==================== branch_perf_monitor
branch_perf_monitor/util_map.png
The die is cut into 14 by 14 equal tiles; white is low, dark blue is high, 0 to 100% covered.
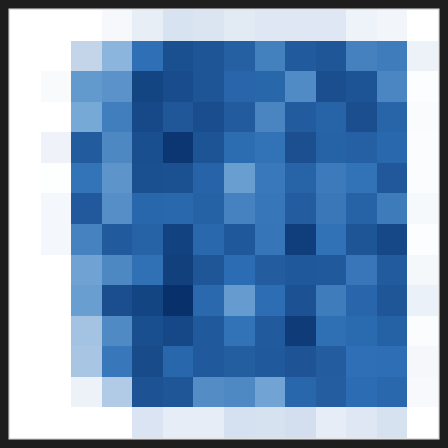
===== src/rtl/branch_perf_monitor.sv =====
// Branch/instruction performance counters for the always-taken core, with a
// registered one-cycle read port for the LCD/debug path.
module branch_perf_monitor #(
    parameter int unsigned CNT_W      = 32,
    parameter bit          AUTO_START = 1'b1
) (
    input  logic        i_clk,
    input  logic        i_rstn,
    input  logic        i_start,
    input  logic        i_clr,
    input  logic        i_insn_vld,
    input  logic        i_is_br,
    input  logic        i_is_jmp,
    input  logic        i_flush,
    input  logic        i_halt,
    input  logic        i_rd_en,
    input  logic [2:0]  i_rd_addr,
    output logic [31:0] o_rd_data,
    output logic        o_rd_vld,
    output logic        o_running,
    output logic        o_done
);

    typedef enum logic [1:0] {IDLE, RUN, DONE} state_t;

    localparam int unsigned      N_CNT = 5;
    localparam logic [CNT_W-1:0] ONE   = CNT_W'(1);

    state_t                        state_q, state_d;
    logic [N_CNT-1:0][CNT_W-1:0]   cnt_q, cnt_d;
    logic [N_CNT-1:0]              inc;
    logic                          ovf_q, ovf_d;
    logic [31:0]                   rd_data_q, rd_data_d;
    logic                          rd_vld_q;
    logic                          evt_br;
    logic [31:0]                   rd_mux;

    always_comb begin
        state_d = state_q;
        if (i_clr) begin
            state_d = IDLE;
        end else begin
            case (state_q)
                IDLE:    if (AUTO_START || i_start) state_d = RUN;
                RUN:     if (i_halt) state_d = DONE;
                DONE:    state_d = DONE;
                default: state_d = IDLE;
            endcase
        end
    end

    // Slot order matches the read address map: cyc, ins, br, miss, corr.
    always_comb begin
        evt_br = i_is_br | i_is_jmp;
        inc    = {evt_br & ~i_flush, evt_br & i_flush, evt_br, i_insn_vld, 1'b1};
        cnt_d  = cnt_q;
        ovf_d  = ovf_q;
        if (i_clr) begin
            cnt_d = '0;
            ovf_d = 1'b0;
        end else if (state_q == RUN) begin
            for (int unsigned i = 0; i < N_CNT; i++) begin
                if (inc[i]) begin
                    if (&cnt_q[i]) ovf_d = 1'b1;
                    else           cnt_d[i] = cnt_q[i] + ONE;
                end
            end
        end
    end

    always_comb begin
        rd_mux = '0;
        case (i_rd_addr)
            3'd0:    rd_mux[CNT_W-1:0] = cnt_q[0];
            3'd1:    rd_mux[CNT_W-1:0] = cnt_q[1];
            3'd2:    rd_mux[CNT_W-1:0] = cnt_q[2];
            3'd3:    rd_mux[CNT_W-1:0] = cnt_q[3];
            3'd4:    rd_mux[CNT_W-1:0] = cnt_q[4];
            3'd5:    rd_mux = {29'b0, ovf_q, state_q == DONE, state_q == RUN};
            default: rd_mux = '0;
        endcase
        rd_data_d = i_rd_en ? rd_mux : rd_data_q;
    end

    always_ff @(posedge i_clk) begin
        if (!i_rstn) begin
            state_q   <= IDLE;
            cnt_q     <= '0;
            ovf_q     <= 1'b0;
            rd_data_q <= '0;
            rd_vld_q  <= 1'b0;
        end else begin
            state_q   <= state_d;
            cnt_q     <= cnt_d;
            ovf_q     <= ovf_d;
            rd_data_q <= rd_data_d;
            rd_vld_q  <= i_rd_en;
        end
    end

    assign o_rd_data = rd_data_q;
    assign o_rd_vld  = rd_vld_q;
    assign o_running = (state_q == RUN);
    assign o_done    = (state_q == DONE);

endmodule


===== config.mk =====
export PLATFORM = sky130hd
export DESIGN_NAME = branch_perf_monitor
export DESIGN_NICKNAME = d
export VERILOG_FILES = /design/src/rtl/branch_perf_monitor.sv
export SDC_FILE = /design/constraint.sdc
export NUM_CORES = 1
export LEC_CHECK = 0
export CORE_MARGIN = 8
export CORE_UTILIZATION = 61
export CTS_CLUSTER_SIZE = 28
export DETAILED_ROUTE_END_ITERATION = 7
export GPL_ROUTABILITY_DRIVEN = 0
export PLACE_DENSITY = 0.81
export SYNTH_ARGS = -nofsm -noshare
export SYNTH_HDL_FRONTEND = slang
export SYNTH_SLANG_ARGS = --single-unit

===== constraint.sdc =====
create_clock -name i_clk -period 5.4 [get_ports i_clk]
set_input_delay 0.81 -clock i_clk [delete_from_list [all_inputs] [get_ports i_clk]]
set_output_delay 0.81 -clock i_clk [all_outputs]
set_load 0.02 [all_outputs]

==> impl_metrics.py <==
# Synthesis and PnR figures
metrics = {
    "status": {
        "outcome": "complete, no violations",
    },
    "logic_synthesis": {
        "mux_share_pct": 8.043,
        "syn-num-nets": 1152,
        "async_flop_share_pct": 0,
        "syn_area_um2": 10020,
        "enable_flop_cells": 0,
        "gate_count_of_the_mapped_netlist": 1131,
    },
    "cts": {
        "numCtsBuffers": 17,
        "clk_pin_slew_worst_paths_ns": 0.07,
    },
    "placement": {
        "place.detailed.hpwl_um": 17860,
    },
    "floorplan": {
        "tapCellCount": 220,
    },
    "layout": {
        "seq-cell-share_pct": 35.00,
        "inverters": 47,
        "comb_share_pct": 50.87,
        "layout.cell_area.non_filler_um2": 11210,
        "dominant_cells": "multi-input combinational cells",
        "clkbuf_count": 25,
    },
    "power": {
        "vdd.ir_drop.worst_mv": 0.2070,
        "cell_internal_power_dissipation_mw": 2.275,
        "sw_frac_of_total_pct": 21.24,
    },
    "worst_setup_path": {
        "critPathLaunch": "i_rd_addr[2]",
        "path_depth": 6,
        "regToRegSetupSlack_ns": 2.36,
    },
    "global_route": {
        "grt_use_total_pct": 25.62,
    },
    "hold_path": {
        "hold_path.class": "reg2reg",
    },
    "route": {
        "detail_route.vias_per_cell": 6.217,
        "ant_nets": 0,
    },
    "final_timing": {
        "worst_case_headroom_to_the_max_slew_limit_pct": 17.66,
    },
}
Notes on branch_perf_monitor/util_map.png above:
16% of the tiles are nearly empty. The densest ninth of the die: centre. The fullest tile reaches 100%. The mean over all tiles is 53%. 43% of the tiles are over 75% full.
starting utilization of the core area: 61.50%
core region area: 16290 um2
fin util: 68.82%

-- metrics by stage --
stage          worst slack (ns)  hold WS, ns
2_1_floorplan             3.009       0.4627
3_3_place_gp              1.838       0.4805
3_5_place_dp              1.761       0.4955
4_1_cts                   2.189       0.5058
5_1_grt                   1.877       0.5322
6_report                  2.181       0.5063
-- metal layers --
layer  track usage (%)  wire, um  vias to the layer above
li1                  -         -                     4082
met1             33.71     10950                     4131
met2             41.17     12110                      321
met3             3.962      1745                       52
met4             10.90       772                        0
met5                 0         0                        -

==================== mem_port_arbiter_flat
mem_port_arbiter_flat/m1.png
Supply wires on this layer in grey.
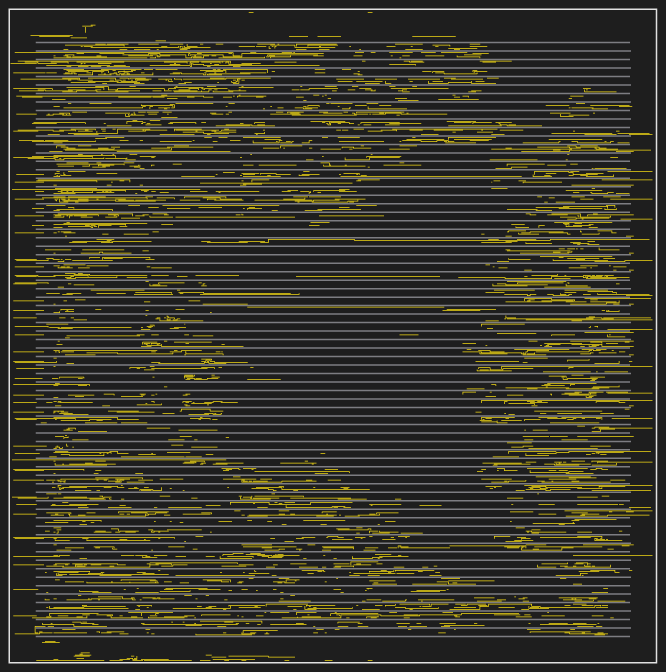
mem_port_arbiter_flat/m4.png
The bar under the picture is 50 um long. Supply wires on this layer in grey. Cells faint in the background.
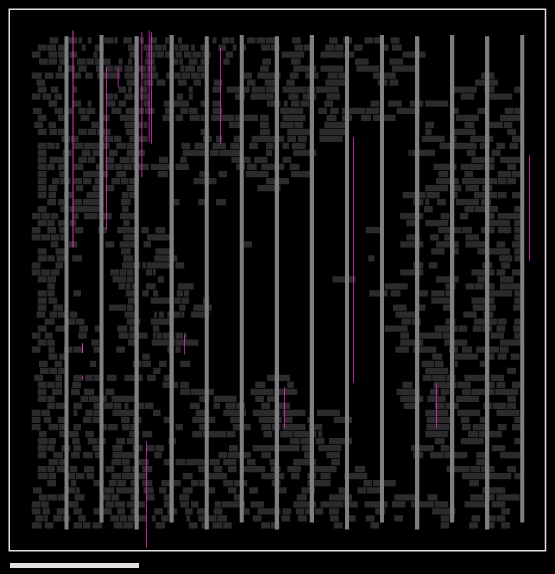
--- src/rtl/mem_port_arbiter_if.sv ---
// Bus bundle between the fetch/data requesters, the arbiter and the memory macro.
// The arbiter uses the slave view; the requester/memory environment uses the master view.
interface mem_port_arbiter_if #(
  parameter int ADDR_W = 64,
  parameter int DATA_W = 64
);
  logic              if_req;
  logic [ADDR_W-1:0] if_addr;
  logic              if_gnt;
  logic              if_rvalid;
  logic [DATA_W-1:0] if_rdata;
  logic              d_req;
  logic              d_we;
  logic [ADDR_W-1:0] d_addr;
  logic [DATA_W-1:0] d_wdata;
  logic              d_gnt;
  logic              d_rvalid;
  logic [DATA_W-1:0] d_rdata;
  logic              mem_en;
  logic              mem_we;
  logic [ADDR_W-1:0] mem_addr;
  logic [DATA_W-1:0] mem_wdata;
  logic [DATA_W-1:0] mem_rdata;
  logic              busy;

  modport slave (
    input  if_req, if_addr, d_req, d_we, d_addr, d_wdata, mem_rdata,
    output if_gnt, if_rvalid, if_rdata, d_gnt, d_rvalid, d_rdata,
    output mem_en, mem_we, mem_addr, mem_wdata, busy
  );

  modport master (
    output if_req, if_addr, d_req, d_we, d_addr, d_wdata, mem_rdata,
    input  if_gnt, if_rvalid, if_rdata, d_gnt, d_rvalid, d_rdata,
    input  mem_en, mem_we, mem_addr, mem_wdata, busy
  );
endinterface

--- src/rtl/mem_port_arbiter.sv ---
// Two-requester arbiter (instruction fetch vs load/store) for a single-ported memory
// with a fixed read latency; one transaction in flight at a time.
module mem_port_arbiter #(
  parameter int ADDR_W  = 64,
  parameter int DATA_W  = 64,
  parameter int MEM_LAT = 2
) (
  input logic               clk,
  input logic               reset,
  mem_port_arbiter_if.slave bus
);
  localparam logic [2:0] LAT_LOAD = 3'(MEM_LAT - 1);

  typedef enum logic {S_IDLE, S_WAIT} state_t;

  state_t            state_reg;
  logic              owner_d_reg;
  logic              we_reg;
  logic              last_d_reg;
  logic [2:0]        cnt_reg;
  logic              if_rvalid_reg;
  logic              d_rvalid_reg;
  logic [DATA_W-1:0] if_rdata_reg;
  logic [DATA_W-1:0] d_rdata_reg;

  logic can_grant;
  logic pick_d;
  logic if_gnt;
  logic d_gnt;

  // Grants are gated by reset as well so every output reads 0 while reset is held.
  always_comb begin
    can_grant = (state_reg == S_IDLE) && reset;
    pick_d    = bus.d_req && (!bus.if_req || !last_d_reg);
    d_gnt     = can_grant && pick_d;
    if_gnt    = can_grant && bus.if_req && !pick_d;
  end

  assign bus.if_gnt    = if_gnt;
  assign bus.d_gnt     = d_gnt;
  assign bus.mem_en    = if_gnt || d_gnt;
  assign bus.mem_we    = d_gnt && bus.d_we;
  assign bus.mem_addr  = d_gnt ? bus.d_addr : (if_gnt ? bus.if_addr : {ADDR_W{1'b0}});
  assign bus.mem_wdata = (if_gnt || d_gnt) ? bus.d_wdata : {DATA_W{1'b0}};
  assign bus.busy      = (state_reg == S_WAIT);
  assign bus.if_rvalid = if_rvalid_reg;
  assign bus.d_rvalid  = d_rvalid_reg;
  assign bus.if_rdata  = if_rdata_reg;
  assign bus.d_rdata   = d_rdata_reg;

  always_ff @(posedge clk or negedge reset) begin
    if (!reset) begin
      state_reg     <= S_IDLE;
      owner_d_reg   <= 1'b0;
      we_reg        <= 1'b0;
      last_d_reg    <= 1'b0;
      cnt_reg       <= 3'd0;
      if_rvalid_reg <= 1'b0;
      d_rvalid_reg  <= 1'b0;
      if_rdata_reg  <= {DATA_W{1'b0}};
      d_rdata_reg   <= {DATA_W{1'b0}};
    end else begin
      if_rvalid_reg <= 1'b0;
      d_rvalid_reg  <= 1'b0;
      case (state_reg)
        S_IDLE: begin
          if (if_gnt || d_gnt) begin
            owner_d_reg <= d_gnt;
            we_reg      <= d_gnt && bus.d_we;
            last_d_reg  <= d_gnt;
            cnt_reg     <= LAT_LOAD;
            state_reg   <= S_WAIT;
          end
        end
        S_WAIT: begin
          if (cnt_reg == 3'd0) begin
            // Stores complete without touching d_rdata; it keeps the last load value.
            if (owner_d_reg) begin
              d_rvalid_reg <= 1'b1;
              if (!we_reg) begin
                d_rdata_reg <= bus.mem_rdata;
              end
            end else begin
              if_rvalid_reg <= 1'b1;
              if_rdata_reg  <= bus.mem_rdata;
            end
            state_reg <= S_IDLE;
          end else begin
            cnt_reg <= cnt_reg - 3'd1;
          end
        end
        default: state_reg <= S_IDLE;
      endcase
    end
  end
endmodule

--- src/flat_wrapper.sv ---
// flat-port wrapper written by rule: the top's interface ports become plain ports
module mem_port_arbiter_flat 
#(
  parameter int ADDR_W  = 64,
  parameter int DATA_W  = 64,
  parameter int MEM_LAT = 2
)
  (clk, reset, bus_if_req, bus_if_addr, bus_d_req, bus_d_we, bus_d_addr, bus_d_wdata, bus_mem_rdata, bus_if_gnt, bus_if_rvalid, bus_if_rdata, bus_d_gnt, bus_d_rvalid, bus_d_rdata, bus_mem_en, bus_mem_we, bus_mem_addr, bus_mem_wdata, bus_busy);
  mem_port_arbiter_if #(.ADDR_W(ADDR_W), .DATA_W(DATA_W)) bus_i ();
  input logic clk;
  input logic reset;
  input wire logic [$bits(bus_i.if_req)-1:0] bus_if_req;
  input wire logic [$bits(bus_i.if_addr)-1:0] bus_if_addr;
  input wire logic [$bits(bus_i.d_req)-1:0] bus_d_req;
  input wire logic [$bits(bus_i.d_we)-1:0] bus_d_we;
  input wire logic [$bits(bus_i.d_addr)-1:0] bus_d_addr;
  input wire logic [$bits(bus_i.d_wdata)-1:0] bus_d_wdata;
  input wire logic [$bits(bus_i.mem_rdata)-1:0] bus_mem_rdata;
  output wire logic [$bits(bus_i.if_gnt)-1:0] bus_if_gnt;
  output wire logic [$bits(bus_i.if_rvalid)-1:0] bus_if_rvalid;
  output wire logic [$bits(bus_i.if_rdata)-1:0] bus_if_rdata;
  output wire logic [$bits(bus_i.d_gnt)-1:0] bus_d_gnt;
  output wire logic [$bits(bus_i.d_rvalid)-1:0] bus_d_rvalid;
  output wire logic [$bits(bus_i.d_rdata)-1:0] bus_d_rdata;
  output wire logic [$bits(bus_i.mem_en)-1:0] bus_mem_en;
  output wire logic [$bits(bus_i.mem_we)-1:0] bus_mem_we;
  output wire logic [$bits(bus_i.mem_addr)-1:0] bus_mem_addr;
  output wire logic [$bits(bus_i.mem_wdata)-1:0] bus_mem_wdata;
  output wire logic [$bits(bus_i.busy)-1:0] bus_busy;
  assign bus_i.if_req = bus_if_req;
  assign bus_i.if_addr = bus_if_addr;
  assign bus_i.d_req = bus_d_req;
  assign bus_i.d_we = bus_d_we;
  assign bus_i.d_addr = bus_d_addr;
  assign bus_i.d_wdata = bus_d_wdata;
  assign bus_i.mem_rdata = bus_mem_rdata;
  assign bus_if_gnt = bus_i.if_gnt;
  assign bus_if_rvalid = bus_i.if_rvalid;
  assign bus_if_rdata = bus_i.if_rdata;
  assign bus_d_gnt = bus_i.d_gnt;
  assign bus_d_rvalid = bus_i.d_rvalid;
  assign bus_d_rdata = bus_i.d_rdata;
  assign bus_mem_en = bus_i.mem_en;
  assign bus_mem_we = bus_i.mem_we;
  assign bus_mem_addr = bus_i.mem_addr;
  assign bus_mem_wdata = bus_i.mem_wdata;
  assign bus_busy = bus_i.busy;
  mem_port_arbiter #(.ADDR_W(ADDR_W), .DATA_W(DATA_W), .MEM_LAT(MEM_LAT)) u_core (.clk(clk), .reset(reset), .bus(bus_i));
endmodule
--- config.mk ---
export PLATFORM = sky130hd
export DESIGN_NAME = mem_port_arbiter_flat
export DESIGN_NICKNAME = d
export VERILOG_FILES = /design/src/rtl/mem_port_arbiter_if.sv /design/src/rtl/mem_port_arbiter.sv /design/src/flat_wrapper.sv
export SDC_FILE = /design/constraint.sdc
export NUM_CORES = 1
export LEC_CHECK = 0
export CORE_AREA = 8 8 199 201
export CTS_CLUSTER_SIZE = 25
export DETAILED_ROUTE_END_ITERATION = 7
export DIE_AREA = 0 0 207 209
export PLACE_DENSITY = 0.47
export SLEW_MARGIN = 15
export SYNTH_ARGS = -nofsm -noshare
export SYNTH_HDL_FRONTEND = slang
export SYNTH_SLANG_ARGS = --single-unit
--- constraint.sdc ---
create_clock -name clk -period 2 [get_ports clk]
set_clock_uncertainty 0.1 [all_clocks]
set_input_delay 0.4 -clock clk [delete_from_list [all_inputs] [get_ports clk]]
set_output_delay 0.4 -clock clk [all_outputs]
set_load 0.005 [all_outputs]
==> impl_metrics.py <==
# Synthesis and PnR figures
metrics = {
    "hold_path": {
        "hold_path.class": "in2async",
    },
    "layout": {
        "antenna_cells": 5,
        "dominant_cells": "non-clock buffers",
        "area_growth_syn_to_layout_pct": 115.4,
    },
    "worst_setup_path": {
        "crit_path_cell_trace": "buf_4 > buf_6 > nor3b_4 > buf_6 > buf_12 > buf_16 > buf_12 > and2_4 > clkbuf_2",
        "cp-end-kind": "primary output",
        "critPathLaunch": "u_core.bus.busy",
        "path_class": "reg2out",
        "worst-path-max-fanout": 6,
    },
    "final_timing": {
        "final.setup.worst_slack_ns": -0.4867,
        "setup_violations": 132,
        "timing_max_transition_violations_final": 0,
        "max_slew.worst_pin.slew_ns": 0.7750,
    },
    "floorplan": {
        "die_width_um": 207,
    },
    "route": {
        "ant_nets": 0,
        "detail_route.iter0.violations": 186,
    },
    "cts": {
        "ctsHoldBuffers": 1,
        "htreeDepth": 4,
    },
    "status": {
        "violations": "negative setup slack",
        "outcome": "finished, violations left",
    },
    "power": {
        "sw_frac_of_total_pct": 28.22,
    },
}
## Picture notes: mem_port_arbiter_flat/m1.png
The layer carries 12800 um of wire. 1199 nets have wire on it. The layer holds 36% of the routed length.
WL final: 35220 um
total number of vias: 6196
global routing met1 resource utilization: 15.73%

## Picture notes: mem_port_arbiter_flat/m4.png
13 nets have wire on it. The wires run mostly vertical. The layer carries 552 um of wire. The layer holds 1.6% of the routed length. The longest straight run is 94.5 um.

## metal layers
metal	routed length [um]	share of wire (%)	GRT usage [%]	up-vias
met2	18250	52	27.13	287
met5	69	0.20	0	-
met1	12840	36	15.73	3009
met3	3508	10	8.051	39
li1	-	-	-	2851
met4	552	1.6	3.870	10
## cell families after synthesis
family,Yosys count,share of synthesized area [%]
flip-flops,136,52.10
AND/OR/NAND/NOR,78,7.719
AND-OR/OR-AND,70,9.194
multiplexers,128,25.51
buffers and inverters,40,4.961
XOR/XNOR,1,0.1341
adder cells (fa/ha/maj),2,0.3830

==================== lift_input_conditioner_flat
lift_input_conditioner_flat/m1.png
Supply wires on this layer in grey.
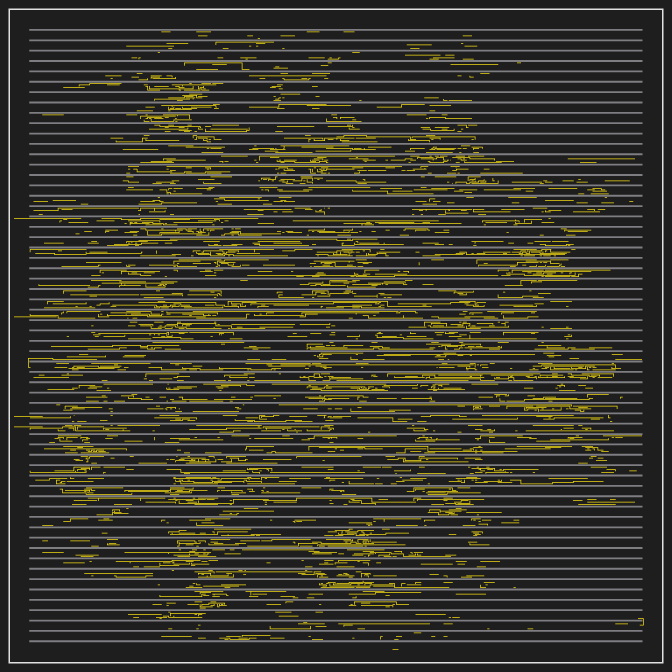
lift_input_conditioner_flat/port_trees.png
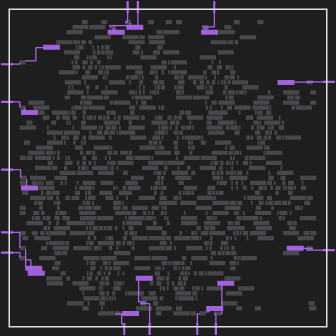
==> src/rtl/lift_input_conditioner_if.sv <==
// Bundle between the raw car/shaft lines and the lift controller's conditioned inputs.
// Every signal is point-to-point and has no handshake: the conditioner never stalls its source.
interface lift_input_conditioner_if #(
    parameter int N = 14
);
    logic [N-1:0] raw_x;
    logic         clr_glitch;
    logic [N-1:0] x_out;
    logic [N-1:0] x_chg;
    logic         settled;
    logic [7:0]   glitch_cnt;

    modport master (
        output raw_x,
        output clr_glitch,
        input  x_out,
        input  x_chg,
        input  settled,
        input  glitch_cnt
    );

    modport slave (
        input  raw_x,
        input  clr_glitch,
        output x_out,
        output x_chg,
        output settled,
        output glitch_cnt
    );
endinterface

==> src/rtl/lift_input_conditioner.sv <==
// Synchronises and debounces the raw lift lines into x1..x14. A change reaches x_out after DEBOUNCE+1 edges, or 2 for bypassed lines.
// No backpressure: the block accepts a new raw sample every cycle, and all outputs are registered.
module lift_input_conditioner #(
    parameter int           N           = 14,
    parameter int           DEBOUNCE    = 4,
    parameter int           CNT_W       = 8,
    parameter logic [N-1:0] RST_VAL     = '0,
    parameter logic [N-1:0] BYPASS_MASK = '0
) (
    input logic                  clk,
    input logic                  rst,
    lift_input_conditioner_if.slave io
);
    localparam int RW = $clog2(N + 1);
    localparam int GW = 8 + RW;

    logic [N-1:0]     sync1, sync2;
    logic [N-1:0]     x_q, x_d;
    logic [N-1:0]     chg_q, chg_d;
    logic [N-1:0]     rej;
    logic [CNT_W-1:0] cnt_q [N];
    logic [CNT_W-1:0] cnt_d [N];
    logic [7:0]       glitch_q, glitch_d;
    logic             settled_q, settled_d;
    logic [RW-1:0]    nrej;
    logic [GW-1:0]    gsum;

    always_comb begin
        x_d   = x_q;
        chg_d = '0;
        rej   = '0;
        cnt_d = '{default: '0};
        for (int i = 0; i < N; i++) begin
            if (BYPASS_MASK[i]) begin
                x_d[i]   = sync2[i];
                chg_d[i] = sync2[i] ^ x_q[i];
            end else if (sync2[i] == x_q[i]) begin
                // A partial run that falls back to the old value is a rejected glitch.
                rej[i] = (cnt_q[i] != '0);
            end else if (cnt_q[i] == CNT_W'(DEBOUNCE - 1)) begin
                x_d[i]   = sync2[i];
                chg_d[i] = 1'b1;
            end else begin
                cnt_d[i] = cnt_q[i] + 1'b1;
            end
        end
    end

    always_comb begin
        nrej = '0;
        for (int i = 0; i < N; i++) begin
            nrej = nrej + RW'(rej[i]);
        end
        gsum = GW'(glitch_q) + GW'(nrej);
        if (io.clr_glitch) begin
            glitch_d = '0;
        end else if (gsum > GW'(255)) begin
            glitch_d = 8'hFF;
        end else begin
            glitch_d = gsum[7:0];
        end
        settled_d = 1'b1;
        for (int i = 0; i < N; i++) begin
            if (cnt_d[i] != '0) begin
                settled_d = 1'b0;
            end
        end
    end

    always_ff @(posedge clk or posedge rst) begin
        if (rst) begin
            sync1     <= RST_VAL;
            sync2     <= RST_VAL;
            x_q       <= RST_VAL;
            chg_q     <= '0;
            glitch_q  <= '0;
            settled_q <= 1'b1;
            for (int i = 0; i < N; i++) begin
                cnt_q[i] <= '0;
            end
        end else begin
            sync1     <= io.raw_x;
            sync2     <= sync1;
            x_q       <= x_d;
            chg_q     <= chg_d;
            glitch_q  <= glitch_d;
            settled_q <= settled_d;
            for (int i = 0; i < N; i++) begin
                cnt_q[i] <= cnt_d[i];
            end
        end
    end

    assign io.x_out      = x_q;
    assign io.x_chg      = chg_q;
    assign io.settled    = settled_q;
    assign io.glitch_cnt = glitch_q;
endmodule
==> src/flat_wrapper.sv <==
// flat-port wrapper written by rule: the top's interface ports become plain ports
module lift_input_conditioner_flat 
#(
    parameter int           N           = 14,
    parameter int           DEBOUNCE    = 4,
    parameter int           CNT_W       = 8,
    parameter logic [N-1:0] RST_VAL     = '0,
    parameter logic [N-1:0] BYPASS_MASK = '0
)
  (clk, rst, io_raw_x, io_clr_glitch, io_x_out, io_x_chg, io_settled, io_glitch_cnt);
  lift_input_conditioner_if #(.N(N)) io_i ();
  input logic clk;
  input logic rst;
  input wire logic [$bits(io_i.raw_x)-1:0] io_raw_x;
  input wire logic [$bits(io_i.clr_glitch)-1:0] io_clr_glitch;
  output wire logic [$bits(io_i.x_out)-1:0] io_x_out;
  output wire logic [$bits(io_i.x_chg)-1:0] io_x_chg;
  output wire logic [$bits(io_i.settled)-1:0] io_settled;
  output wire logic [$bits(io_i.glitch_cnt)-1:0] io_glitch_cnt;
  assign io_i.raw_x = io_raw_x;
  assign io_i.clr_glitch = io_clr_glitch;
  assign io_x_out = io_i.x_out;
  assign io_x_chg = io_i.x_chg;
  assign io_settled = io_i.settled;
  assign io_glitch_cnt = io_i.glitch_cnt;
  lift_input_conditioner #(.N(N), .DEBOUNCE(DEBOUNCE), .CNT_W(CNT_W), .RST_VAL(RST_VAL), .BYPASS_MASK(BYPASS_MASK)) u_core (.clk(clk), .rst(rst), .io(io_i));
endmodule
==> config.mk <==
export PLATFORM = sky130hd
export DESIGN_NAME = lift_input_conditioner_flat
export DESIGN_NICKNAME = d
export VERILOG_FILES = /design/src/rtl/lift_input_conditioner_if.sv /design/src/rtl/lift_input_conditioner.sv /design/src/flat_wrapper.sv
export SDC_FILE = /design/constraint.sdc
export NUM_CORES = 1
export LEC_CHECK = 0
export CAP_MARGIN = 20
export CORE_MARGIN = 5
export CORE_UTILIZATION = 35
export DETAILED_ROUTE_END_ITERATION = 8
export PLACE_DENSITY_LB_ADDON = 0.15
export SETUP_SLACK_MARGIN = 0.02
export SYNTH_ARGS = -nofsm -noshare
export SYNTH_HDL_FRONTEND = slang
export SYNTH_SLANG_ARGS = --single-unit
export TNS_END_PERCENT = 100
==> constraint.sdc <==
create_clock -name clk -period 8.6 [get_ports clk]
set_input_delay 2.58 -clock clk [delete_from_list [all_inputs] [get_ports clk]]
set_output_delay 2.58 -clock clk [all_outputs]
set_load 0.005 [all_outputs]
==> impl_metrics.py <==
# Synthesis and PnR figures
metrics = {
    "status": {
        "outcome": "complete, no violations",
    },
    "final_timing": {
        "skew_ns": 0.01027,
        "clock.fmax_ghz": 0.1639,
        "worst_case_headroom_to_the_max_slew_limit_pct": 40.18,
        "max_slew.worst_pin.slew_ns": 0.8974,
    },
    "logic_synthesis": {
        "ff_type": "sky130_fd_sc_hd__dfrtp_1",
        "yosys_area_um2": 9090,
        "syn_area_um2": 9090,
        "synth_area_leader": "sky130_fd_sc_hd__dfrtp_1",
    },
    "layout": {
        "area_share_of_buffers_outside_the_clock_network_pct": 5.104,
        "n_sequential_cell": 177,
    },
    "cts": {
        "root_buffer": "sky130_fd_sc_hd__clkbuf_16",
        "htreeDepth": 4,
        "post_cts.repair.setup_buffers": 0,
    },
    "worst_setup_path": {
        "arr_time_crit_path_ns": 6.40,
        "timing.rr.end": "u_core.io.glitch_cnt[7]",
        "worst_path_largest_cell_delay_ns": 0.53,
        "timing.rr.start": "u_core.cnt_q[107]",
        "critical_path.slowest_cell": "sky130_fd_sc_hd__or4_4",
        "crit_path_frequent_cell": "sky130_fd_sc_hd__fa_1",
        "path_depth": 20,
    },
    "global_route": {
        "wire_length_of_the_first_global_routing_pass_um": 32220,
        "grt_use_total_pct": 13.79,
    },
    "hold_path": {
        "hold_path.class": "reg2reg",
    },
}
About lift_input_conditioner_flat/m1.png:
The layer carries 9370 um of wire. The layer holds 49% of the routed length. 908 nets have wire on it. The longest straight run is 76.8 um. The wires run mostly horizontal.
WL final: 18940 um
total number of vias: 6213
global routing met1 resource utilization: 19.24%

About lift_input_conditioner_flat/port_trees.png:
Key: purple = io_raw_x [bits 14, direction input, edge 5 west, 4 south, 3 north, 2 east, end cells 14, buffers 14, wire 286 um]
IO Pins: 54
IO Port Bufs: 53

==> cells by family after synthesis <==
logic type               after synthesis  share of synthesized area (%)
AND/OR/NAND/NOR                      363                          19.99
flip-flops                           177                          48.74
XOR/XNOR                             117                          11.27
AND-OR/OR-AND                         87                          7.461
buffers and inverters                 76                          3.221
adder cells (fa/ha/maj)               48                          7.350
multiplexers                          16                          1.968
==> power by group <==
| group | switching [mW] | internal (mW) | total (mW) |
|---|---|---|---|
| sequential | 0.163 | 0.975 | 1.14 |
| clock | 0.341 | 0.440 | 0.781 |
| combinational | 1.08 | 0.929 | 2.01 |
| total | 1.59 | 2.34 | 3.93 |

==================== instruction_fetch_unit
## src/rtl/rock_core_pkg.sv

```systemverilog
// Shared definitions for the rock core front end: datapath width, reset PC,
// the canonical NOP encoding and the fetch state encoding.
package rock_core_pkg;

  localparam int          XLEN      = 32;
  localparam logic [31:0] RESET_PC  = 32'h0000_0000;
  localparam logic [31:0] NOP_INSTR = 32'h0000_0013;

  typedef enum logic [1:0] {
    FETCH = 2'd0,
    WAIT  = 2'd1,
    HOLD  = 2'd2,
    DRAIN = 2'd3
  } fetch_state_t;

endpackage

```

## src/rtl/fetch_pc_reg.sv

```systemverilog
// Program counter register with +4 sequencing and word-aligned redirect.
// A redirect always wins over a sequential advance.
module fetch_pc_reg
  import rock_core_pkg::*;
#(
  parameter int              XLEN     = rock_core_pkg::XLEN,
  parameter logic [XLEN-1:0] RESET_PC = rock_core_pkg::RESET_PC
) (
  input  logic            clk,
  input  logic            rst_n,
  input  logic            redirect_valid,
  input  logic [XLEN-1:0] redirect_target,
  input  logic            advance,
  output logic [XLEN-1:0] pc
);

  localparam logic [XLEN-1:0] PC_STEP = XLEN'(4);

  logic [XLEN-1:0] pc_p0;
  logic [XLEN-1:0] pc_nxt;

  function automatic logic [XLEN-1:0] word_align(input logic [XLEN-1:0] addr);
    return {addr[XLEN-1:2], 2'b00};
  endfunction

  always_comb begin
    pc_nxt = pc_p0;
    if (redirect_valid) begin
      pc_nxt = word_align(redirect_target);
    end else if (advance) begin
      pc_nxt = pc_p0 + PC_STEP;
    end
  end

  // PC register stage
  always_ff @(posedge clk or negedge rst_n) begin
    if (!rst_n) begin
      pc_p0 <= RESET_PC;
    end else begin
      pc_p0 <= pc_nxt;
    end
  end

  assign pc = pc_p0;

endmodule

```

## src/rtl/instruction_fetch_unit.sv

```systemverilog
// Single-outstanding instruction fetch stage: issues word requests to imem,
// captures the returned word and hands it to decode with its PC and link value.
module instruction_fetch_unit
  import rock_core_pkg::*;
#(
  parameter int              XLEN     = rock_core_pkg::XLEN,
  parameter logic [XLEN-1:0] RESET_PC = rock_core_pkg::RESET_PC
) (
  input  logic            clk,
  input  logic            rst_n,
  output logic            imem_req_valid,
  input  logic            imem_req_ready,
  output logic [XLEN-1:0] imem_req_addr,
  input  logic            imem_resp_valid,
  input  logic [31:0]     imem_resp_data,
  input  logic            redirect_valid,
  input  logic [XLEN-1:0] redirect_target,
  output logic            instr_valid,
  input  logic            instr_ready,
  output logic [31:0]     instruction,
  output logic [XLEN-1:0] instr_pc,
  output logic [XLEN-1:0] instr_pc_plus4
);

  localparam logic [XLEN-1:0] PC_STEP = XLEN'(4);

  fetch_state_t    state_p0;
  fetch_state_t    state_nxt;
  logic            capture;
  logic [XLEN-1:0] pc;
  logic [31:0]     instr_word_p1;
  logic [XLEN-1:0] instr_pc_p1;

  fetch_pc_reg #(
    .XLEN     (XLEN),
    .RESET_PC (RESET_PC)
  ) u_pc (
    .clk             (clk),
    .rst_n           (rst_n),
    .redirect_valid  (redirect_valid),
    .redirect_target (redirect_target),
    .advance         (capture),
    .pc              (pc)
  );

  // A response can only be kept when it lands in WAIT with no redirect pending.
  always_comb begin
    state_nxt = state_p0;
    capture   = 1'b0;
    unique case (state_p0)
      FETCH: begin
        if (imem_req_ready) begin
          state_nxt = redirect_valid ? DRAIN : WAIT;
        end
      end
      WAIT: begin
        if (redirect_valid) begin
          state_nxt = imem_resp_valid ? FETCH : DRAIN;
        end else if (imem_resp_valid) begin
          capture   = 1'b1;
          state_nxt = HOLD;
        end
      end
      HOLD: begin
        if (redirect_valid || instr_ready) begin
          state_nxt = FETCH;
        end
      end
      DRAIN: begin
        // Redirects here only move the PC; the stale response must still be absorbed.
        if (imem_resp_valid) begin
          state_nxt = FETCH;
        end
      end
      default: state_nxt = FETCH;
    endcase
  end

  // FSM state stage
  always_ff @(posedge clk or negedge rst_n) begin
    if (!rst_n) begin
      state_p0 <= FETCH;
    end else begin
      state_p0 <= state_nxt;
    end
  end

  // Instruction capture stage
  always_ff @(posedge clk or negedge rst_n) begin
    if (!rst_n) begin
      instr_word_p1 <= NOP_INSTR;
      instr_pc_p1   <= RESET_PC;
    end else if (capture) begin
      instr_word_p1 <= imem_resp_data;
      instr_pc_p1   <= pc;
    end
  end

  assign imem_req_valid = (state_p0 == FETCH);
  assign imem_req_addr  = {pc[XLEN-1:2], 2'b00};
  assign instr_valid    = (state_p0 == HOLD);
  assign instruction    = instr_word_p1;
  assign instr_pc       = instr_pc_p1;
  assign instr_pc_plus4 = instr_pc_p1 + PC_STEP;

endmodule

```

## config.mk

```make
export PLATFORM = sky130hd
export DESIGN_NAME = instruction_fetch_unit
export DESIGN_NICKNAME = d
export VERILOG_FILES = /design/src/rtl/rock_core_pkg.sv /design/src/rtl/fetch_pc_reg.sv /design/src/rtl/instruction_fetch_unit.sv
export SDC_FILE = /design/constraint.sdc
export NUM_CORES = 1
export LEC_CHECK = 0
export ABC_CLOCK_PERIOD_IN_PS = 3100
export CAP_MARGIN = 20
export CORE_ASPECT_RATIO = 1.5
export CORE_MARGIN = 2
export CORE_UTILIZATION = 46
export DETAILED_ROUTE_END_ITERATION = 6
export GPL_TIMING_DRIVEN = 0
export PLACE_DENSITY = 0.86
export SYNTH_ARGS = -nofsm -noshare
export SYNTH_HDL_FRONTEND = slang
export SYNTH_SLANG_ARGS = --single-unit
```

## constraint.sdc

```tcl
create_clock -name clk -period 3.1 [get_ports clk]
set_input_delay 0.465 -clock clk [delete_from_list [all_inputs] [get_ports clk]]
set_output_delay 0.465 -clock clk [all_outputs]
set_load 0.03 [all_outputs]
```

==> impl_metrics.py <==
# Synthesis and PnR figures
metrics = {
    "logic_synthesis": {
        "yosys.stat.seqShare_pct": 50.08,
        "synthXorXnorAreaFrac_pct": 7.074,
        "async_flop_share_pct": 100.0,
        "postSynthAreaPerCell_um2": 10.79,
        "synth_simple_gate_area_share_pct": 17.47,
    },
    "worst_setup_path": {
        "cp-end-kind": "primary output",
        "regToRegSetupSlack_ns": 0.74,
        "critical_path.slowest_cell": "sky130_fd_sc_hd__clkdlybuf4s50_1",
        "worst-path-max-fanout": 7,
    },
    "global_route": {
        "grtUsageMet2_pct": 45.43,
    },
    "final_timing": {
        "timing_max_transition_violations_final": 0,
        "final.setup.tns_ns": 0,
    },
    "power": {
        "comb_power_share_pct": 53.3,
    },
    "route": {
        "detail_route.iter0.violations": 154,
        "final_routed_wire_length_divided_by_cell_count_um": 18.63,
        "ant_nets": 0,
    },
    "layout": {
        "num-nets-final": 717,
    },
    "status": {
        "outcome": "complete, no violations",
    },
    "cts": {
        "clk_pin_slew_worst_paths_ns": 0.07,
    },
}
cell type report:
cell class	count	area, um2
fillers	730	2904
flip-flops and latches	94	2356
multi-input cells	316	2242
repair buffers	194	1941
clock buffers	11	252.7
well taps	117	146.4
plain buffers	23	113.9
clock inverters	5	40.04
inverters	7	26.28
sequential cells by signal (all words and copies together) (netlist names):
| register | cells |
|---|---|
| instr_pc | 30 |
| instruction | 32 |
| state_p0 | 2 |
| u_pc.pc | 30 |
per-layer routing:
layer	wire, um	up-vias
met5	0	-
met4	304	0
met3	875	25
met2	7873	196
met1	5239	2111
li1	-	1999
instruction_fetch_unit/m4.png
The bar under the picture is 20 um long. Supply wires on this layer in grey. Cells faint in the background.
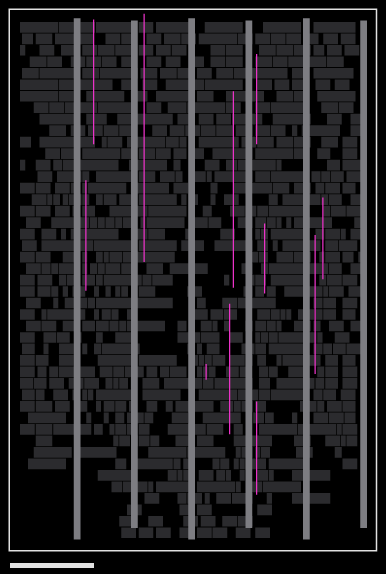
The wires run mostly vertical. 10 nets have wire on it. The longest straight run is 58.5 um. The layer holds 2.1% of the routed length.
WL final: 14290 um
total number of vias: 4331

instruction_fetch_unit/m1.png
Supply wires on this layer in grey.
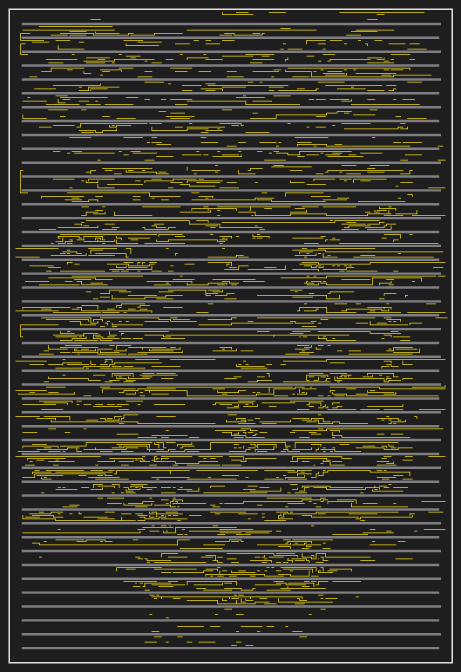
The wires run mostly horizontal. The layer carries 5240 um of wire. The longest straight run is 35.9 um. The layer holds 37% of the routed length. 624 nets have wire on it.
global routing met1 resource utilization: 29.98%

instruction_fetch_unit/class_map.png
The bar under the picture is 20 um long. Fill, decap, tap and diode cells in grey.
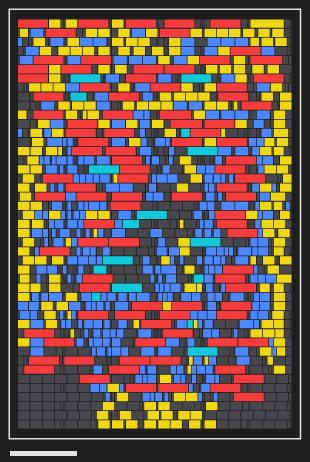
Key: yellow = remaining buffers and delay cells [cells 217]; cyan = clock drivers and dummy loads [cells 16]; red = sequential cells [cells 94]; blue = remaining logic cells [cells 323]
Seq/total area: 33.10%
fin util: 71.02%


==================== mic_regfile
[config.mk]
export PLATFORM = sky130hd
export DESIGN_NAME = mic_regfile
export DESIGN_NICKNAME = d
export VERILOG_FILES = /design/src/rtl/mic_regfile.sv
export SDC_FILE = /design/constraint.sdc
export NUM_CORES = 1
export LEC_CHECK = 0
export CAP_MARGIN = 20
export CORE_MARGIN = 2
export CORE_UTILIZATION = 55
export DETAILED_ROUTE_END_ITERATION = 12
export GPL_TIMING_DRIVEN = 0
export PLACE_DENSITY = 0.85
export SYNTH_ARGS = -nofsm -noshare
export SYNTH_HDL_FRONTEND = slang
export SYNTH_SLANG_ARGS = --single-unit
[constraint.sdc]
create_clock -name clk -period 4.2 [get_ports clk]
set_input_delay 0.84 -clock clk [delete_from_list [all_inputs] [get_ports clk]]
set_output_delay 0.84 -clock clk [all_outputs]
set_load 0.02 [all_outputs]
[src/rtl/mic_regfile.sv]
// Mic-1 register stage: shifter onto the C bus, nine C-bus registers plus MBR,
// latched ALU flags and the B-bus source mux.
module mic_regfile #(
  parameter int unsigned NBITS = 32
) (
  input  logic             clk,
  input  logic             rst_n,
  input  logic [NBITS-1:0] alu_c,
  input  logic             alu_n,
  input  logic             alu_z,
  input  logic [1:0]       shift,
  input  logic [8:0]       c_sel,
  input  logic [3:0]       b_sel,
  input  logic             mem_rd_valid,
  input  logic [NBITS-1:0] mem_rd_data,
  input  logic             fetch_valid,
  input  logic [7:0]       fetch_data,
  output logic [NBITS-1:0] c_bus,
  output logic [NBITS-1:0] b_bus,
  output logic [NBITS-1:0] h_out,
  output logic             flag_n,
  output logic             flag_z,
  output logic [NBITS-1:0] mar_out,
  output logic [NBITS-1:0] mdr_out,
  output logic [NBITS-1:0] pc_out,
  output logic [7:0]       mbr_out
);

  logic [NBITS-1:0] h_q, opc_q, tos_q, cpp_q, lv_q, sp_q, pc_q, mdr_q, mar_q;
  logic [NBITS-1:0] mdr_d;
  logic [7:0]       mbr_q;
  logic             flag_n_q, flag_z_q;
  logic [NBITS-1:0] sll8;

  // SLL8 is applied before SRA1 when both shift bits are set.
  always_comb begin
    sll8  = shift[1] ? {alu_c[NBITS-9:0], 8'h00} : alu_c;
    c_bus = shift[0] ? {sll8[NBITS-1], sll8[NBITS-1:1]} : sll8;
  end

  // Memory read data takes precedence over a C-bus write to MDR.
  always_comb begin
    mdr_d = mdr_q;
    if (c_sel[1])     mdr_d = c_bus;
    if (mem_rd_valid) mdr_d = mem_rd_data;
  end

  always_ff @(posedge clk) begin
    if (!rst_n) begin
      h_q      <= '0;
      opc_q    <= '0;
      tos_q    <= '0;
      cpp_q    <= '0;
      lv_q     <= '0;
      sp_q     <= '0;
      pc_q     <= '0;
      mdr_q    <= '0;
      mar_q    <= '0;
      mbr_q    <= '0;
      flag_n_q <= 1'b0;
      flag_z_q <= 1'b0;
    end else begin
      if (c_sel[8]) h_q   <= c_bus;
      if (c_sel[7]) opc_q <= c_bus;
      if (c_sel[6]) tos_q <= c_bus;
      if (c_sel[5]) cpp_q <= c_bus;
      if (c_sel[4]) lv_q  <= c_bus;
      if (c_sel[3]) sp_q  <= c_bus;
      if (c_sel[2]) pc_q  <= c_bus;
      if (c_sel[0]) mar_q <= c_bus;
      mdr_q <= mdr_d;
      if (fetch_valid) mbr_q <= fetch_data;
      flag_n_q <= alu_n;
      flag_z_q <= alu_z;
    end
  end

  always_comb begin
    b_bus = '0;
    case (b_sel)
      4'd0:    b_bus = mdr_q;
      4'd1:    b_bus = pc_q;
      4'd2:    b_bus = {{(NBITS-8){mbr_q[7]}}, mbr_q};
      4'd3:    b_bus = {{(NBITS-8){1'b0}}, mbr_q};
      4'd4:    b_bus = sp_q;
      4'd5:    b_bus = lv_q;
      4'd6:    b_bus = cpp_q;
      4'd7:    b_bus = tos_q;
      4'd8:    b_bus = opc_q;
      default: b_bus = '0;
    endcase
  end

  assign h_out   = h_q;
  assign flag_n  = flag_n_q;
  assign flag_z  = flag_z_q;
  assign mar_out = mar_q;
  assign mdr_out = mdr_q;
  assign pc_out  = pc_q;
  assign mbr_out = mbr_q;

endmodule

mic_regfile/congestion_map.png
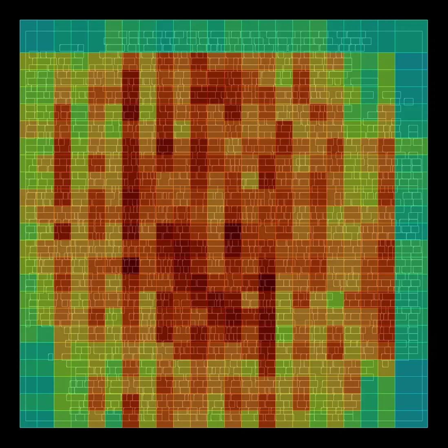
fin util: 73.98%
global routing met1 resource utilization: 46.52%

mic_regfile/class_map.png
The bar under the picture is 50 um long. Fill, decap, tap and diode cells in grey.
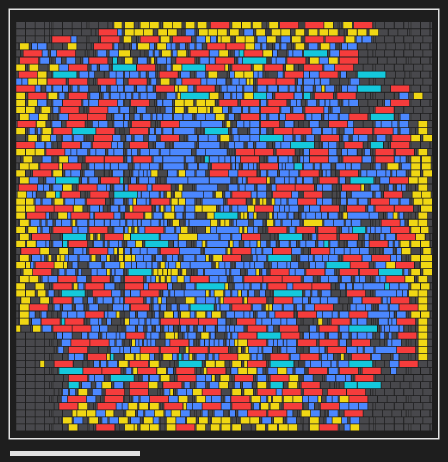
Key: cyan = clock drivers and dummy loads [cells 56]; yellow = remaining buffers and delay cells [cells 407]; blue = remaining logic cells [cells 969]; red = sequential cells [cells 298]
Seq/total area: 31.84%
row count: 58
core region area: 25330 um2
post-route design area: 18740 um2

-- cell type report --
cell class / instances / area [um2]
Clock inverter: 16 / 242.7
Clock buffer: 40 / 859.6
Buffer: 121 / 568.0
Antenna cell: 2 / 5.005
Sequential cell: 298 / 5966
Fill cell: 1778 / 6589
Multi-Input combinational cell: 965 / 7794
Inverter: 4 / 15.01
Tap cell: 330 / 412.9
Timing Repair Buffer: 286 / 2875
-- per-layer routing --
layer  vias to the layer above  routed length (um)
li1                       5540                   -
met1                      6047               19400
met2                       853               23180
met3                       193                5777
met4                         2                2626
met5                         -                  15
==> impl_metrics.py <==
# Synthesis and PnR figures
metrics = {
    "cts": {
        "clk-insertion-delay-late_ns": 0.56,
    },
    "logic_synthesis": {
        "synth_area_in_compound_gates_pct": 10.29,
        "mux_share_pct": 28.52,
        "syn_area_um2": 14260,
    },
    "final_timing": {
        "hold_viol": 0,
        "final.setup.worst_slack_ns": -0.04974,
        "setup_violations": 7,
        "clock.fmax_ghz": 0.2353,
    },
    "route": {
        "detail_route.iter0.violations": 1729,
        "postRouteWirelength_um": 51000,
    },
    "status": {
        "outcome": "finished, violations left",
        "violations": "negative setup slack",
    },
    "global_route": {
        "maximum_number_of_pins_on_one_net_before_global_route_repair": 15,
    },
    "worst_setup_path": {
        "endpoint": "b_bus[24]",
        "critPathRequiredTime_ns": 3.36,
    },
    "power": {
        "pg_comb_mw": 1.58,
        "clock_power_share_pct": 38.7,
    },
    "placement": {
        "gp_routability_congestion": 0.9492,
    },
}

==================== button_event
button_event/util_map.png
The die is cut into 5 by 9 equal tiles; white is low, dark blue is high, 0 to 100% covered.
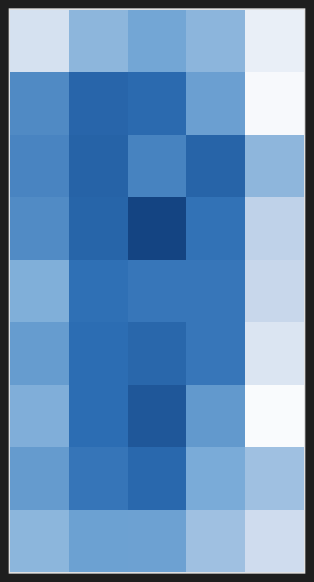
button_event/m1.png
Supply wires on this layer in grey.
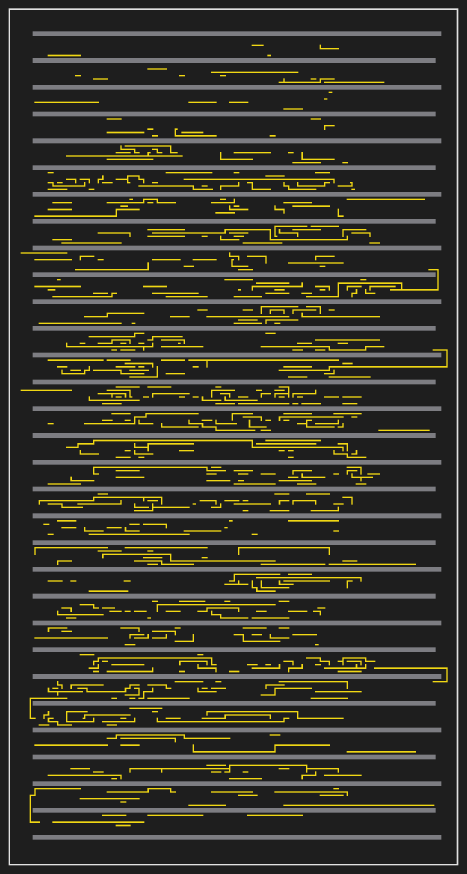
button_event/class_map.png
The bar under the picture is 10 um long. Fill, decap, tap and diode cells in grey.
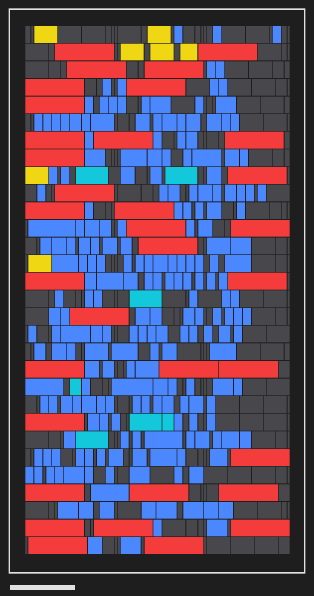
[src/rtl/button_event_pkg.sv]
// Shared definitions for the button front-end (debouncer and event classifier).
// Holds the classifier state type and the default timing constants derived
// from the system clock frequency.
package button_pkg;

    typedef enum logic [1:0] {
        IDLE,
        PRESSED,
        HELD
    } state_t;

    localparam int unsigned CLK_HZ        = 50_000_000;
    localparam int unsigned LONG_PRESS_MS = 1000;
    localparam int unsigned REPEAT_MS     = 200;

    // Converts a duration in milliseconds into system clock cycles.
    function automatic int unsigned ms_to_cycles(input int unsigned ms);
        return (CLK_HZ / 1000) * ms;
    endfunction

    localparam int unsigned DEF_LONG_CYCLES   = ms_to_cycles(LONG_PRESS_MS);
    localparam int unsigned DEF_REPEAT_CYCLES = ms_to_cycles(REPEAT_MS);
    localparam int unsigned DEF_CNT_W         = 26;

endpackage

[src/rtl/button_event_sync_2ff.sv]
// Two-stage synchroniser for a single asynchronous level.
// Both stages clear to 0 on the asynchronous active-high reset.
module sync_2ff (
    input  logic clk,
    input  logic rst,
    input  logic i_d,
    output logic o_q
);

    logic r_s1;
    logic r_s2;

    // Two-flop capture of the asynchronous input level.
    always_ff @(posedge clk or posedge rst) begin
        if (rst) begin
            r_s1 <= 1'b0;
            r_s2 <= 1'b0;
        end else begin
            r_s1 <= i_d;
            r_s2 <= r_s1;
        end
    end

    assign o_q = r_s2;

endmodule

[src/rtl/button_event.sv]
// Button event classifier: resynchronises the debounced level and turns it
// into single-cycle press / short-release / long-press / auto-repeat pulses,
// plus a "held" level while a long press is in progress.
// Optional feature: define BUTTON_EVENT_REPEAT_EN to build the auto-repeat
// counter; when undefined, o_repeat is tied low and REPEAT_CYCLES is unused.
// Port note: the spec's "repeat" is an SV keyword, so data ports carry i_/o_
// prefixes (i_in, o_press, o_short_rel, o_long_press, o_repeat, o_held).
module button_event
    import button_pkg::*;
#(
    parameter int unsigned LONG_CYCLES   = DEF_LONG_CYCLES,
    parameter int unsigned REPEAT_CYCLES = DEF_REPEAT_CYCLES,
    parameter int unsigned CNT_W         = DEF_CNT_W
) (
    input  logic clk,
    input  logic rst,
    input  logic i_in,
    output logic o_press,
    output logic o_short_rel,
    output logic o_long_press,
    output logic o_repeat,
    output logic o_held
);

    localparam logic [CNT_W-1:0] LONG_M1 = CNT_W'(LONG_CYCLES - 1);

    // Parameter legality is checked at elaboration.
    if (LONG_CYCLES < 2) begin : g_bad_long
        $error("button_event: LONG_CYCLES must be >= 2");
    end
    if (REPEAT_CYCLES < 2) begin : g_bad_repeat
        $error("button_event: REPEAT_CYCLES must be >= 2");
    end
    if ((64'(LONG_CYCLES) >> CNT_W) != 64'd0) begin : g_bad_cnt_long
        $error("button_event: CNT_W too narrow for LONG_CYCLES");
    end
    if ((64'(REPEAT_CYCLES) >> CNT_W) != 64'd0) begin : g_bad_cnt_rep
        $error("button_event: CNT_W too narrow for REPEAT_CYCLES");
    end

    logic             w_s2;
    state_t           r_state;
    logic [CNT_W-1:0] r_cnt;
    logic             r_press;
    logic             r_short_rel;
    logic             r_long_press;
    logic             r_held;

    sync_2ff u_sync (
        .clk (clk),
        .rst (rst),
        .i_d (i_in),
        .o_q (w_s2)
    );

`ifdef BUTTON_EVENT_REPEAT_EN
    localparam logic [CNT_W-1:0] REP_M1 = CNT_W'(REPEAT_CYCLES - 1);
    logic r_repeat;
`endif

    // Classifier FSM with hold counter; every output is a registered pulse/level.
    always_ff @(posedge clk or posedge rst) begin
        if (rst) begin
            r_state      <= IDLE;
            r_cnt        <= '0;
            r_press      <= 1'b0;
            r_short_rel  <= 1'b0;
            r_long_press <= 1'b0;
            r_held       <= 1'b0;
`ifdef BUTTON_EVENT_REPEAT_EN
            r_repeat     <= 1'b0;
`endif
        end else begin
            r_press      <= 1'b0;
            r_short_rel  <= 1'b0;
            r_long_press <= 1'b0;
`ifdef BUTTON_EVENT_REPEAT_EN
            r_repeat     <= 1'b0;
`endif
            case (r_state)
                IDLE: begin
                    if (w_s2) begin
                        r_state <= PRESSED;
                        r_press <= 1'b1;
                        r_cnt   <= '0;
                    end
                end
                PRESSED: begin
                    // Release is tested first so it beats the long-press threshold.
                    if (!w_s2) begin
                        r_state     <= IDLE;
                        r_short_rel <= 1'b1;
                        r_cnt       <= '0;
                    end else if (r_cnt == LONG_M1) begin
                        r_state      <= HELD;
                        r_long_press <= 1'b1;
                        r_held       <= 1'b1;
                        r_cnt        <= '0;
                    end else begin
                        r_cnt <= r_cnt + 1'b1;
                    end
                end
                HELD: begin
                    if (!w_s2) begin
                        r_state <= IDLE;
                        r_held  <= 1'b0;
                        r_cnt   <= '0;
                    end
`ifdef BUTTON_EVENT_REPEAT_EN
                    else if (r_cnt == REP_M1) begin
                        r_repeat <= 1'b1;
                        r_cnt    <= '0;
                    end else begin
                        r_cnt <= r_cnt + 1'b1;
                    end
`endif
                end
                default: begin
                    r_state <= IDLE;
                    r_held  <= 1'b0;
                    r_cnt   <= '0;
                end
            endcase
        end
    end

    assign o_press      = r_press;
    assign o_short_rel  = r_short_rel;
    assign o_long_press = r_long_press;
    assign o_held       = r_held;
`ifdef BUTTON_EVENT_REPEAT_EN
    assign o_repeat     = r_repeat;
`else
    assign o_repeat     = 1'b0;
`endif

endmodule

[config.mk]
export PLATFORM = sky130hd
export DESIGN_NAME = button_event
export DESIGN_NICKNAME = d
export VERILOG_FILES = /design/src/rtl/button_event_pkg.sv /design/src/rtl/button_event_sync_2ff.sv /design/src/rtl/button_event.sv
export SDC_FILE = /design/constraint.sdc
export NUM_CORES = 1
export LEC_CHECK = 0
export ABC_AREA = 1
export CAP_MARGIN = 20
export CORE_ASPECT_RATIO = 2
export CORE_MARGIN = 2
export CORE_UTILIZATION = 60
export DETAILED_ROUTE_END_ITERATION = 8
export GPL_ROUTABILITY_DRIVEN = 0
export PLACE_DENSITY = 0.77
export SETUP_SLACK_MARGIN = 0.15
export SLEW_MARGIN = 20
export SYNTH_ARGS = -nofsm -noshare
export SYNTH_HDL_FRONTEND = slang
export SYNTH_SLANG_ARGS = --single-unit
[constraint.sdc]
create_clock -name clk -period 2.9 [get_ports clk]
set_input_delay 0.58 -clock clk [delete_from_list [all_inputs] [get_ports clk]]
set_output_delay 0.58 -clock clk [all_outputs]
set_load 0.05 [all_outputs]
==> impl_metrics.py <==
# Synthesis and PnR figures
metrics = {
    "logic_synthesis": {
        "syn_area_um2": 2053,
        "enable_flop_cells": 0,
        "synth.lib_cells_used.distinct": 33,
        "ys_top_logic_family": "simple AND/OR/NAND/NOR gates",
        "synth_area_leader": "sky130_fd_sc_hd__dfrtp_1",
    },
    "cts": {
        "clock-sinks": 34,
        "htreeDepth": 2,
        "ctsHoldBuffers": 0,
        "cts_max_path_buffers": 2,
    },
    "power": {
        "pg_comb_uw": 301,
        "sw_frac_of_total_pct": 35.87,
    },
    "placement": {
        "dp.cells": 292,
    },
    "route": {
        "drc": 0,
        "detail_route.iter0.violations": 46,
        "highest-signal-layer": "met4",
        "route.met2.wl_um": 2298,
    },
    "global_route": {
        "maximum_number_of_pins_on_one_net_before_global_route_repair": 35,
        "total_congestion_overflow": 0,
    },
    "floorplan": {
        "die_width_um": 45.37,
        "die_area_um2": 3935,
    },
    "layout": {
        "area_growth_syn_to_layout_pct": 7.191,
        "largest_register_ff_count": 26,
    },
    "worst_setup_path": {
        "crit_path_cell_trace": "clkdlybuf4s50_1",
        "regToRegSetupSlack_ns": 1.17,
    },
    "final_timing": {
        "clock.fmax_ghz": 0.4974,
        "timing_max_transition_violations_final": 0,
    },
    "status": {
        "outcome": "complete, no violations",
    },
}
About button_event/util_map.png:
The fullest tile reaches 92%. 24% of the tiles are over 75% full. The densest ninth of the die: centre. The mean over all tiles is 55%.
core region area: 3341 um2
fin util: 65.88%
starting utilization of the core area: 61.46%

About button_event/m1.png:
248 nets have wire on it. The wires run mostly horizontal. The longest straight run is 16.1 um. The layer holds 37% of the routed length. The layer carries 1520 um of wire.
total number of vias: 1645
WL final: 4174 um
global routing met1 resource utilization: 27.35%

About button_event/class_map.png:
Key: yellow = remaining buffers and delay cells [cells 7]; red = sequential cells [cells 34]; cyan = clock drivers and dummy loads [cells 7]; blue = remaining logic cells [cells 219]
post-route design area: 2201 um2
row count: 30
Seq/total area: 38.66%

==> layer usage <==
| metal | up-vias | global-route usage [%] |
|---|---|---|
| met5 | - | 0 |
| met3 | 15 | 4.583 |
| met2 | 39 | 45.06 |
| li1 | 821 | - |
| met4 | 0 | 17.11 |
| met1 | 770 | 27.35 |
==> cell type report <==
class,instances,share of cell area (%)
multi-input cells,188,47.24
well taps,32,1.819
repair buffers,7,3.070
clock buffers,5,3.127
inverters,31,5.628
flip-flops and latches,34,38.66
clock inverters,2,0.4548

==================== ps2_scan_decoder
**config.mk**
```make
export PLATFORM = sky130hd
export DESIGN_NAME = ps2_scan_decoder
export DESIGN_NICKNAME = d
export VERILOG_FILES = /design/src/rtl/ps2_scan_decoder.sv
export SDC_FILE = /design/constraint.sdc
export NUM_CORES = 1
export LEC_CHECK = 0
export ABC_CLOCK_PERIOD_IN_PS = 4000
export CAP_MARGIN = 20
export CORE_ASPECT_RATIO = 0.5
export CORE_MARGIN = 2
export CORE_UTILIZATION = 30
export CTS_CLUSTER_SIZE = 10
export DETAILED_ROUTE_END_ITERATION = 10
export GPL_ROUTABILITY_DRIVEN = 0
export PLACE_DENSITY = 0.57
export SLEW_MARGIN = 10
export SYNTH_ARGS = -nofsm -noshare
export SYNTH_HDL_FRONTEND = slang
export SYNTH_SLANG_ARGS = --single-unit
```
**constraint.sdc**
```tcl
create_clock -name computerClk -period 4 [get_ports computerClk]
set_input_delay 0.4 -clock computerClk [delete_from_list [all_inputs] [get_ports computerClk]]
set_output_delay 0.4 -clock computerClk [all_outputs]
set_load 0.1 [all_outputs]
```
**src/rtl/ps2_scan_decoder.sv**
```systemverilog
// PS/2 keyboard event decoder: folds E0/F0/E1 scan-code sequences into single
// key events, tracks held modifiers, buffers events in a small FIFO with a
// valid/ready handshake and counts receiver errors.
module ps2_scan_decoder #(
  parameter int FIFO_DEPTH = 4
) (
  input  logic       computerClk,
  input  logic       rst,
  input  logic       byte_valid,
  input  logic [7:0] byte_data,
  input  logic       byte_err,
  output logic       evt_valid,
  input  logic       evt_ready,
  output logic [7:0] evt_code,
  output logic       evt_ext,
  output logic       evt_release,
  output logic [2:0] modifiers,
  output logic       overflow,
  output logic [7:0] err_count
);

  localparam int AW = (FIFO_DEPTH > 1) ? $clog2(FIFO_DEPTH) : 1;
  localparam int CW = AW + 1;

  typedef enum logic [2:0] {
    S_IDLE,
    S_EXT,
    S_REL,
    S_EXT_REL,
    S_PAUSE
  } state_t;

  state_t      state_q;
  logic [2:0]  skip_q;
  logic        emit_d;
  logic [7:0]  code_d;
  logic        ext_d;
  logic        rel_d;
  logic [5:0]  held_q;
  logic [7:0]  err_q;
  logic [9:0]  mem_q [FIFO_DEPTH];
  logic [AW-1:0] wr_q;
  logic [AW-1:0] rd_q;
  logic [CW-1:0] cnt_q;
  logic        ovf_q;
  logic        full;
  logic        pop;
  logic        push_ok;
  logic [9:0]  head;

  // Keyboard command responses that carry no key information
  function automatic logic is_response(input logic [7:0] b);
    return b inside {8'h00, 8'hAA, 8'hEE, 8'hFA, 8'hFE, 8'hFF};
  endfunction

  // Saturating increment for the error counter
  function automatic logic [7:0] sat_inc8(input logic [7:0] v);
    return (v == 8'hFF) ? v : v + 8'd1;
  endfunction

  // Decide whether the current byte completes a key event and what it is
  always_comb begin
    emit_d = 1'b0;
    code_d = byte_data;
    ext_d  = 1'b0;
    rel_d  = 1'b0;
    if (byte_valid && !byte_err) begin
      case (state_q)
        S_IDLE: begin
          if (!(byte_data inside {8'hE0, 8'hF0, 8'hE1}) && !is_response(byte_data))
            emit_d = 1'b1;
        end
        S_EXT: begin
          if (byte_data != 8'hF0 && byte_data != 8'hE0) begin
            emit_d = 1'b1;
            ext_d  = 1'b1;
          end
        end
        S_REL: begin
          if (byte_data != 8'hF0 && byte_data != 8'hE0) begin
            emit_d = 1'b1;
            rel_d  = 1'b1;
          end
        end
        S_EXT_REL: begin
          if (byte_data != 8'hF0 && byte_data != 8'hE0) begin
            emit_d = 1'b1;
            ext_d  = 1'b1;
            rel_d  = 1'b1;
          end
        end
        S_PAUSE: begin
          if (skip_q == 3'd1) begin
            emit_d = 1'b1;
            code_d = 8'h77;
            ext_d  = 1'b1;
          end
        end
        default: emit_d = 1'b0;
      endcase
    end
  end

  // Prefix-tracking state machine; an errored byte abandons any partial sequence
  always_ff @(posedge computerClk) begin
    if (rst) begin
      state_q <= S_IDLE;
      skip_q  <= 3'd0;
    end else if (byte_valid) begin
      if (byte_err) begin
        state_q <= S_IDLE;
        skip_q  <= 3'd0;
      end else begin
        case (state_q)
          S_IDLE: begin
            case (byte_data)
              8'hE0:   state_q <= S_EXT;
              8'hF0:   state_q <= S_REL;
              8'hE1: begin
                state_q <= S_PAUSE;
                skip_q  <= 3'd7;
              end
              default: state_q <= S_IDLE;
            endcase
          end
          S_EXT: begin
            case (byte_data)
              8'hF0:   state_q <= S_EXT_REL;
              8'hE0:   state_q <= S_EXT;
              default: state_q <= S_IDLE;
            endcase
          end
          S_REL: begin
            case (byte_data)
              8'hF0:   state_q <= S_REL;
              8'hE0:   state_q <= S_EXT_REL;
              default: state_q <= S_IDLE;
            endcase
          end
          S_EXT_REL: begin
            if (byte_data != 8'hE0 && byte_data != 8'hF0) state_q <= S_IDLE;
          end
          S_PAUSE: begin
            skip_q <= skip_q - 3'd1;
            if (skip_q <= 3'd1) state_q <= S_IDLE;
          end
          default: state_q <= S_IDLE;
        endcase
      end
    end
  end

  // Per-key held flags; updated on every emitted event, even one the FIFO drops
  always_ff @(posedge computerClk) begin
    if (rst) begin
      held_q <= 6'd0;
    end else if (emit_d) begin
      case ({ext_d, code_d})
        {1'b0, 8'h12}: held_q[0] <= !rel_d;
        {1'b0, 8'h59}: held_q[1] <= !rel_d;
        {1'b0, 8'h14}: held_q[2] <= !rel_d;
        {1'b1, 8'h14}: held_q[3] <= !rel_d;
        {1'b0, 8'h11}: held_q[4] <= !rel_d;
        {1'b1, 8'h11}: held_q[5] <= !rel_d;
        default: ;
      endcase
    end
  end

  assign modifiers = {held_q[5] | held_q[4], held_q[3] | held_q[2], held_q[1] | held_q[0]};

  // Receiver error counter, saturating
  always_ff @(posedge computerClk) begin
    if (rst) begin
      err_q <= 8'd0;
    end else if (byte_valid && byte_err) begin
      err_q <= sat_inc8(err_q);
    end
  end

  assign err_count = err_q;

  assign full    = (cnt_q == CW'(FIFO_DEPTH));
  assign pop     = evt_valid & evt_ready;
  assign push_ok = emit_d & (!full | pop);

  // Event storage; at full with a simultaneous pop the write lands in the slot being vacated
  always_ff @(posedge computerClk) begin
    if (push_ok) mem_q[wr_q] <= {ext_d, rel_d, code_d};
  end

  // FIFO pointers, occupancy and sticky overflow flag
  always_ff @(posedge computerClk) begin
    if (rst) begin
      wr_q  <= '0;
      rd_q  <= '0;
      cnt_q <= '0;
      ovf_q <= 1'b0;
    end else begin
      if (push_ok) wr_q <= wr_q + AW'(1);
      if (pop)     rd_q <= rd_q + AW'(1);
      case ({push_ok, pop})
        2'b10:   cnt_q <= cnt_q + CW'(1);
        2'b01:   cnt_q <= cnt_q - CW'(1);
        default: cnt_q <= cnt_q;
      endcase
      if (emit_d && full && !pop) ovf_q <= 1'b1;
    end
  end

  assign overflow    = ovf_q;
  assign evt_valid   = (cnt_q != '0);
  assign head        = mem_q[rd_q];
  assign evt_code    = evt_valid ? head[7:0] : 8'h00;
  assign evt_release = evt_valid ? head[8] : 1'b0;
  assign evt_ext     = evt_valid ? head[9] : 1'b0;

endmodule
```
ps2_scan_decoder/m1.png
Supply wires on this layer in grey.
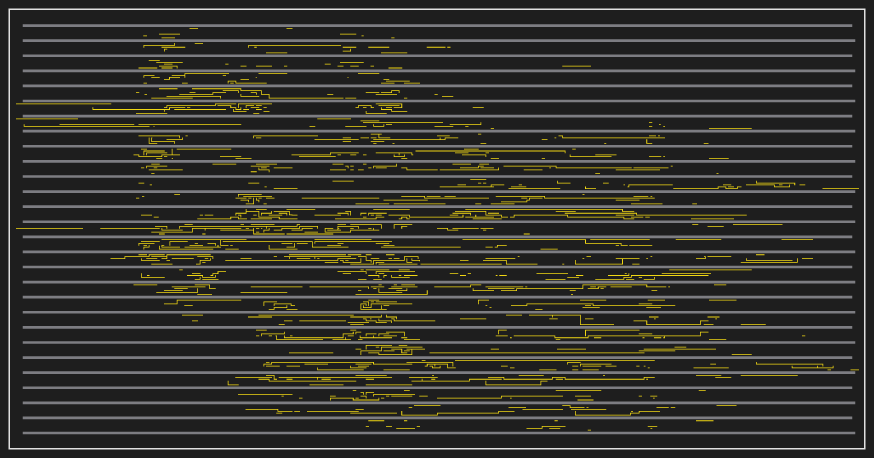
315 nets have wire on it. The layer carries 3130 um of wire.
global routing met1 resource utilization: 15.13%
WL final: 7087 um

==> impl_metrics.py <==
# Synthesis and PnR figures
metrics = {
    "status": {
        "outcome": "complete, no violations",
    },
    "final_timing": {
        "finalHoldWorstSlack_ns": 0.4671,
        "time_the_worst_path_needs_with_i_o_delays_and_setup_ns": 3.192,
        "final.setup.tns_ns": 0,
    },
    "power": {
        "p_leak_nw": 1.443,
        "total_power_mw": 2.366,
        "power-top-group": "clock",
    },
    "cts": {
        "clk-insertion-delay-late_ns": 0.33,
        "cts_max_path_buffers": 2,
    },
    "layout": {
        "area_growth_syn_to_layout_pct": 25.08,
        "num-nets-final": 338,
        "lay_top_count": "sky130_fd_sc_hd__edfxtp_1",
    },
    "worst_setup_path": {
        "critical_path.startpoint_type": "register",
        "cp-end-kind": "primary output",
        "crit_path_cell_trace": "mux4_2 > and2_1 > clkdlybuf4s50_1",
        "timing.rr.end": "mem_q[3][5]",
        "path_class": "reg2out",
        "arr_time_crit_path_ns": 2.79,
    },
    "route": {
        "highest-signal-layer": "met4",
        "wl_met1_um": 3125,
    },
    "global_route": {
        "grtUsageMet2_pct": 22.52,
        "wire_length_of_the_first_global_routing_pass_um": 11850,
        "maximum_number_of_pins_on_one_net_before_global_route_repair": 32,
        "grt_antenna_before_repair": 0,
        "globalRoute.busiestLayer": "met2",
    },
    "logic_synthesis": {
        "netlist.area_leader.share_pct": 35.62,
        "synth.lib_cells_used.distinct": 59,
    },
    "floorplan": {
        "placeableCoreArea_um2": 10980,
        "io-pin-count": 36,
    },
}
[flip-flops by register name, indices dropped and copies added, names as in the netlist, named ones only]
| name | flops |
|---|---|
| cnt_q | 3 |
| err_count | 8 |
| held_q | 6 |
| mem_q | 40 |
| overflow | 1 |
| rd_q | 2 |
| skip_q | 3 |
| state_q | 3 |
| wr_q | 2 |
[worst max-delay path by stage]
stage	cells after the start	from	to
after floorplan	4	cnt_q[0]	evt_code[0]
after CTS	3	register	evt_release
after global routing	3	register	evt_code[5]
after global placement	8	byte_data[2]	cnt_q[2]
final	3	register	evt_release
after detailed placement	8	byte_data[2]	cnt_q[2]

==================== intr_cfg_snoop_mc
==> src/rtl/intr_cfg_snoop_mc.sv <==
// ---------------------------------------------------------------------------
// intr_cfg_snoop_mc
// Passive snooper on the PCIe TRN RX stream. It decodes single-DW host
// memory writes (MWr32/MWr64, length 1) that hit BAR_IDX and keeps, for each
// of NUM_CH DMA channels, an interrupt enable bit and a 32-bit interrupt
// period. It only listens and never drives the TRN interface.
//
// Ports
//   trn_clk, reset_n       clock, asynchronous active-low reset
//   trn_rd[63:0]           RX data, DW0 in [63:32]
//   trn_rrem_n[7:0]        RX remainder (unused)
//   trn_rsof_n/trn_reof_n  start/end of frame, active-low
//   trn_rsrc_rdy_n         source ready, active-low
//   trn_rsrc_dsc_n         source discontinue, active-low
//   trn_rbar_hit_n[6:0]    BAR hit, active-low
//   trn_rdst_rdy_n         destination ready, active-low (observed only)
//   interrupts_enabled     per-channel enable
//   interrupt_period       channel c in bits [32c+31:32c]
//   cfg_update             one-cycle pulse per channel written
//
// Register map, per channel (DW index relative to REG_BASE + 4*ch):
//   +0 enable, +1 disable, +2 period (byte-swapped byte count), +3 reserved
// ---------------------------------------------------------------------------
module intr_cfg_snoop_mc #(
    parameter int          BAR_IDX    = 2,
    parameter int          NUM_CH     = 2,
    parameter int          REG_BASE   = 8,
    parameter logic        EN_RST     = 1'b1,
    parameter logic [31:0] PERIOD_RST = 32'h0003D090
) (
    input  logic                  trn_clk,
    input  logic                  reset_n,
    input  logic [63:0]           trn_rd,
    input  logic [7:0]            trn_rrem_n,
    input  logic                  trn_rsof_n,
    input  logic                  trn_reof_n,
    input  logic                  trn_rsrc_rdy_n,
    input  logic                  trn_rsrc_dsc_n,
    input  logic [6:0]            trn_rbar_hit_n,
    input  logic                  trn_rdst_rdy_n,
    output logic [NUM_CH-1:0]     interrupts_enabled,
    output logic [32*NUM_CH-1:0]  interrupt_period,
    output logic [NUM_CH-1:0]     cfg_update
);

    localparam logic [6:0] REG_LO = 7'(REG_BASE);
    localparam logic [6:0] REG_HI = 7'(REG_BASE + 4*NUM_CH);

    typedef enum logic [2:0] {
        S_IDLE,
        S_ADDR,
        S_DATA,
        S_COMMIT,
        S_DRAIN
    } state_t;

    state_t                   r_state, w_nxt;
    logic                     r_is64;
    logic [5:0]               r_idx;
    logic [NUM_CH-1:0]        r_en;
    logic [NUM_CH-1:0][31:0]  r_period;
    logic [NUM_CH-1:0]        r_upd;

    logic        w_acc, w_sof, w_eof, w_dsc;
    logic        w_qual;
    state_t      w_sof_nxt;
    logic        w_commit;
    logic [5:0]  w_idx;
    logic [31:0] w_data, w_sw;
    logic [6:0]  w_off;
    logic        w_in_rng;
    logic [2:0]  w_ch;
    logic [1:0]  w_sub;

    assign w_acc = !trn_rsrc_rdy_n && !trn_rdst_rdy_n;
    assign w_sof = !trn_rsof_n;
    assign w_eof = !trn_reof_n;
    assign w_dsc = !trn_rsrc_dsc_n;

    // Header qualifies: our BAR, MWr32 or MWr64, exactly one DW of payload.
    assign w_qual = !trn_rbar_hit_n[BAR_IDX] &&
                    (trn_rd[62:56] == 7'b10_00000 || trn_rd[62:56] == 7'b11_00000) &&
                    (trn_rd[41:32] == 10'd1);

    // Shared SOF handling for IDLE/COMMIT and for a restart inside ADDR/DATA.
    // A single-beat SOF+EOF frame carries nothing we care about.
    always_comb begin
        w_sof_nxt = S_IDLE;
        if (!w_eof)
            w_sof_nxt = w_qual ? S_ADDR : S_DRAIN;
    end

    // The data beat is the ADDR beat for MWr32 (must be EOF) or the DATA beat
    // for MWr64. Registers update on the edge that accepts it, so COMMIT is
    // the cycle where the new values and the pulse are visible.
    assign w_commit = w_acc && !w_dsc && !w_sof &&
                      ((r_state == S_ADDR && !r_is64 && w_eof) || r_state == S_DATA);

    assign w_idx  = (r_state == S_ADDR) ? trn_rd[39:34] : r_idx;
    assign w_data = (r_state == S_ADDR) ? trn_rd[31:0]  : trn_rd[63:32];
    assign w_sw   = {w_data[7:0], w_data[15:8], w_data[23:16], w_data[31:24]};

    assign w_in_rng = ({1'b0, w_idx} >= REG_LO) && ({1'b0, w_idx} < REG_HI);
    assign w_off    = {1'b0, w_idx} - REG_LO;
    assign w_ch     = w_off[4:2];
    assign w_sub    = w_off[1:0];

    always_comb begin
        w_nxt = r_state;
        if (w_acc) begin
            if (w_dsc) begin
                w_nxt = S_IDLE;
            end else begin
                case (r_state)
                    S_IDLE, S_COMMIT: w_nxt = w_sof ? w_sof_nxt : S_IDLE;
                    S_ADDR: begin
                        if (w_sof)       w_nxt = w_sof_nxt;
                        else if (r_is64) w_nxt = w_eof ? S_IDLE : S_DATA;
                        else             w_nxt = w_eof ? S_COMMIT : S_DRAIN;
                    end
                    S_DATA:  w_nxt = w_sof ? w_sof_nxt : S_COMMIT;
                    S_DRAIN: w_nxt = w_eof ? S_IDLE : S_DRAIN;
                    default: w_nxt = S_IDLE;
                endcase
            end
        end else if (r_state == S_COMMIT) begin
            w_nxt = S_IDLE;
        end
    end

    always_ff @(posedge trn_clk or negedge reset_n) begin
        if (!reset_n) begin
            r_state <= S_IDLE;
            r_is64  <= 1'b0;
            r_idx   <= '0;
        end else begin
            r_state <= w_nxt;
            if (w_acc && !w_dsc && w_sof)
                r_is64 <= trn_rd[61];
            if (w_acc && !w_dsc && !w_sof && r_state == S_ADDR)
                r_idx <= trn_rd[7:2];
        end
    end

    always_ff @(posedge trn_clk or negedge reset_n) begin
        if (!reset_n) begin
            r_en     <= {NUM_CH{EN_RST}};
            r_period <= {NUM_CH{PERIOD_RST}};
            r_upd    <= '0;
        end else begin
            r_upd <= '0;
            for (int c = 0; c < NUM_CH; c++) begin
                if (w_commit && w_in_rng && w_ch == 3'(c)) begin
                    case (w_sub)
                        2'd0: begin r_en[c] <= 1'b1; r_upd[c] <= 1'b1; end
                        2'd1: begin r_en[c] <= 1'b0; r_upd[c] <= 1'b1; end
                        2'd2: begin
                            // Zero period would stall the channel; ignore it.
                            if (w_sw != 32'd0) begin
                                r_period[c] <= {2'b00, w_sw[31:2]};
                                r_upd[c]    <= 1'b1;
                            end
                        end
                        default: ;
                    endcase
                end
            end
        end
    end

    assign interrupts_enabled = r_en;
    assign interrupt_period   = r_period;
    assign cfg_update         = r_upd;

    logic w_unused_ok;
    assign w_unused_ok = &{1'b0, trn_rrem_n, trn_rbar_hit_n};

endmodule

==> config.mk <==
export PLATFORM = sky130hd
export DESIGN_NAME = intr_cfg_snoop_mc
export DESIGN_NICKNAME = d
export VERILOG_FILES = /design/src/rtl/intr_cfg_snoop_mc.sv
export SDC_FILE = /design/constraint.sdc
export NUM_CORES = 1
export LEC_CHECK = 0
export CAP_MARGIN = 20
export CORE_ASPECT_RATIO = 2
export CORE_MARGIN = 2
export CORE_UTILIZATION = 47
export DETAILED_ROUTE_END_ITERATION = 10
export PLACE_DENSITY = 0.86
export SLEW_MARGIN = 20
export SYNTH_ARGS = -nofsm -noshare
export SYNTH_HDL_FRONTEND = slang
export SYNTH_SLANG_ARGS = --single-unit
export TNS_END_PERCENT = 5
==> constraint.sdc <==
create_clock -name trn_clk -period 4.5 [get_ports trn_clk]
set_clock_uncertainty 0.15 [all_clocks]
set_input_delay 1.35 -clock trn_clk [delete_from_list [all_inputs] [get_ports trn_clk]]
set_output_delay 1.35 -clock trn_clk [all_outputs]
set_load 0.01 [all_outputs]
intr_cfg_snoop_mc/class_map.png
The bar under the picture is 20 um long. Fill, decap, tap and diode cells in grey.
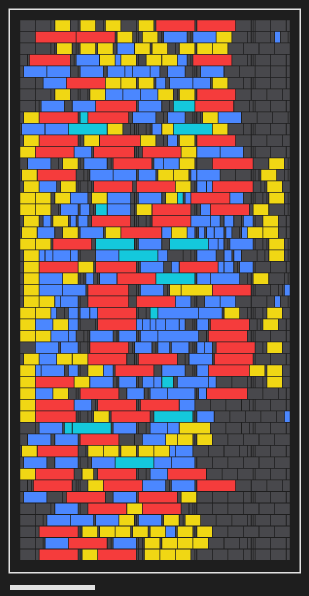
Key: blue = remaining logic cells [cells 184]; yellow = remaining buffers and delay cells [cells 141]; cyan = clock drivers and dummy loads [cells 16]; red = sequential cells [cells 74]
core region area: 8174 um2
Seq/total area: 33.38%
fin util: 68.61%
post-route design area: 5608 um2

intr_cfg_snoop_mc/m1.png
Supply wires on this layer in grey.
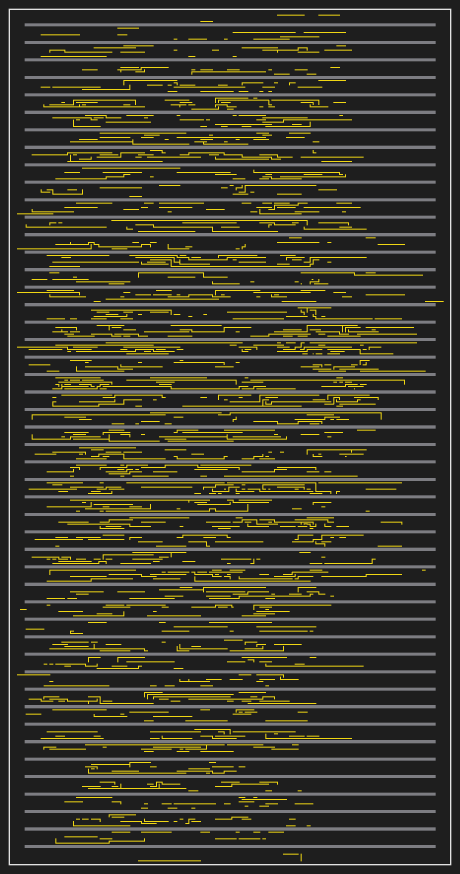
The layer carries 3920 um of wire. The longest straight run is 30.4 um. The wires run mostly horizontal. 411 nets have wire on it.
global routing met1 resource utilization: 29.66%
WL final: 10640 um
total number of vias: 2846

==> impl_metrics.py <==
# Synthesis and PnR figures
metrics = {
    "cts": {
        "root_buffer": "sky130_fd_sc_hd__clkbuf_16",
        "clock-sinks": 74,
        "cts_max_path_buffers": 2,
        "post_cts_resize_count": 0,
    },
    "floorplan": {
        "die_y_um": 132.9,
    },
    "final_timing": {
        "max_slew.worst_pin.slew_ns": 0.9108,
        "final.setup.tns_ns": 0,
    },
    "worst_setup_path": {
        "reg2regPathDepth": 6,
        "critical_path.startpoint_type": "input port",
    },
    "power": {
        "power_sequential_uw": 674,
        "pg_comb_uw": 132,
    },
    "flow_run": {
        "warnings": 41,
        "max-cap-violations": 0,
    },
    "route": {
        "wl_met1_um": 3920,
        "detail_route.iter0.violations": 87,
    },
    "layout": {
        "fraction_of_final_layout_cells_sized_beyond_drive_strength_1_pct": 34.94,
        "final_cell_count_no_fill": 513,
    },
    "logic_synthesis": {
        "number_of_warnings_issued_by_yosys": 0,
        "synthXorXnorAreaFrac_pct": 0,
        "netlist_top_cells_area": "sky130_fd_sc_hd__dfrtp_1 (37%), sky130_fd_sc_hd__mux2_4 (23%), sky130_fd_sc_hd__dfstp_2 (11%), sky130_fd_sc_hd__mux2_2 (10%), sky130_fd_sc_hd__buf_6 (2.0%)",
    },
    "status": {
        "outcome": "complete, no violations",
    },
}
intr_cfg_snoop_mc/congestion_map.png
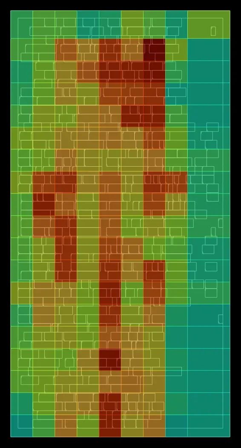
final routed wire length divided by cell count: 20.73 um
met3 usage: 4.422%
global routing met2 resource utilization: 41.19%
overall routing resource usage: 24.86%
global route hottest layer: met2

==> registers in the layout, indices dropped and copies added (netlist names) <==
name / count
cfg_update: 2
interrupt_period: 60
interrupts_enabled: 2
r_idx: 6
r_is64: 1
r_state: 3
==> final cells by class <==
class / instances / area [um2]
multi-input cells: 178 / 1899
repair buffers: 141 / 1419
clock inverters: 5 / 30.03
clock buffers: 11 / 242.7
fillers: 561 / 2566
well taps: 98 / 122.6
flip-flops and latches: 74 / 1872
inverters: 6 / 22.52

==================== reset_request_gen
==> src/rtl/reset_request_gen_pkg.sv <==
// Package reset_req_pkg
//  Shared types and helpers for the reset request generator.
//  - cause_e : cause of the last reset request (NONE/BUTTON/SOFT/WDOG)
//  - state_e : request FSM states (IDLE/DEBOUNCE/PULSE/HOLDOFF)
//  - ms_to_cycles : converts a duration in ms into ipClk cycles
package reset_req_pkg;

  typedef enum logic [1:0] {
    CAUSE_NONE   = 2'd0,
    CAUSE_BUTTON = 2'd1,
    CAUSE_SOFT   = 2'd2,
    CAUSE_WDOG   = 2'd3
  } cause_e;

  typedef enum logic [1:0] {
    STATE_IDLE     = 2'd0,
    STATE_DEBOUNCE = 2'd1,
    STATE_PULSE    = 2'd2,
    STATE_HOLDOFF  = 2'd3
  } state_e;

  // Frequency is divided first so the intermediate product stays within 32 bits.
  function automatic int unsigned ms_to_cycles(input int unsigned freq, input int unsigned ms);
    return (freq / 1000) * ms;
  endfunction

endpackage

==> src/rtl/reset_request_gen_sync_2ff.sv <==
// Module sync_2ff
//  Two-flop synchroniser for a single asynchronous level.
//  Ports:
//   ipClk  in  1  destination clock
//   Reset  in  1  synchronous, active-high; forces both flops to ResetValue
//   ipD    in  1  asynchronous input level
//   opQ    out 1  synchronised level (two ipClk cycles of latency)
module sync_2ff #(
  parameter logic ResetValue = 1'b0
) (
  input  logic ipClk,
  input  logic Reset,
  input  logic ipD,
  output logic opQ
);

  logic metaStage;

  always_ff @(posedge ipClk) begin
    if (Reset) begin
      metaStage <= ResetValue;
      opQ       <= ResetValue;
    end else begin
      metaStage <= ipD;
      opQ       <= metaStage;
    end
  end

endmodule

==> src/rtl/reset_request_gen.sv <==
// Module reset_request_gen
//  Qualifies reset requests (push-button, software, optional watchdog) and
//  issues a fixed-width request pulse to the delayed-reset release stage.
//  Reset must come from power-on only, never from opResetReq.
//  Optional feature macro: RESET_REQ_WATCHDOG_EN (adds the watchdog timer).
//  Ports:
//   ipClk       in  1  clock
//   Reset       in  1  synchronous, active-high reset
//   ipButton    in  1  asynchronous push-button level
//   ipSoftReq   in  1  software request, single-cycle pulse
//   ipKick      in  1  watchdog kick, single-cycle pulse (ignored without watchdog)
//   opResetReq  out 1  registered request pulse, Pulse_ms worth of cycles wide
//   opBusy      out 1  high whenever the FSM is not in IDLE
//   opCause     out 2  cause of the last request (0 NONE,1 BUTTON,2 SOFT,3 WDOG)
module reset_request_gen
  import reset_req_pkg::*;
#(
  parameter int unsigned Clk_Frequency     = 50_000_000,
  parameter int unsigned Debounce_ms       = 10,
  parameter int unsigned Pulse_ms          = 1,
  parameter bit          Button_Active_Low = 1'b1,
  parameter int unsigned Watchdog_ms       = 1000
) (
  input  logic       ipClk,
  input  logic       Reset,
  input  logic       ipButton,
  input  logic       ipSoftReq,
  input  logic       ipKick,
  output logic       opResetReq,
  output logic       opBusy,
  output logic [1:0] opCause
);

  localparam int unsigned DebounceCycles = ms_to_cycles(Clk_Frequency, Debounce_ms);
  localparam int unsigned PulseCycles    = ms_to_cycles(Clk_Frequency, Pulse_ms);
  // Debounce and pulse timing never overlap, so one counter serves both.
  localparam int unsigned PhaseMax   = (DebounceCycles > PulseCycles) ? DebounceCycles : PulseCycles;
  localparam int          PhaseWidth = $clog2(PhaseMax + 1);

  localparam logic [1:0] Idle     = STATE_IDLE;
  localparam logic [1:0] Debounce = STATE_DEBOUNCE;
  localparam logic [1:0] Pulse    = STATE_PULSE;
  localparam logic [1:0] Holdoff  = STATE_HOLDOFF;

  logic [1:0]            stateReg;
  logic [PhaseWidth-1:0] phaseCount;
  logic                  syncButton;
  logic                  pressed;
  logic                  wdExpire;
  logic                  startPulse;
  cause_e                startCause;

  // Flops come out of reset at the released level so no press is seen on release.
  sync_2ff #(
    .ResetValue(Button_Active_Low)
  ) buttonSync (
    .ipClk(ipClk),
    .Reset(Reset),
    .ipD  (ipButton),
    .opQ  (syncButton)
  );

  assign pressed = Button_Active_Low ? ~syncButton : syncButton;
  assign opBusy  = (stateReg != Idle);

`ifdef RESET_REQ_WATCHDOG_EN
  localparam int unsigned WatchdogCycles = ms_to_cycles(Clk_Frequency, Watchdog_ms);
  localparam int          WdWidth        = $clog2(WatchdogCycles + 1);

  logic [WdWidth-1:0] wdCount;
  logic               wdRunning;

  assign wdRunning = (stateReg == Idle) || (stateReg == Debounce);
  // A kick on the expiry cycle rescues the system.
  assign wdExpire  = wdRunning && !ipKick && (wdCount == WdWidth'(WatchdogCycles - 1));

  always_ff @(posedge ipClk) begin
    if (Reset || ipKick || startPulse) begin
      wdCount <= '0;
    end else if (wdRunning) begin
      wdCount <= wdCount + WdWidth'(1);
    end
  end
`else
  logic unusedKick;
  assign unusedKick = ipKick;
  assign wdExpire   = 1'b0;
`endif

  // Request arbitration: watchdog expiry beats software, software beats a
  // completed debounce. Expiry is also honoured during DEBOUNCE so a bouncing
  // button cannot postpone it.
  always_comb begin
    startPulse = 1'b0;
    startCause = CAUSE_NONE;
    case (stateReg)
      Idle: begin
        if (wdExpire) begin
          startPulse = 1'b1;
          startCause = CAUSE_WDOG;
        end else if (ipSoftReq) begin
          startPulse = 1'b1;
          startCause = CAUSE_SOFT;
        end
      end
      Debounce: begin
        if (wdExpire) begin
          startPulse = 1'b1;
          startCause = CAUSE_WDOG;
        end else if (pressed && (phaseCount == PhaseWidth'(DebounceCycles - 1))) begin
          startPulse = 1'b1;
          startCause = CAUSE_BUTTON;
        end
      end
      default: ;
    endcase
  end

  always_ff @(posedge ipClk) begin
    if (Reset) begin
      stateReg   <= Idle;
      phaseCount <= '0;
      opResetReq <= 1'b0;
      opCause    <= CAUSE_NONE;
    end else if (startPulse) begin
      stateReg   <= Pulse;
      phaseCount <= '0;
      opResetReq <= 1'b1;
      opCause    <= startCause;
    end else begin
      case (stateReg)
        Idle: begin
          if (pressed) begin
            stateReg   <= Debounce;
            phaseCount <= '0;
          end
        end
        Debounce: begin
          if (!pressed) begin
            stateReg <= Idle;
          end else begin
            phaseCount <= phaseCount + PhaseWidth'(1);
          end
        end
        Pulse: begin
          if (phaseCount == PhaseWidth'(PulseCycles - 1)) begin
            stateReg   <= Holdoff;
            opResetReq <= 1'b0;
          end else begin
            phaseCount <= phaseCount + PhaseWidth'(1);
          end
        end
        Holdoff: begin
          // A held button must be released before another press can count.
          if (!pressed) begin
            stateReg <= Idle;
          end
        end
        default: stateReg <= Idle;
      endcase
    end
  end

endmodule

==> config.mk <==
export PLATFORM = sky130hd
export DESIGN_NAME = reset_request_gen
export DESIGN_NICKNAME = d
export VERILOG_FILES = /design/src/rtl/reset_request_gen_pkg.sv /design/src/rtl/reset_request_gen_sync_2ff.sv /design/src/rtl/reset_request_gen.sv
export SDC_FILE = /design/constraint.sdc
export NUM_CORES = 1
export LEC_CHECK = 0
export CAP_MARGIN = 20
export CORE_MARGIN = 3
export CORE_UTILIZATION = 52
export DETAILED_ROUTE_END_ITERATION = 8
export GPL_TIMING_DRIVEN = 0
export PLACE_DENSITY = 0.76
export SLEW_MARGIN = 10
export SYNTH_ARGS = -nofsm -noshare
export SYNTH_HDL_FRONTEND = slang
export SYNTH_HIERARCHICAL = 1
export SYNTH_SLANG_ARGS = --single-unit
==> constraint.sdc <==
create_clock -name ipClk -period 2 [get_ports ipClk]
set_clock_uncertainty 0.05 [all_clocks]
set_input_delay 0.4 -clock ipClk [delete_from_list [all_inputs] [get_ports ipClk]]
set_output_delay 0.4 -clock ipClk [all_outputs]
set_load 0.005 [all_outputs]
reset_request_gen/util_map.png
The die is cut into 12 by 12 equal tiles; white is low, dark blue is high, 0 to 100% covered.
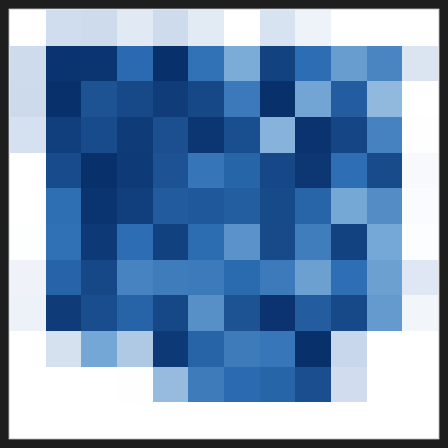
The densest ninth of the die: centre. 22% of the tiles are nearly empty. The mean over all tiles is 53%. 42% of the tiles are over 75% full. The fullest tile reaches 100%.
core region area: 2522 um2
fin util: 72.17%

==> impl_metrics.py <==
# Synthesis and PnR figures
metrics = {
    "floorplan": {
        "die_width_um": 58.17,
    },
    "worst_setup_path": {
        "path_delay_family": "simple AND/OR/NAND/NOR gates",
    },
    "logic_synthesis": {
        "ff_type": "sky130_fd_sc_hd__dfxtp_1",
        "synthXorXnorAreaFrac_pct": 9.903,
    },
    "layout": {
        "inverters": 7,
    },
    "global_route": {
        "gr-usage-met3_pct": 2.673,
    },
    "route": {
        "detailroute.via_count": 1278,
        "wl_met1_um": 1396,
    },
    "power": {
        "power_sequential_uw": 548,
        "total_power_mw": 1.099,
        "power-top-group": "registers",
    },
    "status": {
        "violations": "negative setup slack",
        "outcome": "finished, violations left",
    },
    "final_timing": {
        "setup_violations": 13,
        "timing_max_transition_violations_final": 0,
        "final.setup.worst_slack_ns": -0.04867,
    },
    "cts": {
        "numCtsBuffers": 3,
    },
}
reset_request_gen/class_map.png
The bar under the picture is 20 um long. Fill, decap, tap and diode cells in grey.
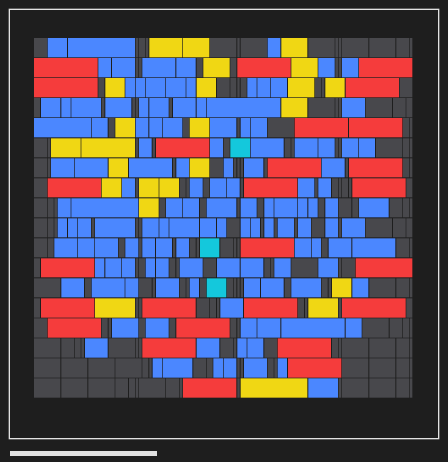
Key: blue = remaining logic cells [cells 131]; cyan = clock-net drivers [cells 3]; yellow = remaining buffers and delay cells [cells 24]; red = sequential cells [cells 26]
row count: 18
post-route design area: 1821 um2
Seq/total area: 29.28%

## through the flow
step / TNS (ns) / instances / utilization, % / setup WS (ns) / hold slack (ns)
after floorplan: -0.2375 / 159 / - / -0.02411 / 0.3354
after global placement: -3.968 / 196 / 60.42 / -0.2598 / 0.3458
after detailed placement: -5.035 / 196 / 60.42 / -0.3112 / 0.3537
after CTS: -0.5047 / 208 / 65.58 / -0.04653 / 0.3845
after global routing: -1.597 / 214 / 72.17 / -0.1205 / 0.4158
final: -0.2772 / 214 / 72.17 / -0.04867 / 0.3849

==================== registers_file
`config.mk`:
```
export PLATFORM = sky130hd
export DESIGN_NAME = registers_file
export DESIGN_NICKNAME = d
export VERILOG_FILES = /design/src/rtl/regfile_pkg.sv /design/src/rtl/regfile_read_port.sv /design/src/rtl/registers_file.sv
export SDC_FILE = /design/constraint.sdc
export NUM_CORES = 2
export LEC_CHECK = 0
export ABC_AREA = 1
export CAP_MARGIN = 20
export CORE_MARGIN = 1.5
export CORE_UTILIZATION = 55
export DETAILED_ROUTE_END_ITERATION = 8
export HOLD_SLACK_MARGIN = 0.03
export PLACE_DENSITY = 0.73
export SETUP_SLACK_MARGIN = 0.05
export SYNTH_ARGS = -nofsm -noshare
export SYNTH_HDL_FRONTEND = slang
export SYNTH_SLANG_ARGS = --single-unit
```
`constraint.sdc`:
```
create_clock -name clk -period 41.5 [get_ports clk]
set_input_delay 8.3 -clock clk [delete_from_list [all_inputs] [get_ports clk]]
set_output_delay 8.3 -clock clk [all_outputs]
set_load 0.005 [all_outputs]
```
`src/rtl/regfile_pkg.sv`:
```
// regfile_pkg: shared sizes, index/word types and the hardwired-zero register index
package regfile_pkg;
    localparam int DATA_WIDTH = 32;
    localparam int ADDR_WIDTH = 5;
    localparam int NUM_REGS   = 2 ** ADDR_WIDTH;
    typedef logic [DATA_WIDTH-1:0] word_t;
    typedef logic [ADDR_WIDTH-1:0] reg_idx_t;
    localparam reg_idx_t ZERO_REG = '0;
endpackage

```
`src/rtl/regfile_read_port.sv`:
```
// regfile_read_port: combinational index-to-data mux that forces the zero register to read 0
module regfile_read_port
    import regfile_pkg::*;
(
    input  word_t    i_regs [NUM_REGS],
    input  reg_idx_t i_addr,
    output word_t    o_data
);
    always_comb o_data = (i_addr == ZERO_REG) ? '0 : i_regs[i_addr];
endmodule

```
`src/rtl/registers_file.sv`:
```
// registers_file: 32 x 32-bit register file, two combinational read ports, one synchronous write port
module registers_file
    import regfile_pkg::*;
(
    input  logic     clk,
    input  logic     rst,
    input  logic     write_enable,
    input  reg_idx_t read_reg1,
    input  reg_idx_t read_reg2,
    input  reg_idx_t write_reg,
    input  word_t    write_data,
    output word_t    read_data1,
    output word_t    read_data2
);
    word_t r_regs [NUM_REGS];
    // reset wins over a write arriving on the same edge; index 0 is never stored
    always_ff @(posedge clk or posedge rst) begin
        if (rst) begin
            for (int i = 0; i < NUM_REGS; i++) r_regs[i] <= '0;
        end else if (write_enable && write_reg != ZERO_REG) begin
            r_regs[write_reg] <= write_data;
        end
    end
    regfile_read_port u_rp1 (.i_regs(r_regs), .i_addr(read_reg1), .o_data(read_data1));
    regfile_read_port u_rp2 (.i_regs(r_regs), .i_addr(read_reg2), .o_data(read_data2));
endmodule

```
registers_file/congestion_map.png
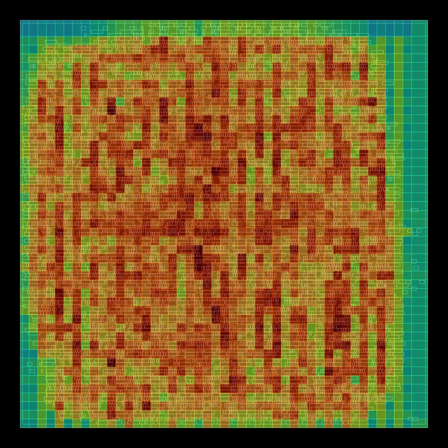
global route hottest layer: met2
overall routing resource usage: 38.23%
global routing met2 resource utilization: 57.35%
met3 usage: 8.709%

==> impl_metrics.py <==
# Synthesis and PnR figures
metrics = {
    "cts": {
        "clk_pin_slew_worst_paths_ns": 0.06,
        "numCtsBuffers": 111,
    },
    "status": {
        "outcome": "complete, no violations",
    },
    "flow_run": {
        "warnings": 60,
    },
    "layout": {
        "layout.area.seq_um2": 25620,
        "mi_logic_area_um2": 27660,
        "largest_register_ff_count": 1024,
    },
    "worst_setup_path": {
        "critPathLaunch": "read_reg1[0]",
        "timing.rr.start": "r_regs[551]",
        "endpoint": "read_data1[29]",
        "path_class": "in2out",
        "timing.rr.end": "r_regs[551]",
    },
    "placement": {
        "place_ws_ns": 20.29,
    },
    "logic_synthesis": {
        "synth_area_leader": "sky130_fd_sc_hd__dfrtp_1",
        "ff_type": "sky130_fd_sc_hd__dfrtp_1",
        "syn-num-nets": 8345,
    },
    "power": {
        "total_power_mw": 2.928,
    },
}
registers_file/m4.png
The bar under the picture is 100 um long. Supply wires on this layer in grey. Cells faint in the background.
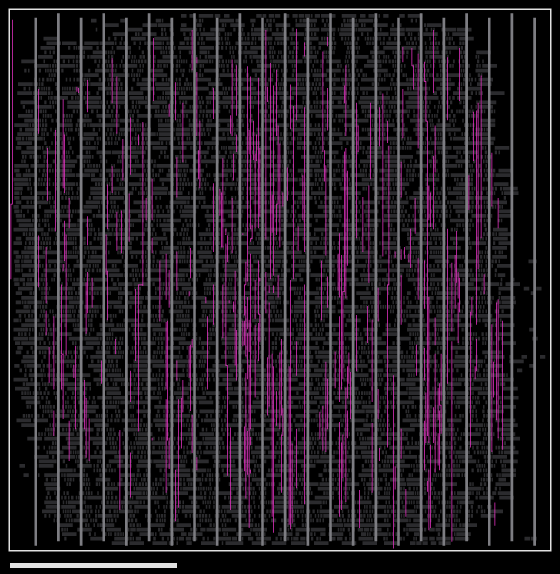
The layer carries 10800 um of wire. The longest straight run is 188 um. The layer holds 5.4% of the routed length.
total number of vias: 56860
WL final: 200600 um

==> per-layer routing <==
layer / wire length [um] / vias to the layer above
met5: 102 / -
met1: 78870 / 26540
met4: 10810 / 6
met2: 85570 / 3690
met3: 25240 / 654
li1: - / 25970
==> layout make-up <==
type | count | area share (%)
Inverter | 90 | 0.6411
Tap cell | 1368 | 2.811
Clock buffer | 160 | 5.211
Multi-Input combinational cell | 6423 | 45.43
Timing Repair Buffer | 179 | 2.852
Antenna cell | 3 | 0.01233
Sequential cell | 1024 | 42.08
Clock inverter | 44 | 0.9555

==================== pipeline_controller
pipeline_controller/congestion_map.png
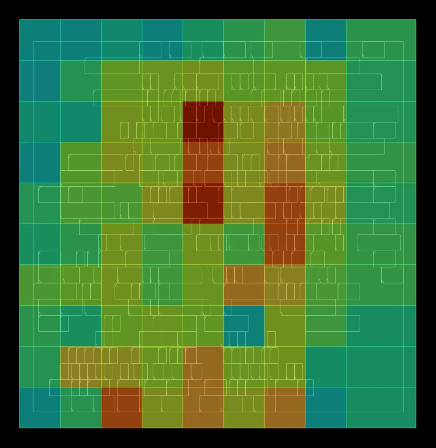
pipeline_controller/util_map.png
The die is cut into 7 by 7 equal tiles; white is low, dark blue is high, 0 to 100% covered.
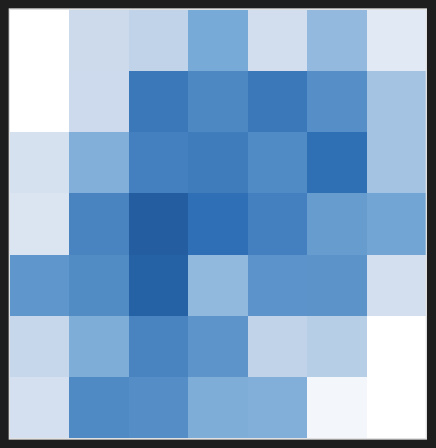
### src/rtl/pipeline_controller.sv
// Pipeline hazard/stall controller: generates latch enables and flushes for the
// five-stage pipeline, tracks a sticky halt and counts PC-stalled cycles.
module pipeline_controller (
  input  logic        CLK,
  input  logic        nRST,
  input  logic        ihit,
  input  logic        dhit,
  input  logic        exmem_dmemREN,
  input  logic        exmem_dmemWEN,
  input  logic        branch_taken,
  input  logic        idex_dmemREN,
  input  logic [4:0]  idex_dest,
  input  logic [4:0]  ifid_rs,
  input  logic [4:0]  ifid_rt,
  input  logic        memwb_halt,
  output logic        pc_en,
  output logic        ifid_en,
  output logic        idex_en,
  output logic        exmem_en,
  output logic        memwb_en,
  output logic        ifid_flush,
  output logic        idex_flush,
  output logic        exmem_flush,
  output logic        memwb_flush,
  output logic        halt,
  output logic [15:0] stall_count
);

  localparam logic [1:0] RUN    = 2'd0;
  localparam logic [1:0] DWAIT  = 2'd1;
  localparam logic [1:0] HALTED = 2'd2;

  logic [1:0] state;
  logic [1:0] next_state;
  logic       dmem_miss;
  logic       load_use;

  assign dmem_miss = (exmem_dmemREN || exmem_dmemWEN) && !dhit;
  assign load_use  = idex_dmemREN && (idex_dest != 5'd0) &&
                     ((idex_dest == ifid_rs) || (idex_dest == ifid_rt));

  // Priority chain: halted, halt arrival, dmem miss, branch, load-use, imiss, run.
  // Outputs are gated by nRST so they drop to zero the moment reset asserts.
  always_comb begin
    pc_en       = 1'b0;
    ifid_en     = 1'b0;
    idex_en     = 1'b0;
    exmem_en    = 1'b0;
    memwb_en    = 1'b0;
    ifid_flush  = 1'b0;
    idex_flush  = 1'b0;
    exmem_flush = 1'b0;
    memwb_flush = 1'b0;
    next_state  = RUN;
    if (!nRST) begin
      next_state = RUN;
    end else if (state == HALTED) begin
      next_state = HALTED;
    end else if (memwb_halt) begin
      memwb_en    = 1'b1;
      memwb_flush = 1'b1;
      next_state  = HALTED;
    end else if (dmem_miss) begin
      memwb_en    = 1'b1;
      memwb_flush = 1'b1;
      next_state  = DWAIT;
    end else begin
      pc_en    = 1'b1;
      ifid_en  = 1'b1;
      idex_en  = 1'b1;
      exmem_en = 1'b1;
      memwb_en = 1'b1;
      if (branch_taken) begin
        ifid_flush  = 1'b1;
        idex_flush  = 1'b1;
        exmem_flush = 1'b1;
      end else if (load_use) begin
        pc_en      = 1'b0;
        ifid_en    = 1'b0;
        idex_flush = 1'b1;
      end else if (!ihit) begin
        pc_en      = 1'b0;
        ifid_flush = 1'b1;
      end
    end
  end

  always_ff @(posedge CLK or negedge nRST) begin
    if (!nRST) begin
      state <= RUN;
      halt  <= 1'b0;
    end else begin
      state <= next_state;
      if (next_state == HALTED) begin
        halt <= 1'b1;
      end
    end
  end

  // Saturating count of cycles where the PC was held outside HALTED.
  always_ff @(posedge CLK or negedge nRST) begin
    if (!nRST) begin
      stall_count <= 16'd0;
    end else if (!pc_en && (state != HALTED) && (stall_count != 16'hFFFF)) begin
      stall_count <= stall_count + 16'd1;
    end
  end

endmodule
### config.mk
export PLATFORM = sky130hd
export DESIGN_NAME = pipeline_controller
export DESIGN_NICKNAME = d
export VERILOG_FILES = /design/src/rtl/pipeline_controller.sv
export SDC_FILE = /design/constraint.sdc
export NUM_CORES = 1
export LEC_CHECK = 0
export ABC_AREA = 1
export CAP_MARGIN = 10
export CORE_AREA = 2 2 65 67
export DETAILED_ROUTE_END_ITERATION = 6
export DIE_AREA = 0 0 67 69
export MAX_ROUTING_LAYER = met4
export PLACE_DENSITY = 0.68
export SLEW_MARGIN = 20
export SYNTH_ARGS = -nofsm -noshare
export SYNTH_HDL_FRONTEND = slang
export SYNTH_SLANG_ARGS = --single-unit
### constraint.sdc
create_clock -name CLK -period 3.07 [get_ports CLK]
set_input_delay 0.307 -clock CLK [delete_from_list [all_inputs] [get_ports CLK]]
set_output_delay 0.307 -clock CLK [all_outputs]
set_load 0.05 [all_outputs]
==> impl_metrics.py <==
# Synthesis and PnR figures
metrics = {
    "layout": {
        "n_sequential_cell": 19,
        "num-nets-final": 291,
    },
    "logic_synthesis": {
        "synth_flops": 19,
        "synth.lib_cells_used.distinct": 25,
        "syn_area_um2": 1479,
        "yosys.stat.seqShare_pct": 32.15,
        "netlist.area_leader.share_pct": 32.15,
    },
    "floorplan": {
        "tapCellCount": 50,
    },
    "worst_setup_path": {
        "worst_path_largest_cell_delay_ns": 0.51,
        "path_delay_family": "buffers and inverters",
        "worst-path-max-fanout": 21,
        "critical_path.slowest_cell": "sky130_fd_sc_hd__clkdlybuf4s50_1",
        "cp-end-kind": "primary output",
        "regToRegSetupSlack_ns": 1.12,
    },
    "placement": {
        "place.detailed.hpwl_um": 2736,
    },
    "status": {
        "outcome": "complete, no violations",
    },
    "final_timing": {
        "time_the_worst_path_needs_with_i_o_delays_and_setup_ns": 2.379,
    },
    "route": {
        "ant_nets": 0,
    },
    "cts": {
        "post_cts.repair.setup_buffers": 0,
    },
}
About pipeline_controller/congestion_map.png:
met3 usage: 3.426%
global routing met1 resource utilization: 22.60%
global routing met2 resource utilization: 26.62%
final routed wire length divided by cell count: 11.15 um

About pipeline_controller/util_map.png:
The mean over all tiles is 44%. The fullest tile reaches 81%. The densest ninth of the die: centre. 8.2% of the tiles are nearly empty. The emptiest ninth of the die: south-east. 4.1% of the tiles are over 75% full.
fin util: 54.03%
starting utilization of the core area: 37.79%
core region area: 3914 um2

[power by group]
group,total [mW],internal [mW],switching [mW]
registers,0.334,0.284,0.0503
clock network,0.176,0.0923,0.0833
logic,0.414,0.158,0.256
total,0.923,0.533,0.390
[stage by stage]
| step | power (mW) | hold WS, ns | utilization (%) |
|---|---|---|---|
| finish | 0.9233 | 0.4652 | 54.03 |
| global route | 0.9750 | 0.4927 | 54.03 |
| detailed placement | 0.7544 | 0.4602 | 52.88 |
| global placement | 0.7469 | 0.4671 | 52.88 |
| floorplan | 0.6013 | 0.01141 | - |
| CTS | 0.9299 | 0.4745 | 54.03 |

==================== sub_mp_arbiter
[src/rtl/sub_mp_arbiter.sv]
// Two-requester arbiter around one shared 32-bit subtractor.
// Performs WORDS x 32-bit unsigned subtraction, one word per cycle.

module full_sub_32 (
  input  logic [31:0] a_i,
  input  logic [31:0] b_i,
  input  logic        bin_i,
  output logic [31:0] d_o,
  output logic        bout_o
);
  assign {bout_o, d_o} = {1'b0, a_i} - {1'b0, b_i} - {32'b0, bin_i};
endmodule

// state | meaning
// IDLE  | arbitrate between requesters, accept one operand pair
// RUN   | subtract word k, borrow carried in borrow_q
// DONE  | result held on res_* until the consumer takes it
module sub_mp_arbiter #(
  parameter int WORDS = 2
) (
  input  logic                clk,
  input  logic                rst_n,
  input  logic                req0_valid,
  output logic                req0_ready,
  input  logic [32*WORDS-1:0] req0_x,
  input  logic [32*WORDS-1:0] req0_y,
  input  logic                req1_valid,
  output logic                req1_ready,
  input  logic [32*WORDS-1:0] req1_x,
  input  logic [32*WORDS-1:0] req1_y,
  output logic                res_valid,
  input  logic                res_ready,
  output logic                res_id,
  output logic [32*WORDS-1:0] res_d,
  output logic                res_bout,
  output logic                res_zero
);
  localparam int KW = (WORDS > 1) ? $clog2(WORDS) : 1;

  typedef enum logic [1:0] {IDLE, RUN, DONE} state_e;

  state_e                  state_q;
  logic [WORDS-1:0][31:0]  x_q, y_q, res_d_q, res_d_d;
  logic [KW-1:0]           k_q;
  logic                    borrow_q, last_grant_q;
  logic                    res_valid_q, res_id_q, res_bout_q, res_zero_q;
  logic                    grant;
  logic [31:0]             sub_d;
  logic                    sub_bout;

  // Round-robin only matters on a tie; a lone requester always wins.
  always_comb begin
    grant = 1'b0;
    if (req0_valid && req1_valid) grant = ~last_grant_q;
    else                          grant = req1_valid;
  end

  assign req0_ready = (state_q == IDLE) && req0_valid && !grant;
  assign req1_ready = (state_q == IDLE) && req1_valid &&  grant;

  full_sub_32 u_sub (
    .a_i    (x_q[k_q]),
    .b_i    (y_q[k_q]),
    .bin_i  (borrow_q),
    .d_o    (sub_d),
    .bout_o (sub_bout)
  );

  always_comb begin
    res_d_d      = res_d_q;
    res_d_d[k_q] = sub_d;
  end

  always_ff @(posedge clk) begin
    if (!rst_n) begin
      state_q      <= IDLE;
      x_q          <= '0;
      y_q          <= '0;
      res_d_q      <= '0;
      k_q          <= '0;
      borrow_q     <= 1'b0;
      last_grant_q <= 1'b1;
      res_valid_q  <= 1'b0;
      res_id_q     <= 1'b0;
      res_bout_q   <= 1'b0;
      res_zero_q   <= 1'b0;
    end else begin
      case (state_q)
        IDLE: begin
          if (req0_ready || req1_ready) begin
            x_q          <= grant ? req1_x : req0_x;
            y_q          <= grant ? req1_y : req0_y;
            res_id_q     <= grant;
            last_grant_q <= grant;
            borrow_q     <= 1'b0;
            k_q          <= '0;
            res_d_q      <= '0;
            state_q      <= RUN;
          end
        end
        RUN: begin
          res_d_q  <= res_d_d;
          borrow_q <= sub_bout;
          if (k_q == KW'(WORDS - 1)) begin
            res_bout_q  <= sub_bout;
            res_zero_q  <= (res_d_d == '0);
            res_valid_q <= 1'b1;
            state_q     <= DONE;
          end else begin
            k_q <= k_q + 1'b1;
          end
        end
        DONE: begin
          if (res_ready) begin
            res_valid_q <= 1'b0;
            state_q     <= IDLE;
          end
        end
        default: state_q <= IDLE;
      endcase
    end
  end

  assign res_valid = res_valid_q;
  assign res_id    = res_id_q;
  assign res_d     = res_d_q;
  assign res_bout  = res_bout_q;
  assign res_zero  = res_zero_q;
endmodule

[config.mk]
export PLATFORM = sky130hd
export DESIGN_NAME = sub_mp_arbiter
export DESIGN_NICKNAME = d
export VERILOG_FILES = /design/src/rtl/sub_mp_arbiter.sv
export SDC_FILE = /design/constraint.sdc
export NUM_CORES = 1
export LEC_CHECK = 0
export CORE_ASPECT_RATIO = 0.75
export CORE_MARGIN = 2
export CORE_UTILIZATION = 60
export DETAILED_ROUTE_END_ITERATION = 12
export DONT_BUFFER_PORTS = 1
export PLACE_DENSITY = 0.75
export RECOVER_POWER = 100
export SYNTH_ARGS = -nofsm -noshare
export SYNTH_HDL_FRONTEND = slang
export SYNTH_SLANG_ARGS = --single-unit
[constraint.sdc]
create_clock -name clk -period 6.3 [get_ports clk]
set_clock_uncertainty 0.1 [all_clocks]
set_input_delay 1.26 -clock clk [delete_from_list [all_inputs] [get_ports clk]]
set_output_delay 1.26 -clock clk [all_outputs]
set_load 0.05 [all_outputs]
==> impl_metrics.py <==
# Synthesis and PnR figures
metrics = {
    "status": {
        "outcome": "finished, violations left",
        "violations": "max-capacitance violations, max-slew violations",
    },
    "worst_setup_path": {
        "path_class": "reg2reg",
        "buf_inv_stages_crit_path": 1,
        "arr_time_crit_path_ns": 5.51,
        "endpoint": "res_zero",
    },
    "cts": {
        "numCtsBuffers": 20,
        "clock-sinks": 201,
    },
    "floorplan": {
        "die_width_um": 164.6,
        "die_y_um": 124.5,
        "io-pin-count": 331,
    },
    "power": {
        "pg_comb_mw": 1.91,
        "clock_power_share_pct": 24.6,
    },
    "logic_synthesis": {
        "synthAdderAreaFrac_pct": 6.810,
        "number_of_warnings_issued_by_yosys": 0,
        "synth_area_in_compound_gates_pct": 20.78,
        "synth_area_leader": "sky130_fd_sc_hd__dfxtp_1",
        "postSynthAreaPerCell_um2": 9.238,
    },
    "flow_run": {
        "max-cap-violations": 3,
    },
    "layout": {
        "antenna_cells": 1,
        "fraction_of_final_layout_cells_sized_beyond_drive_strength_1_pct": 6.777,
    },
    "final_timing": {
        "final.setup.worst_slack_ns": 1.128,
        "timing_max_transition_violations_final": 296,
    },
}
[placed cells by master (no fill, tap or decap), drive strengths merged, types with 10 or more instances in the layout]
cell type  netlist  layout
dfxtp          201     201
mux2i          160     160
nand2          158     158
o211a          129     129
nor2b           67      67
inv             66      66
a22oi           60      60
ha              60      60
mux2            32      32
clkbuf          70      31
a21oi           25      25
o21ai           25      25
nor2            24      24
xnor2           19      19
nor3            12      12
xor2            11      11
nor4            11      11
a21o            10      10
and2            10      10
[sequential cells by signal, summed over array words and instances (netlist names), 2 cells and up]
name	cells
res_d	64
state_q	2
y_q	64
x_q	64
sub_mp_arbiter/class_map.png
The bar under the picture is 50 um long. Fill, decap, tap and diode cells in grey.
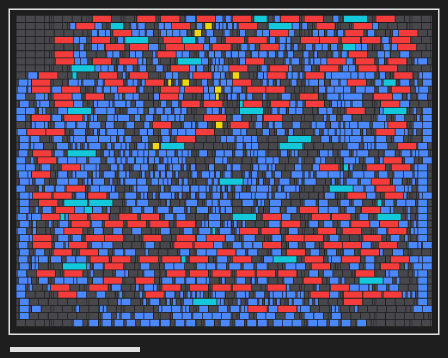
Key: red = sequential cells [cells 201]; cyan = clock drivers and dummy loads [cells 35]; yellow = remaining buffers and delay cells [cells 9]; blue = remaining logic cells [cells 965]
Seq/total area: 32.71%
core region area: 19160 um2
fin util: 64.27%
post-route design area: 12310 um2

sub_mp_arbiter/util_map.png
The die is cut into 16 by 12 equal tiles; white is low, dark blue is high, 0 to 100% covered.
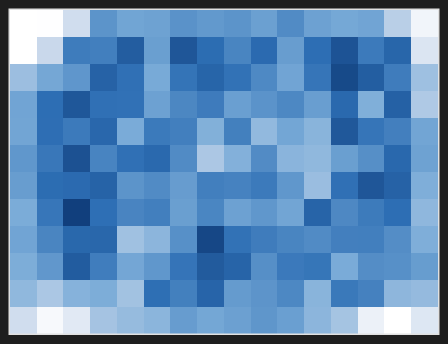
2.1% of the tiles are nearly empty. The fullest tile reaches 94%. The mean over all tiles is 59%. 18% of the tiles are over 75% full.
starting utilization of the core area: 60.61%


==================== fp_mul_pipe
fp_mul_pipe/class_map.png
The bar under the picture is 20 um long. Fill, decap, tap and diode cells in grey.
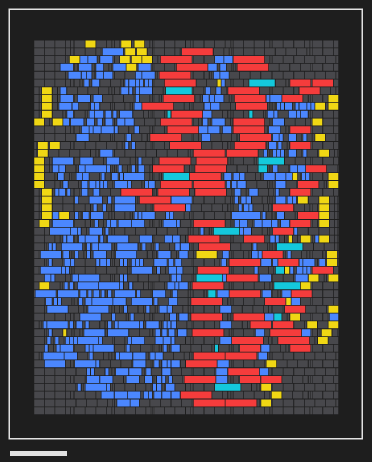
fp_mul_pipe/congestion_map.png
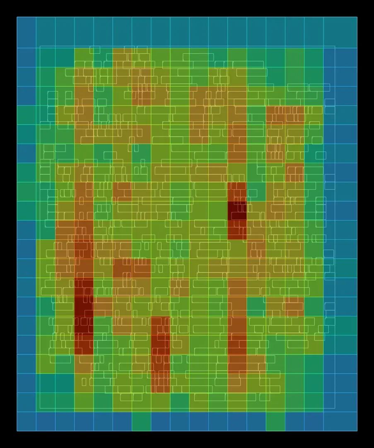
### src/rtl/fp_pkg.sv
// Shared floating-point definitions: operand classes, flag bit positions
// and format-dependent constants for the pipelined multiplier.
package fp_pkg;

    typedef enum logic [2:0] {
        ZERO,
        NORM,
        INF,
        QNAN,
        SNAN
    } fp_class_e;

    localparam int FLG_NAN = 6;
    localparam int FLG_INF = 5;
    localparam int FLG_ZERO = 4;
    localparam int FLG_OVF = 3;
    localparam int FLG_UNF = 2;
    localparam int FLG_INV = 1;
    localparam int FLG_INX = 0;

    // Exponent bias; a format with no stored mantissa has no bias.
    function automatic int fp_bias(input int exp_w, input int man_w);
        return (man_w > 0) ? (1 << (exp_w - 1)) - 1 : 0;
    endfunction

    // Canonical quiet NaN: sign 0, exponent all-ones, mantissa MSB only.
    function automatic logic [63:0] fp_qnan(input int exp_w, input int man_w);
        logic [63:0] v;
        v = ((64'd1 << exp_w) - 64'd1) << man_w;
        v = v | (64'd1 << (man_w - 1));
        return v;
    endfunction

    // Positive infinity: exponent all-ones, mantissa zero.
    function automatic logic [63:0] fp_inf(input int exp_w, input int man_w);
        return ((64'd1 << exp_w) - 64'd1) << man_w;
    endfunction

endpackage

### src/rtl/fp_classify.sv
// Combinational operand classifier: zero (incl. flushed subnormals),
// normal, infinity, quiet NaN or signalling NaN.
module fp_classify
    import fp_pkg::*;
#(
    parameter int EXP_W = 8,
    parameter int MAN_W = 7
) (
    input  logic [EXP_W-1:0] i_exp,
    input  logic [MAN_W-1:0] i_mant,
    output fp_class_e        o_cls
);

    // Decode the exponent/mantissa fields into a single class.
    always_comb begin
        o_cls = NORM;
        if (i_exp == '0) begin
            o_cls = ZERO;
        end else if (&i_exp) begin
            if (i_mant == '0) begin
                o_cls = INF;
            end else if (i_mant[MAN_W-1]) begin
                o_cls = QNAN;
            end else begin
                o_cls = SNAN;
            end
        end
    end

endmodule

### src/rtl/fp_mul_pipe.sv
// Three-stage pipelined floating-point multiplier with valid/ready flow.
// Define FP_MUL_RNE_EN for round-to-nearest-even; otherwise truncates.
module fp_mul_pipe
    import fp_pkg::*;
#(
    parameter int EXP_W = 8,
    parameter int MAN_W = 7
) (
    input  logic                   clk,
    input  logic                   rst,
    input  logic                   in_valid,
    output logic                   in_ready,
    input  logic [EXP_W+MAN_W:0]   num1,
    input  logic [EXP_W+MAN_W:0]   num2,
    output logic                   out_valid,
    input  logic                   out_ready,
    output logic [EXP_W+MAN_W:0]   result,
    output logic [6:0]             flags
);

    localparam int W = 1 + EXP_W + MAN_W;
    localparam int PW = 2 * MAN_W + 2;
    localparam int EW = EXP_W + 2;

    localparam logic signed [EW-1:0] BIAS_C = EW'(fp_bias(EXP_W, MAN_W));
    localparam logic signed [EW-1:0] EMAX_C = EW'((1 << EXP_W) - 1);
    localparam logic signed [EW-1:0] ONE_C = EW'(1);
    localparam logic signed [EW-1:0] EZERO_C = '0;
    localparam logic [W-1:0] QNAN_C = W'(fp_qnan(EXP_W, MAN_W));
    localparam logic [W-1:0] INF_C = W'(fp_inf(EXP_W, MAN_W));

    logic w_adv;

    fp_class_e w_cls1;
    fp_class_e w_cls2;
    logic signed [EW-1:0] w_exp_sum;
    logic [PW-1:0] w_prod;

    logic r1_valid;
    logic r1_sign;
    fp_class_e r1_cls1;
    fp_class_e r1_cls2;
    logic signed [EW-1:0] r1_exp;
    logic [PW-1:0] r1_prod;

    logic [MAN_W-1:0] w_mant;
    logic w_guard;
    logic w_sticky;
    logic signed [EW-1:0] w_exp_n;
    logic w_rup;
    logic [MAN_W:0] w_mant_r;
    logic signed [EW-1:0] w_exp_r;

    logic r2_valid;
    logic r2_sign;
    fp_class_e r2_cls1;
    fp_class_e r2_cls2;
    logic signed [EW-1:0] r2_exp;
    logic [MAN_W-1:0] r2_mant;
    logic r2_inexact;

    logic w_any_nan;
    logic w_any_snan;
    logic w_inf_zero;
    logic w_any_inf;
    logic w_any_zero;
    logic [W-1:0] w_res;
    logic [6:0] w_flg;

    logic r_out_valid;
    logic [W-1:0] r_result;
    logic [6:0] r_flags;

    assign w_adv = !r_out_valid || out_ready;
    assign in_ready = w_adv || rst;
    assign out_valid = r_out_valid;
    assign result = r_result;
    assign flags = r_flags;

    fp_classify #(.EXP_W(EXP_W), .MAN_W(MAN_W)) u_cls1 (
        .i_exp  (num1[MAN_W +: EXP_W]),
        .i_mant (num1[MAN_W-1:0]),
        .o_cls  (w_cls1)
    );

    fp_classify #(.EXP_W(EXP_W), .MAN_W(MAN_W)) u_cls2 (
        .i_exp  (num2[MAN_W +: EXP_W]),
        .i_mant (num2[MAN_W-1:0]),
        .o_cls  (w_cls2)
    );

    assign w_exp_sum = $signed({2'b00, num1[MAN_W +: EXP_W]})
                     + $signed({2'b00, num2[MAN_W +: EXP_W]})
                     - BIAS_C;
    assign w_prod = PW'({1'b1, num1[MAN_W-1:0]})
                  * PW'({1'b1, num2[MAN_W-1:0]});

    // S1: capture classes, exponent sum and raw significand product.
    always_ff @(posedge clk) begin
        if (rst) begin
            r1_valid <= 1'b0;
        end else if (w_adv) begin
            r1_valid <= in_valid;
            r1_sign <= num1[W-1] ^ num2[W-1];
            r1_cls1 <= w_cls1;
            r1_cls2 <= w_cls2;
            r1_exp <= w_exp_sum;
            r1_prod <= w_prod;
        end
    end

    // Normalise: pick kept bits, guard and sticky from the product.
    always_comb begin
        w_mant = '0;
        w_guard = 1'b0;
        w_sticky = 1'b0;
        w_exp_n = r1_exp;
        if (r1_prod[PW-1]) begin
            w_mant = r1_prod[PW-2 -: MAN_W];
            w_guard = r1_prod[MAN_W];
            w_sticky = |r1_prod[MAN_W-1:0];
            w_exp_n = r1_exp + ONE_C;
        end else begin
            w_mant = r1_prod[PW-3 -: MAN_W];
            w_guard = r1_prod[MAN_W-1];
            w_sticky = |r1_prod[MAN_W-2:0];
        end
    end

`ifdef FP_MUL_RNE_EN
    assign w_rup = w_guard & (w_sticky | w_mant[0]);
`else
    assign w_rup = 1'b0;
`endif

    // A rounding carry leaves the mantissa at zero and bumps the exponent.
    assign w_mant_r = {1'b0, w_mant} + {{MAN_W{1'b0}}, w_rup};
    assign w_exp_r = w_mant_r[MAN_W] ? w_exp_n + ONE_C : w_exp_n;

    // S2: register the normalised, rounded value.
    always_ff @(posedge clk) begin
        if (rst) begin
            r2_valid <= 1'b0;
        end else if (w_adv) begin
            r2_valid <= r1_valid;
            r2_sign <= r1_sign;
            r2_cls1 <= r1_cls1;
            r2_cls2 <= r1_cls2;
            r2_exp <= w_exp_r;
            r2_mant <= w_mant_r[MAN_W-1:0];
            r2_inexact <= w_guard | w_sticky;
        end
    end

    assign w_any_nan = (r2_cls1 == QNAN) || (r2_cls1 == SNAN)
                    || (r2_cls2 == QNAN) || (r2_cls2 == SNAN);
    assign w_any_snan = (r2_cls1 == SNAN) || (r2_cls2 == SNAN);
    assign w_inf_zero = ((r2_cls1 == INF) && (r2_cls2 == ZERO))
                     || ((r2_cls1 == ZERO) && (r2_cls2 == INF));
    assign w_any_inf = (r2_cls1 == INF) || (r2_cls2 == INF);
    assign w_any_zero = (r2_cls1 == ZERO) || (r2_cls2 == ZERO);

    // Special values take priority over range checks on the normal path.
    always_comb begin
        w_res = '0;
        w_flg = '0;
        if (w_any_nan || w_inf_zero) begin
            w_res = QNAN_C;
            w_flg[FLG_NAN] = 1'b1;
            w_flg[FLG_INV] = w_any_snan || w_inf_zero;
        end else if (w_any_inf) begin
            w_res = INF_C | {r2_sign, {(W-1){1'b0}}};
            w_flg[FLG_INF] = 1'b1;
        end else if (w_any_zero) begin
            w_res = {r2_sign, {(W-1){1'b0}}};
            w_flg[FLG_ZERO] = 1'b1;
        end else if (r2_exp >= EMAX_C) begin
            w_res = INF_C | {r2_sign, {(W-1){1'b0}}};
            w_flg[FLG_OVF] = 1'b1;
            w_flg[FLG_INF] = 1'b1;
            w_flg[FLG_INX] = 1'b1;
        end else if (r2_exp <= EZERO_C) begin
            w_res = {r2_sign, {(W-1){1'b0}}};
            w_flg[FLG_UNF] = 1'b1;
            w_flg[FLG_ZERO] = 1'b1;
            w_flg[FLG_INX] = 1'b1;
        end else begin
            w_res = {r2_sign, r2_exp[EXP_W-1:0], r2_mant};
            w_flg[FLG_INX] = r2_inexact;
        end
    end

    // S3: output registers; flags read zero whenever no result is valid.
    always_ff @(posedge clk) begin
        if (rst) begin
            r_out_valid <= 1'b0;
            r_result <= '0;
            r_flags <= '0;
        end else if (w_adv) begin
            r_out_valid <= r2_valid;
            r_result <= r2_valid ? w_res : '0;
            r_flags <= r2_valid ? w_flg : '0;
        end
    end

endmodule
### config.mk
export PLATFORM = sky130hd
export DESIGN_NAME = fp_mul_pipe
export DESIGN_NICKNAME = d
export VERILOG_FILES = /design/src/rtl/fp_pkg.sv /design/src/rtl/fp_classify.sv /design/src/rtl/fp_mul_pipe.sv
export SDC_FILE = /design/constraint.sdc
export NUM_CORES = 1
export LEC_CHECK = 0
export CAP_MARGIN = 20
export CORE_ASPECT_RATIO = 1.25
export CORE_MARGIN = 8
export CORE_UTILIZATION = 40
export CTS_CLUSTER_SIZE = 14
export DETAILED_ROUTE_END_ITERATION = 8
export GPL_TIMING_DRIVEN = 0
export PLACE_DENSITY_LB_ADDON = 0.08
export SYNTH_ARGS = -nofsm -noshare
export SYNTH_HDL_FRONTEND = slang
export SYNTH_SLANG_ARGS = --single-unit
### constraint.sdc
create_clock -name clk -period 6.79 [get_ports clk]
set_clock_uncertainty 0.2 [all_clocks]
set_input_delay 0.679 -clock clk [delete_from_list [all_inputs] [get_ports clk]]
set_output_delay 0.679 -clock clk [all_outputs]
set_load 0.02 [all_outputs]
==> impl_metrics.py <==
# Synthesis and PnR figures
metrics = {
    "status": {
        "outcome": "complete, no violations",
    },
    "worst_setup_path": {
        "timing.rr.end": "result[14]",
        "critical_path.slowest_cell": "sky130_fd_sc_hd__fa_1",
        "timing.rr.start": "out_valid",
        "path_class": "in2reg",
        "worst-path-max-fanout": 8,
        "critPathRequiredTime_ns": 6.68,
    },
    "floorplan": {
        "io-pin-count": 61,
        "die_area_um2": 18280,
    },
    "layout": {
        "fraction_of_final_layout_cells_sized_beyond_drive_strength_1_pct": 5.931,
        "clkbuf_count": 10,
        "lay_top_count": "sky130_fd_sc_hd__inv_1",
    },
    "logic_synthesis": {
        "synth.lib_cells_used.distinct": 48,
        "syn_area_um2": 5677,
        "ys_top_logic_family": "adder cells",
        "netlist.area_leader.share_pct": 30.68,
    },
    "final_timing": {
        "worst_case_headroom_to_the_max_slew_limit_pct": 55.52,
    },
    "route": {
        "detail_route.iter0.violations": 146,
        "detail_route.vias_per_cell": 4.965,
        "route.met2.wl_um": 5681,
    },
    "cts": {
        "cts_max_path_buffers": 2,
    },
}
About fp_mul_pipe/class_map.png:
Key: cyan = clock drivers and dummy loads [cells 16]; red = sequential cells [cells 84]; yellow = remaining buffers and delay cells [cells 67]; blue = remaining logic cells [cells 440]
Seq/total area: 33.30%
core region area: 13870 um2
row count: 48

About fp_mul_pipe/congestion_map.png:
fin util: 48.96%
global routing met2 resource utilization: 23.09%
overall routing resource usage: 13.37%
final routed wire length divided by cell count: 14.52 um
met3 usage: 2.992%

[registers in the layout (all words and copies together), names as in the netlist]
signal / flops
r2_sign: 1
r2_cls2: 3
r1_sign: 1
r2_mant: 7
r1_exp: 10
r2_valid: 1
r2_inexact: 1
r2_cls1: 3
result: 16
r1_valid: 1
r2_exp: 10
r1_cls1: 3
r1_cls2: 3
r1_prod: 16
flags: 7
out_valid: 1
[where the power goes]
part,internal (mW),leakage [nW],switching (mW)
registers,0.673,0.771,0.0373
logic,0.303,1.94,0.363
clock network,0.247,0.124,0.188

==================== imem_loader
`config.mk`:
```
export PLATFORM = sky130hd
export DESIGN_NAME = imem_loader
export DESIGN_NICKNAME = d
export VERILOG_FILES = /design/src/rtl/imem_loader.sv
export SDC_FILE = /design/constraint.sdc
export NUM_CORES = 1
export LEC_CHECK = 0
export ABC_AREA = 1
export CAP_MARGIN = 0
export CORE_MARGIN = 5
export CORE_UTILIZATION = 55
export DETAILED_ROUTE_END_ITERATION = 8
export GPL_TIMING_DRIVEN = 0
export HOLD_SLACK_MARGIN = 0.03
export PLACE_DENSITY_LB_ADDON = 0.08
export SLEW_MARGIN = 20
export SYNTH_ARGS = -nofsm -noshare
export SYNTH_HDL_FRONTEND = slang
export SYNTH_SLANG_ARGS = --single-unit
```
`constraint.sdc`:
```
create_clock -name clk -period 4.25 [get_ports clk]
set_clock_uncertainty 0.15 [all_clocks]
set_input_delay 1.0625 -clock clk [delete_from_list [all_inputs] [get_ports clk]]
set_output_delay 1.0625 -clock clk [all_outputs]
set_load 0.01 [all_outputs]
```
`src/rtl/imem_loader.sv`:
```
// Boot-time instruction memory loader: assembles big-endian words from a framed,
// XOR-checksummed byte stream and holds the CPU until a valid image is in place.
module imem_loader #(
   parameter int ADDR_WIDTH = 8
) (
   input  logic                  clk,
   input  logic                  reset,
   input  logic                  rx_valid,
   input  logic [7:0]            rx_data,
   input  logic                  load_req,
   output logic                  mem_we,
   output logic [ADDR_WIDTH-1:0] mem_addr,
   output logic [31:0]           mem_wdata,
   output logic                  cpu_hold,
   output logic                  load_done,
   output logic                  err
);

   localparam logic [2:0] ST_LEN_HI = 3'd0;
   localparam logic [2:0] ST_LEN_LO = 3'd1;
   localparam logic [2:0] ST_DATA   = 3'd2;
   localparam logic [2:0] ST_CHK    = 3'd3;
   localparam logic [2:0] ST_RUN    = 3'd4;
   localparam logic [2:0] ST_ERR    = 3'd5;

   localparam logic [16:0]         DEPTH_C    = 17'd1 << ADDR_WIDTH;
   localparam logic [ADDR_WIDTH:0] WORD_ONE_C = (ADDR_WIDTH+1)'(1);

   logic [2:0]            state_r;
   logic [7:0]            len_hi_r;
   logic [ADDR_WIDTH:0]   n_r;
   logic [1:0]            byte_cnt_r;
   logic [ADDR_WIDTH:0]   wcnt_r;
   logic [7:0]            xor_r;
   logic [23:0]           word_r;
   logic                  mem_we_r;
   logic [ADDR_WIDTH-1:0] mem_addr_r;
   logic [31:0]           mem_wdata_r;
   logic                  cpu_hold_r;
   logic                  load_done_r;
   logic                  err_r;

   logic [15:0]           len_s;
   logic [ADDR_WIDTH:0]   wcnt_next_s;

   function automatic logic [7:0] chk_accum(input logic [7:0] acc, input logic [7:0] b);
      return acc ^ b;
   endfunction

   assign len_s       = {len_hi_r, rx_data};
   assign wcnt_next_s = wcnt_r + WORD_ONE_C;

   // Frame parser, word assembly and all registered outputs
   always_ff @(posedge clk) begin
      if (reset) begin
         state_r     <= ST_LEN_HI;
         len_hi_r    <= 8'd0;
         n_r         <= '0;
         byte_cnt_r  <= 2'd0;
         wcnt_r      <= '0;
         xor_r       <= 8'd0;
         word_r      <= 24'd0;
         mem_we_r    <= 1'b0;
         mem_addr_r  <= '0;
         mem_wdata_r <= 32'd0;
         cpu_hold_r  <= 1'b1;
         load_done_r <= 1'b0;
         err_r       <= 1'b0;
      end else begin
         mem_we_r    <= 1'b0;
         load_done_r <= 1'b0;
         case (state_r)
            ST_LEN_HI: begin
               if (rx_valid) begin
                  len_hi_r <= rx_data;
                  state_r  <= ST_LEN_LO;
               end
            end
            ST_LEN_LO: begin
               if (rx_valid) begin
                  byte_cnt_r <= 2'd0;
                  wcnt_r     <= '0;
                  xor_r      <= 8'd0;
                  n_r        <= (ADDR_WIDTH+1)'(len_s);
                  if ({1'b0, len_s} > DEPTH_C) begin
                     state_r <= ST_ERR;
                     err_r   <= 1'b1;
                  end else if (len_s == 16'd0) begin
                     state_r <= ST_CHK;
                  end else begin
                     state_r <= ST_DATA;
                  end
               end
            end
            ST_DATA: begin
               if (rx_valid) begin
                  xor_r      <= chk_accum(xor_r, rx_data);
                  word_r     <= {word_r[15:0], rx_data};
                  byte_cnt_r <= byte_cnt_r + 2'd1;
                  // Fourth byte completes the word; counter wraps to 0 by itself
                  if (byte_cnt_r == 2'd3) begin
                     mem_we_r    <= 1'b1;
                     mem_addr_r  <= wcnt_r[ADDR_WIDTH-1:0];
                     mem_wdata_r <= {word_r, rx_data};
                     wcnt_r      <= wcnt_next_s;
                     if (wcnt_next_s == n_r) begin
                        state_r <= ST_CHK;
                     end
                  end
               end
            end
            ST_CHK: begin
               if (rx_valid) begin
                  if (rx_data == xor_r) begin
                     state_r     <= ST_RUN;
                     load_done_r <= 1'b1;
                     cpu_hold_r  <= 1'b0;
                  end else begin
                     state_r <= ST_ERR;
                     err_r   <= 1'b1;
                  end
               end
            end
            ST_RUN: begin
               if (load_req) begin
                  state_r    <= ST_LEN_HI;
                  cpu_hold_r <= 1'b1;
               end
            end
            ST_ERR: begin
               if (load_req) begin
                  state_r <= ST_LEN_HI;
                  err_r   <= 1'b0;
               end
            end
            default: begin
               state_r    <= ST_LEN_HI;
               cpu_hold_r <= 1'b1;
            end
         endcase
      end
   end

   assign mem_we    = mem_we_r;
   assign mem_addr  = mem_addr_r;
   assign mem_wdata = mem_wdata_r;
   assign cpu_hold  = cpu_hold_r;
   assign load_done = load_done_r;
   assign err       = err_r;

endmodule

```
imem_loader/class_map.png
The bar under the picture is 20 um long. Fill, decap, tap and diode cells in grey.
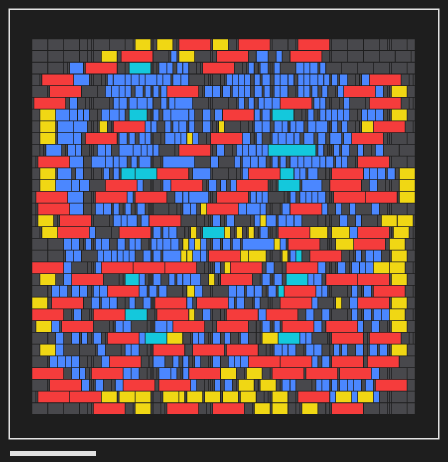
Key: red = sequential cells [cells 107]; cyan = clock drivers and dummy loads [cells 16]; blue = remaining logic cells [cells 434]; yellow = remaining buffers and delay cells [cells 81]
Seq/total area: 40.90%
fin util: 67.78%
core region area: 7727 um2
row count: 32

imem_loader/congestion_map.png
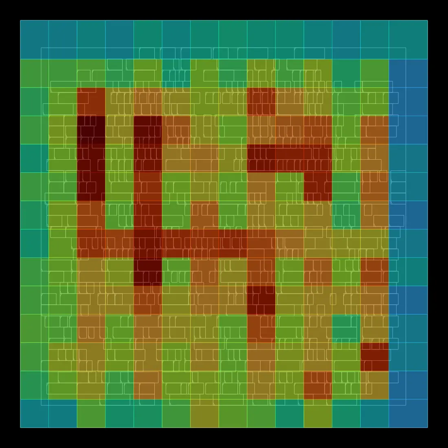
final routed wire length divided by cell count: 14.90 um
met3 usage: 3.156%
global routing met2 resource utilization: 36.73%

==> impl_metrics.py <==
# Synthesis and PnR figures
metrics = {
    "status": {
        "outcome": "complete, no violations",
    },
    "logic_synthesis": {
        "gate_count_of_the_mapped_netlist": 568,
        "ys_top_logic_family": "simple AND/OR/NAND/NOR gates",
        "yosys_area_um2": 4370,
        "synth_flops": 107,
        "yosys.stat.seqShare_pct": 49.01,
        "synthXorXnorAreaFrac_pct": 1.804,
        "synth.lib_cells_used.distinct": 29,
    },
    "placement": {
        "place.detailed.hpwl_um": 7949,
    },
    "hold_path": {
        "worst_hold_path.endpoint": "byte_cnt_r[1]",
        "hold-path-cell-count": 2,
    },
    "layout": {
        "dominant_cells": "sequential cells",
        "clkCellAreaFrac_pct": 3.798,
        "n_sequential_cell": 107,
        "clkbuf_count": 11,
        "num-nets-final": 647,
    },
    "worst_setup_path": {
        "timing.rr.start": "wcnt_r[1]",
        "crit_path_frequent_cell": "sky130_fd_sc_hd__nand2_1",
    },
    "cts": {
        "clk-insertion-delay-late_ns": 0.38,
    },
    "final_timing": {
        "timing_max_transition_violations_final": 0,
        "grt_setup_unrepaired": "no",
    },
    "power": {
        "sw_frac_of_total_pct": 31.38,
    },
    "global_route": {
        "grt_antenna_before_repair": 0,
    },
}
[tightest hold or removal path: cells and delay by family, from the launching register on]
| family | cells | cell delay [ns] |
|---|---|---|
| flops | 1 | 0.32 |
| simple gates | 1 | 0.06 |
| compound gates | 1 | 0.05 |
[routing by layer]
| metal | vias to the layer above | part of all wire (%) | GRT usage, % |
|---|---|---|---|
| met2 | 125 | 48 | 36.73 |
| met4 | 0 | 2.1 | 8.718 |
| met5 | - | 0 | 0 |
| met1 | 1888 | 44 | 30.23 |
| met3 | 22 | 5.8 | 3.156 |
| li1 | 2010 | - | - |

==================== control_unit
$ cat config.mk
export PLATFORM = sky130hd
export DESIGN_NAME = control_unit
export DESIGN_NICKNAME = d
export VERILOG_FILES = /design/src/rtl/control_unit.sv
export SDC_FILE = /design/constraint.sdc
export NUM_CORES = 1
export LEC_CHECK = 0
export CAP_MARGIN = 20
export CORE_MARGIN = 2
export CORE_UTILIZATION = 50
export CTS_CLUSTER_SIZE = 16
export DETAILED_ROUTE_END_ITERATION = 6
export HOLD_SLACK_MARGIN = 0.08
export PLACE_DENSITY = 0.79
export SLEW_MARGIN = 40
export SYNTH_ARGS = -nofsm -noshare
export SYNTH_HDL_FRONTEND = slang
export SYNTH_SLANG_ARGS = --single-unit
$ cat constraint.sdc
create_clock -name clk -period 2.7 [get_ports clk]
set_input_delay 0.675 -clock clk [delete_from_list [all_inputs] [get_ports clk]]
set_output_delay 0.675 -clock clk [all_outputs]
set_load 0.05 [all_outputs]
$ cat src/rtl/control_unit.sv
// Moore-style instruction sequencer for the 8-bit CPU. Outputs are registered from the next state.
// Optional feature macro CU_ILLEGAL_TRAP_EN: an undefined opcode parks the sequencer in HALT until reset.
module control_unit (
    input  logic       clk,
    input  logic       reset,
    input  logic [7:0] IR,
    input  logic [3:0] CCR_Result,
    output logic       IR_Load,
    output logic       MAR_Load,
    output logic       PC_Load,
    output logic       PC_Inc,
    output logic       A_Load,
    output logic       B_Load,
    output logic [2:0] ALU_Sel,
    output logic       CCR_Load,
    output logic [1:0] Bus1_Sel,
    output logic [1:0] Bus2_Sel,
    output logic       write
);

    localparam logic [7:0] OP_LDA_IMM = 8'h86;
    localparam logic [7:0] OP_LDA_DIR = 8'h87;
    localparam logic [7:0] OP_LDB_IMM = 8'h88;
    localparam logic [7:0] OP_LDB_DIR = 8'h89;
    localparam logic [7:0] OP_STA_DIR = 8'h96;
    localparam logic [7:0] OP_STB_DIR = 8'h97;
    localparam logic [7:0] OP_BRA     = 8'h20;

    localparam logic [1:0] BUS1_PC  = 2'b00;
    localparam logic [1:0] BUS1_A   = 2'b01;
    localparam logic [1:0] BUS1_B   = 2'b10;
    localparam logic [1:0] BUS2_ALU = 2'b00;
    localparam logic [1:0] BUS2_B1  = 2'b01;
    localparam logic [1:0] BUS2_MEM = 2'b10;

    typedef enum logic [4:0] {
        FETCH_0,
        FETCH_1,
        FETCH_2,
        DECODE_3,
        OPF_4,
        OPF_5,
        LD_6,
        DIR_6,
        DIR_7,
        DIR_8,
        ST_7,
        ALU_4,
        BR_4,
        BR_5,
        BR_6,
        BNT_4,
        HALT
    } state_t;

    typedef struct packed {
        logic       ir_load;
        logic       mar_load;
        logic       pc_load;
        logic       pc_inc;
        logic       a_load;
        logic       b_load;
        logic [2:0] alu_sel;
        logic       ccr_load;
        logic [1:0] bus1_sel;
        logic [1:0] bus2_sel;
        logic       write;
    } ctrl_t;

    state_t state;
    state_t state_nxt;
    ctrl_t  ctrl_q;

    function automatic logic is_ld_imm(input logic [7:0] op);
        return (op == OP_LDA_IMM) || (op == OP_LDB_IMM);
    endfunction

    function automatic logic is_ld_dir(input logic [7:0] op);
        return (op == OP_LDA_DIR) || (op == OP_LDB_DIR);
    endfunction

    function automatic logic is_store(input logic [7:0] op);
        return (op == OP_STA_DIR) || (op == OP_STB_DIR);
    endfunction

    function automatic logic is_branch(input logic [7:0] op);
        return (op >= OP_BRA) && (op <= 8'h28);
    endfunction

    function automatic logic is_alu(input logic [7:0] op);
        return op inside {8'h42, 8'h43, 8'h44, 8'h45, 8'h46, 8'h48, 8'h4A, 8'h4B};
    endfunction

    // Flags are {N,Z,V,C}; odd opcodes test a flag set, even ones test it clear.
    function automatic logic branch_taken(input logic [7:0] op, input logic [3:0] ccr);
        logic taken;
        taken = 1'b0;
        case (op)
            8'h20:   taken = 1'b1;
            8'h21:   taken = ccr[3];
            8'h22:   taken = ~ccr[3];
            8'h23:   taken = ccr[2];
            8'h24:   taken = ~ccr[2];
            8'h25:   taken = ccr[1];
            8'h26:   taken = ~ccr[1];
            8'h27:   taken = ccr[0];
            8'h28:   taken = ~ccr[0];
            default: taken = 1'b0;
        endcase
        return taken;
    endfunction

    function automatic logic [2:0] alu_code(input logic [7:0] op);
        logic [2:0] code;
        code = 3'b000;
        case (op)
            8'h42:   code = 3'b000;
            8'h43:   code = 3'b001;
            8'h44:   code = 3'b010;
            8'h45:   code = 3'b011;
            8'h46:   code = 3'b100;
            8'h48:   code = 3'b101;
            8'h4A:   code = 3'b110;
            8'h4B:   code = 3'b111;
            default: code = 3'b000;
        endcase
        return code;
    endfunction

    function automatic state_t dispatch(input logic [7:0] op, input logic [3:0] ccr);
        state_t s;
        if (is_ld_imm(op) || is_ld_dir(op) || is_store(op)) begin
            s = OPF_4;
        end else if (is_alu(op)) begin
            s = ALU_4;
        end else if (is_branch(op)) begin
            s = branch_taken(op, ccr) ? BR_4 : BNT_4;
        end else begin
`ifdef CU_ILLEGAL_TRAP_EN
            s = HALT;
`else
            s = FETCH_0;
`endif
        end
        return s;
    endfunction

    // IR is only reloaded in FETCH_2, so it stays valid for every later state of the instruction.
    function automatic state_t next_state(input state_t s, input logic [7:0] op,
                                          input logic [3:0] ccr);
        state_t n;
        n = FETCH_0;
        case (s)
            FETCH_0:  n = FETCH_1;
            FETCH_1:  n = FETCH_2;
            FETCH_2:  n = DECODE_3;
            DECODE_3: n = dispatch(op, ccr);
            OPF_4:    n = OPF_5;
            OPF_5:    n = is_ld_imm(op) ? LD_6 : DIR_6;
            DIR_6:    n = is_store(op) ? ST_7 : DIR_7;
            DIR_7:    n = DIR_8;
            BR_4:     n = BR_5;
            BR_5:     n = BR_6;
            HALT:     n = HALT;
            default:  n = FETCH_0;
        endcase
        return n;
    endfunction

    function automatic ctrl_t controls_for(input state_t s, input logic [7:0] op);
        ctrl_t c;
        c = '0;
        case (s)
            FETCH_0, OPF_4, BR_4: begin
                c.bus1_sel = BUS1_PC;
                c.bus2_sel = BUS2_B1;
                c.mar_load = 1'b1;
            end
            FETCH_1, OPF_5, BNT_4: c.pc_inc = 1'b1;
            FETCH_2: begin
                c.bus2_sel = BUS2_MEM;
                c.ir_load  = 1'b1;
            end
            LD_6, DIR_8: begin
                c.bus2_sel = BUS2_MEM;
                c.a_load   = (op == OP_LDA_IMM) || (op == OP_LDA_DIR);
                c.b_load   = (op == OP_LDB_IMM) || (op == OP_LDB_DIR);
            end
            DIR_6: begin
                c.bus2_sel = BUS2_MEM;
                c.mar_load = 1'b1;
            end
            ST_7: begin
                c.bus1_sel = (op == OP_STA_DIR) ? BUS1_A : BUS1_B;
                c.write    = 1'b1;
            end
            ALU_4: begin
                c.bus2_sel = BUS2_ALU;
                c.a_load   = 1'b1;
                c.ccr_load = 1'b1;
                c.alu_sel  = alu_code(op);
            end
            BR_6: begin
                c.bus2_sel = BUS2_MEM;
                c.pc_load  = 1'b1;
            end
            default: c = '0;
        endcase
        return c;
    endfunction

    assign state_nxt = next_state(state, IR, CCR_Result);

    // Output register is loaded with the decode of the state being entered, keeping outputs glitch-free.
    always_ff @(posedge clk) begin
        if (reset) begin
            state  <= FETCH_0;
            ctrl_q <= controls_for(FETCH_0, IR);
        end else begin
            state  <= state_nxt;
            ctrl_q <= controls_for(state_nxt, IR);
        end
    end

    // Reset masks the registered outputs at once so an aborted instruction never pulses a load or write.
    assign IR_Load  = ctrl_q.ir_load  & ~reset;
    assign MAR_Load = ctrl_q.mar_load & ~reset;
    assign PC_Load  = ctrl_q.pc_load  & ~reset;
    assign PC_Inc   = ctrl_q.pc_inc   & ~reset;
    assign A_Load   = ctrl_q.a_load   & ~reset;
    assign B_Load   = ctrl_q.b_load   & ~reset;
    assign ALU_Sel  = reset ? 3'b000 : ctrl_q.alu_sel;
    assign CCR_Load = ctrl_q.ccr_load & ~reset;
    assign Bus1_Sel = reset ? 2'b00 : ctrl_q.bus1_sel;
    assign Bus2_Sel = reset ? 2'b00 : ctrl_q.bus2_sel;
    assign write    = ctrl_q.write    & ~reset;

endmodule

control_unit/m4.png
The bar under the picture is 20 um long. Supply wires on this layer in grey. Cells faint in the background.
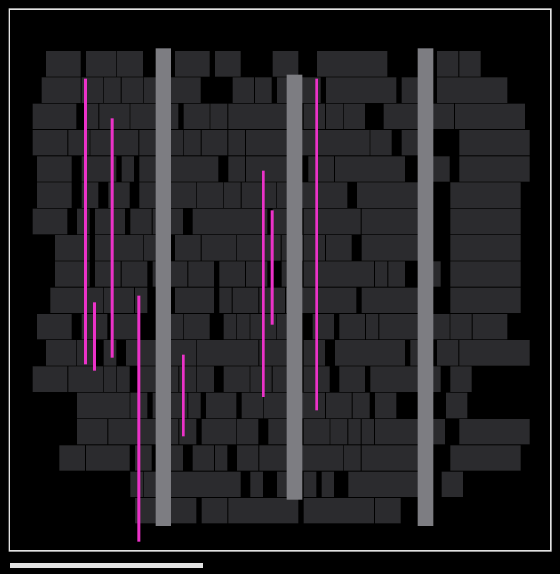
The layer carries 163 um of wire. 8 nets have wire on it. The layer holds 4.6% of the routed length. The wires run mostly vertical.
WL final: 3524 um
total number of vias: 1404

control_unit/congestion_map.png
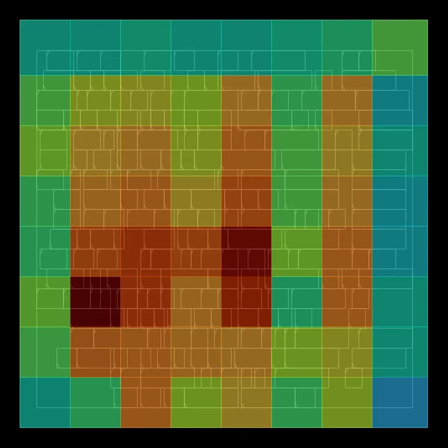
global route hottest layer: met2
met3 usage: 3.023%
final routed wire length divided by cell count: 14.74 um
global routing met2 resource utilization: 44.73%

[layout make-up]
type                    count  area [um2]  share of cell area (%)
multi-input cells         121       865.8                   43.01
flip-flops and latches     20       400.4                   19.89
clock buffers               4       36.28                   1.802
inverters                   8       30.03                   1.492
repair buffers             56       643.1                   31.95
well taps                  30       37.54                   1.865
[logic make-up (layout without fill, tap and decap cells)]
group                     Yosys count  in the layout
and+or+nand+nor                    80             80
AOI/OAI and AO/OA                  39             39
DFF                                20             20
buffers and inverters              20             68
xor gates and xnor gates            1              1
muxes                               1              1
==> impl_metrics.py <==
# Synthesis and PnR figures
metrics = {
    "status": {
        "outcome": "complete, no violations",
    },
    "power": {
        "comb_power_share_pct": 27.2,
        "cell_internal_power_dissipation_uw": 476.0,
    },
    "route": {
        "route.met2.wl_um": 1917,
        "ant_nets": 0,
    },
    "final_timing": {
        "worst_case_headroom_to_the_max_slew_limit_pct": 63.59,
        "max_slew.worst_pin.slew_ns": 0.5444,
    },
    "layout": {
        "layout.filler_cells": 174,
    },
    "worst_setup_path": {
        "regToRegSetupSlack_ns": 0.65,
        "critical_path.startpoint_type": "input port",
        "crit_path_cell_trace": "clkdlybuf4s50_1 > nor2b_1 > buf_12",
        "worst_path_largest_cell_delay_ns": 0.69,
    },
    "floorplan": {
        "rows": 18,
    },
    "logic_synthesis": {
        "synth_area_in_compound_gates_pct": 23.05,
        "ys_top_logic_family": "simple AND/OR/NAND/NOR gates",
    },
    "global_route": {
        "wire_length_of_the_first_global_routing_pass_um": 5823,
        "grt_use_total_pct": 23.21,
        "grtUsageMet1_pct": 23.57,
        "first_global_vias": 1379,
    },
    "hold_path": {
        "timing.hold.worst.start": "state[4]",
        "worst_hold_path.endpoint": "state[4]",
    },
    "placement": {
        "placed_cell_area_um2": 1972,
    },
}

==================== spi_reg_slave
File: src/rtl/spi_reg_slave.sv
// SPI mode-0 register slave, oversampled in the clk domain. A command byte
// {rw, ..., addr} is followed by a burst of data words that either write the
// register bank or read it back on MISO, with auto-incrementing address.
module spi_reg_slave #(
   parameter int unsigned DATA_W   = 8,
   parameter int unsigned NUM_REGS = 16,
   parameter int unsigned ADDR_W   = 4
) (
   input  logic                       clk,
   input  logic                       rst,
   input  logic                       SCLK,
   input  logic                       SSEL,
   input  logic                       MOSI,
   output logic                       MISO,
   output logic [NUM_REGS*DATA_W-1:0] regs_flat,
   output logic                       wr_stb,
   output logic [ADDR_W-1:0]          wr_addr,
   output logic [DATA_W-1:0]          wr_data,
   output logic                       busy
);

   localparam int unsigned CntW = $clog2(DATA_W);

   typedef enum logic [1:0] {StIdle, StCmd, StData} state_e;

   // [0] first sync stage, [1] second sync stage, [2] one-clk delayed copy
   logic [2:0] sclk_sync_q, sclk_sync_d;
   logic [1:0] ssel_sync_q, ssel_sync_d;
   logic [1:0] mosi_sync_q, mosi_sync_d;
   // Marks when the SSEL synchroniser holds real samples after reset
   logic [1:0] settle_q, settle_d;
   logic       arm_q, arm_d;

   state_e                     state_q, state_d;
   logic [CntW-1:0]            bit_cnt_q, bit_cnt_d;
   logic [DATA_W-2:0]          rx_shift_q, rx_shift_d;
   logic [DATA_W-1:0]          tx_shift_q, tx_shift_d;
   logic [ADDR_W-1:0]          addr_q, addr_d;
   logic                       cmd_wr_q, cmd_wr_d;
   logic [NUM_REGS*DATA_W-1:0] regs_q, regs_d;
   logic                       wr_stb_q, wr_stb_d;
   logic [ADDR_W-1:0]          wr_addr_q, wr_addr_d;
   logic [DATA_W-1:0]          wr_data_q, wr_data_d;

   logic              rise, fall, ssel_inact, mosi_s;
   logic              word_done, addr_ok;
   logic [DATA_W-1:0] rx_word;
   logic [ADDR_W-1:0] addr_inc;

   // Out-of-range addresses read as zero
   function automatic logic [DATA_W-1:0] reg_rd(input logic [ADDR_W-1:0]          a,
                                                input logic [NUM_REGS*DATA_W-1:0] bank);
      if (32'(a) < NUM_REGS) begin
         return bank[32'(a)*DATA_W +: DATA_W];
      end
      return '0;
   endfunction

   assign rise       = sclk_sync_q[1] & ~sclk_sync_q[2];
   assign fall       = ~sclk_sync_q[1] & sclk_sync_q[2];
   assign ssel_inact = ssel_sync_q[1];
   assign mosi_s     = mosi_sync_q[1];
   assign rx_word    = {rx_shift_q, mosi_s};
   assign word_done  = rise && (bit_cnt_q == CntW'(DATA_W-1));
   assign addr_ok    = 32'(addr_q) < NUM_REGS;
   assign addr_inc   = (addr_q == ADDR_W'(NUM_REGS-1)) ? '0 : addr_q + ADDR_W'(1);

   // Next state of the input synchronisers and the post-reset settle tracker
   always_comb begin
      sclk_sync_d = {sclk_sync_q[1:0], SCLK};
      ssel_sync_d = {ssel_sync_q[0], SSEL};
      mosi_sync_d = {mosi_sync_q[0], MOSI};
      settle_d    = {settle_q[0], 1'b1};
   end

   // Synchroniser registers; SSEL resets to inactive so busy starts low
   always_ff @(posedge clk) begin
      if (rst) begin
         sclk_sync_q <= '0;
         ssel_sync_q <= '1;
         mosi_sync_q <= '0;
         settle_q    <= '0;
      end else begin
         sclk_sync_q <= sclk_sync_d;
         ssel_sync_q <= ssel_sync_d;
         mosi_sync_q <= mosi_sync_d;
         settle_q    <= settle_d;
      end
   end

   // Frame FSM: command decode, write burst and read burst next-state logic
   always_comb begin
      state_d    = state_q;
      bit_cnt_d  = bit_cnt_q;
      rx_shift_d = rx_shift_q;
      tx_shift_d = tx_shift_q;
      addr_d     = addr_q;
      cmd_wr_d   = cmd_wr_q;
      regs_d     = regs_q;
      wr_stb_d   = 1'b0;
      wr_addr_d  = wr_addr_q;
      wr_data_d  = wr_data_q;
      // A frame may only start once SSEL has been seen idle since reset
      arm_d      = arm_q | (ssel_inact & settle_q[1]);

      unique case (state_q)
         StIdle: begin
            bit_cnt_d  = '0;
            tx_shift_d = '0;
            if (!ssel_inact && arm_q) begin
               state_d = StCmd;
            end
         end
         StCmd: begin
            if (rise) begin
               rx_shift_d = rx_word[DATA_W-2:0];
               bit_cnt_d  = bit_cnt_q + CntW'(1);
               if (word_done) begin
                  bit_cnt_d = '0;
                  cmd_wr_d  = rx_word[DATA_W-1];
                  addr_d    = rx_word[ADDR_W-1:0];
                  state_d   = StData;
                  if (!rx_word[DATA_W-1]) begin
                     tx_shift_d = reg_rd(rx_word[ADDR_W-1:0], regs_q);
                  end
               end
            end
         end
         StData: begin
            if (rise) begin
               rx_shift_d = rx_word[DATA_W-2:0];
               bit_cnt_d  = bit_cnt_q + CntW'(1);
               if (word_done) begin
                  bit_cnt_d = '0;
                  addr_d    = addr_inc;
                  if (cmd_wr_q && addr_ok) begin
                     regs_d[32'(addr_q)*DATA_W +: DATA_W] = rx_word;
                     wr_stb_d  = 1'b1;
                     wr_addr_d = addr_q;
                     wr_data_d = rx_word;
                  end
               end
            end else if (fall && !cmd_wr_q) begin
               // The fall trailing a word boundary presents the next word's MSB
               // instead of shifting, so the master never sees it clipped.
               if (bit_cnt_q == '0) begin
                  tx_shift_d = reg_rd(addr_q, regs_q);
               end else begin
                  tx_shift_d = {tx_shift_q[DATA_W-2:0], 1'b0};
               end
            end
         end
         default: state_d = StIdle;
      endcase

      // Deselect aborts the frame and drops any partial word
      if (ssel_inact) begin
         state_d    = StIdle;
         bit_cnt_d  = '0;
         tx_shift_d = '0;
      end
   end

   // Frame FSM and register bank state
   always_ff @(posedge clk) begin
      if (rst) begin
         state_q    <= StIdle;
         bit_cnt_q  <= '0;
         rx_shift_q <= '0;
         tx_shift_q <= '0;
         addr_q     <= '0;
         cmd_wr_q   <= 1'b0;
         regs_q     <= '0;
         wr_stb_q   <= 1'b0;
         wr_addr_q  <= '0;
         wr_data_q  <= '0;
         arm_q      <= 1'b0;
      end else begin
         state_q    <= state_d;
         bit_cnt_q  <= bit_cnt_d;
         rx_shift_q <= rx_shift_d;
         tx_shift_q <= tx_shift_d;
         addr_q     <= addr_d;
         cmd_wr_q   <= cmd_wr_d;
         regs_q     <= regs_d;
         wr_stb_q   <= wr_stb_d;
         wr_addr_q  <= wr_addr_d;
         wr_data_q  <= wr_data_d;
         arm_q      <= arm_d;
      end
   end

   assign MISO      = tx_shift_q[DATA_W-1];
   assign regs_flat = regs_q;
   assign wr_stb    = wr_stb_q;
   assign wr_addr   = wr_addr_q;
   assign wr_data   = wr_data_q;
   assign busy      = ~ssel_sync_q[1];

endmodule

File: config.mk
export PLATFORM = sky130hd
export DESIGN_NAME = spi_reg_slave
export DESIGN_NICKNAME = d
export VERILOG_FILES = /design/src/rtl/spi_reg_slave.sv
export SDC_FILE = /design/constraint.sdc
export NUM_CORES = 1
export LEC_CHECK = 0
export CORE_MARGIN = 8
export CORE_UTILIZATION = 49
export DETAILED_ROUTE_END_ITERATION = 8
export GPL_ROUTABILITY_DRIVEN = 0
export GPL_TIMING_DRIVEN = 0
export PLACE_DENSITY = 0.8
export SLEW_MARGIN = 20
export SYNTH_ARGS = -nofsm -noshare
export SYNTH_HDL_FRONTEND = slang
export SYNTH_SLANG_ARGS = --single-unit
File: constraint.sdc
create_clock -name clk -period 2.9 [get_ports clk]
set_clock_uncertainty 0.2 [all_clocks]
set_input_delay 0.725 -clock clk [delete_from_list [all_inputs] [get_ports clk]]
set_output_delay 0.725 -clock clk [all_outputs]
set_load 0.01 [all_outputs]
spi_reg_slave/m1.png
Supply wires on this layer in grey.
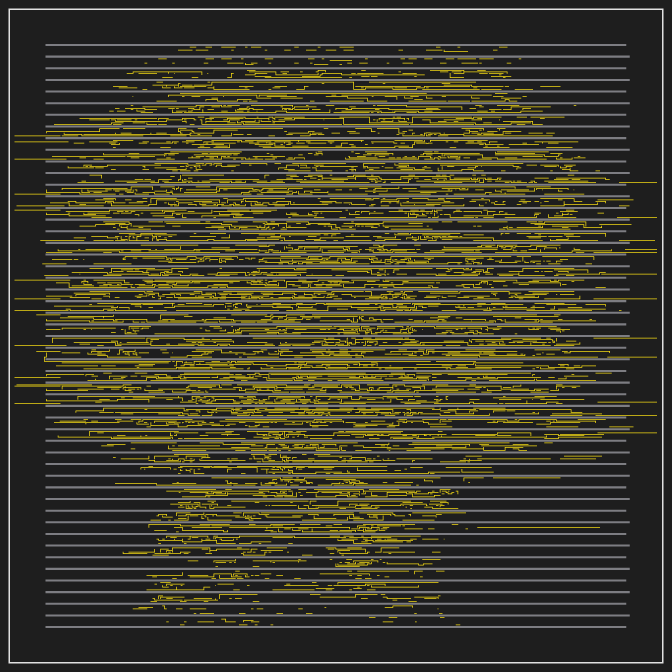
The wires run mostly horizontal. The layer carries 13000 um of wire.
WL final: 36590 um
total number of vias: 9315

==> impl_metrics.py <==
# Synthesis and PnR figures
metrics = {
    "logic_synthesis": {
        "synth.lib_cells_used.distinct": 53,
        "yosys_area_um2": 9107,
        "gate_count_of_the_mapped_netlist": 973,
        "synth_simple_gate_area_share_pct": 18.19,
    },
    "placement": {
        "numPortBuffers": 146,
    },
    "final_timing": {
        "clock.fmax_ghz": 0.3442,
        "final.setup.worst_slack_ns": -0.005163,
        "final.period_utilization_pct": 100.2,
        "setup_violations": 1,
    },
    "route": {
        "detail_route.vias_per_cell": 6.658,
        "drc": 36,
    },
    "layout": {
        "signal_buffers": 231,
        "antenna_cells": 0,
        "area_share_of_buffers_outside_the_clock_network_pct": 16.64,
        "clkbuf_count": 18,
    },
    "flow_run": {
        "max-cap-violations": 0,
    },
    "worst_setup_path": {
        "timing.rr.start": "addr_q[0]",
        "path_class": "reg2reg",
    },
    "cts": {
        "htreeDepth": 4,
        "cts_max_path_buffers": 2,
    },
    "status": {
        "outcome": "finished, violations left",
        "violations": "design-rule violations, negative setup slack",
    },
    "hold_path": {
        "timing.hold.worst.start": "ssel_sync_q[0]",
    },
    "power": {
        "power_sequential_mw": 2.42,
    },
}
[flip-flops by register name (all words and copies together), names as in the netlist]
signal       flops
arm_q            1
wr_addr          4
rx_shift_q       7
bit_cnt_q        3
wr_stb           1
tx_shift_q       8
regs_flat      128
state_q          2
settle_q         2
wr_data          8
sclk_sync_q      3
cmd_wr_q         1
ssel_sync_q      2
mosi_sync_q      2
addr_q           4
[placed cells by master, fill, tap and decap left out, drive strengths merged, types with 37 or more instances in the layout]
cell,count
a21oi,73
buf,42
clkbuf,61
clkdlybuf4s50,146
dfxtp,176
mux2i,152
mux4,37
nand2,106
nand3,48
nor2,103

==================== sensor_feeder
sensor_feeder/util_map.png
The die is cut into 6 by 6 equal tiles; white is low, dark blue is high, 0 to 100% covered.
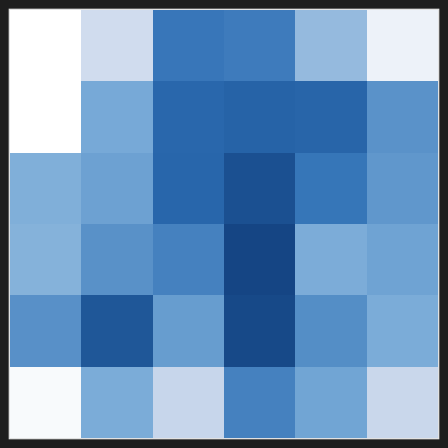
sensor_feeder/congestion_map.png
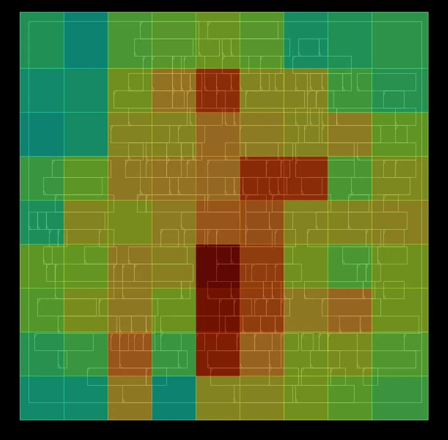
**config.mk**
```make
export PLATFORM = sky130hd
export DESIGN_NAME = sensor_feeder
export DESIGN_NICKNAME = d
export VERILOG_FILES = /design/src/rtl/sensor_feeder.sv
export SDC_FILE = /design/constraint.sdc
export NUM_CORES = 1
export LEC_CHECK = 0
export CAP_MARGIN = 20
export CELL_PAD_IN_SITES_DETAIL_PLACEMENT = 0
export CELL_PAD_IN_SITES_GLOBAL_PLACEMENT = 1
export CORE_UTILIZATION = 54
export DETAILED_ROUTE_END_ITERATION = 10
export DONT_BUFFER_PORTS = 1
export GPL_TIMING_DRIVEN = 0
export PLACE_DENSITY = 0.89
export SETUP_SLACK_MARGIN = 0.05
export SYNTH_ARGS = -nofsm -noshare
export SYNTH_HDL_FRONTEND = slang
export SYNTH_SLANG_ARGS = --single-unit
export TNS_END_PERCENT = 10
```
**constraint.sdc**
```tcl
create_clock -name CLK -period 4.55 [get_ports CLK]
set_input_delay 0.91 -clock CLK [delete_from_list [all_inputs] [get_ports CLK]]
set_output_delay 0.91 -clock CLK [all_outputs]
set_load 0.01 [all_outputs]
```
**src/rtl/sensor_feeder.sv**
```systemverilog
// Debounced sensor-to-filter feeder driving a four-phase return-to-zero
// handshake (Start/Sensor rails) with acknowledge timeout and event counting.
module sensor_feeder #(
  parameter int unsigned DEB_CYCLES     = 4,
  parameter int unsigned TIMEOUT_CYCLES = 255,
  parameter int unsigned CNT_W          = 8
) (
  input  logic             CLK,
  input  logic             RST,
  input  logic             RawSensor,
  input  logic             Actuator,
  output logic             Start,
  output logic             Sensor,
  output logic             Busy,
  output logic             Timeout,
  output logic [CNT_W-1:0] EventCount
);

  typedef enum logic [1:0] {IDLE, REQ, REL, ERR} state_t;

  localparam logic [8:0]  DEB_LIM  = 9'(DEB_CYCLES);
  localparam logic [15:0] TMO_LAST = 16'(TIMEOUT_CYCLES - 1);

  state_t      state, state_nxt;
  logic        rs_m, rs_s, act_m, act_s;
  logic        rs_prev, deb, deb_q, deb_rise;
  logic [8:0]  deb_cnt, deb_stable;
  logic [15:0] tcnt;
  logic        tmo_hit;
  logic        rail, rail_nxt, busy_nxt;

  always_ff @(posedge CLK or posedge RST) begin
    if (RST) begin
      rs_m  <= 1'b0;
      rs_s  <= 1'b0;
      act_m <= 1'b0;
      act_s <= 1'b0;
    end else begin
      rs_m  <= RawSensor;
      rs_s  <= rs_m;
      act_m <= Actuator;
      act_s <= act_m;
    end
  end

  // Stable-cycle count includes the current cycle, so deb follows rs_s
  // exactly DEB_CYCLES cycles after rs_s settles.
  always_comb begin
    deb_stable = DEB_LIM;
    if (rs_s != rs_prev)
      deb_stable = 9'd1;
    else if (deb_cnt < DEB_LIM)
      deb_stable = deb_cnt + 9'd1;
  end

  always_ff @(posedge CLK or posedge RST) begin
    if (RST) begin
      rs_prev <= 1'b0;
      deb_cnt <= '0;
      deb     <= 1'b0;
      deb_q   <= 1'b0;
    end else begin
      rs_prev <= rs_s;
      deb_cnt <= deb_stable;
      deb_q   <= deb;
      if (deb_stable >= DEB_LIM)
        deb <= rs_s;
    end
  end

  assign deb_rise = deb & ~deb_q;
  assign tmo_hit  = (tcnt == TMO_LAST);

  always_ff @(posedge CLK or posedge RST) begin
    if (RST) begin
      state      <= IDLE;
      rail       <= 1'b0;
      Busy       <= 1'b0;
      Timeout    <= 1'b0;
      EventCount <= '0;
      tcnt       <= '0;
    end else begin
      state <= state_nxt;
      rail  <= rail_nxt;
      Busy  <= busy_nxt;
      if (state_nxt == ERR)
        Timeout <= 1'b1;
      if (state == REL && state_nxt == IDLE)
        EventCount <= EventCount + CNT_W'(1);
      if (state_nxt != state)
        tcnt <= '0;
      else if (state == REQ || state == REL)
        tcnt <= tcnt + 16'd1;
    end
  end

  // Acknowledge is tested before the timeout so a coincident edge completes the handshake.
  always_comb begin
    state_nxt = state;
    case (state)
      IDLE: if (deb_rise && !act_s) state_nxt = REQ;
      REQ: begin
        if (act_s)        state_nxt = REL;
        else if (tmo_hit) state_nxt = ERR;
      end
      REL: begin
        if (!act_s)       state_nxt = IDLE;
        else if (tmo_hit) state_nxt = ERR;
      end
      ERR: if (!act_s && !deb) state_nxt = IDLE;
      default: state_nxt = IDLE;
    endcase
  end

  always_comb begin
    rail_nxt = (state_nxt == REQ);
    busy_nxt = (state_nxt == REQ) || (state_nxt == REL);
  end

  assign Start  = rail;
  assign Sensor = rail;

endmodule

```
==> impl_metrics.py <==
# Synthesis and PnR figures
metrics = {
    "power": {
        "power-top-group": "registers",
        "power.sequential.fraction_pct": 42.7,
        "power_sequential_uw": 511,
        "total_power_mw": 1.196,
        "clock_power_share_pct": 25.9,
    },
    "cts": {
        "cts_tree": "yes",
        "cts_max_path_buffers": 2,
        "clk-insertion-delay-late_ns": 0.30,
        "post_cts_resize_count": 0,
    },
    "global_route": {
        "grt_antenna_before_repair": 0,
        "total_congestion_overflow": 0,
    },
    "placement": {
        "dp.cells": 234,
    },
    "status": {
        "outcome": "complete, no violations",
    },
    "logic_synthesis": {
        "synth.cells.most_frequent": "sky130_fd_sc_hd__dfrtp_1 (45), sky130_fd_sc_hd__nor2_1 (21), sky130_fd_sc_hd__xor2_1 (12)",
        "synth.lib_cells_used.distinct": 42,
    },
    "worst_setup_path": {
        "path_class": "reg2reg",
        "critical_path.startpoint_type": "register",
        "regToRegSetupSlack_ns": 1.44,
        "arr_time_crit_path_ns": 3.33,
        "timing.rr.end": "EventCount[7]",
        "path_delay_family": "simple AND/OR/NAND/NOR gates",
    },
    "layout": {
        "layout.filler_cells": 310,
        "final_cell_count_no_fill": 242,
    },
    "route": {
        "ant_nets": 0,
    },
}
Notes on sensor_feeder/util_map.png above:
22% of the tiles are over 75% full. 5.6% of the tiles are nearly empty. The mean over all tiles is 54%. The densest ninth of the die: centre.
fin util: 61.64%
core region area: 3689 um2
starting utilization of the core area: 56.34%

Notes on sensor_feeder/congestion_map.png above:
met3 usage: 5.893%
final routed wire length divided by cell count: 13.98 um
global routing met2 resource utilization: 34.84%
global routing met1 resource utilization: 22.06%
overall routing resource usage: 19.85%

[flip-flops by register name, summed over array words and instances, names as in the netlist, 2 cells and up]
name        cells
state           2
tcnt           16
deb_cnt         9
EventCount      8
[cells by family (layout without fill, tap and decap cells)]
family | Yosys count | count (layout) | share of synthesized area [%]
compound gates | 17 | 17 | 7.285
simple gates | 72 | 72 | 18.54
other cells | 1 | 6 | 0.1804
mux | 2 | 2 | 1.084
buf+inv | 10 | 18 | 2.408
xor+xnor | 23 | 23 | 9.693
flops | 45 | 45 | 54.18
fa+ha+maj | 11 | 11 | 6.622

==================== dmem_arbiter
dmem_arbiter/util_map.png
The die is cut into 13 by 14 equal tiles; white is low, dark blue is high, 0 to 100% covered.
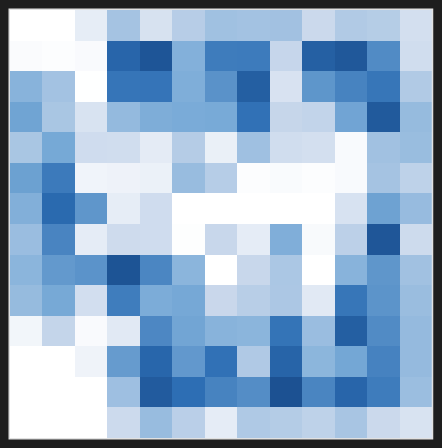
dmem_arbiter/port_trees.png
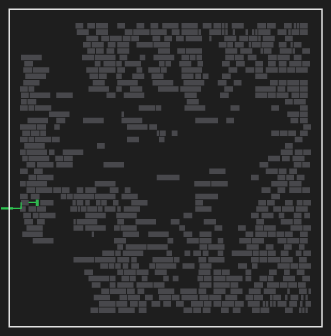
**src/rtl/dmem_arbiter.sv**
```systemverilog
// dmem_arbiter: shares one data_memory port between the core LSU and a UART loader.
// Optional stall cycle counter enabled by defining DMEM_ARB_STALL_CNT_EN.
`default_nettype none

module dmem_arbiter #(
  parameter int          ADDR_W   = 32,
  parameter int          DATA_W   = 32,
  parameter int          MAX_WAIT = 4,
  parameter logic [2:0]  LD_RD_WR = 3'b010
) (
  input  logic              clock,
  input  logic              reset,
  input  logic              cpu_req,
  input  logic              cpu_we,
  input  logic [ADDR_W-1:0] cpu_addr,
  input  logic [DATA_W-1:0] cpu_wdata,
  input  logic [2:0]        cpu_rd_wr,
  output logic [DATA_W-1:0] cpu_rdata,
  output logic              cpu_stall,
  input  logic              ld_req,
  input  logic              ld_we,
  input  logic [ADDR_W-1:0] ld_addr,
  input  logic [DATA_W-1:0] ld_wdata,
  output logic              ld_ack,
  output logic [DATA_W-1:0] ld_rdata,
  output logic [ADDR_W-1:0] mem_addr,
  output logic [DATA_W-1:0] mem_wdata,
  output logic              mem_wr,
  output logic [2:0]        mem_rd_wr,
  input  logic [DATA_W-1:0] mem_rdata,
  output logic [31:0]       stall_count
);

  localparam int WC_W = $clog2(MAX_WAIT) + 1;

  typedef enum logic [1:0] {
    ST_CORE   = 2'd0,
    ST_LOADER = 2'd1,
    ST_ACK    = 2'd2
  } state_t;

  state_t            r_state;
  logic [WC_W-1:0]   r_wait_cnt;
  logic              r_ld_ack;
  logic [DATA_W-1:0] r_ld_rdata;
  logic              w_ld_sel;
  logic              w_grant;

  assign w_ld_sel = (r_state == ST_LOADER);
  // Idle core grants at once; busy core yields once the loader has waited MAX_WAIT-1 cycles.
  assign w_grant  = (r_state == ST_CORE) && ld_req &&
                    (!cpu_req || (r_wait_cnt == WC_W'(MAX_WAIT - 1)));

  always_ff @(posedge clock or posedge reset) begin
    if (reset) begin
      r_state    <= ST_CORE;
      r_wait_cnt <= '0;
      r_ld_ack   <= 1'b0;
      r_ld_rdata <= '0;
    end else begin
      r_ld_ack <= 1'b0;
      case (r_state)
        ST_CORE: begin
          if (w_grant) r_state <= ST_LOADER;
        end
        ST_LOADER: begin
          r_state    <= ST_ACK;
          r_ld_ack   <= 1'b1;
          r_ld_rdata <= mem_rdata;
        end
        default: r_state <= ST_CORE;
      endcase
      if (!ld_req || w_grant) begin
        r_wait_cnt <= '0;
      end else if ((r_state == ST_CORE) && cpu_req) begin
        r_wait_cnt <= r_wait_cnt + WC_W'(1);
      end
    end
  end

  // Memory routing is combinational from state so an async reset drops a loader write at once.
  assign mem_addr  = w_ld_sel ? ld_addr  : cpu_addr;
  assign mem_wdata = w_ld_sel ? ld_wdata : cpu_wdata;
  assign mem_wr    = w_ld_sel ? ld_we    : (cpu_req & cpu_we);
  assign mem_rd_wr = w_ld_sel ? LD_RD_WR : cpu_rd_wr;
  assign cpu_stall = w_ld_sel & cpu_req;
  assign cpu_rdata = mem_rdata;
  assign ld_ack    = r_ld_ack;
  assign ld_rdata  = r_ld_rdata;

`ifdef DMEM_ARB_STALL_CNT_EN
  logic [31:0] r_stall_count;

  always_ff @(posedge clock or posedge reset) begin
    if (reset) begin
      r_stall_count <= 32'h0;
    end else if (cpu_stall) begin
      r_stall_count <= r_stall_count + 32'd1;
    end
  end

  assign stall_count = r_stall_count;
`else
  assign stall_count = 32'h0;
`endif

endmodule

`default_nettype wire
```
**config.mk**
```make
export PLATFORM = sky130hd
export DESIGN_NAME = dmem_arbiter
export DESIGN_NICKNAME = d
export VERILOG_FILES = /design/src/rtl/dmem_arbiter.sv
export SDC_FILE = /design/constraint.sdc
export NUM_CORES = 1
export LEC_CHECK = 0
export ABC_AREA = 0
export CORE_AREA = 4 4 130 132
export DETAILED_ROUTE_END_ITERATION = 10
export DIE_AREA = 0 0 134 136
export PLACE_DENSITY = 0.64
export SYNTH_ARGS = -nofsm -noshare
export SYNTH_HDL_FRONTEND = slang
export SYNTH_SLANG_ARGS = --single-unit
```
**constraint.sdc**
```tcl
create_clock -name clock -period 1.8 [get_ports clock]
set_input_delay 0.36 -clock clock [delete_from_list [all_inputs] [get_ports clock]]
set_output_delay 0.36 -clock clock [all_outputs]
set_load 0.05 [all_outputs]
```
==> impl_metrics.py <==
# Synthesis and PnR figures
metrics = {
    "final_timing": {
        "setup_violations": 67,
        "final.setup.worst_slack_ns": -0.2758,
    },
    "cts": {
        "post_cts_resize_count": 80,
        "cts_max_path_buffers": 2,
        "cts_tree": "yes",
        "root_buffer": "sky130_fd_sc_hd__clkbuf_16",
    },
    "power": {
        "comb_power_share_pct": 63.1,
        "sw_frac_of_total_pct": 43.73,
        "power-per-cell-area_nw_per_um2": 786.7,
        "powerClk_uw": 875,
    },
    "status": {
        "outcome": "finished, violations left",
        "violations": "negative setup slack",
    },
    "layout": {
        "lay_top_count": "sky130_fd_sc_hd__clkdlybuf4s50_1",
    },
    "worst_setup_path": {
        "critical_path.startpoint_type": "register",
    },
    "route": {
        "detail_route.vias_per_cell": 3.755,
    },
}
## Picture notes: dmem_arbiter/util_map.png
8.2% of the tiles are over 75% full. 12% of the tiles are nearly empty. The mean over all tiles is 37%. The fullest tile reaches 87%.
starting utilization of the core area: 19.99%
fin util: 44.59%

## Picture notes: dmem_arbiter/port_trees.png
Key: green = cpu_we [bits 1, direction input, edge west, end cells 1, buffers 1, wire 10.1 um]
IO Pins: 335
IO Port Bufs: 302

==> area by class of cell <==
class,count,area [um2]
clock buffer,7,142.6
timing repair buffer,343,3945
fill,1439,8706
tap,216,270.3
clock inverter,1,5.005
sequential,38,950.9
multi-input combinational,147,1678
inverter,4,15.01
==> per-layer routing <==
layer / vias up / wire length [um] / track usage [%]
met1: 1365 / 5501 / 16.30
met5: - / 13 / 0
li1: 1319 / - / -
met2: 145 / 7727 / 26.70
met3: 8 / 1165 / 4.478
met4: 2 / 115 / 2.286

==================== apb_master_arbiter
`src/rtl/apb_master_arbiter.sv`:
```
// rtl/apb_master_arbiter.sv - round-robin multi-client APB master
// Grants one local client at a time and runs it through APB SETUP/ACCESS.
module apb_master_arbiter #(
    parameter int NUM_REQ = 2,
    parameter int ADDR_W  = 32,
    parameter int DATA_W  = 32,
    parameter int TIMEOUT = 16
) (
    input  logic                      clk,
    input  logic                      resetn,
    input  logic [NUM_REQ-1:0]        req_valid,
    input  logic [NUM_REQ-1:0]        req_write,
    input  logic [NUM_REQ*ADDR_W-1:0] req_addr,
    input  logic [NUM_REQ*DATA_W-1:0] req_wdata,
    output logic [NUM_REQ-1:0]        req_ready,
    output logic [NUM_REQ-1:0]        rsp_valid,
    output logic [DATA_W-1:0]         rsp_rdata,
    output logic                      rsp_err,
    output logic                      psel,
    output logic                      penable,
    output logic [ADDR_W-1:0]         paddr,
    output logic                      pwrite,
    output logic [DATA_W-1:0]         pwdata,
    input  logic [DATA_W-1:0]         prdata,
    input  logic                      pready,
    input  logic                      pslverr
);

    localparam int IDX_W = (NUM_REQ > 1) ? $clog2(NUM_REQ) : 1;
    localparam int CNT_W = (TIMEOUT > 1) ? $clog2(TIMEOUT) : 1;
    localparam logic [CNT_W-1:0] CNT_LAST = (TIMEOUT > 0) ? CNT_W'(TIMEOUT - 1) : '0;
    localparam logic [IDX_W-1:0] IDX_LAST = IDX_W'(NUM_REQ - 1);

    typedef enum logic [1:0] {
        IDLE   = 2'd0,
        SETUP  = 2'd1,
        ACCESS = 2'd2
    } state_t;

    state_t              state_q, state_d;
    logic [IDX_W-1:0]    ptr_q, ptr_d;
    logic [IDX_W-1:0]    gnt_q, gnt_d;
    logic [CNT_W-1:0]    cnt_q, cnt_d;
    logic [ADDR_W-1:0]   paddr_q, paddr_d;
    logic                pwrite_q, pwrite_d;
    logic [DATA_W-1:0]   pwdata_q, pwdata_d;
    logic [NUM_REQ-1:0]  rsp_valid_q, rsp_valid_d;
    logic [DATA_W-1:0]   rsp_rdata_q, rsp_rdata_d;
    logic                rsp_err_q, rsp_err_d;

    logic                any_valid;
    logic [IDX_W-1:0]    grant_idx;
    logic                timeout_hit;
    logic                done;
    int                  idx;

    // Search upward from the pointer with wrap; the first hit wins.
    always_comb begin
        any_valid = 1'b0;
        grant_idx = '0;
        idx       = 0;
        for (int k = 0; k < NUM_REQ; k++) begin
            idx = int'(ptr_q) + k;
            if (idx >= NUM_REQ) begin
                idx = idx - NUM_REQ;
            end
            if (!any_valid && req_valid[idx]) begin
                any_valid = 1'b1;
                grant_idx = IDX_W'(idx);
            end
        end
    end

    assign timeout_hit = (TIMEOUT > 0) && (state_q == ACCESS) && !pready && (cnt_q == CNT_LAST);
    assign done        = (state_q == ACCESS) && (pready || timeout_hit);

    always_ff @(posedge clk or negedge resetn) begin
        if (!resetn) begin
            state_q <= IDLE;
        end else begin
            state_q <= state_d;
        end
    end

    always_comb begin
        state_d = state_q;
        case (state_q)
            IDLE:    if (any_valid) state_d = SETUP;
            SETUP:   state_d = ACCESS;
            ACCESS:  if (done) state_d = IDLE;
            default: state_d = IDLE;
        endcase
    end

    always_comb begin
        psel      = (state_q == SETUP) || (state_q == ACCESS);
        penable   = (state_q == ACCESS);
        req_ready = '0;
        if (resetn && (state_q == IDLE) && any_valid) begin
            req_ready = NUM_REQ'(1) << grant_idx;
        end
    end

    always_comb begin
        paddr_d     = paddr_q;
        pwrite_d    = pwrite_q;
        pwdata_d    = pwdata_q;
        gnt_d       = gnt_q;
        ptr_d       = ptr_q;
        cnt_d       = '0;
        rsp_valid_d = '0;
        rsp_rdata_d = '0;
        rsp_err_d   = 1'b0;
        if ((state_q == IDLE) && any_valid) begin
            paddr_d  = req_addr[grant_idx*ADDR_W +: ADDR_W];
            pwrite_d = req_write[grant_idx];
            pwdata_d = req_wdata[grant_idx*DATA_W +: DATA_W];
            gnt_d    = grant_idx;
        end
        if (done) begin
            rsp_valid_d = NUM_REQ'(1) << gnt_q;
            rsp_err_d   = timeout_hit || pslverr;
            rsp_rdata_d = (pready && !pwrite_q) ? prdata : '0;
            ptr_d       = (gnt_q == IDX_LAST) ? '0 : gnt_q + 1'b1;
        end else if ((TIMEOUT > 0) && (state_q == ACCESS)) begin
            cnt_d = cnt_q + 1'b1;
        end
    end

    always_ff @(posedge clk or negedge resetn) begin
        if (!resetn) begin
            paddr_q     <= '0;
            pwrite_q    <= 1'b0;
            pwdata_q    <= '0;
            gnt_q       <= '0;
            ptr_q       <= '0;
            cnt_q       <= '0;
            rsp_valid_q <= '0;
            rsp_rdata_q <= '0;
            rsp_err_q   <= 1'b0;
        end else begin
            paddr_q     <= paddr_d;
            pwrite_q    <= pwrite_d;
            pwdata_q    <= pwdata_d;
            gnt_q       <= gnt_d;
            ptr_q       <= ptr_d;
            cnt_q       <= cnt_d;
            rsp_valid_q <= rsp_valid_d;
            rsp_rdata_q <= rsp_rdata_d;
            rsp_err_q   <= rsp_err_d;
        end
    end

    assign paddr     = paddr_q;
    assign pwrite    = pwrite_q;
    assign pwdata    = pwdata_q;
    assign rsp_valid = rsp_valid_q;
    assign rsp_rdata = rsp_rdata_q;
    assign rsp_err   = rsp_err_q;

endmodule
```
`config.mk`:
```
export PLATFORM = sky130hd
export DESIGN_NAME = apb_master_arbiter
export DESIGN_NICKNAME = d
export VERILOG_FILES = /design/src/rtl/apb_master_arbiter.sv
export SDC_FILE = /design/constraint.sdc
export NUM_CORES = 1
export LEC_CHECK = 0
export CAP_MARGIN = 20
export CELL_PAD_IN_SITES_DETAIL_PLACEMENT = 1
export CELL_PAD_IN_SITES_GLOBAL_PLACEMENT = 1
export CORE_ASPECT_RATIO = 0.6
export CORE_MARGIN = 8
export CORE_UTILIZATION = 29
export DETAILED_ROUTE_END_ITERATION = 7
export GPL_TIMING_DRIVEN = 0
export PLACE_DENSITY = 0.95
export SYNTH_ARGS = -nofsm -noshare
export SYNTH_HDL_FRONTEND = slang
export SYNTH_SLANG_ARGS = --single-unit
```
`constraint.sdc`:
```
create_clock -name clk -period 5.4 [get_ports clk]
set_clock_uncertainty 0.2 [all_clocks]
set_input_delay 1.08 -clock clk [delete_from_list [all_inputs] [get_ports clk]]
set_output_delay 1.08 -clock clk [all_outputs]
set_load 0.01 [all_outputs]
```
apb_master_arbiter/m4.png
The bar under the picture is 50 um long. Supply wires on this layer in grey. Cells faint in the background.
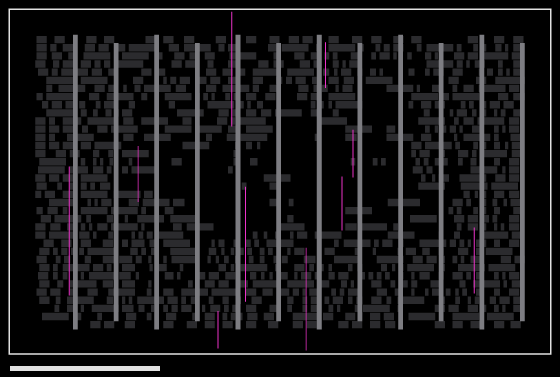
8 nets have wire on it. The layer holds 1.2% of the routed length. The layer carries 254 um of wire. The longest straight run is 42.8 um.
total number of vias: 4974
WL final: 21860 um

[sequential cells by signal, indices dropped and copies added (netlist names)]
register and flops:
pwdata 32, state_q 2, rsp_rdata 32, rsp_valid 2, cnt_q 4, rsp_err 1
gnt_q 1, paddr 32, ptr_q 1, pwrite 1
[cell type report]
class	count	share of cell area [%]
plain buffers	46	2.812
clock buffers	9	2.812
clock inverters	7	1.047
inverters	4	0.1874
multi-input cells	329	21.91
flip-flops and latches	108	33.74
well taps	209	3.265
repair buffers	272	34.22
==> impl_metrics.py <==
# Synthesis and PnR figures
metrics = {
    "status": {
        "outcome": "complete, no violations",
    },
    "logic_synthesis": {
        "synth.lib_cells_used.distinct": 23,
        "synth.yosys.num_cells": 487,
        "gate_count_of_the_mapped_netlist": 487,
        "synthXorXnorAreaFrac_pct": 0.3728,
        "async_flop_share_pct": 100.0,
        "yosys.stat.seqShare_pct": 57.52,
    },
    "route": {
        "ant_nets": 0,
        "detail_route.iter0.violations": 268,
        "highest-signal-layer": "met4",
    },
    "worst_setup_path": {
        "timing.rr.start": "state_q[0]",
        "buf_inv_stages_crit_path": 5,
        "endpoint": "req_ready[0]",
        "regToRegSetupSlack_ns": 3.35,
    },
    "cts": {
        "post_cts.repair.setup_buffers": 0,
        "cts_max_path_buffers": 2,
    },
    "flow_run": {
        "warnings": 29,
    },
    "placement": {
        "place_ws_ns": 0.9467,
    },
    "power": {
        "p_leak_nw": 3.296,
    },
    "layout": {
        "post-route-util_pct": 49.95,
        "num-nets-final": 943,
        "lay_top_count": "sky130_fd_sc_hd__clkdlybuf4s50_1",
    },
    "hold_path": {
        "timing.hold.worst.start": "gnt_q",
    },
}

==================== uart_tx_byte
===== config.mk =====
export PLATFORM = sky130hd
export DESIGN_NAME = uart_tx_byte
export DESIGN_NICKNAME = d
export VERILOG_FILES = /design/src/rtl/uart_tx_byte.sv
export SDC_FILE = /design/constraint.sdc
export NUM_CORES = 1
export LEC_CHECK = 0
export CORE_MARGIN = 10
export CORE_UTILIZATION = 44
export DETAILED_ROUTE_END_ITERATION = 8
export GPL_TIMING_DRIVEN = 0
export MAX_ROUTING_LAYER = met4
export RECOVER_POWER = 25
export SLEW_MARGIN = 20
export SYNTH_ARGS = -nofsm -noshare
export SYNTH_HDL_FRONTEND = slang
export SYNTH_SLANG_ARGS = --single-unit

===== constraint.sdc =====
create_clock -name clk -period 3.2 [get_ports clk]
set_input_delay 0.64 -clock clk [delete_from_list [all_inputs] [get_ports clk]]
set_output_delay 0.64 -clock clk [all_outputs]
set_load 0.02 [all_outputs]

===== src/rtl/uart_tx_byte.sv =====
// uart_tx_byte
//   Serial output stage for the converted character stream. Characters
//   arrive over a valid/ready handshake. They are buffered in a small
//   circular FIFO and sent on a single line as 8N1 UART frames: one start
//   bit, eight data bits LSB first, and one stop bit.
//
// Parameters
//   CLKS_PER_BIT : clock cycles per UART bit (2..65535)
//   FIFO_DEPTH   : input buffer entries (power of two, >= 2)
//
// Ports
//   clk      : system clock, rising edge
//   rst      : asynchronous active-high reset
//   in_data  : character to send, captured when in_valid && in_ready
//   in_valid : upstream presents a character
//   in_ready : FIFO has room (not full)
//   tx       : registered serial line, idles high
//   busy     : FIFO non-empty or frame in progress
module uart_tx_byte #(
  parameter int CLKS_PER_BIT = 16,
  parameter int FIFO_DEPTH   = 4
) (
  input  logic       clk,
  input  logic       rst,
  input  logic [7:0] in_data,
  input  logic       in_valid,
  output logic       in_ready,
  output logic       tx,
  output logic       busy
);

  localparam int BW = $clog2(CLKS_PER_BIT);
  localparam int PW = $clog2(FIFO_DEPTH);
  localparam int CW = PW + 1;
  localparam logic [BW-1:0] BAUD_LAST = BW'(CLKS_PER_BIT - 1);
  localparam logic [CW-1:0] COUNT_FULL = CW'(FIFO_DEPTH);

  typedef enum logic [1:0] {
    S_IDLE  = 2'd0,
    S_START = 2'd1,
    S_DATA  = 2'd2,
    S_STOP  = 2'd3
  } state_t;

  // Frame state
  state_t        r_state;
  logic          r_tx;
  logic [BW-1:0] r_baud;
  logic [2:0]    r_bit_idx;
  logic [7:0]    r_shift;

  // FIFO state
  logic [7:0]    r_fifo_mem [FIFO_DEPTH];
  logic [PW-1:0] r_wr_ptr;
  logic [PW-1:0] r_rd_ptr;
  logic [CW-1:0] r_count;

  // Next-state and control wires
  state_t        w_state_nxt;
  logic          w_tx_nxt;
  logic [BW-1:0] w_baud_nxt;
  logic [2:0]    w_bit_idx_nxt;
  logic [7:0]    w_shift_nxt;
  logic          w_pop;
  logic          w_push;
  logic          w_fifo_empty;
  logic          w_fifo_full;
  logic          w_baud_last;
  logic [7:0]    w_head;

  assign w_fifo_empty = (r_count == {CW{1'b0}});
  assign w_fifo_full  = (r_count == COUNT_FULL);
  assign w_push       = in_valid && !w_fifo_full;
  assign w_head       = r_fifo_mem[r_rd_ptr];
  assign w_baud_last  = (r_baud == BAUD_LAST);

  assign in_ready = !w_fifo_full;
  assign tx       = r_tx;
  assign busy     = (r_state != S_IDLE) || !w_fifo_empty;

  // Next-state logic. tx is computed one step ahead so the registered line
  // already carries the new bit value in the first cycle of each bit.
  always_comb begin
    w_state_nxt   = r_state;
    w_tx_nxt      = r_tx;
    w_baud_nxt    = r_baud;
    w_bit_idx_nxt = r_bit_idx;
    w_shift_nxt   = r_shift;
    w_pop         = 1'b0;

    case (r_state)
      S_IDLE: begin
        w_tx_nxt = 1'b1;
        if (!w_fifo_empty) begin
          w_pop         = 1'b1;
          w_shift_nxt   = w_head;
          w_baud_nxt    = {BW{1'b0}};
          w_bit_idx_nxt = 3'd0;
          w_tx_nxt      = 1'b0;
          w_state_nxt   = S_START;
        end else begin
          w_baud_nxt = {BW{1'b0}};
        end
      end

      S_START: begin
        if (w_baud_last) begin
          w_baud_nxt    = {BW{1'b0}};
          w_bit_idx_nxt = 3'd0;
          w_tx_nxt      = r_shift[0];
          w_state_nxt   = S_DATA;
        end else begin
          w_baud_nxt = r_baud + BW'(1);
        end
      end

      S_DATA: begin
        if (w_baud_last) begin
          w_baud_nxt = {BW{1'b0}};
          if (r_bit_idx == 3'd7) begin
            w_tx_nxt    = 1'b1;
            w_state_nxt = S_STOP;
          end else begin
            // Next bit on the line is the one that becomes shift[0].
            w_shift_nxt   = {1'b0, r_shift[7:1]};
            w_bit_idx_nxt = r_bit_idx + 3'd1;
            w_tx_nxt      = r_shift[1];
          end
        end else begin
          w_baud_nxt = r_baud + BW'(1);
        end
      end

      S_STOP: begin
        if (w_baud_last) begin
          w_baud_nxt = {BW{1'b0}};
          // Chain straight into the next start bit when data is waiting.
          if (!w_fifo_empty) begin
            w_pop         = 1'b1;
            w_shift_nxt   = w_head;
            w_bit_idx_nxt = 3'd0;
            w_tx_nxt      = 1'b0;
            w_state_nxt   = S_START;
          end else begin
            w_tx_nxt    = 1'b1;
            w_state_nxt = S_IDLE;
          end
        end else begin
          w_baud_nxt = r_baud + BW'(1);
        end
      end

      default: begin
        w_tx_nxt    = 1'b1;
        w_baud_nxt  = {BW{1'b0}};
        w_state_nxt = S_IDLE;
      end
    endcase
  end

  // Frame state registers; reset forces the line high immediately.
  always_ff @(posedge clk or posedge rst) begin
    if (rst) begin
      r_state   <= S_IDLE;
      r_tx      <= 1'b1;
      r_baud    <= {BW{1'b0}};
      r_bit_idx <= 3'd0;
      r_shift   <= 8'h00;
    end else begin
      r_state   <= w_state_nxt;
      r_tx      <= w_tx_nxt;
      r_baud    <= w_baud_nxt;
      r_bit_idx <= w_bit_idx_nxt;
      r_shift   <= w_shift_nxt;
    end
  end

  // FIFO storage; contents are only meaningful below the count, so no reset.
  always_ff @(posedge clk) begin
    if (w_push) begin
      r_fifo_mem[r_wr_ptr] <= in_data;
    end
  end

  // FIFO pointers and occupancy; pointers wrap naturally (power-of-two depth).
  always_ff @(posedge clk or posedge rst) begin
    if (rst) begin
      r_wr_ptr <= {PW{1'b0}};
      r_rd_ptr <= {PW{1'b0}};
      r_count  <= {CW{1'b0}};
    end else begin
      if (w_push) begin
        r_wr_ptr <= r_wr_ptr + PW'(1);
      end
      if (w_pop) begin
        r_rd_ptr <= r_rd_ptr + PW'(1);
      end
      case ({w_push, w_pop})
        2'b10:   r_count <= r_count + CW'(1);
        2'b01:   r_count <= r_count - CW'(1);
        default: r_count <= r_count;
      endcase
    end
  end

endmodule


uart_tx_byte/m1.png
Supply wires on this layer in grey.
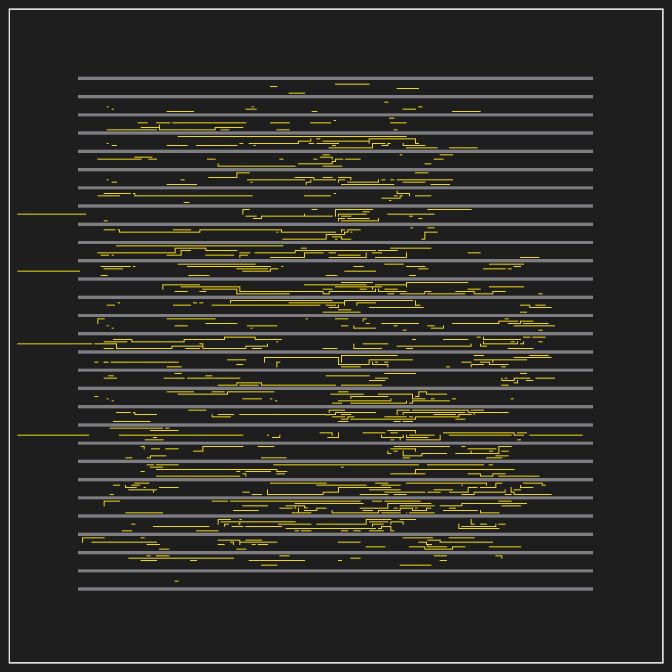
215 nets have wire on it. The layer holds 44% of the routed length. The wires run mostly horizontal.
WL final: 4811 um
global routing met1 resource utilization: 12.37%
total number of vias: 1518

==> impl_metrics.py <==
# Synthesis and PnR figures
metrics = {
    "logic_synthesis": {
        "enable_flop_cells": 32,
        "top_cell": "sky130_fd_sc_hd__edfxtp_1",
    },
    "layout": {
        "final_cell_count_no_fill": 290,
        "layout.cells.most_common_list": "sky130_fd_sc_hd__edfxtp_1 (32), sky130_fd_sc_hd__dfrtp_1 (24), sky130_fd_sc_hd__mux2_2 (14), sky130_fd_sc_hd__nand2_1 (13), sky130_fd_sc_hd__ha_1 (13)",
        "layout.filler_cells": 481,
    },
    "final_timing": {
        "max_slew.worst_pin.slew_ns": 0.9292,
        "final.setup.worst_slack_ns": 0.4377,
        "hold_viol": 0,
    },
    "status": {
        "outcome": "complete, no violations",
    },
    "worst_setup_path": {
        "cp-end-kind": "primary output",
        "timing.rr.end": "r_count[2]",
        "critPathRequiredTime_ns": 2.56,
        "endpoint": "busy",
        "arr_time_crit_path_ns": 2.12,
        "regToRegSetupSlack_ns": 0.68,
    },
    "cts": {
        "numCtsBuffers": 9,
        "clock-sinks": 57,
    },
    "placement": {
        "placed_cell_area_um2": 2849,
        "dp.cells": 274,
    },
    "power": {
        "p_leak_nw": 1.243,
        "total_power_mw": 1.935,
    },
    "hold_path": {
        "hold-path-cell-count": 2,
    },
    "route": {
        "highest-signal-layer": "met4",
    },
    "global_route": {
        "total_congestion_overflow": 0,
        "grt_antenna_before_repair": 0,
    },
}
uart_tx_byte/class_map.png
The bar under the picture is 20 um long. Fill, decap, tap and diode cells in grey.
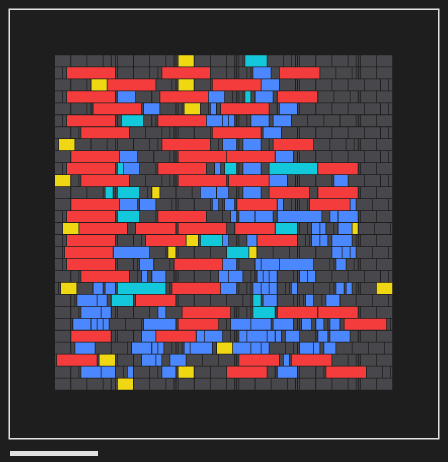
Key: red = sequential cells [cells 57]; blue = remaining logic cells [cells 124]; cyan = clock drivers and dummy loads [cells 16]; yellow = remaining buffers and delay cells [cells 18]
fin util: 52.27%
post-route design area: 3058 um2

sequential cells by signal, summed over array words and instances (netlist names):
signal / cells
r_fifo_mem: 32
r_shift: 8
r_baud: 4
r_bit_idx: 3
r_count: 3
r_rd_ptr: 2
r_state: 2
r_wr_ptr: 2
tx: 1
layout make-up:
class	instances	area share, %
sequential	57	51.92
multi-input combinational	114	31.83
timing repair buffer	13	4.255
clock buffer	9	4.051
tap	75	3.069
clock inverter	7	2.782
inverter	10	1.227
buffer	5	0.8592
where the power goes:
part	switching (mW)	total (mW)	internal, mW
clock network	0.286	0.716	0.430
logic	0.158	0.261	0.104
registers	0.0552	0.958	0.902

==================== dem_tree_recombiner
[config.mk]
export PLATFORM = sky130hd
export DESIGN_NAME = dem_tree_recombiner
export DESIGN_NICKNAME = d
export VERILOG_FILES = /design/src/rtl/dem_tree_recombiner.sv
export SDC_FILE = /design/constraint.sdc
export NUM_CORES = 1
export LEC_CHECK = 0
export ABC_AREA = 1
export CORE_MARGIN = 1
export CORE_UTILIZATION = 33
export DETAILED_ROUTE_END_ITERATION = 12
export HOLD_SLACK_MARGIN = 0.06
export PLACE_DENSITY = 0.51
export SYNTH_ARGS = -nofsm -noshare
export SYNTH_HDL_FRONTEND = slang
export SYNTH_SLANG_ARGS = --single-unit
export TNS_END_PERCENT = 10
[constraint.sdc]
create_clock -name clk_i -period 3.2 [get_ports clk_i]
set_input_delay 0.96 -clock clk_i [delete_from_list [all_inputs] [get_ports clk_i]]
set_output_delay 0.96 -clock clk_i [all_outputs]
set_load 0.005 [all_outputs]
[src/rtl/dem_tree_recombiner.sv]
// rtl/dem_tree_recombiner.sv - rebuilds the DEM tree sample from its 8 element streams and checks it against queued references
module dem_tree_recombiner #(
  parameter int INPUT_WIDTH = 16,
  parameter int REF_DEPTH   = 4,
  parameter int CNT_WIDTH   = 16
) (
  input  logic                            clk_i,
  input  logic                            reset_i,
  input  logic                            ref_valid_i,
  input  logic signed [INPUT_WIDTH-1:0]   x_ref_i,
  input  logic                            valid_i,
  input  logic signed [INPUT_WIDTH-1:0]   x_in3_1_i,
  input  logic signed [INPUT_WIDTH-1:0]   x_in3_2_i,
  input  logic signed [INPUT_WIDTH-1:0]   x_in3_3_i,
  input  logic signed [INPUT_WIDTH-1:0]   x_in3_4_i,
  input  logic signed [INPUT_WIDTH-1:0]   x_in3_5_i,
  input  logic signed [INPUT_WIDTH-1:0]   x_in3_6_i,
  input  logic signed [INPUT_WIDTH-1:0]   x_in3_7_i,
  input  logic signed [INPUT_WIDTH-1:0]   x_in3_8_i,
  input  logic                            clear_i,
  output logic signed [INPUT_WIDTH+2:0]   y_o,
  output logic                            y_valid_o,
  output logic                            match_o,
  output logic [CNT_WIDTH-1:0]            mismatch_cnt_o,
  output logic [2:0]                      layer_status_o,
  output logic [$clog2(REF_DEPTH):0]      ref_level_o,
  output logic                            overflow_o,
  output logic                            underflow_o,
  output logic                            error_flag_o
);

  localparam int W  = INPUT_WIDTH;
  localparam int AW = $clog2(REF_DEPTH);
  localparam logic [AW:0] FULL_LEVEL = (AW+1)'(REF_DEPTH);

  logic signed [W:0]   p1, p2, p3, p4;
  logic signed [W+1:0] q1, q2;
  logic                v1, v2;
  logic signed [W+2:0] y_sum;

  logic [W-1:0] mem [REF_DEPTH];
  logic [AW:0]  wr_ptr, rd_ptr, level;
  logic [W-1:0] head;
  logic [W+2:0] head_ext;
  logic         fifo_empty, fifo_full, do_pop, do_push, ref_eq;

  assign y_sum = {q1[W+1], q1} + {q2[W+1], q2};

  // The extra pointer bit distinguishes full from empty when the indices coincide.
  assign level      = wr_ptr - rd_ptr;
  assign fifo_empty = (level == '0);
  assign fifo_full  = (level == FULL_LEVEL);
  assign do_pop     = v2 && !fifo_empty;
  assign do_push    = ref_valid_i && (!fifo_full || do_pop);
  assign head       = mem[rd_ptr[AW-1:0]];
  assign head_ext   = {{3{head[W-1]}}, head};
  assign ref_eq     = ($unsigned(y_sum) == head_ext);

  // Reference storage; a push into the slot being popped reads the old value first.
  always_ff @(posedge clk_i) begin
    if (do_push) mem[wr_ptr[AW-1:0]] <= x_ref_i;
  end

  always_ff @(posedge clk_i or negedge reset_i) begin
    if (!reset_i) begin
      v1             <= 1'b0;
      v2             <= 1'b0;
      y_valid_o      <= 1'b0;
      p1             <= '0;
      p2             <= '0;
      p3             <= '0;
      p4             <= '0;
      q1             <= '0;
      q2             <= '0;
      y_o            <= '0;
      match_o        <= 1'b0;
      wr_ptr         <= '0;
      rd_ptr         <= '0;
      mismatch_cnt_o <= '0;
      overflow_o     <= 1'b0;
      underflow_o    <= 1'b0;
    end else begin
      v1        <= valid_i;
      v2        <= v1;
      y_valid_o <= v2;

      if (valid_i) begin
        p1 <= {x_in3_1_i[W-1], x_in3_1_i} + {x_in3_2_i[W-1], x_in3_2_i};
        p2 <= {x_in3_3_i[W-1], x_in3_3_i} + {x_in3_4_i[W-1], x_in3_4_i};
        p3 <= {x_in3_5_i[W-1], x_in3_5_i} + {x_in3_6_i[W-1], x_in3_6_i};
        p4 <= {x_in3_7_i[W-1], x_in3_7_i} + {x_in3_8_i[W-1], x_in3_8_i};
      end
      if (v1) begin
        q1 <= {p1[W], p1} + {p2[W], p2};
        q2 <= {p3[W], p3} + {p4[W], p4};
      end
      if (v2) begin
        y_o     <= y_sum;
        match_o <= do_pop && ref_eq;
      end

      if (do_push) wr_ptr <= wr_ptr + 1'b1;
      if (do_pop)  rd_ptr <= rd_ptr + 1'b1;

      // Clear takes priority over any event landing on the same edge.
      if (clear_i) begin
        mismatch_cnt_o <= '0;
        overflow_o     <= 1'b0;
        underflow_o    <= 1'b0;
      end else begin
        if (ref_valid_i && fifo_full && !do_pop) overflow_o <= 1'b1;
        if (v2 && fifo_empty) underflow_o <= 1'b1;
        if (do_pop && !ref_eq && !(&mismatch_cnt_o))
          mismatch_cnt_o <= mismatch_cnt_o + 1'b1;
      end
    end
  end

  assign layer_status_o = {y_valid_o, v2, v1};
  assign ref_level_o    = level;
  assign error_flag_o   = (|mismatch_cnt_o) || overflow_o || underflow_o;

endmodule

dem_tree_recombiner/m1.png
Supply wires on this layer in grey.
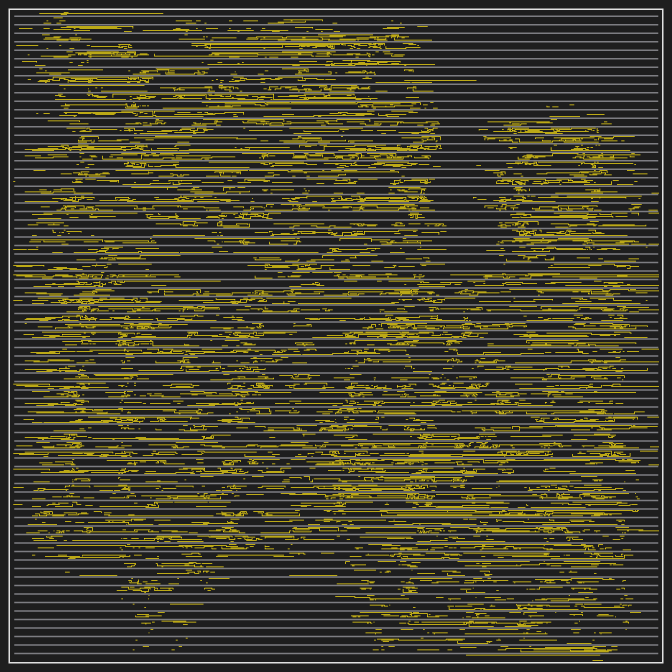
The layer carries 19300 um of wire. The longest straight run is 57.5 um. The layer holds 51% of the routed length. 2081 nets have wire on it. The wires run mostly horizontal.
total number of vias: 12250
global routing met1 resource utilization: 25.39%
WL final: 37830 um

==> impl_metrics.py <==
# Synthesis and PnR figures
metrics = {
    "cts": {
        "cts_max_path_buffers": 3,
        "clk_pin_slew_worst_paths_ns": 0.06,
    },
    "layout": {
        "layout.cells.most_common_list": "sky130_fd_sc_hd__nand2_1 (469), sky130_fd_sc_hd__clkdlybuf4s50_1 (192), sky130_fd_sc_hd__inv_1 (184), sky130_fd_sc_hd__dfrtp_1 (151), sky130_fd_sc_hd__o21ai_0 (138)",
    },
    "logic_synthesis": {
        "synth_flops": 215,
        "netlist_top_cells_area": "sky130_fd_sc_hd__dfrtp_1 (27%), sky130_fd_sc_hd__edfxtp_1 (14%), sky130_fd_sc_hd__nand2_1 (12%), sky130_fd_sc_hd__ha_1 (11%), sky130_fd_sc_hd__o21ai_0 (5.0%)",
        "ys_top_logic_family": "simple AND/OR/NAND/NOR gates",
        "synth_simple_gate_area_share_pct": 22.91,
    },
    "status": {
        "outcome": "complete, no violations",
    },
    "placement": {
        "place.detailed.hpwl_um": 29870,
        "numPortBuffers": 194,
    },
    "worst_setup_path": {
        "path_class": "reg2out",
        "critical_path.startpoint_type": "register",
        "timing.rr.end": "mismatch_cnt_o[14]",
    },
    "route": {
        "detail_route.vias_per_cell": 4.772,
    },
    "final_timing": {
        "worst_case_headroom_to_the_max_slew_limit_pct": 60.79,
    },
}
dem_tree_recombiner/congestion_map.png
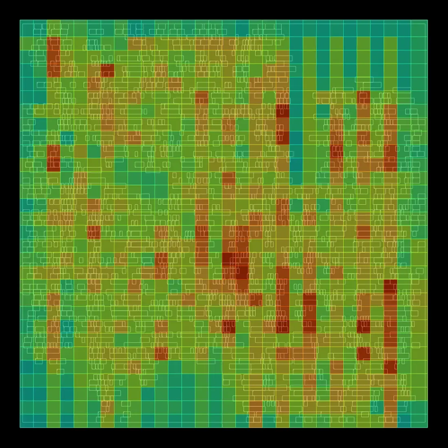
final routed wire length divided by cell count: 14.74 um
fin util: 42.88%
global routing met2 resource utilization: 28.14%

## power breakdown
part	internal (mW)	switching, mW
Combinational	2.63	3.98
Clock	1.83	1.18
Sequential	3.57	0.465
Total	8.03	5.62
## flip-flops by register name, indices dropped and copies added (netlist names)
register / count
wr_ptr: 3
mem: 64
p3: 17
p1: 17
underflow_o: 1
overflow_o: 1
mismatch_cnt_o: 16
v2: 1
p2: 17
p4: 17
y_valid_o: 1
v1: 1
match_o: 1
q1: 18
rd_ptr: 3
y_o: 19
q2: 18


==> notes/layouts.md <==
Pictures saved along the way, in no particular order.

Cells coloured by class.
shot_01.png
The bar under the picture is 50 um long. Fill, decap, tap and diode cells in grey.
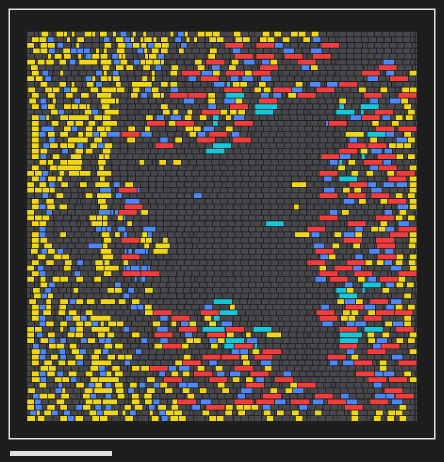
shot_02.png
The bar under the picture is 50 um long. Fill, decap, tap and diode cells in grey.
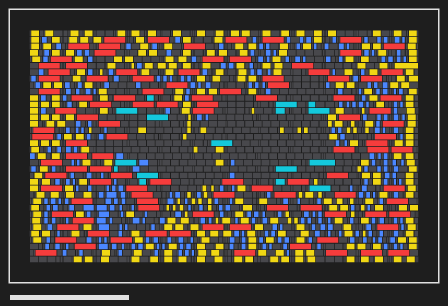
shot_03.png
The bar under the picture is 100 um long. Fill, decap, tap and diode cells in grey.
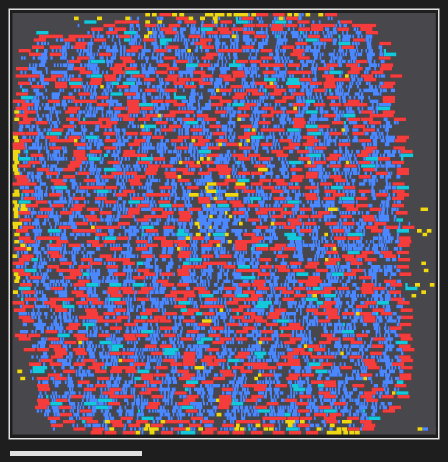
shot_04.png
The bar under the picture is 50 um long. Fill, decap, tap and diode cells in grey.
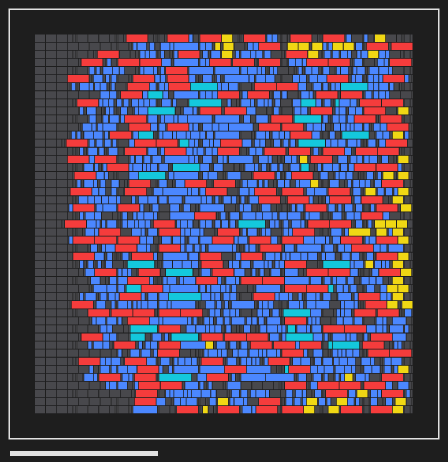
shot_05.png
The bar under the picture is 50 um long. Fill, decap, tap and diode cells in grey.
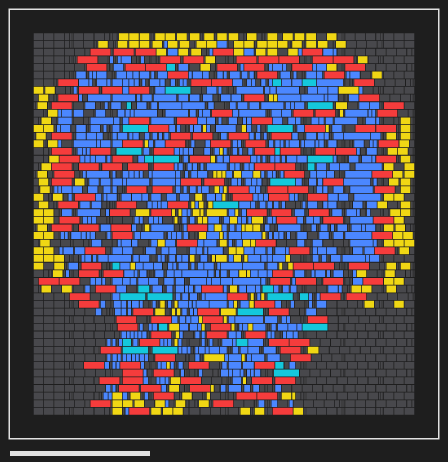
shot_06.png
The bar under the picture is 50 um long. Fill, decap, tap and diode cells in grey.
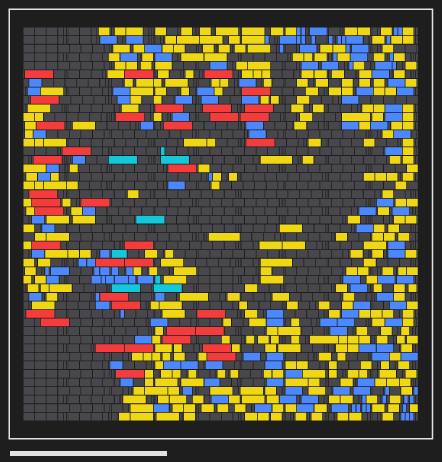
shot_04.png is branch_perf_monitor.
shot_06.png is dmem_arbiter.
shot_01.png is mem_port_arbiter_flat.
shot_02.png is apb_master_arbiter.
shot_05.png is spi_reg_slave.
shot_03.png is registers_file.
The one with the fewest sequential cells is shot_06.png.

Key to shot_06.png:
Key: blue = remaining logic cells [cells 151]; yellow = remaining buffers and delay cells [cells 343]; cyan = clock drivers and dummy loads [cells 8]; red = sequential cells [cells 38]


==> screenshots <==
Placement density heat map.
image #1
The die is cut into 32 by 32 equal tiles; white is low, dark blue is high, 0 to 100% covered.
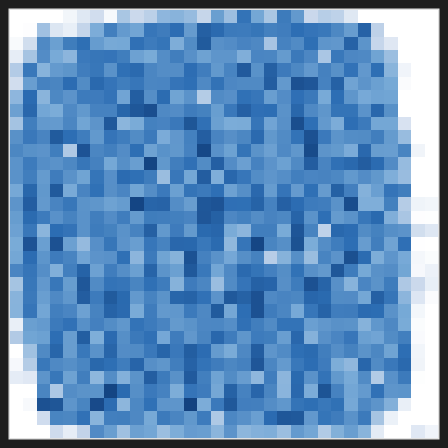
image #2
The die is cut into 17 by 17 equal tiles; white is low, dark blue is high, 0 to 100% covered.
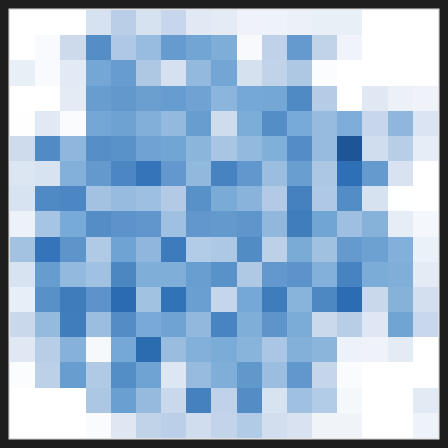
image #3
The die is cut into 21 by 21 equal tiles; white is low, dark blue is high, 0 to 100% covered.
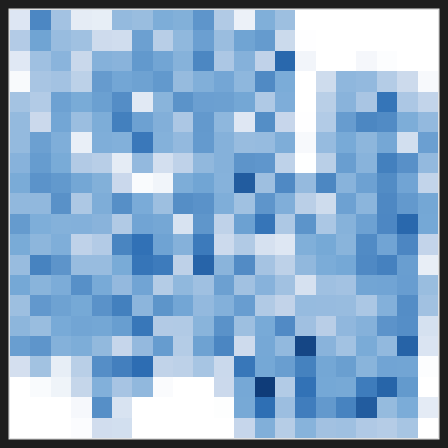
image #4
The die is cut into 18 by 11 equal tiles; white is low, dark blue is high, 0 to 100% covered.
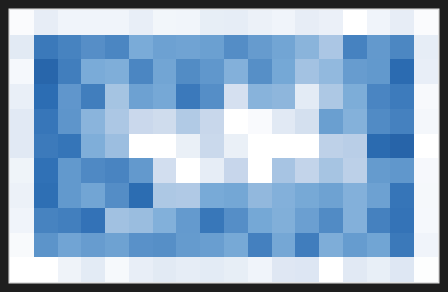
image #5
The die is cut into 11 by 11 equal tiles; white is low, dark blue is high, 0 to 100% covered.
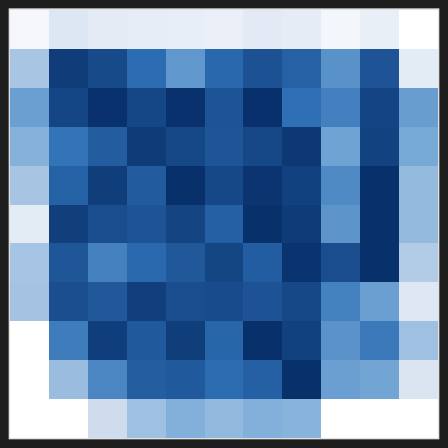
image #6
The die is cut into 15 by 15 equal tiles; white is low, dark blue is high, 0 to 100% covered.
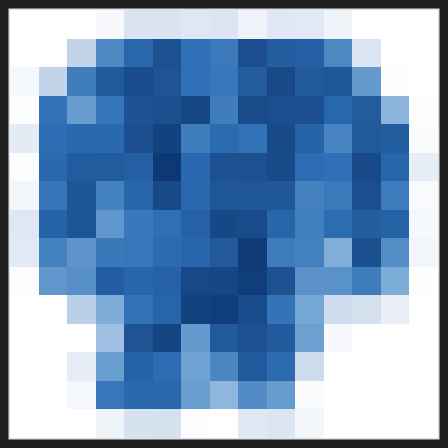
| picture | from |
|---|---|
| image #4 | apb_master_arbiter |
| image #2 | lift_input_conditioner_flat |
| image #5 | control_unit |
| image #3 | dem_tree_recombiner |
| image #1 | registers_file |
| image #6 | spi_reg_slave |

Key to image #4:
The fullest tile reaches 79%. 3.0% of the tiles are over 75% full. The emptiest ninth of the die: centre. The mean over all tiles is 38%.

Power figures rest on the tool's default switching activity, not on a simulated workload.
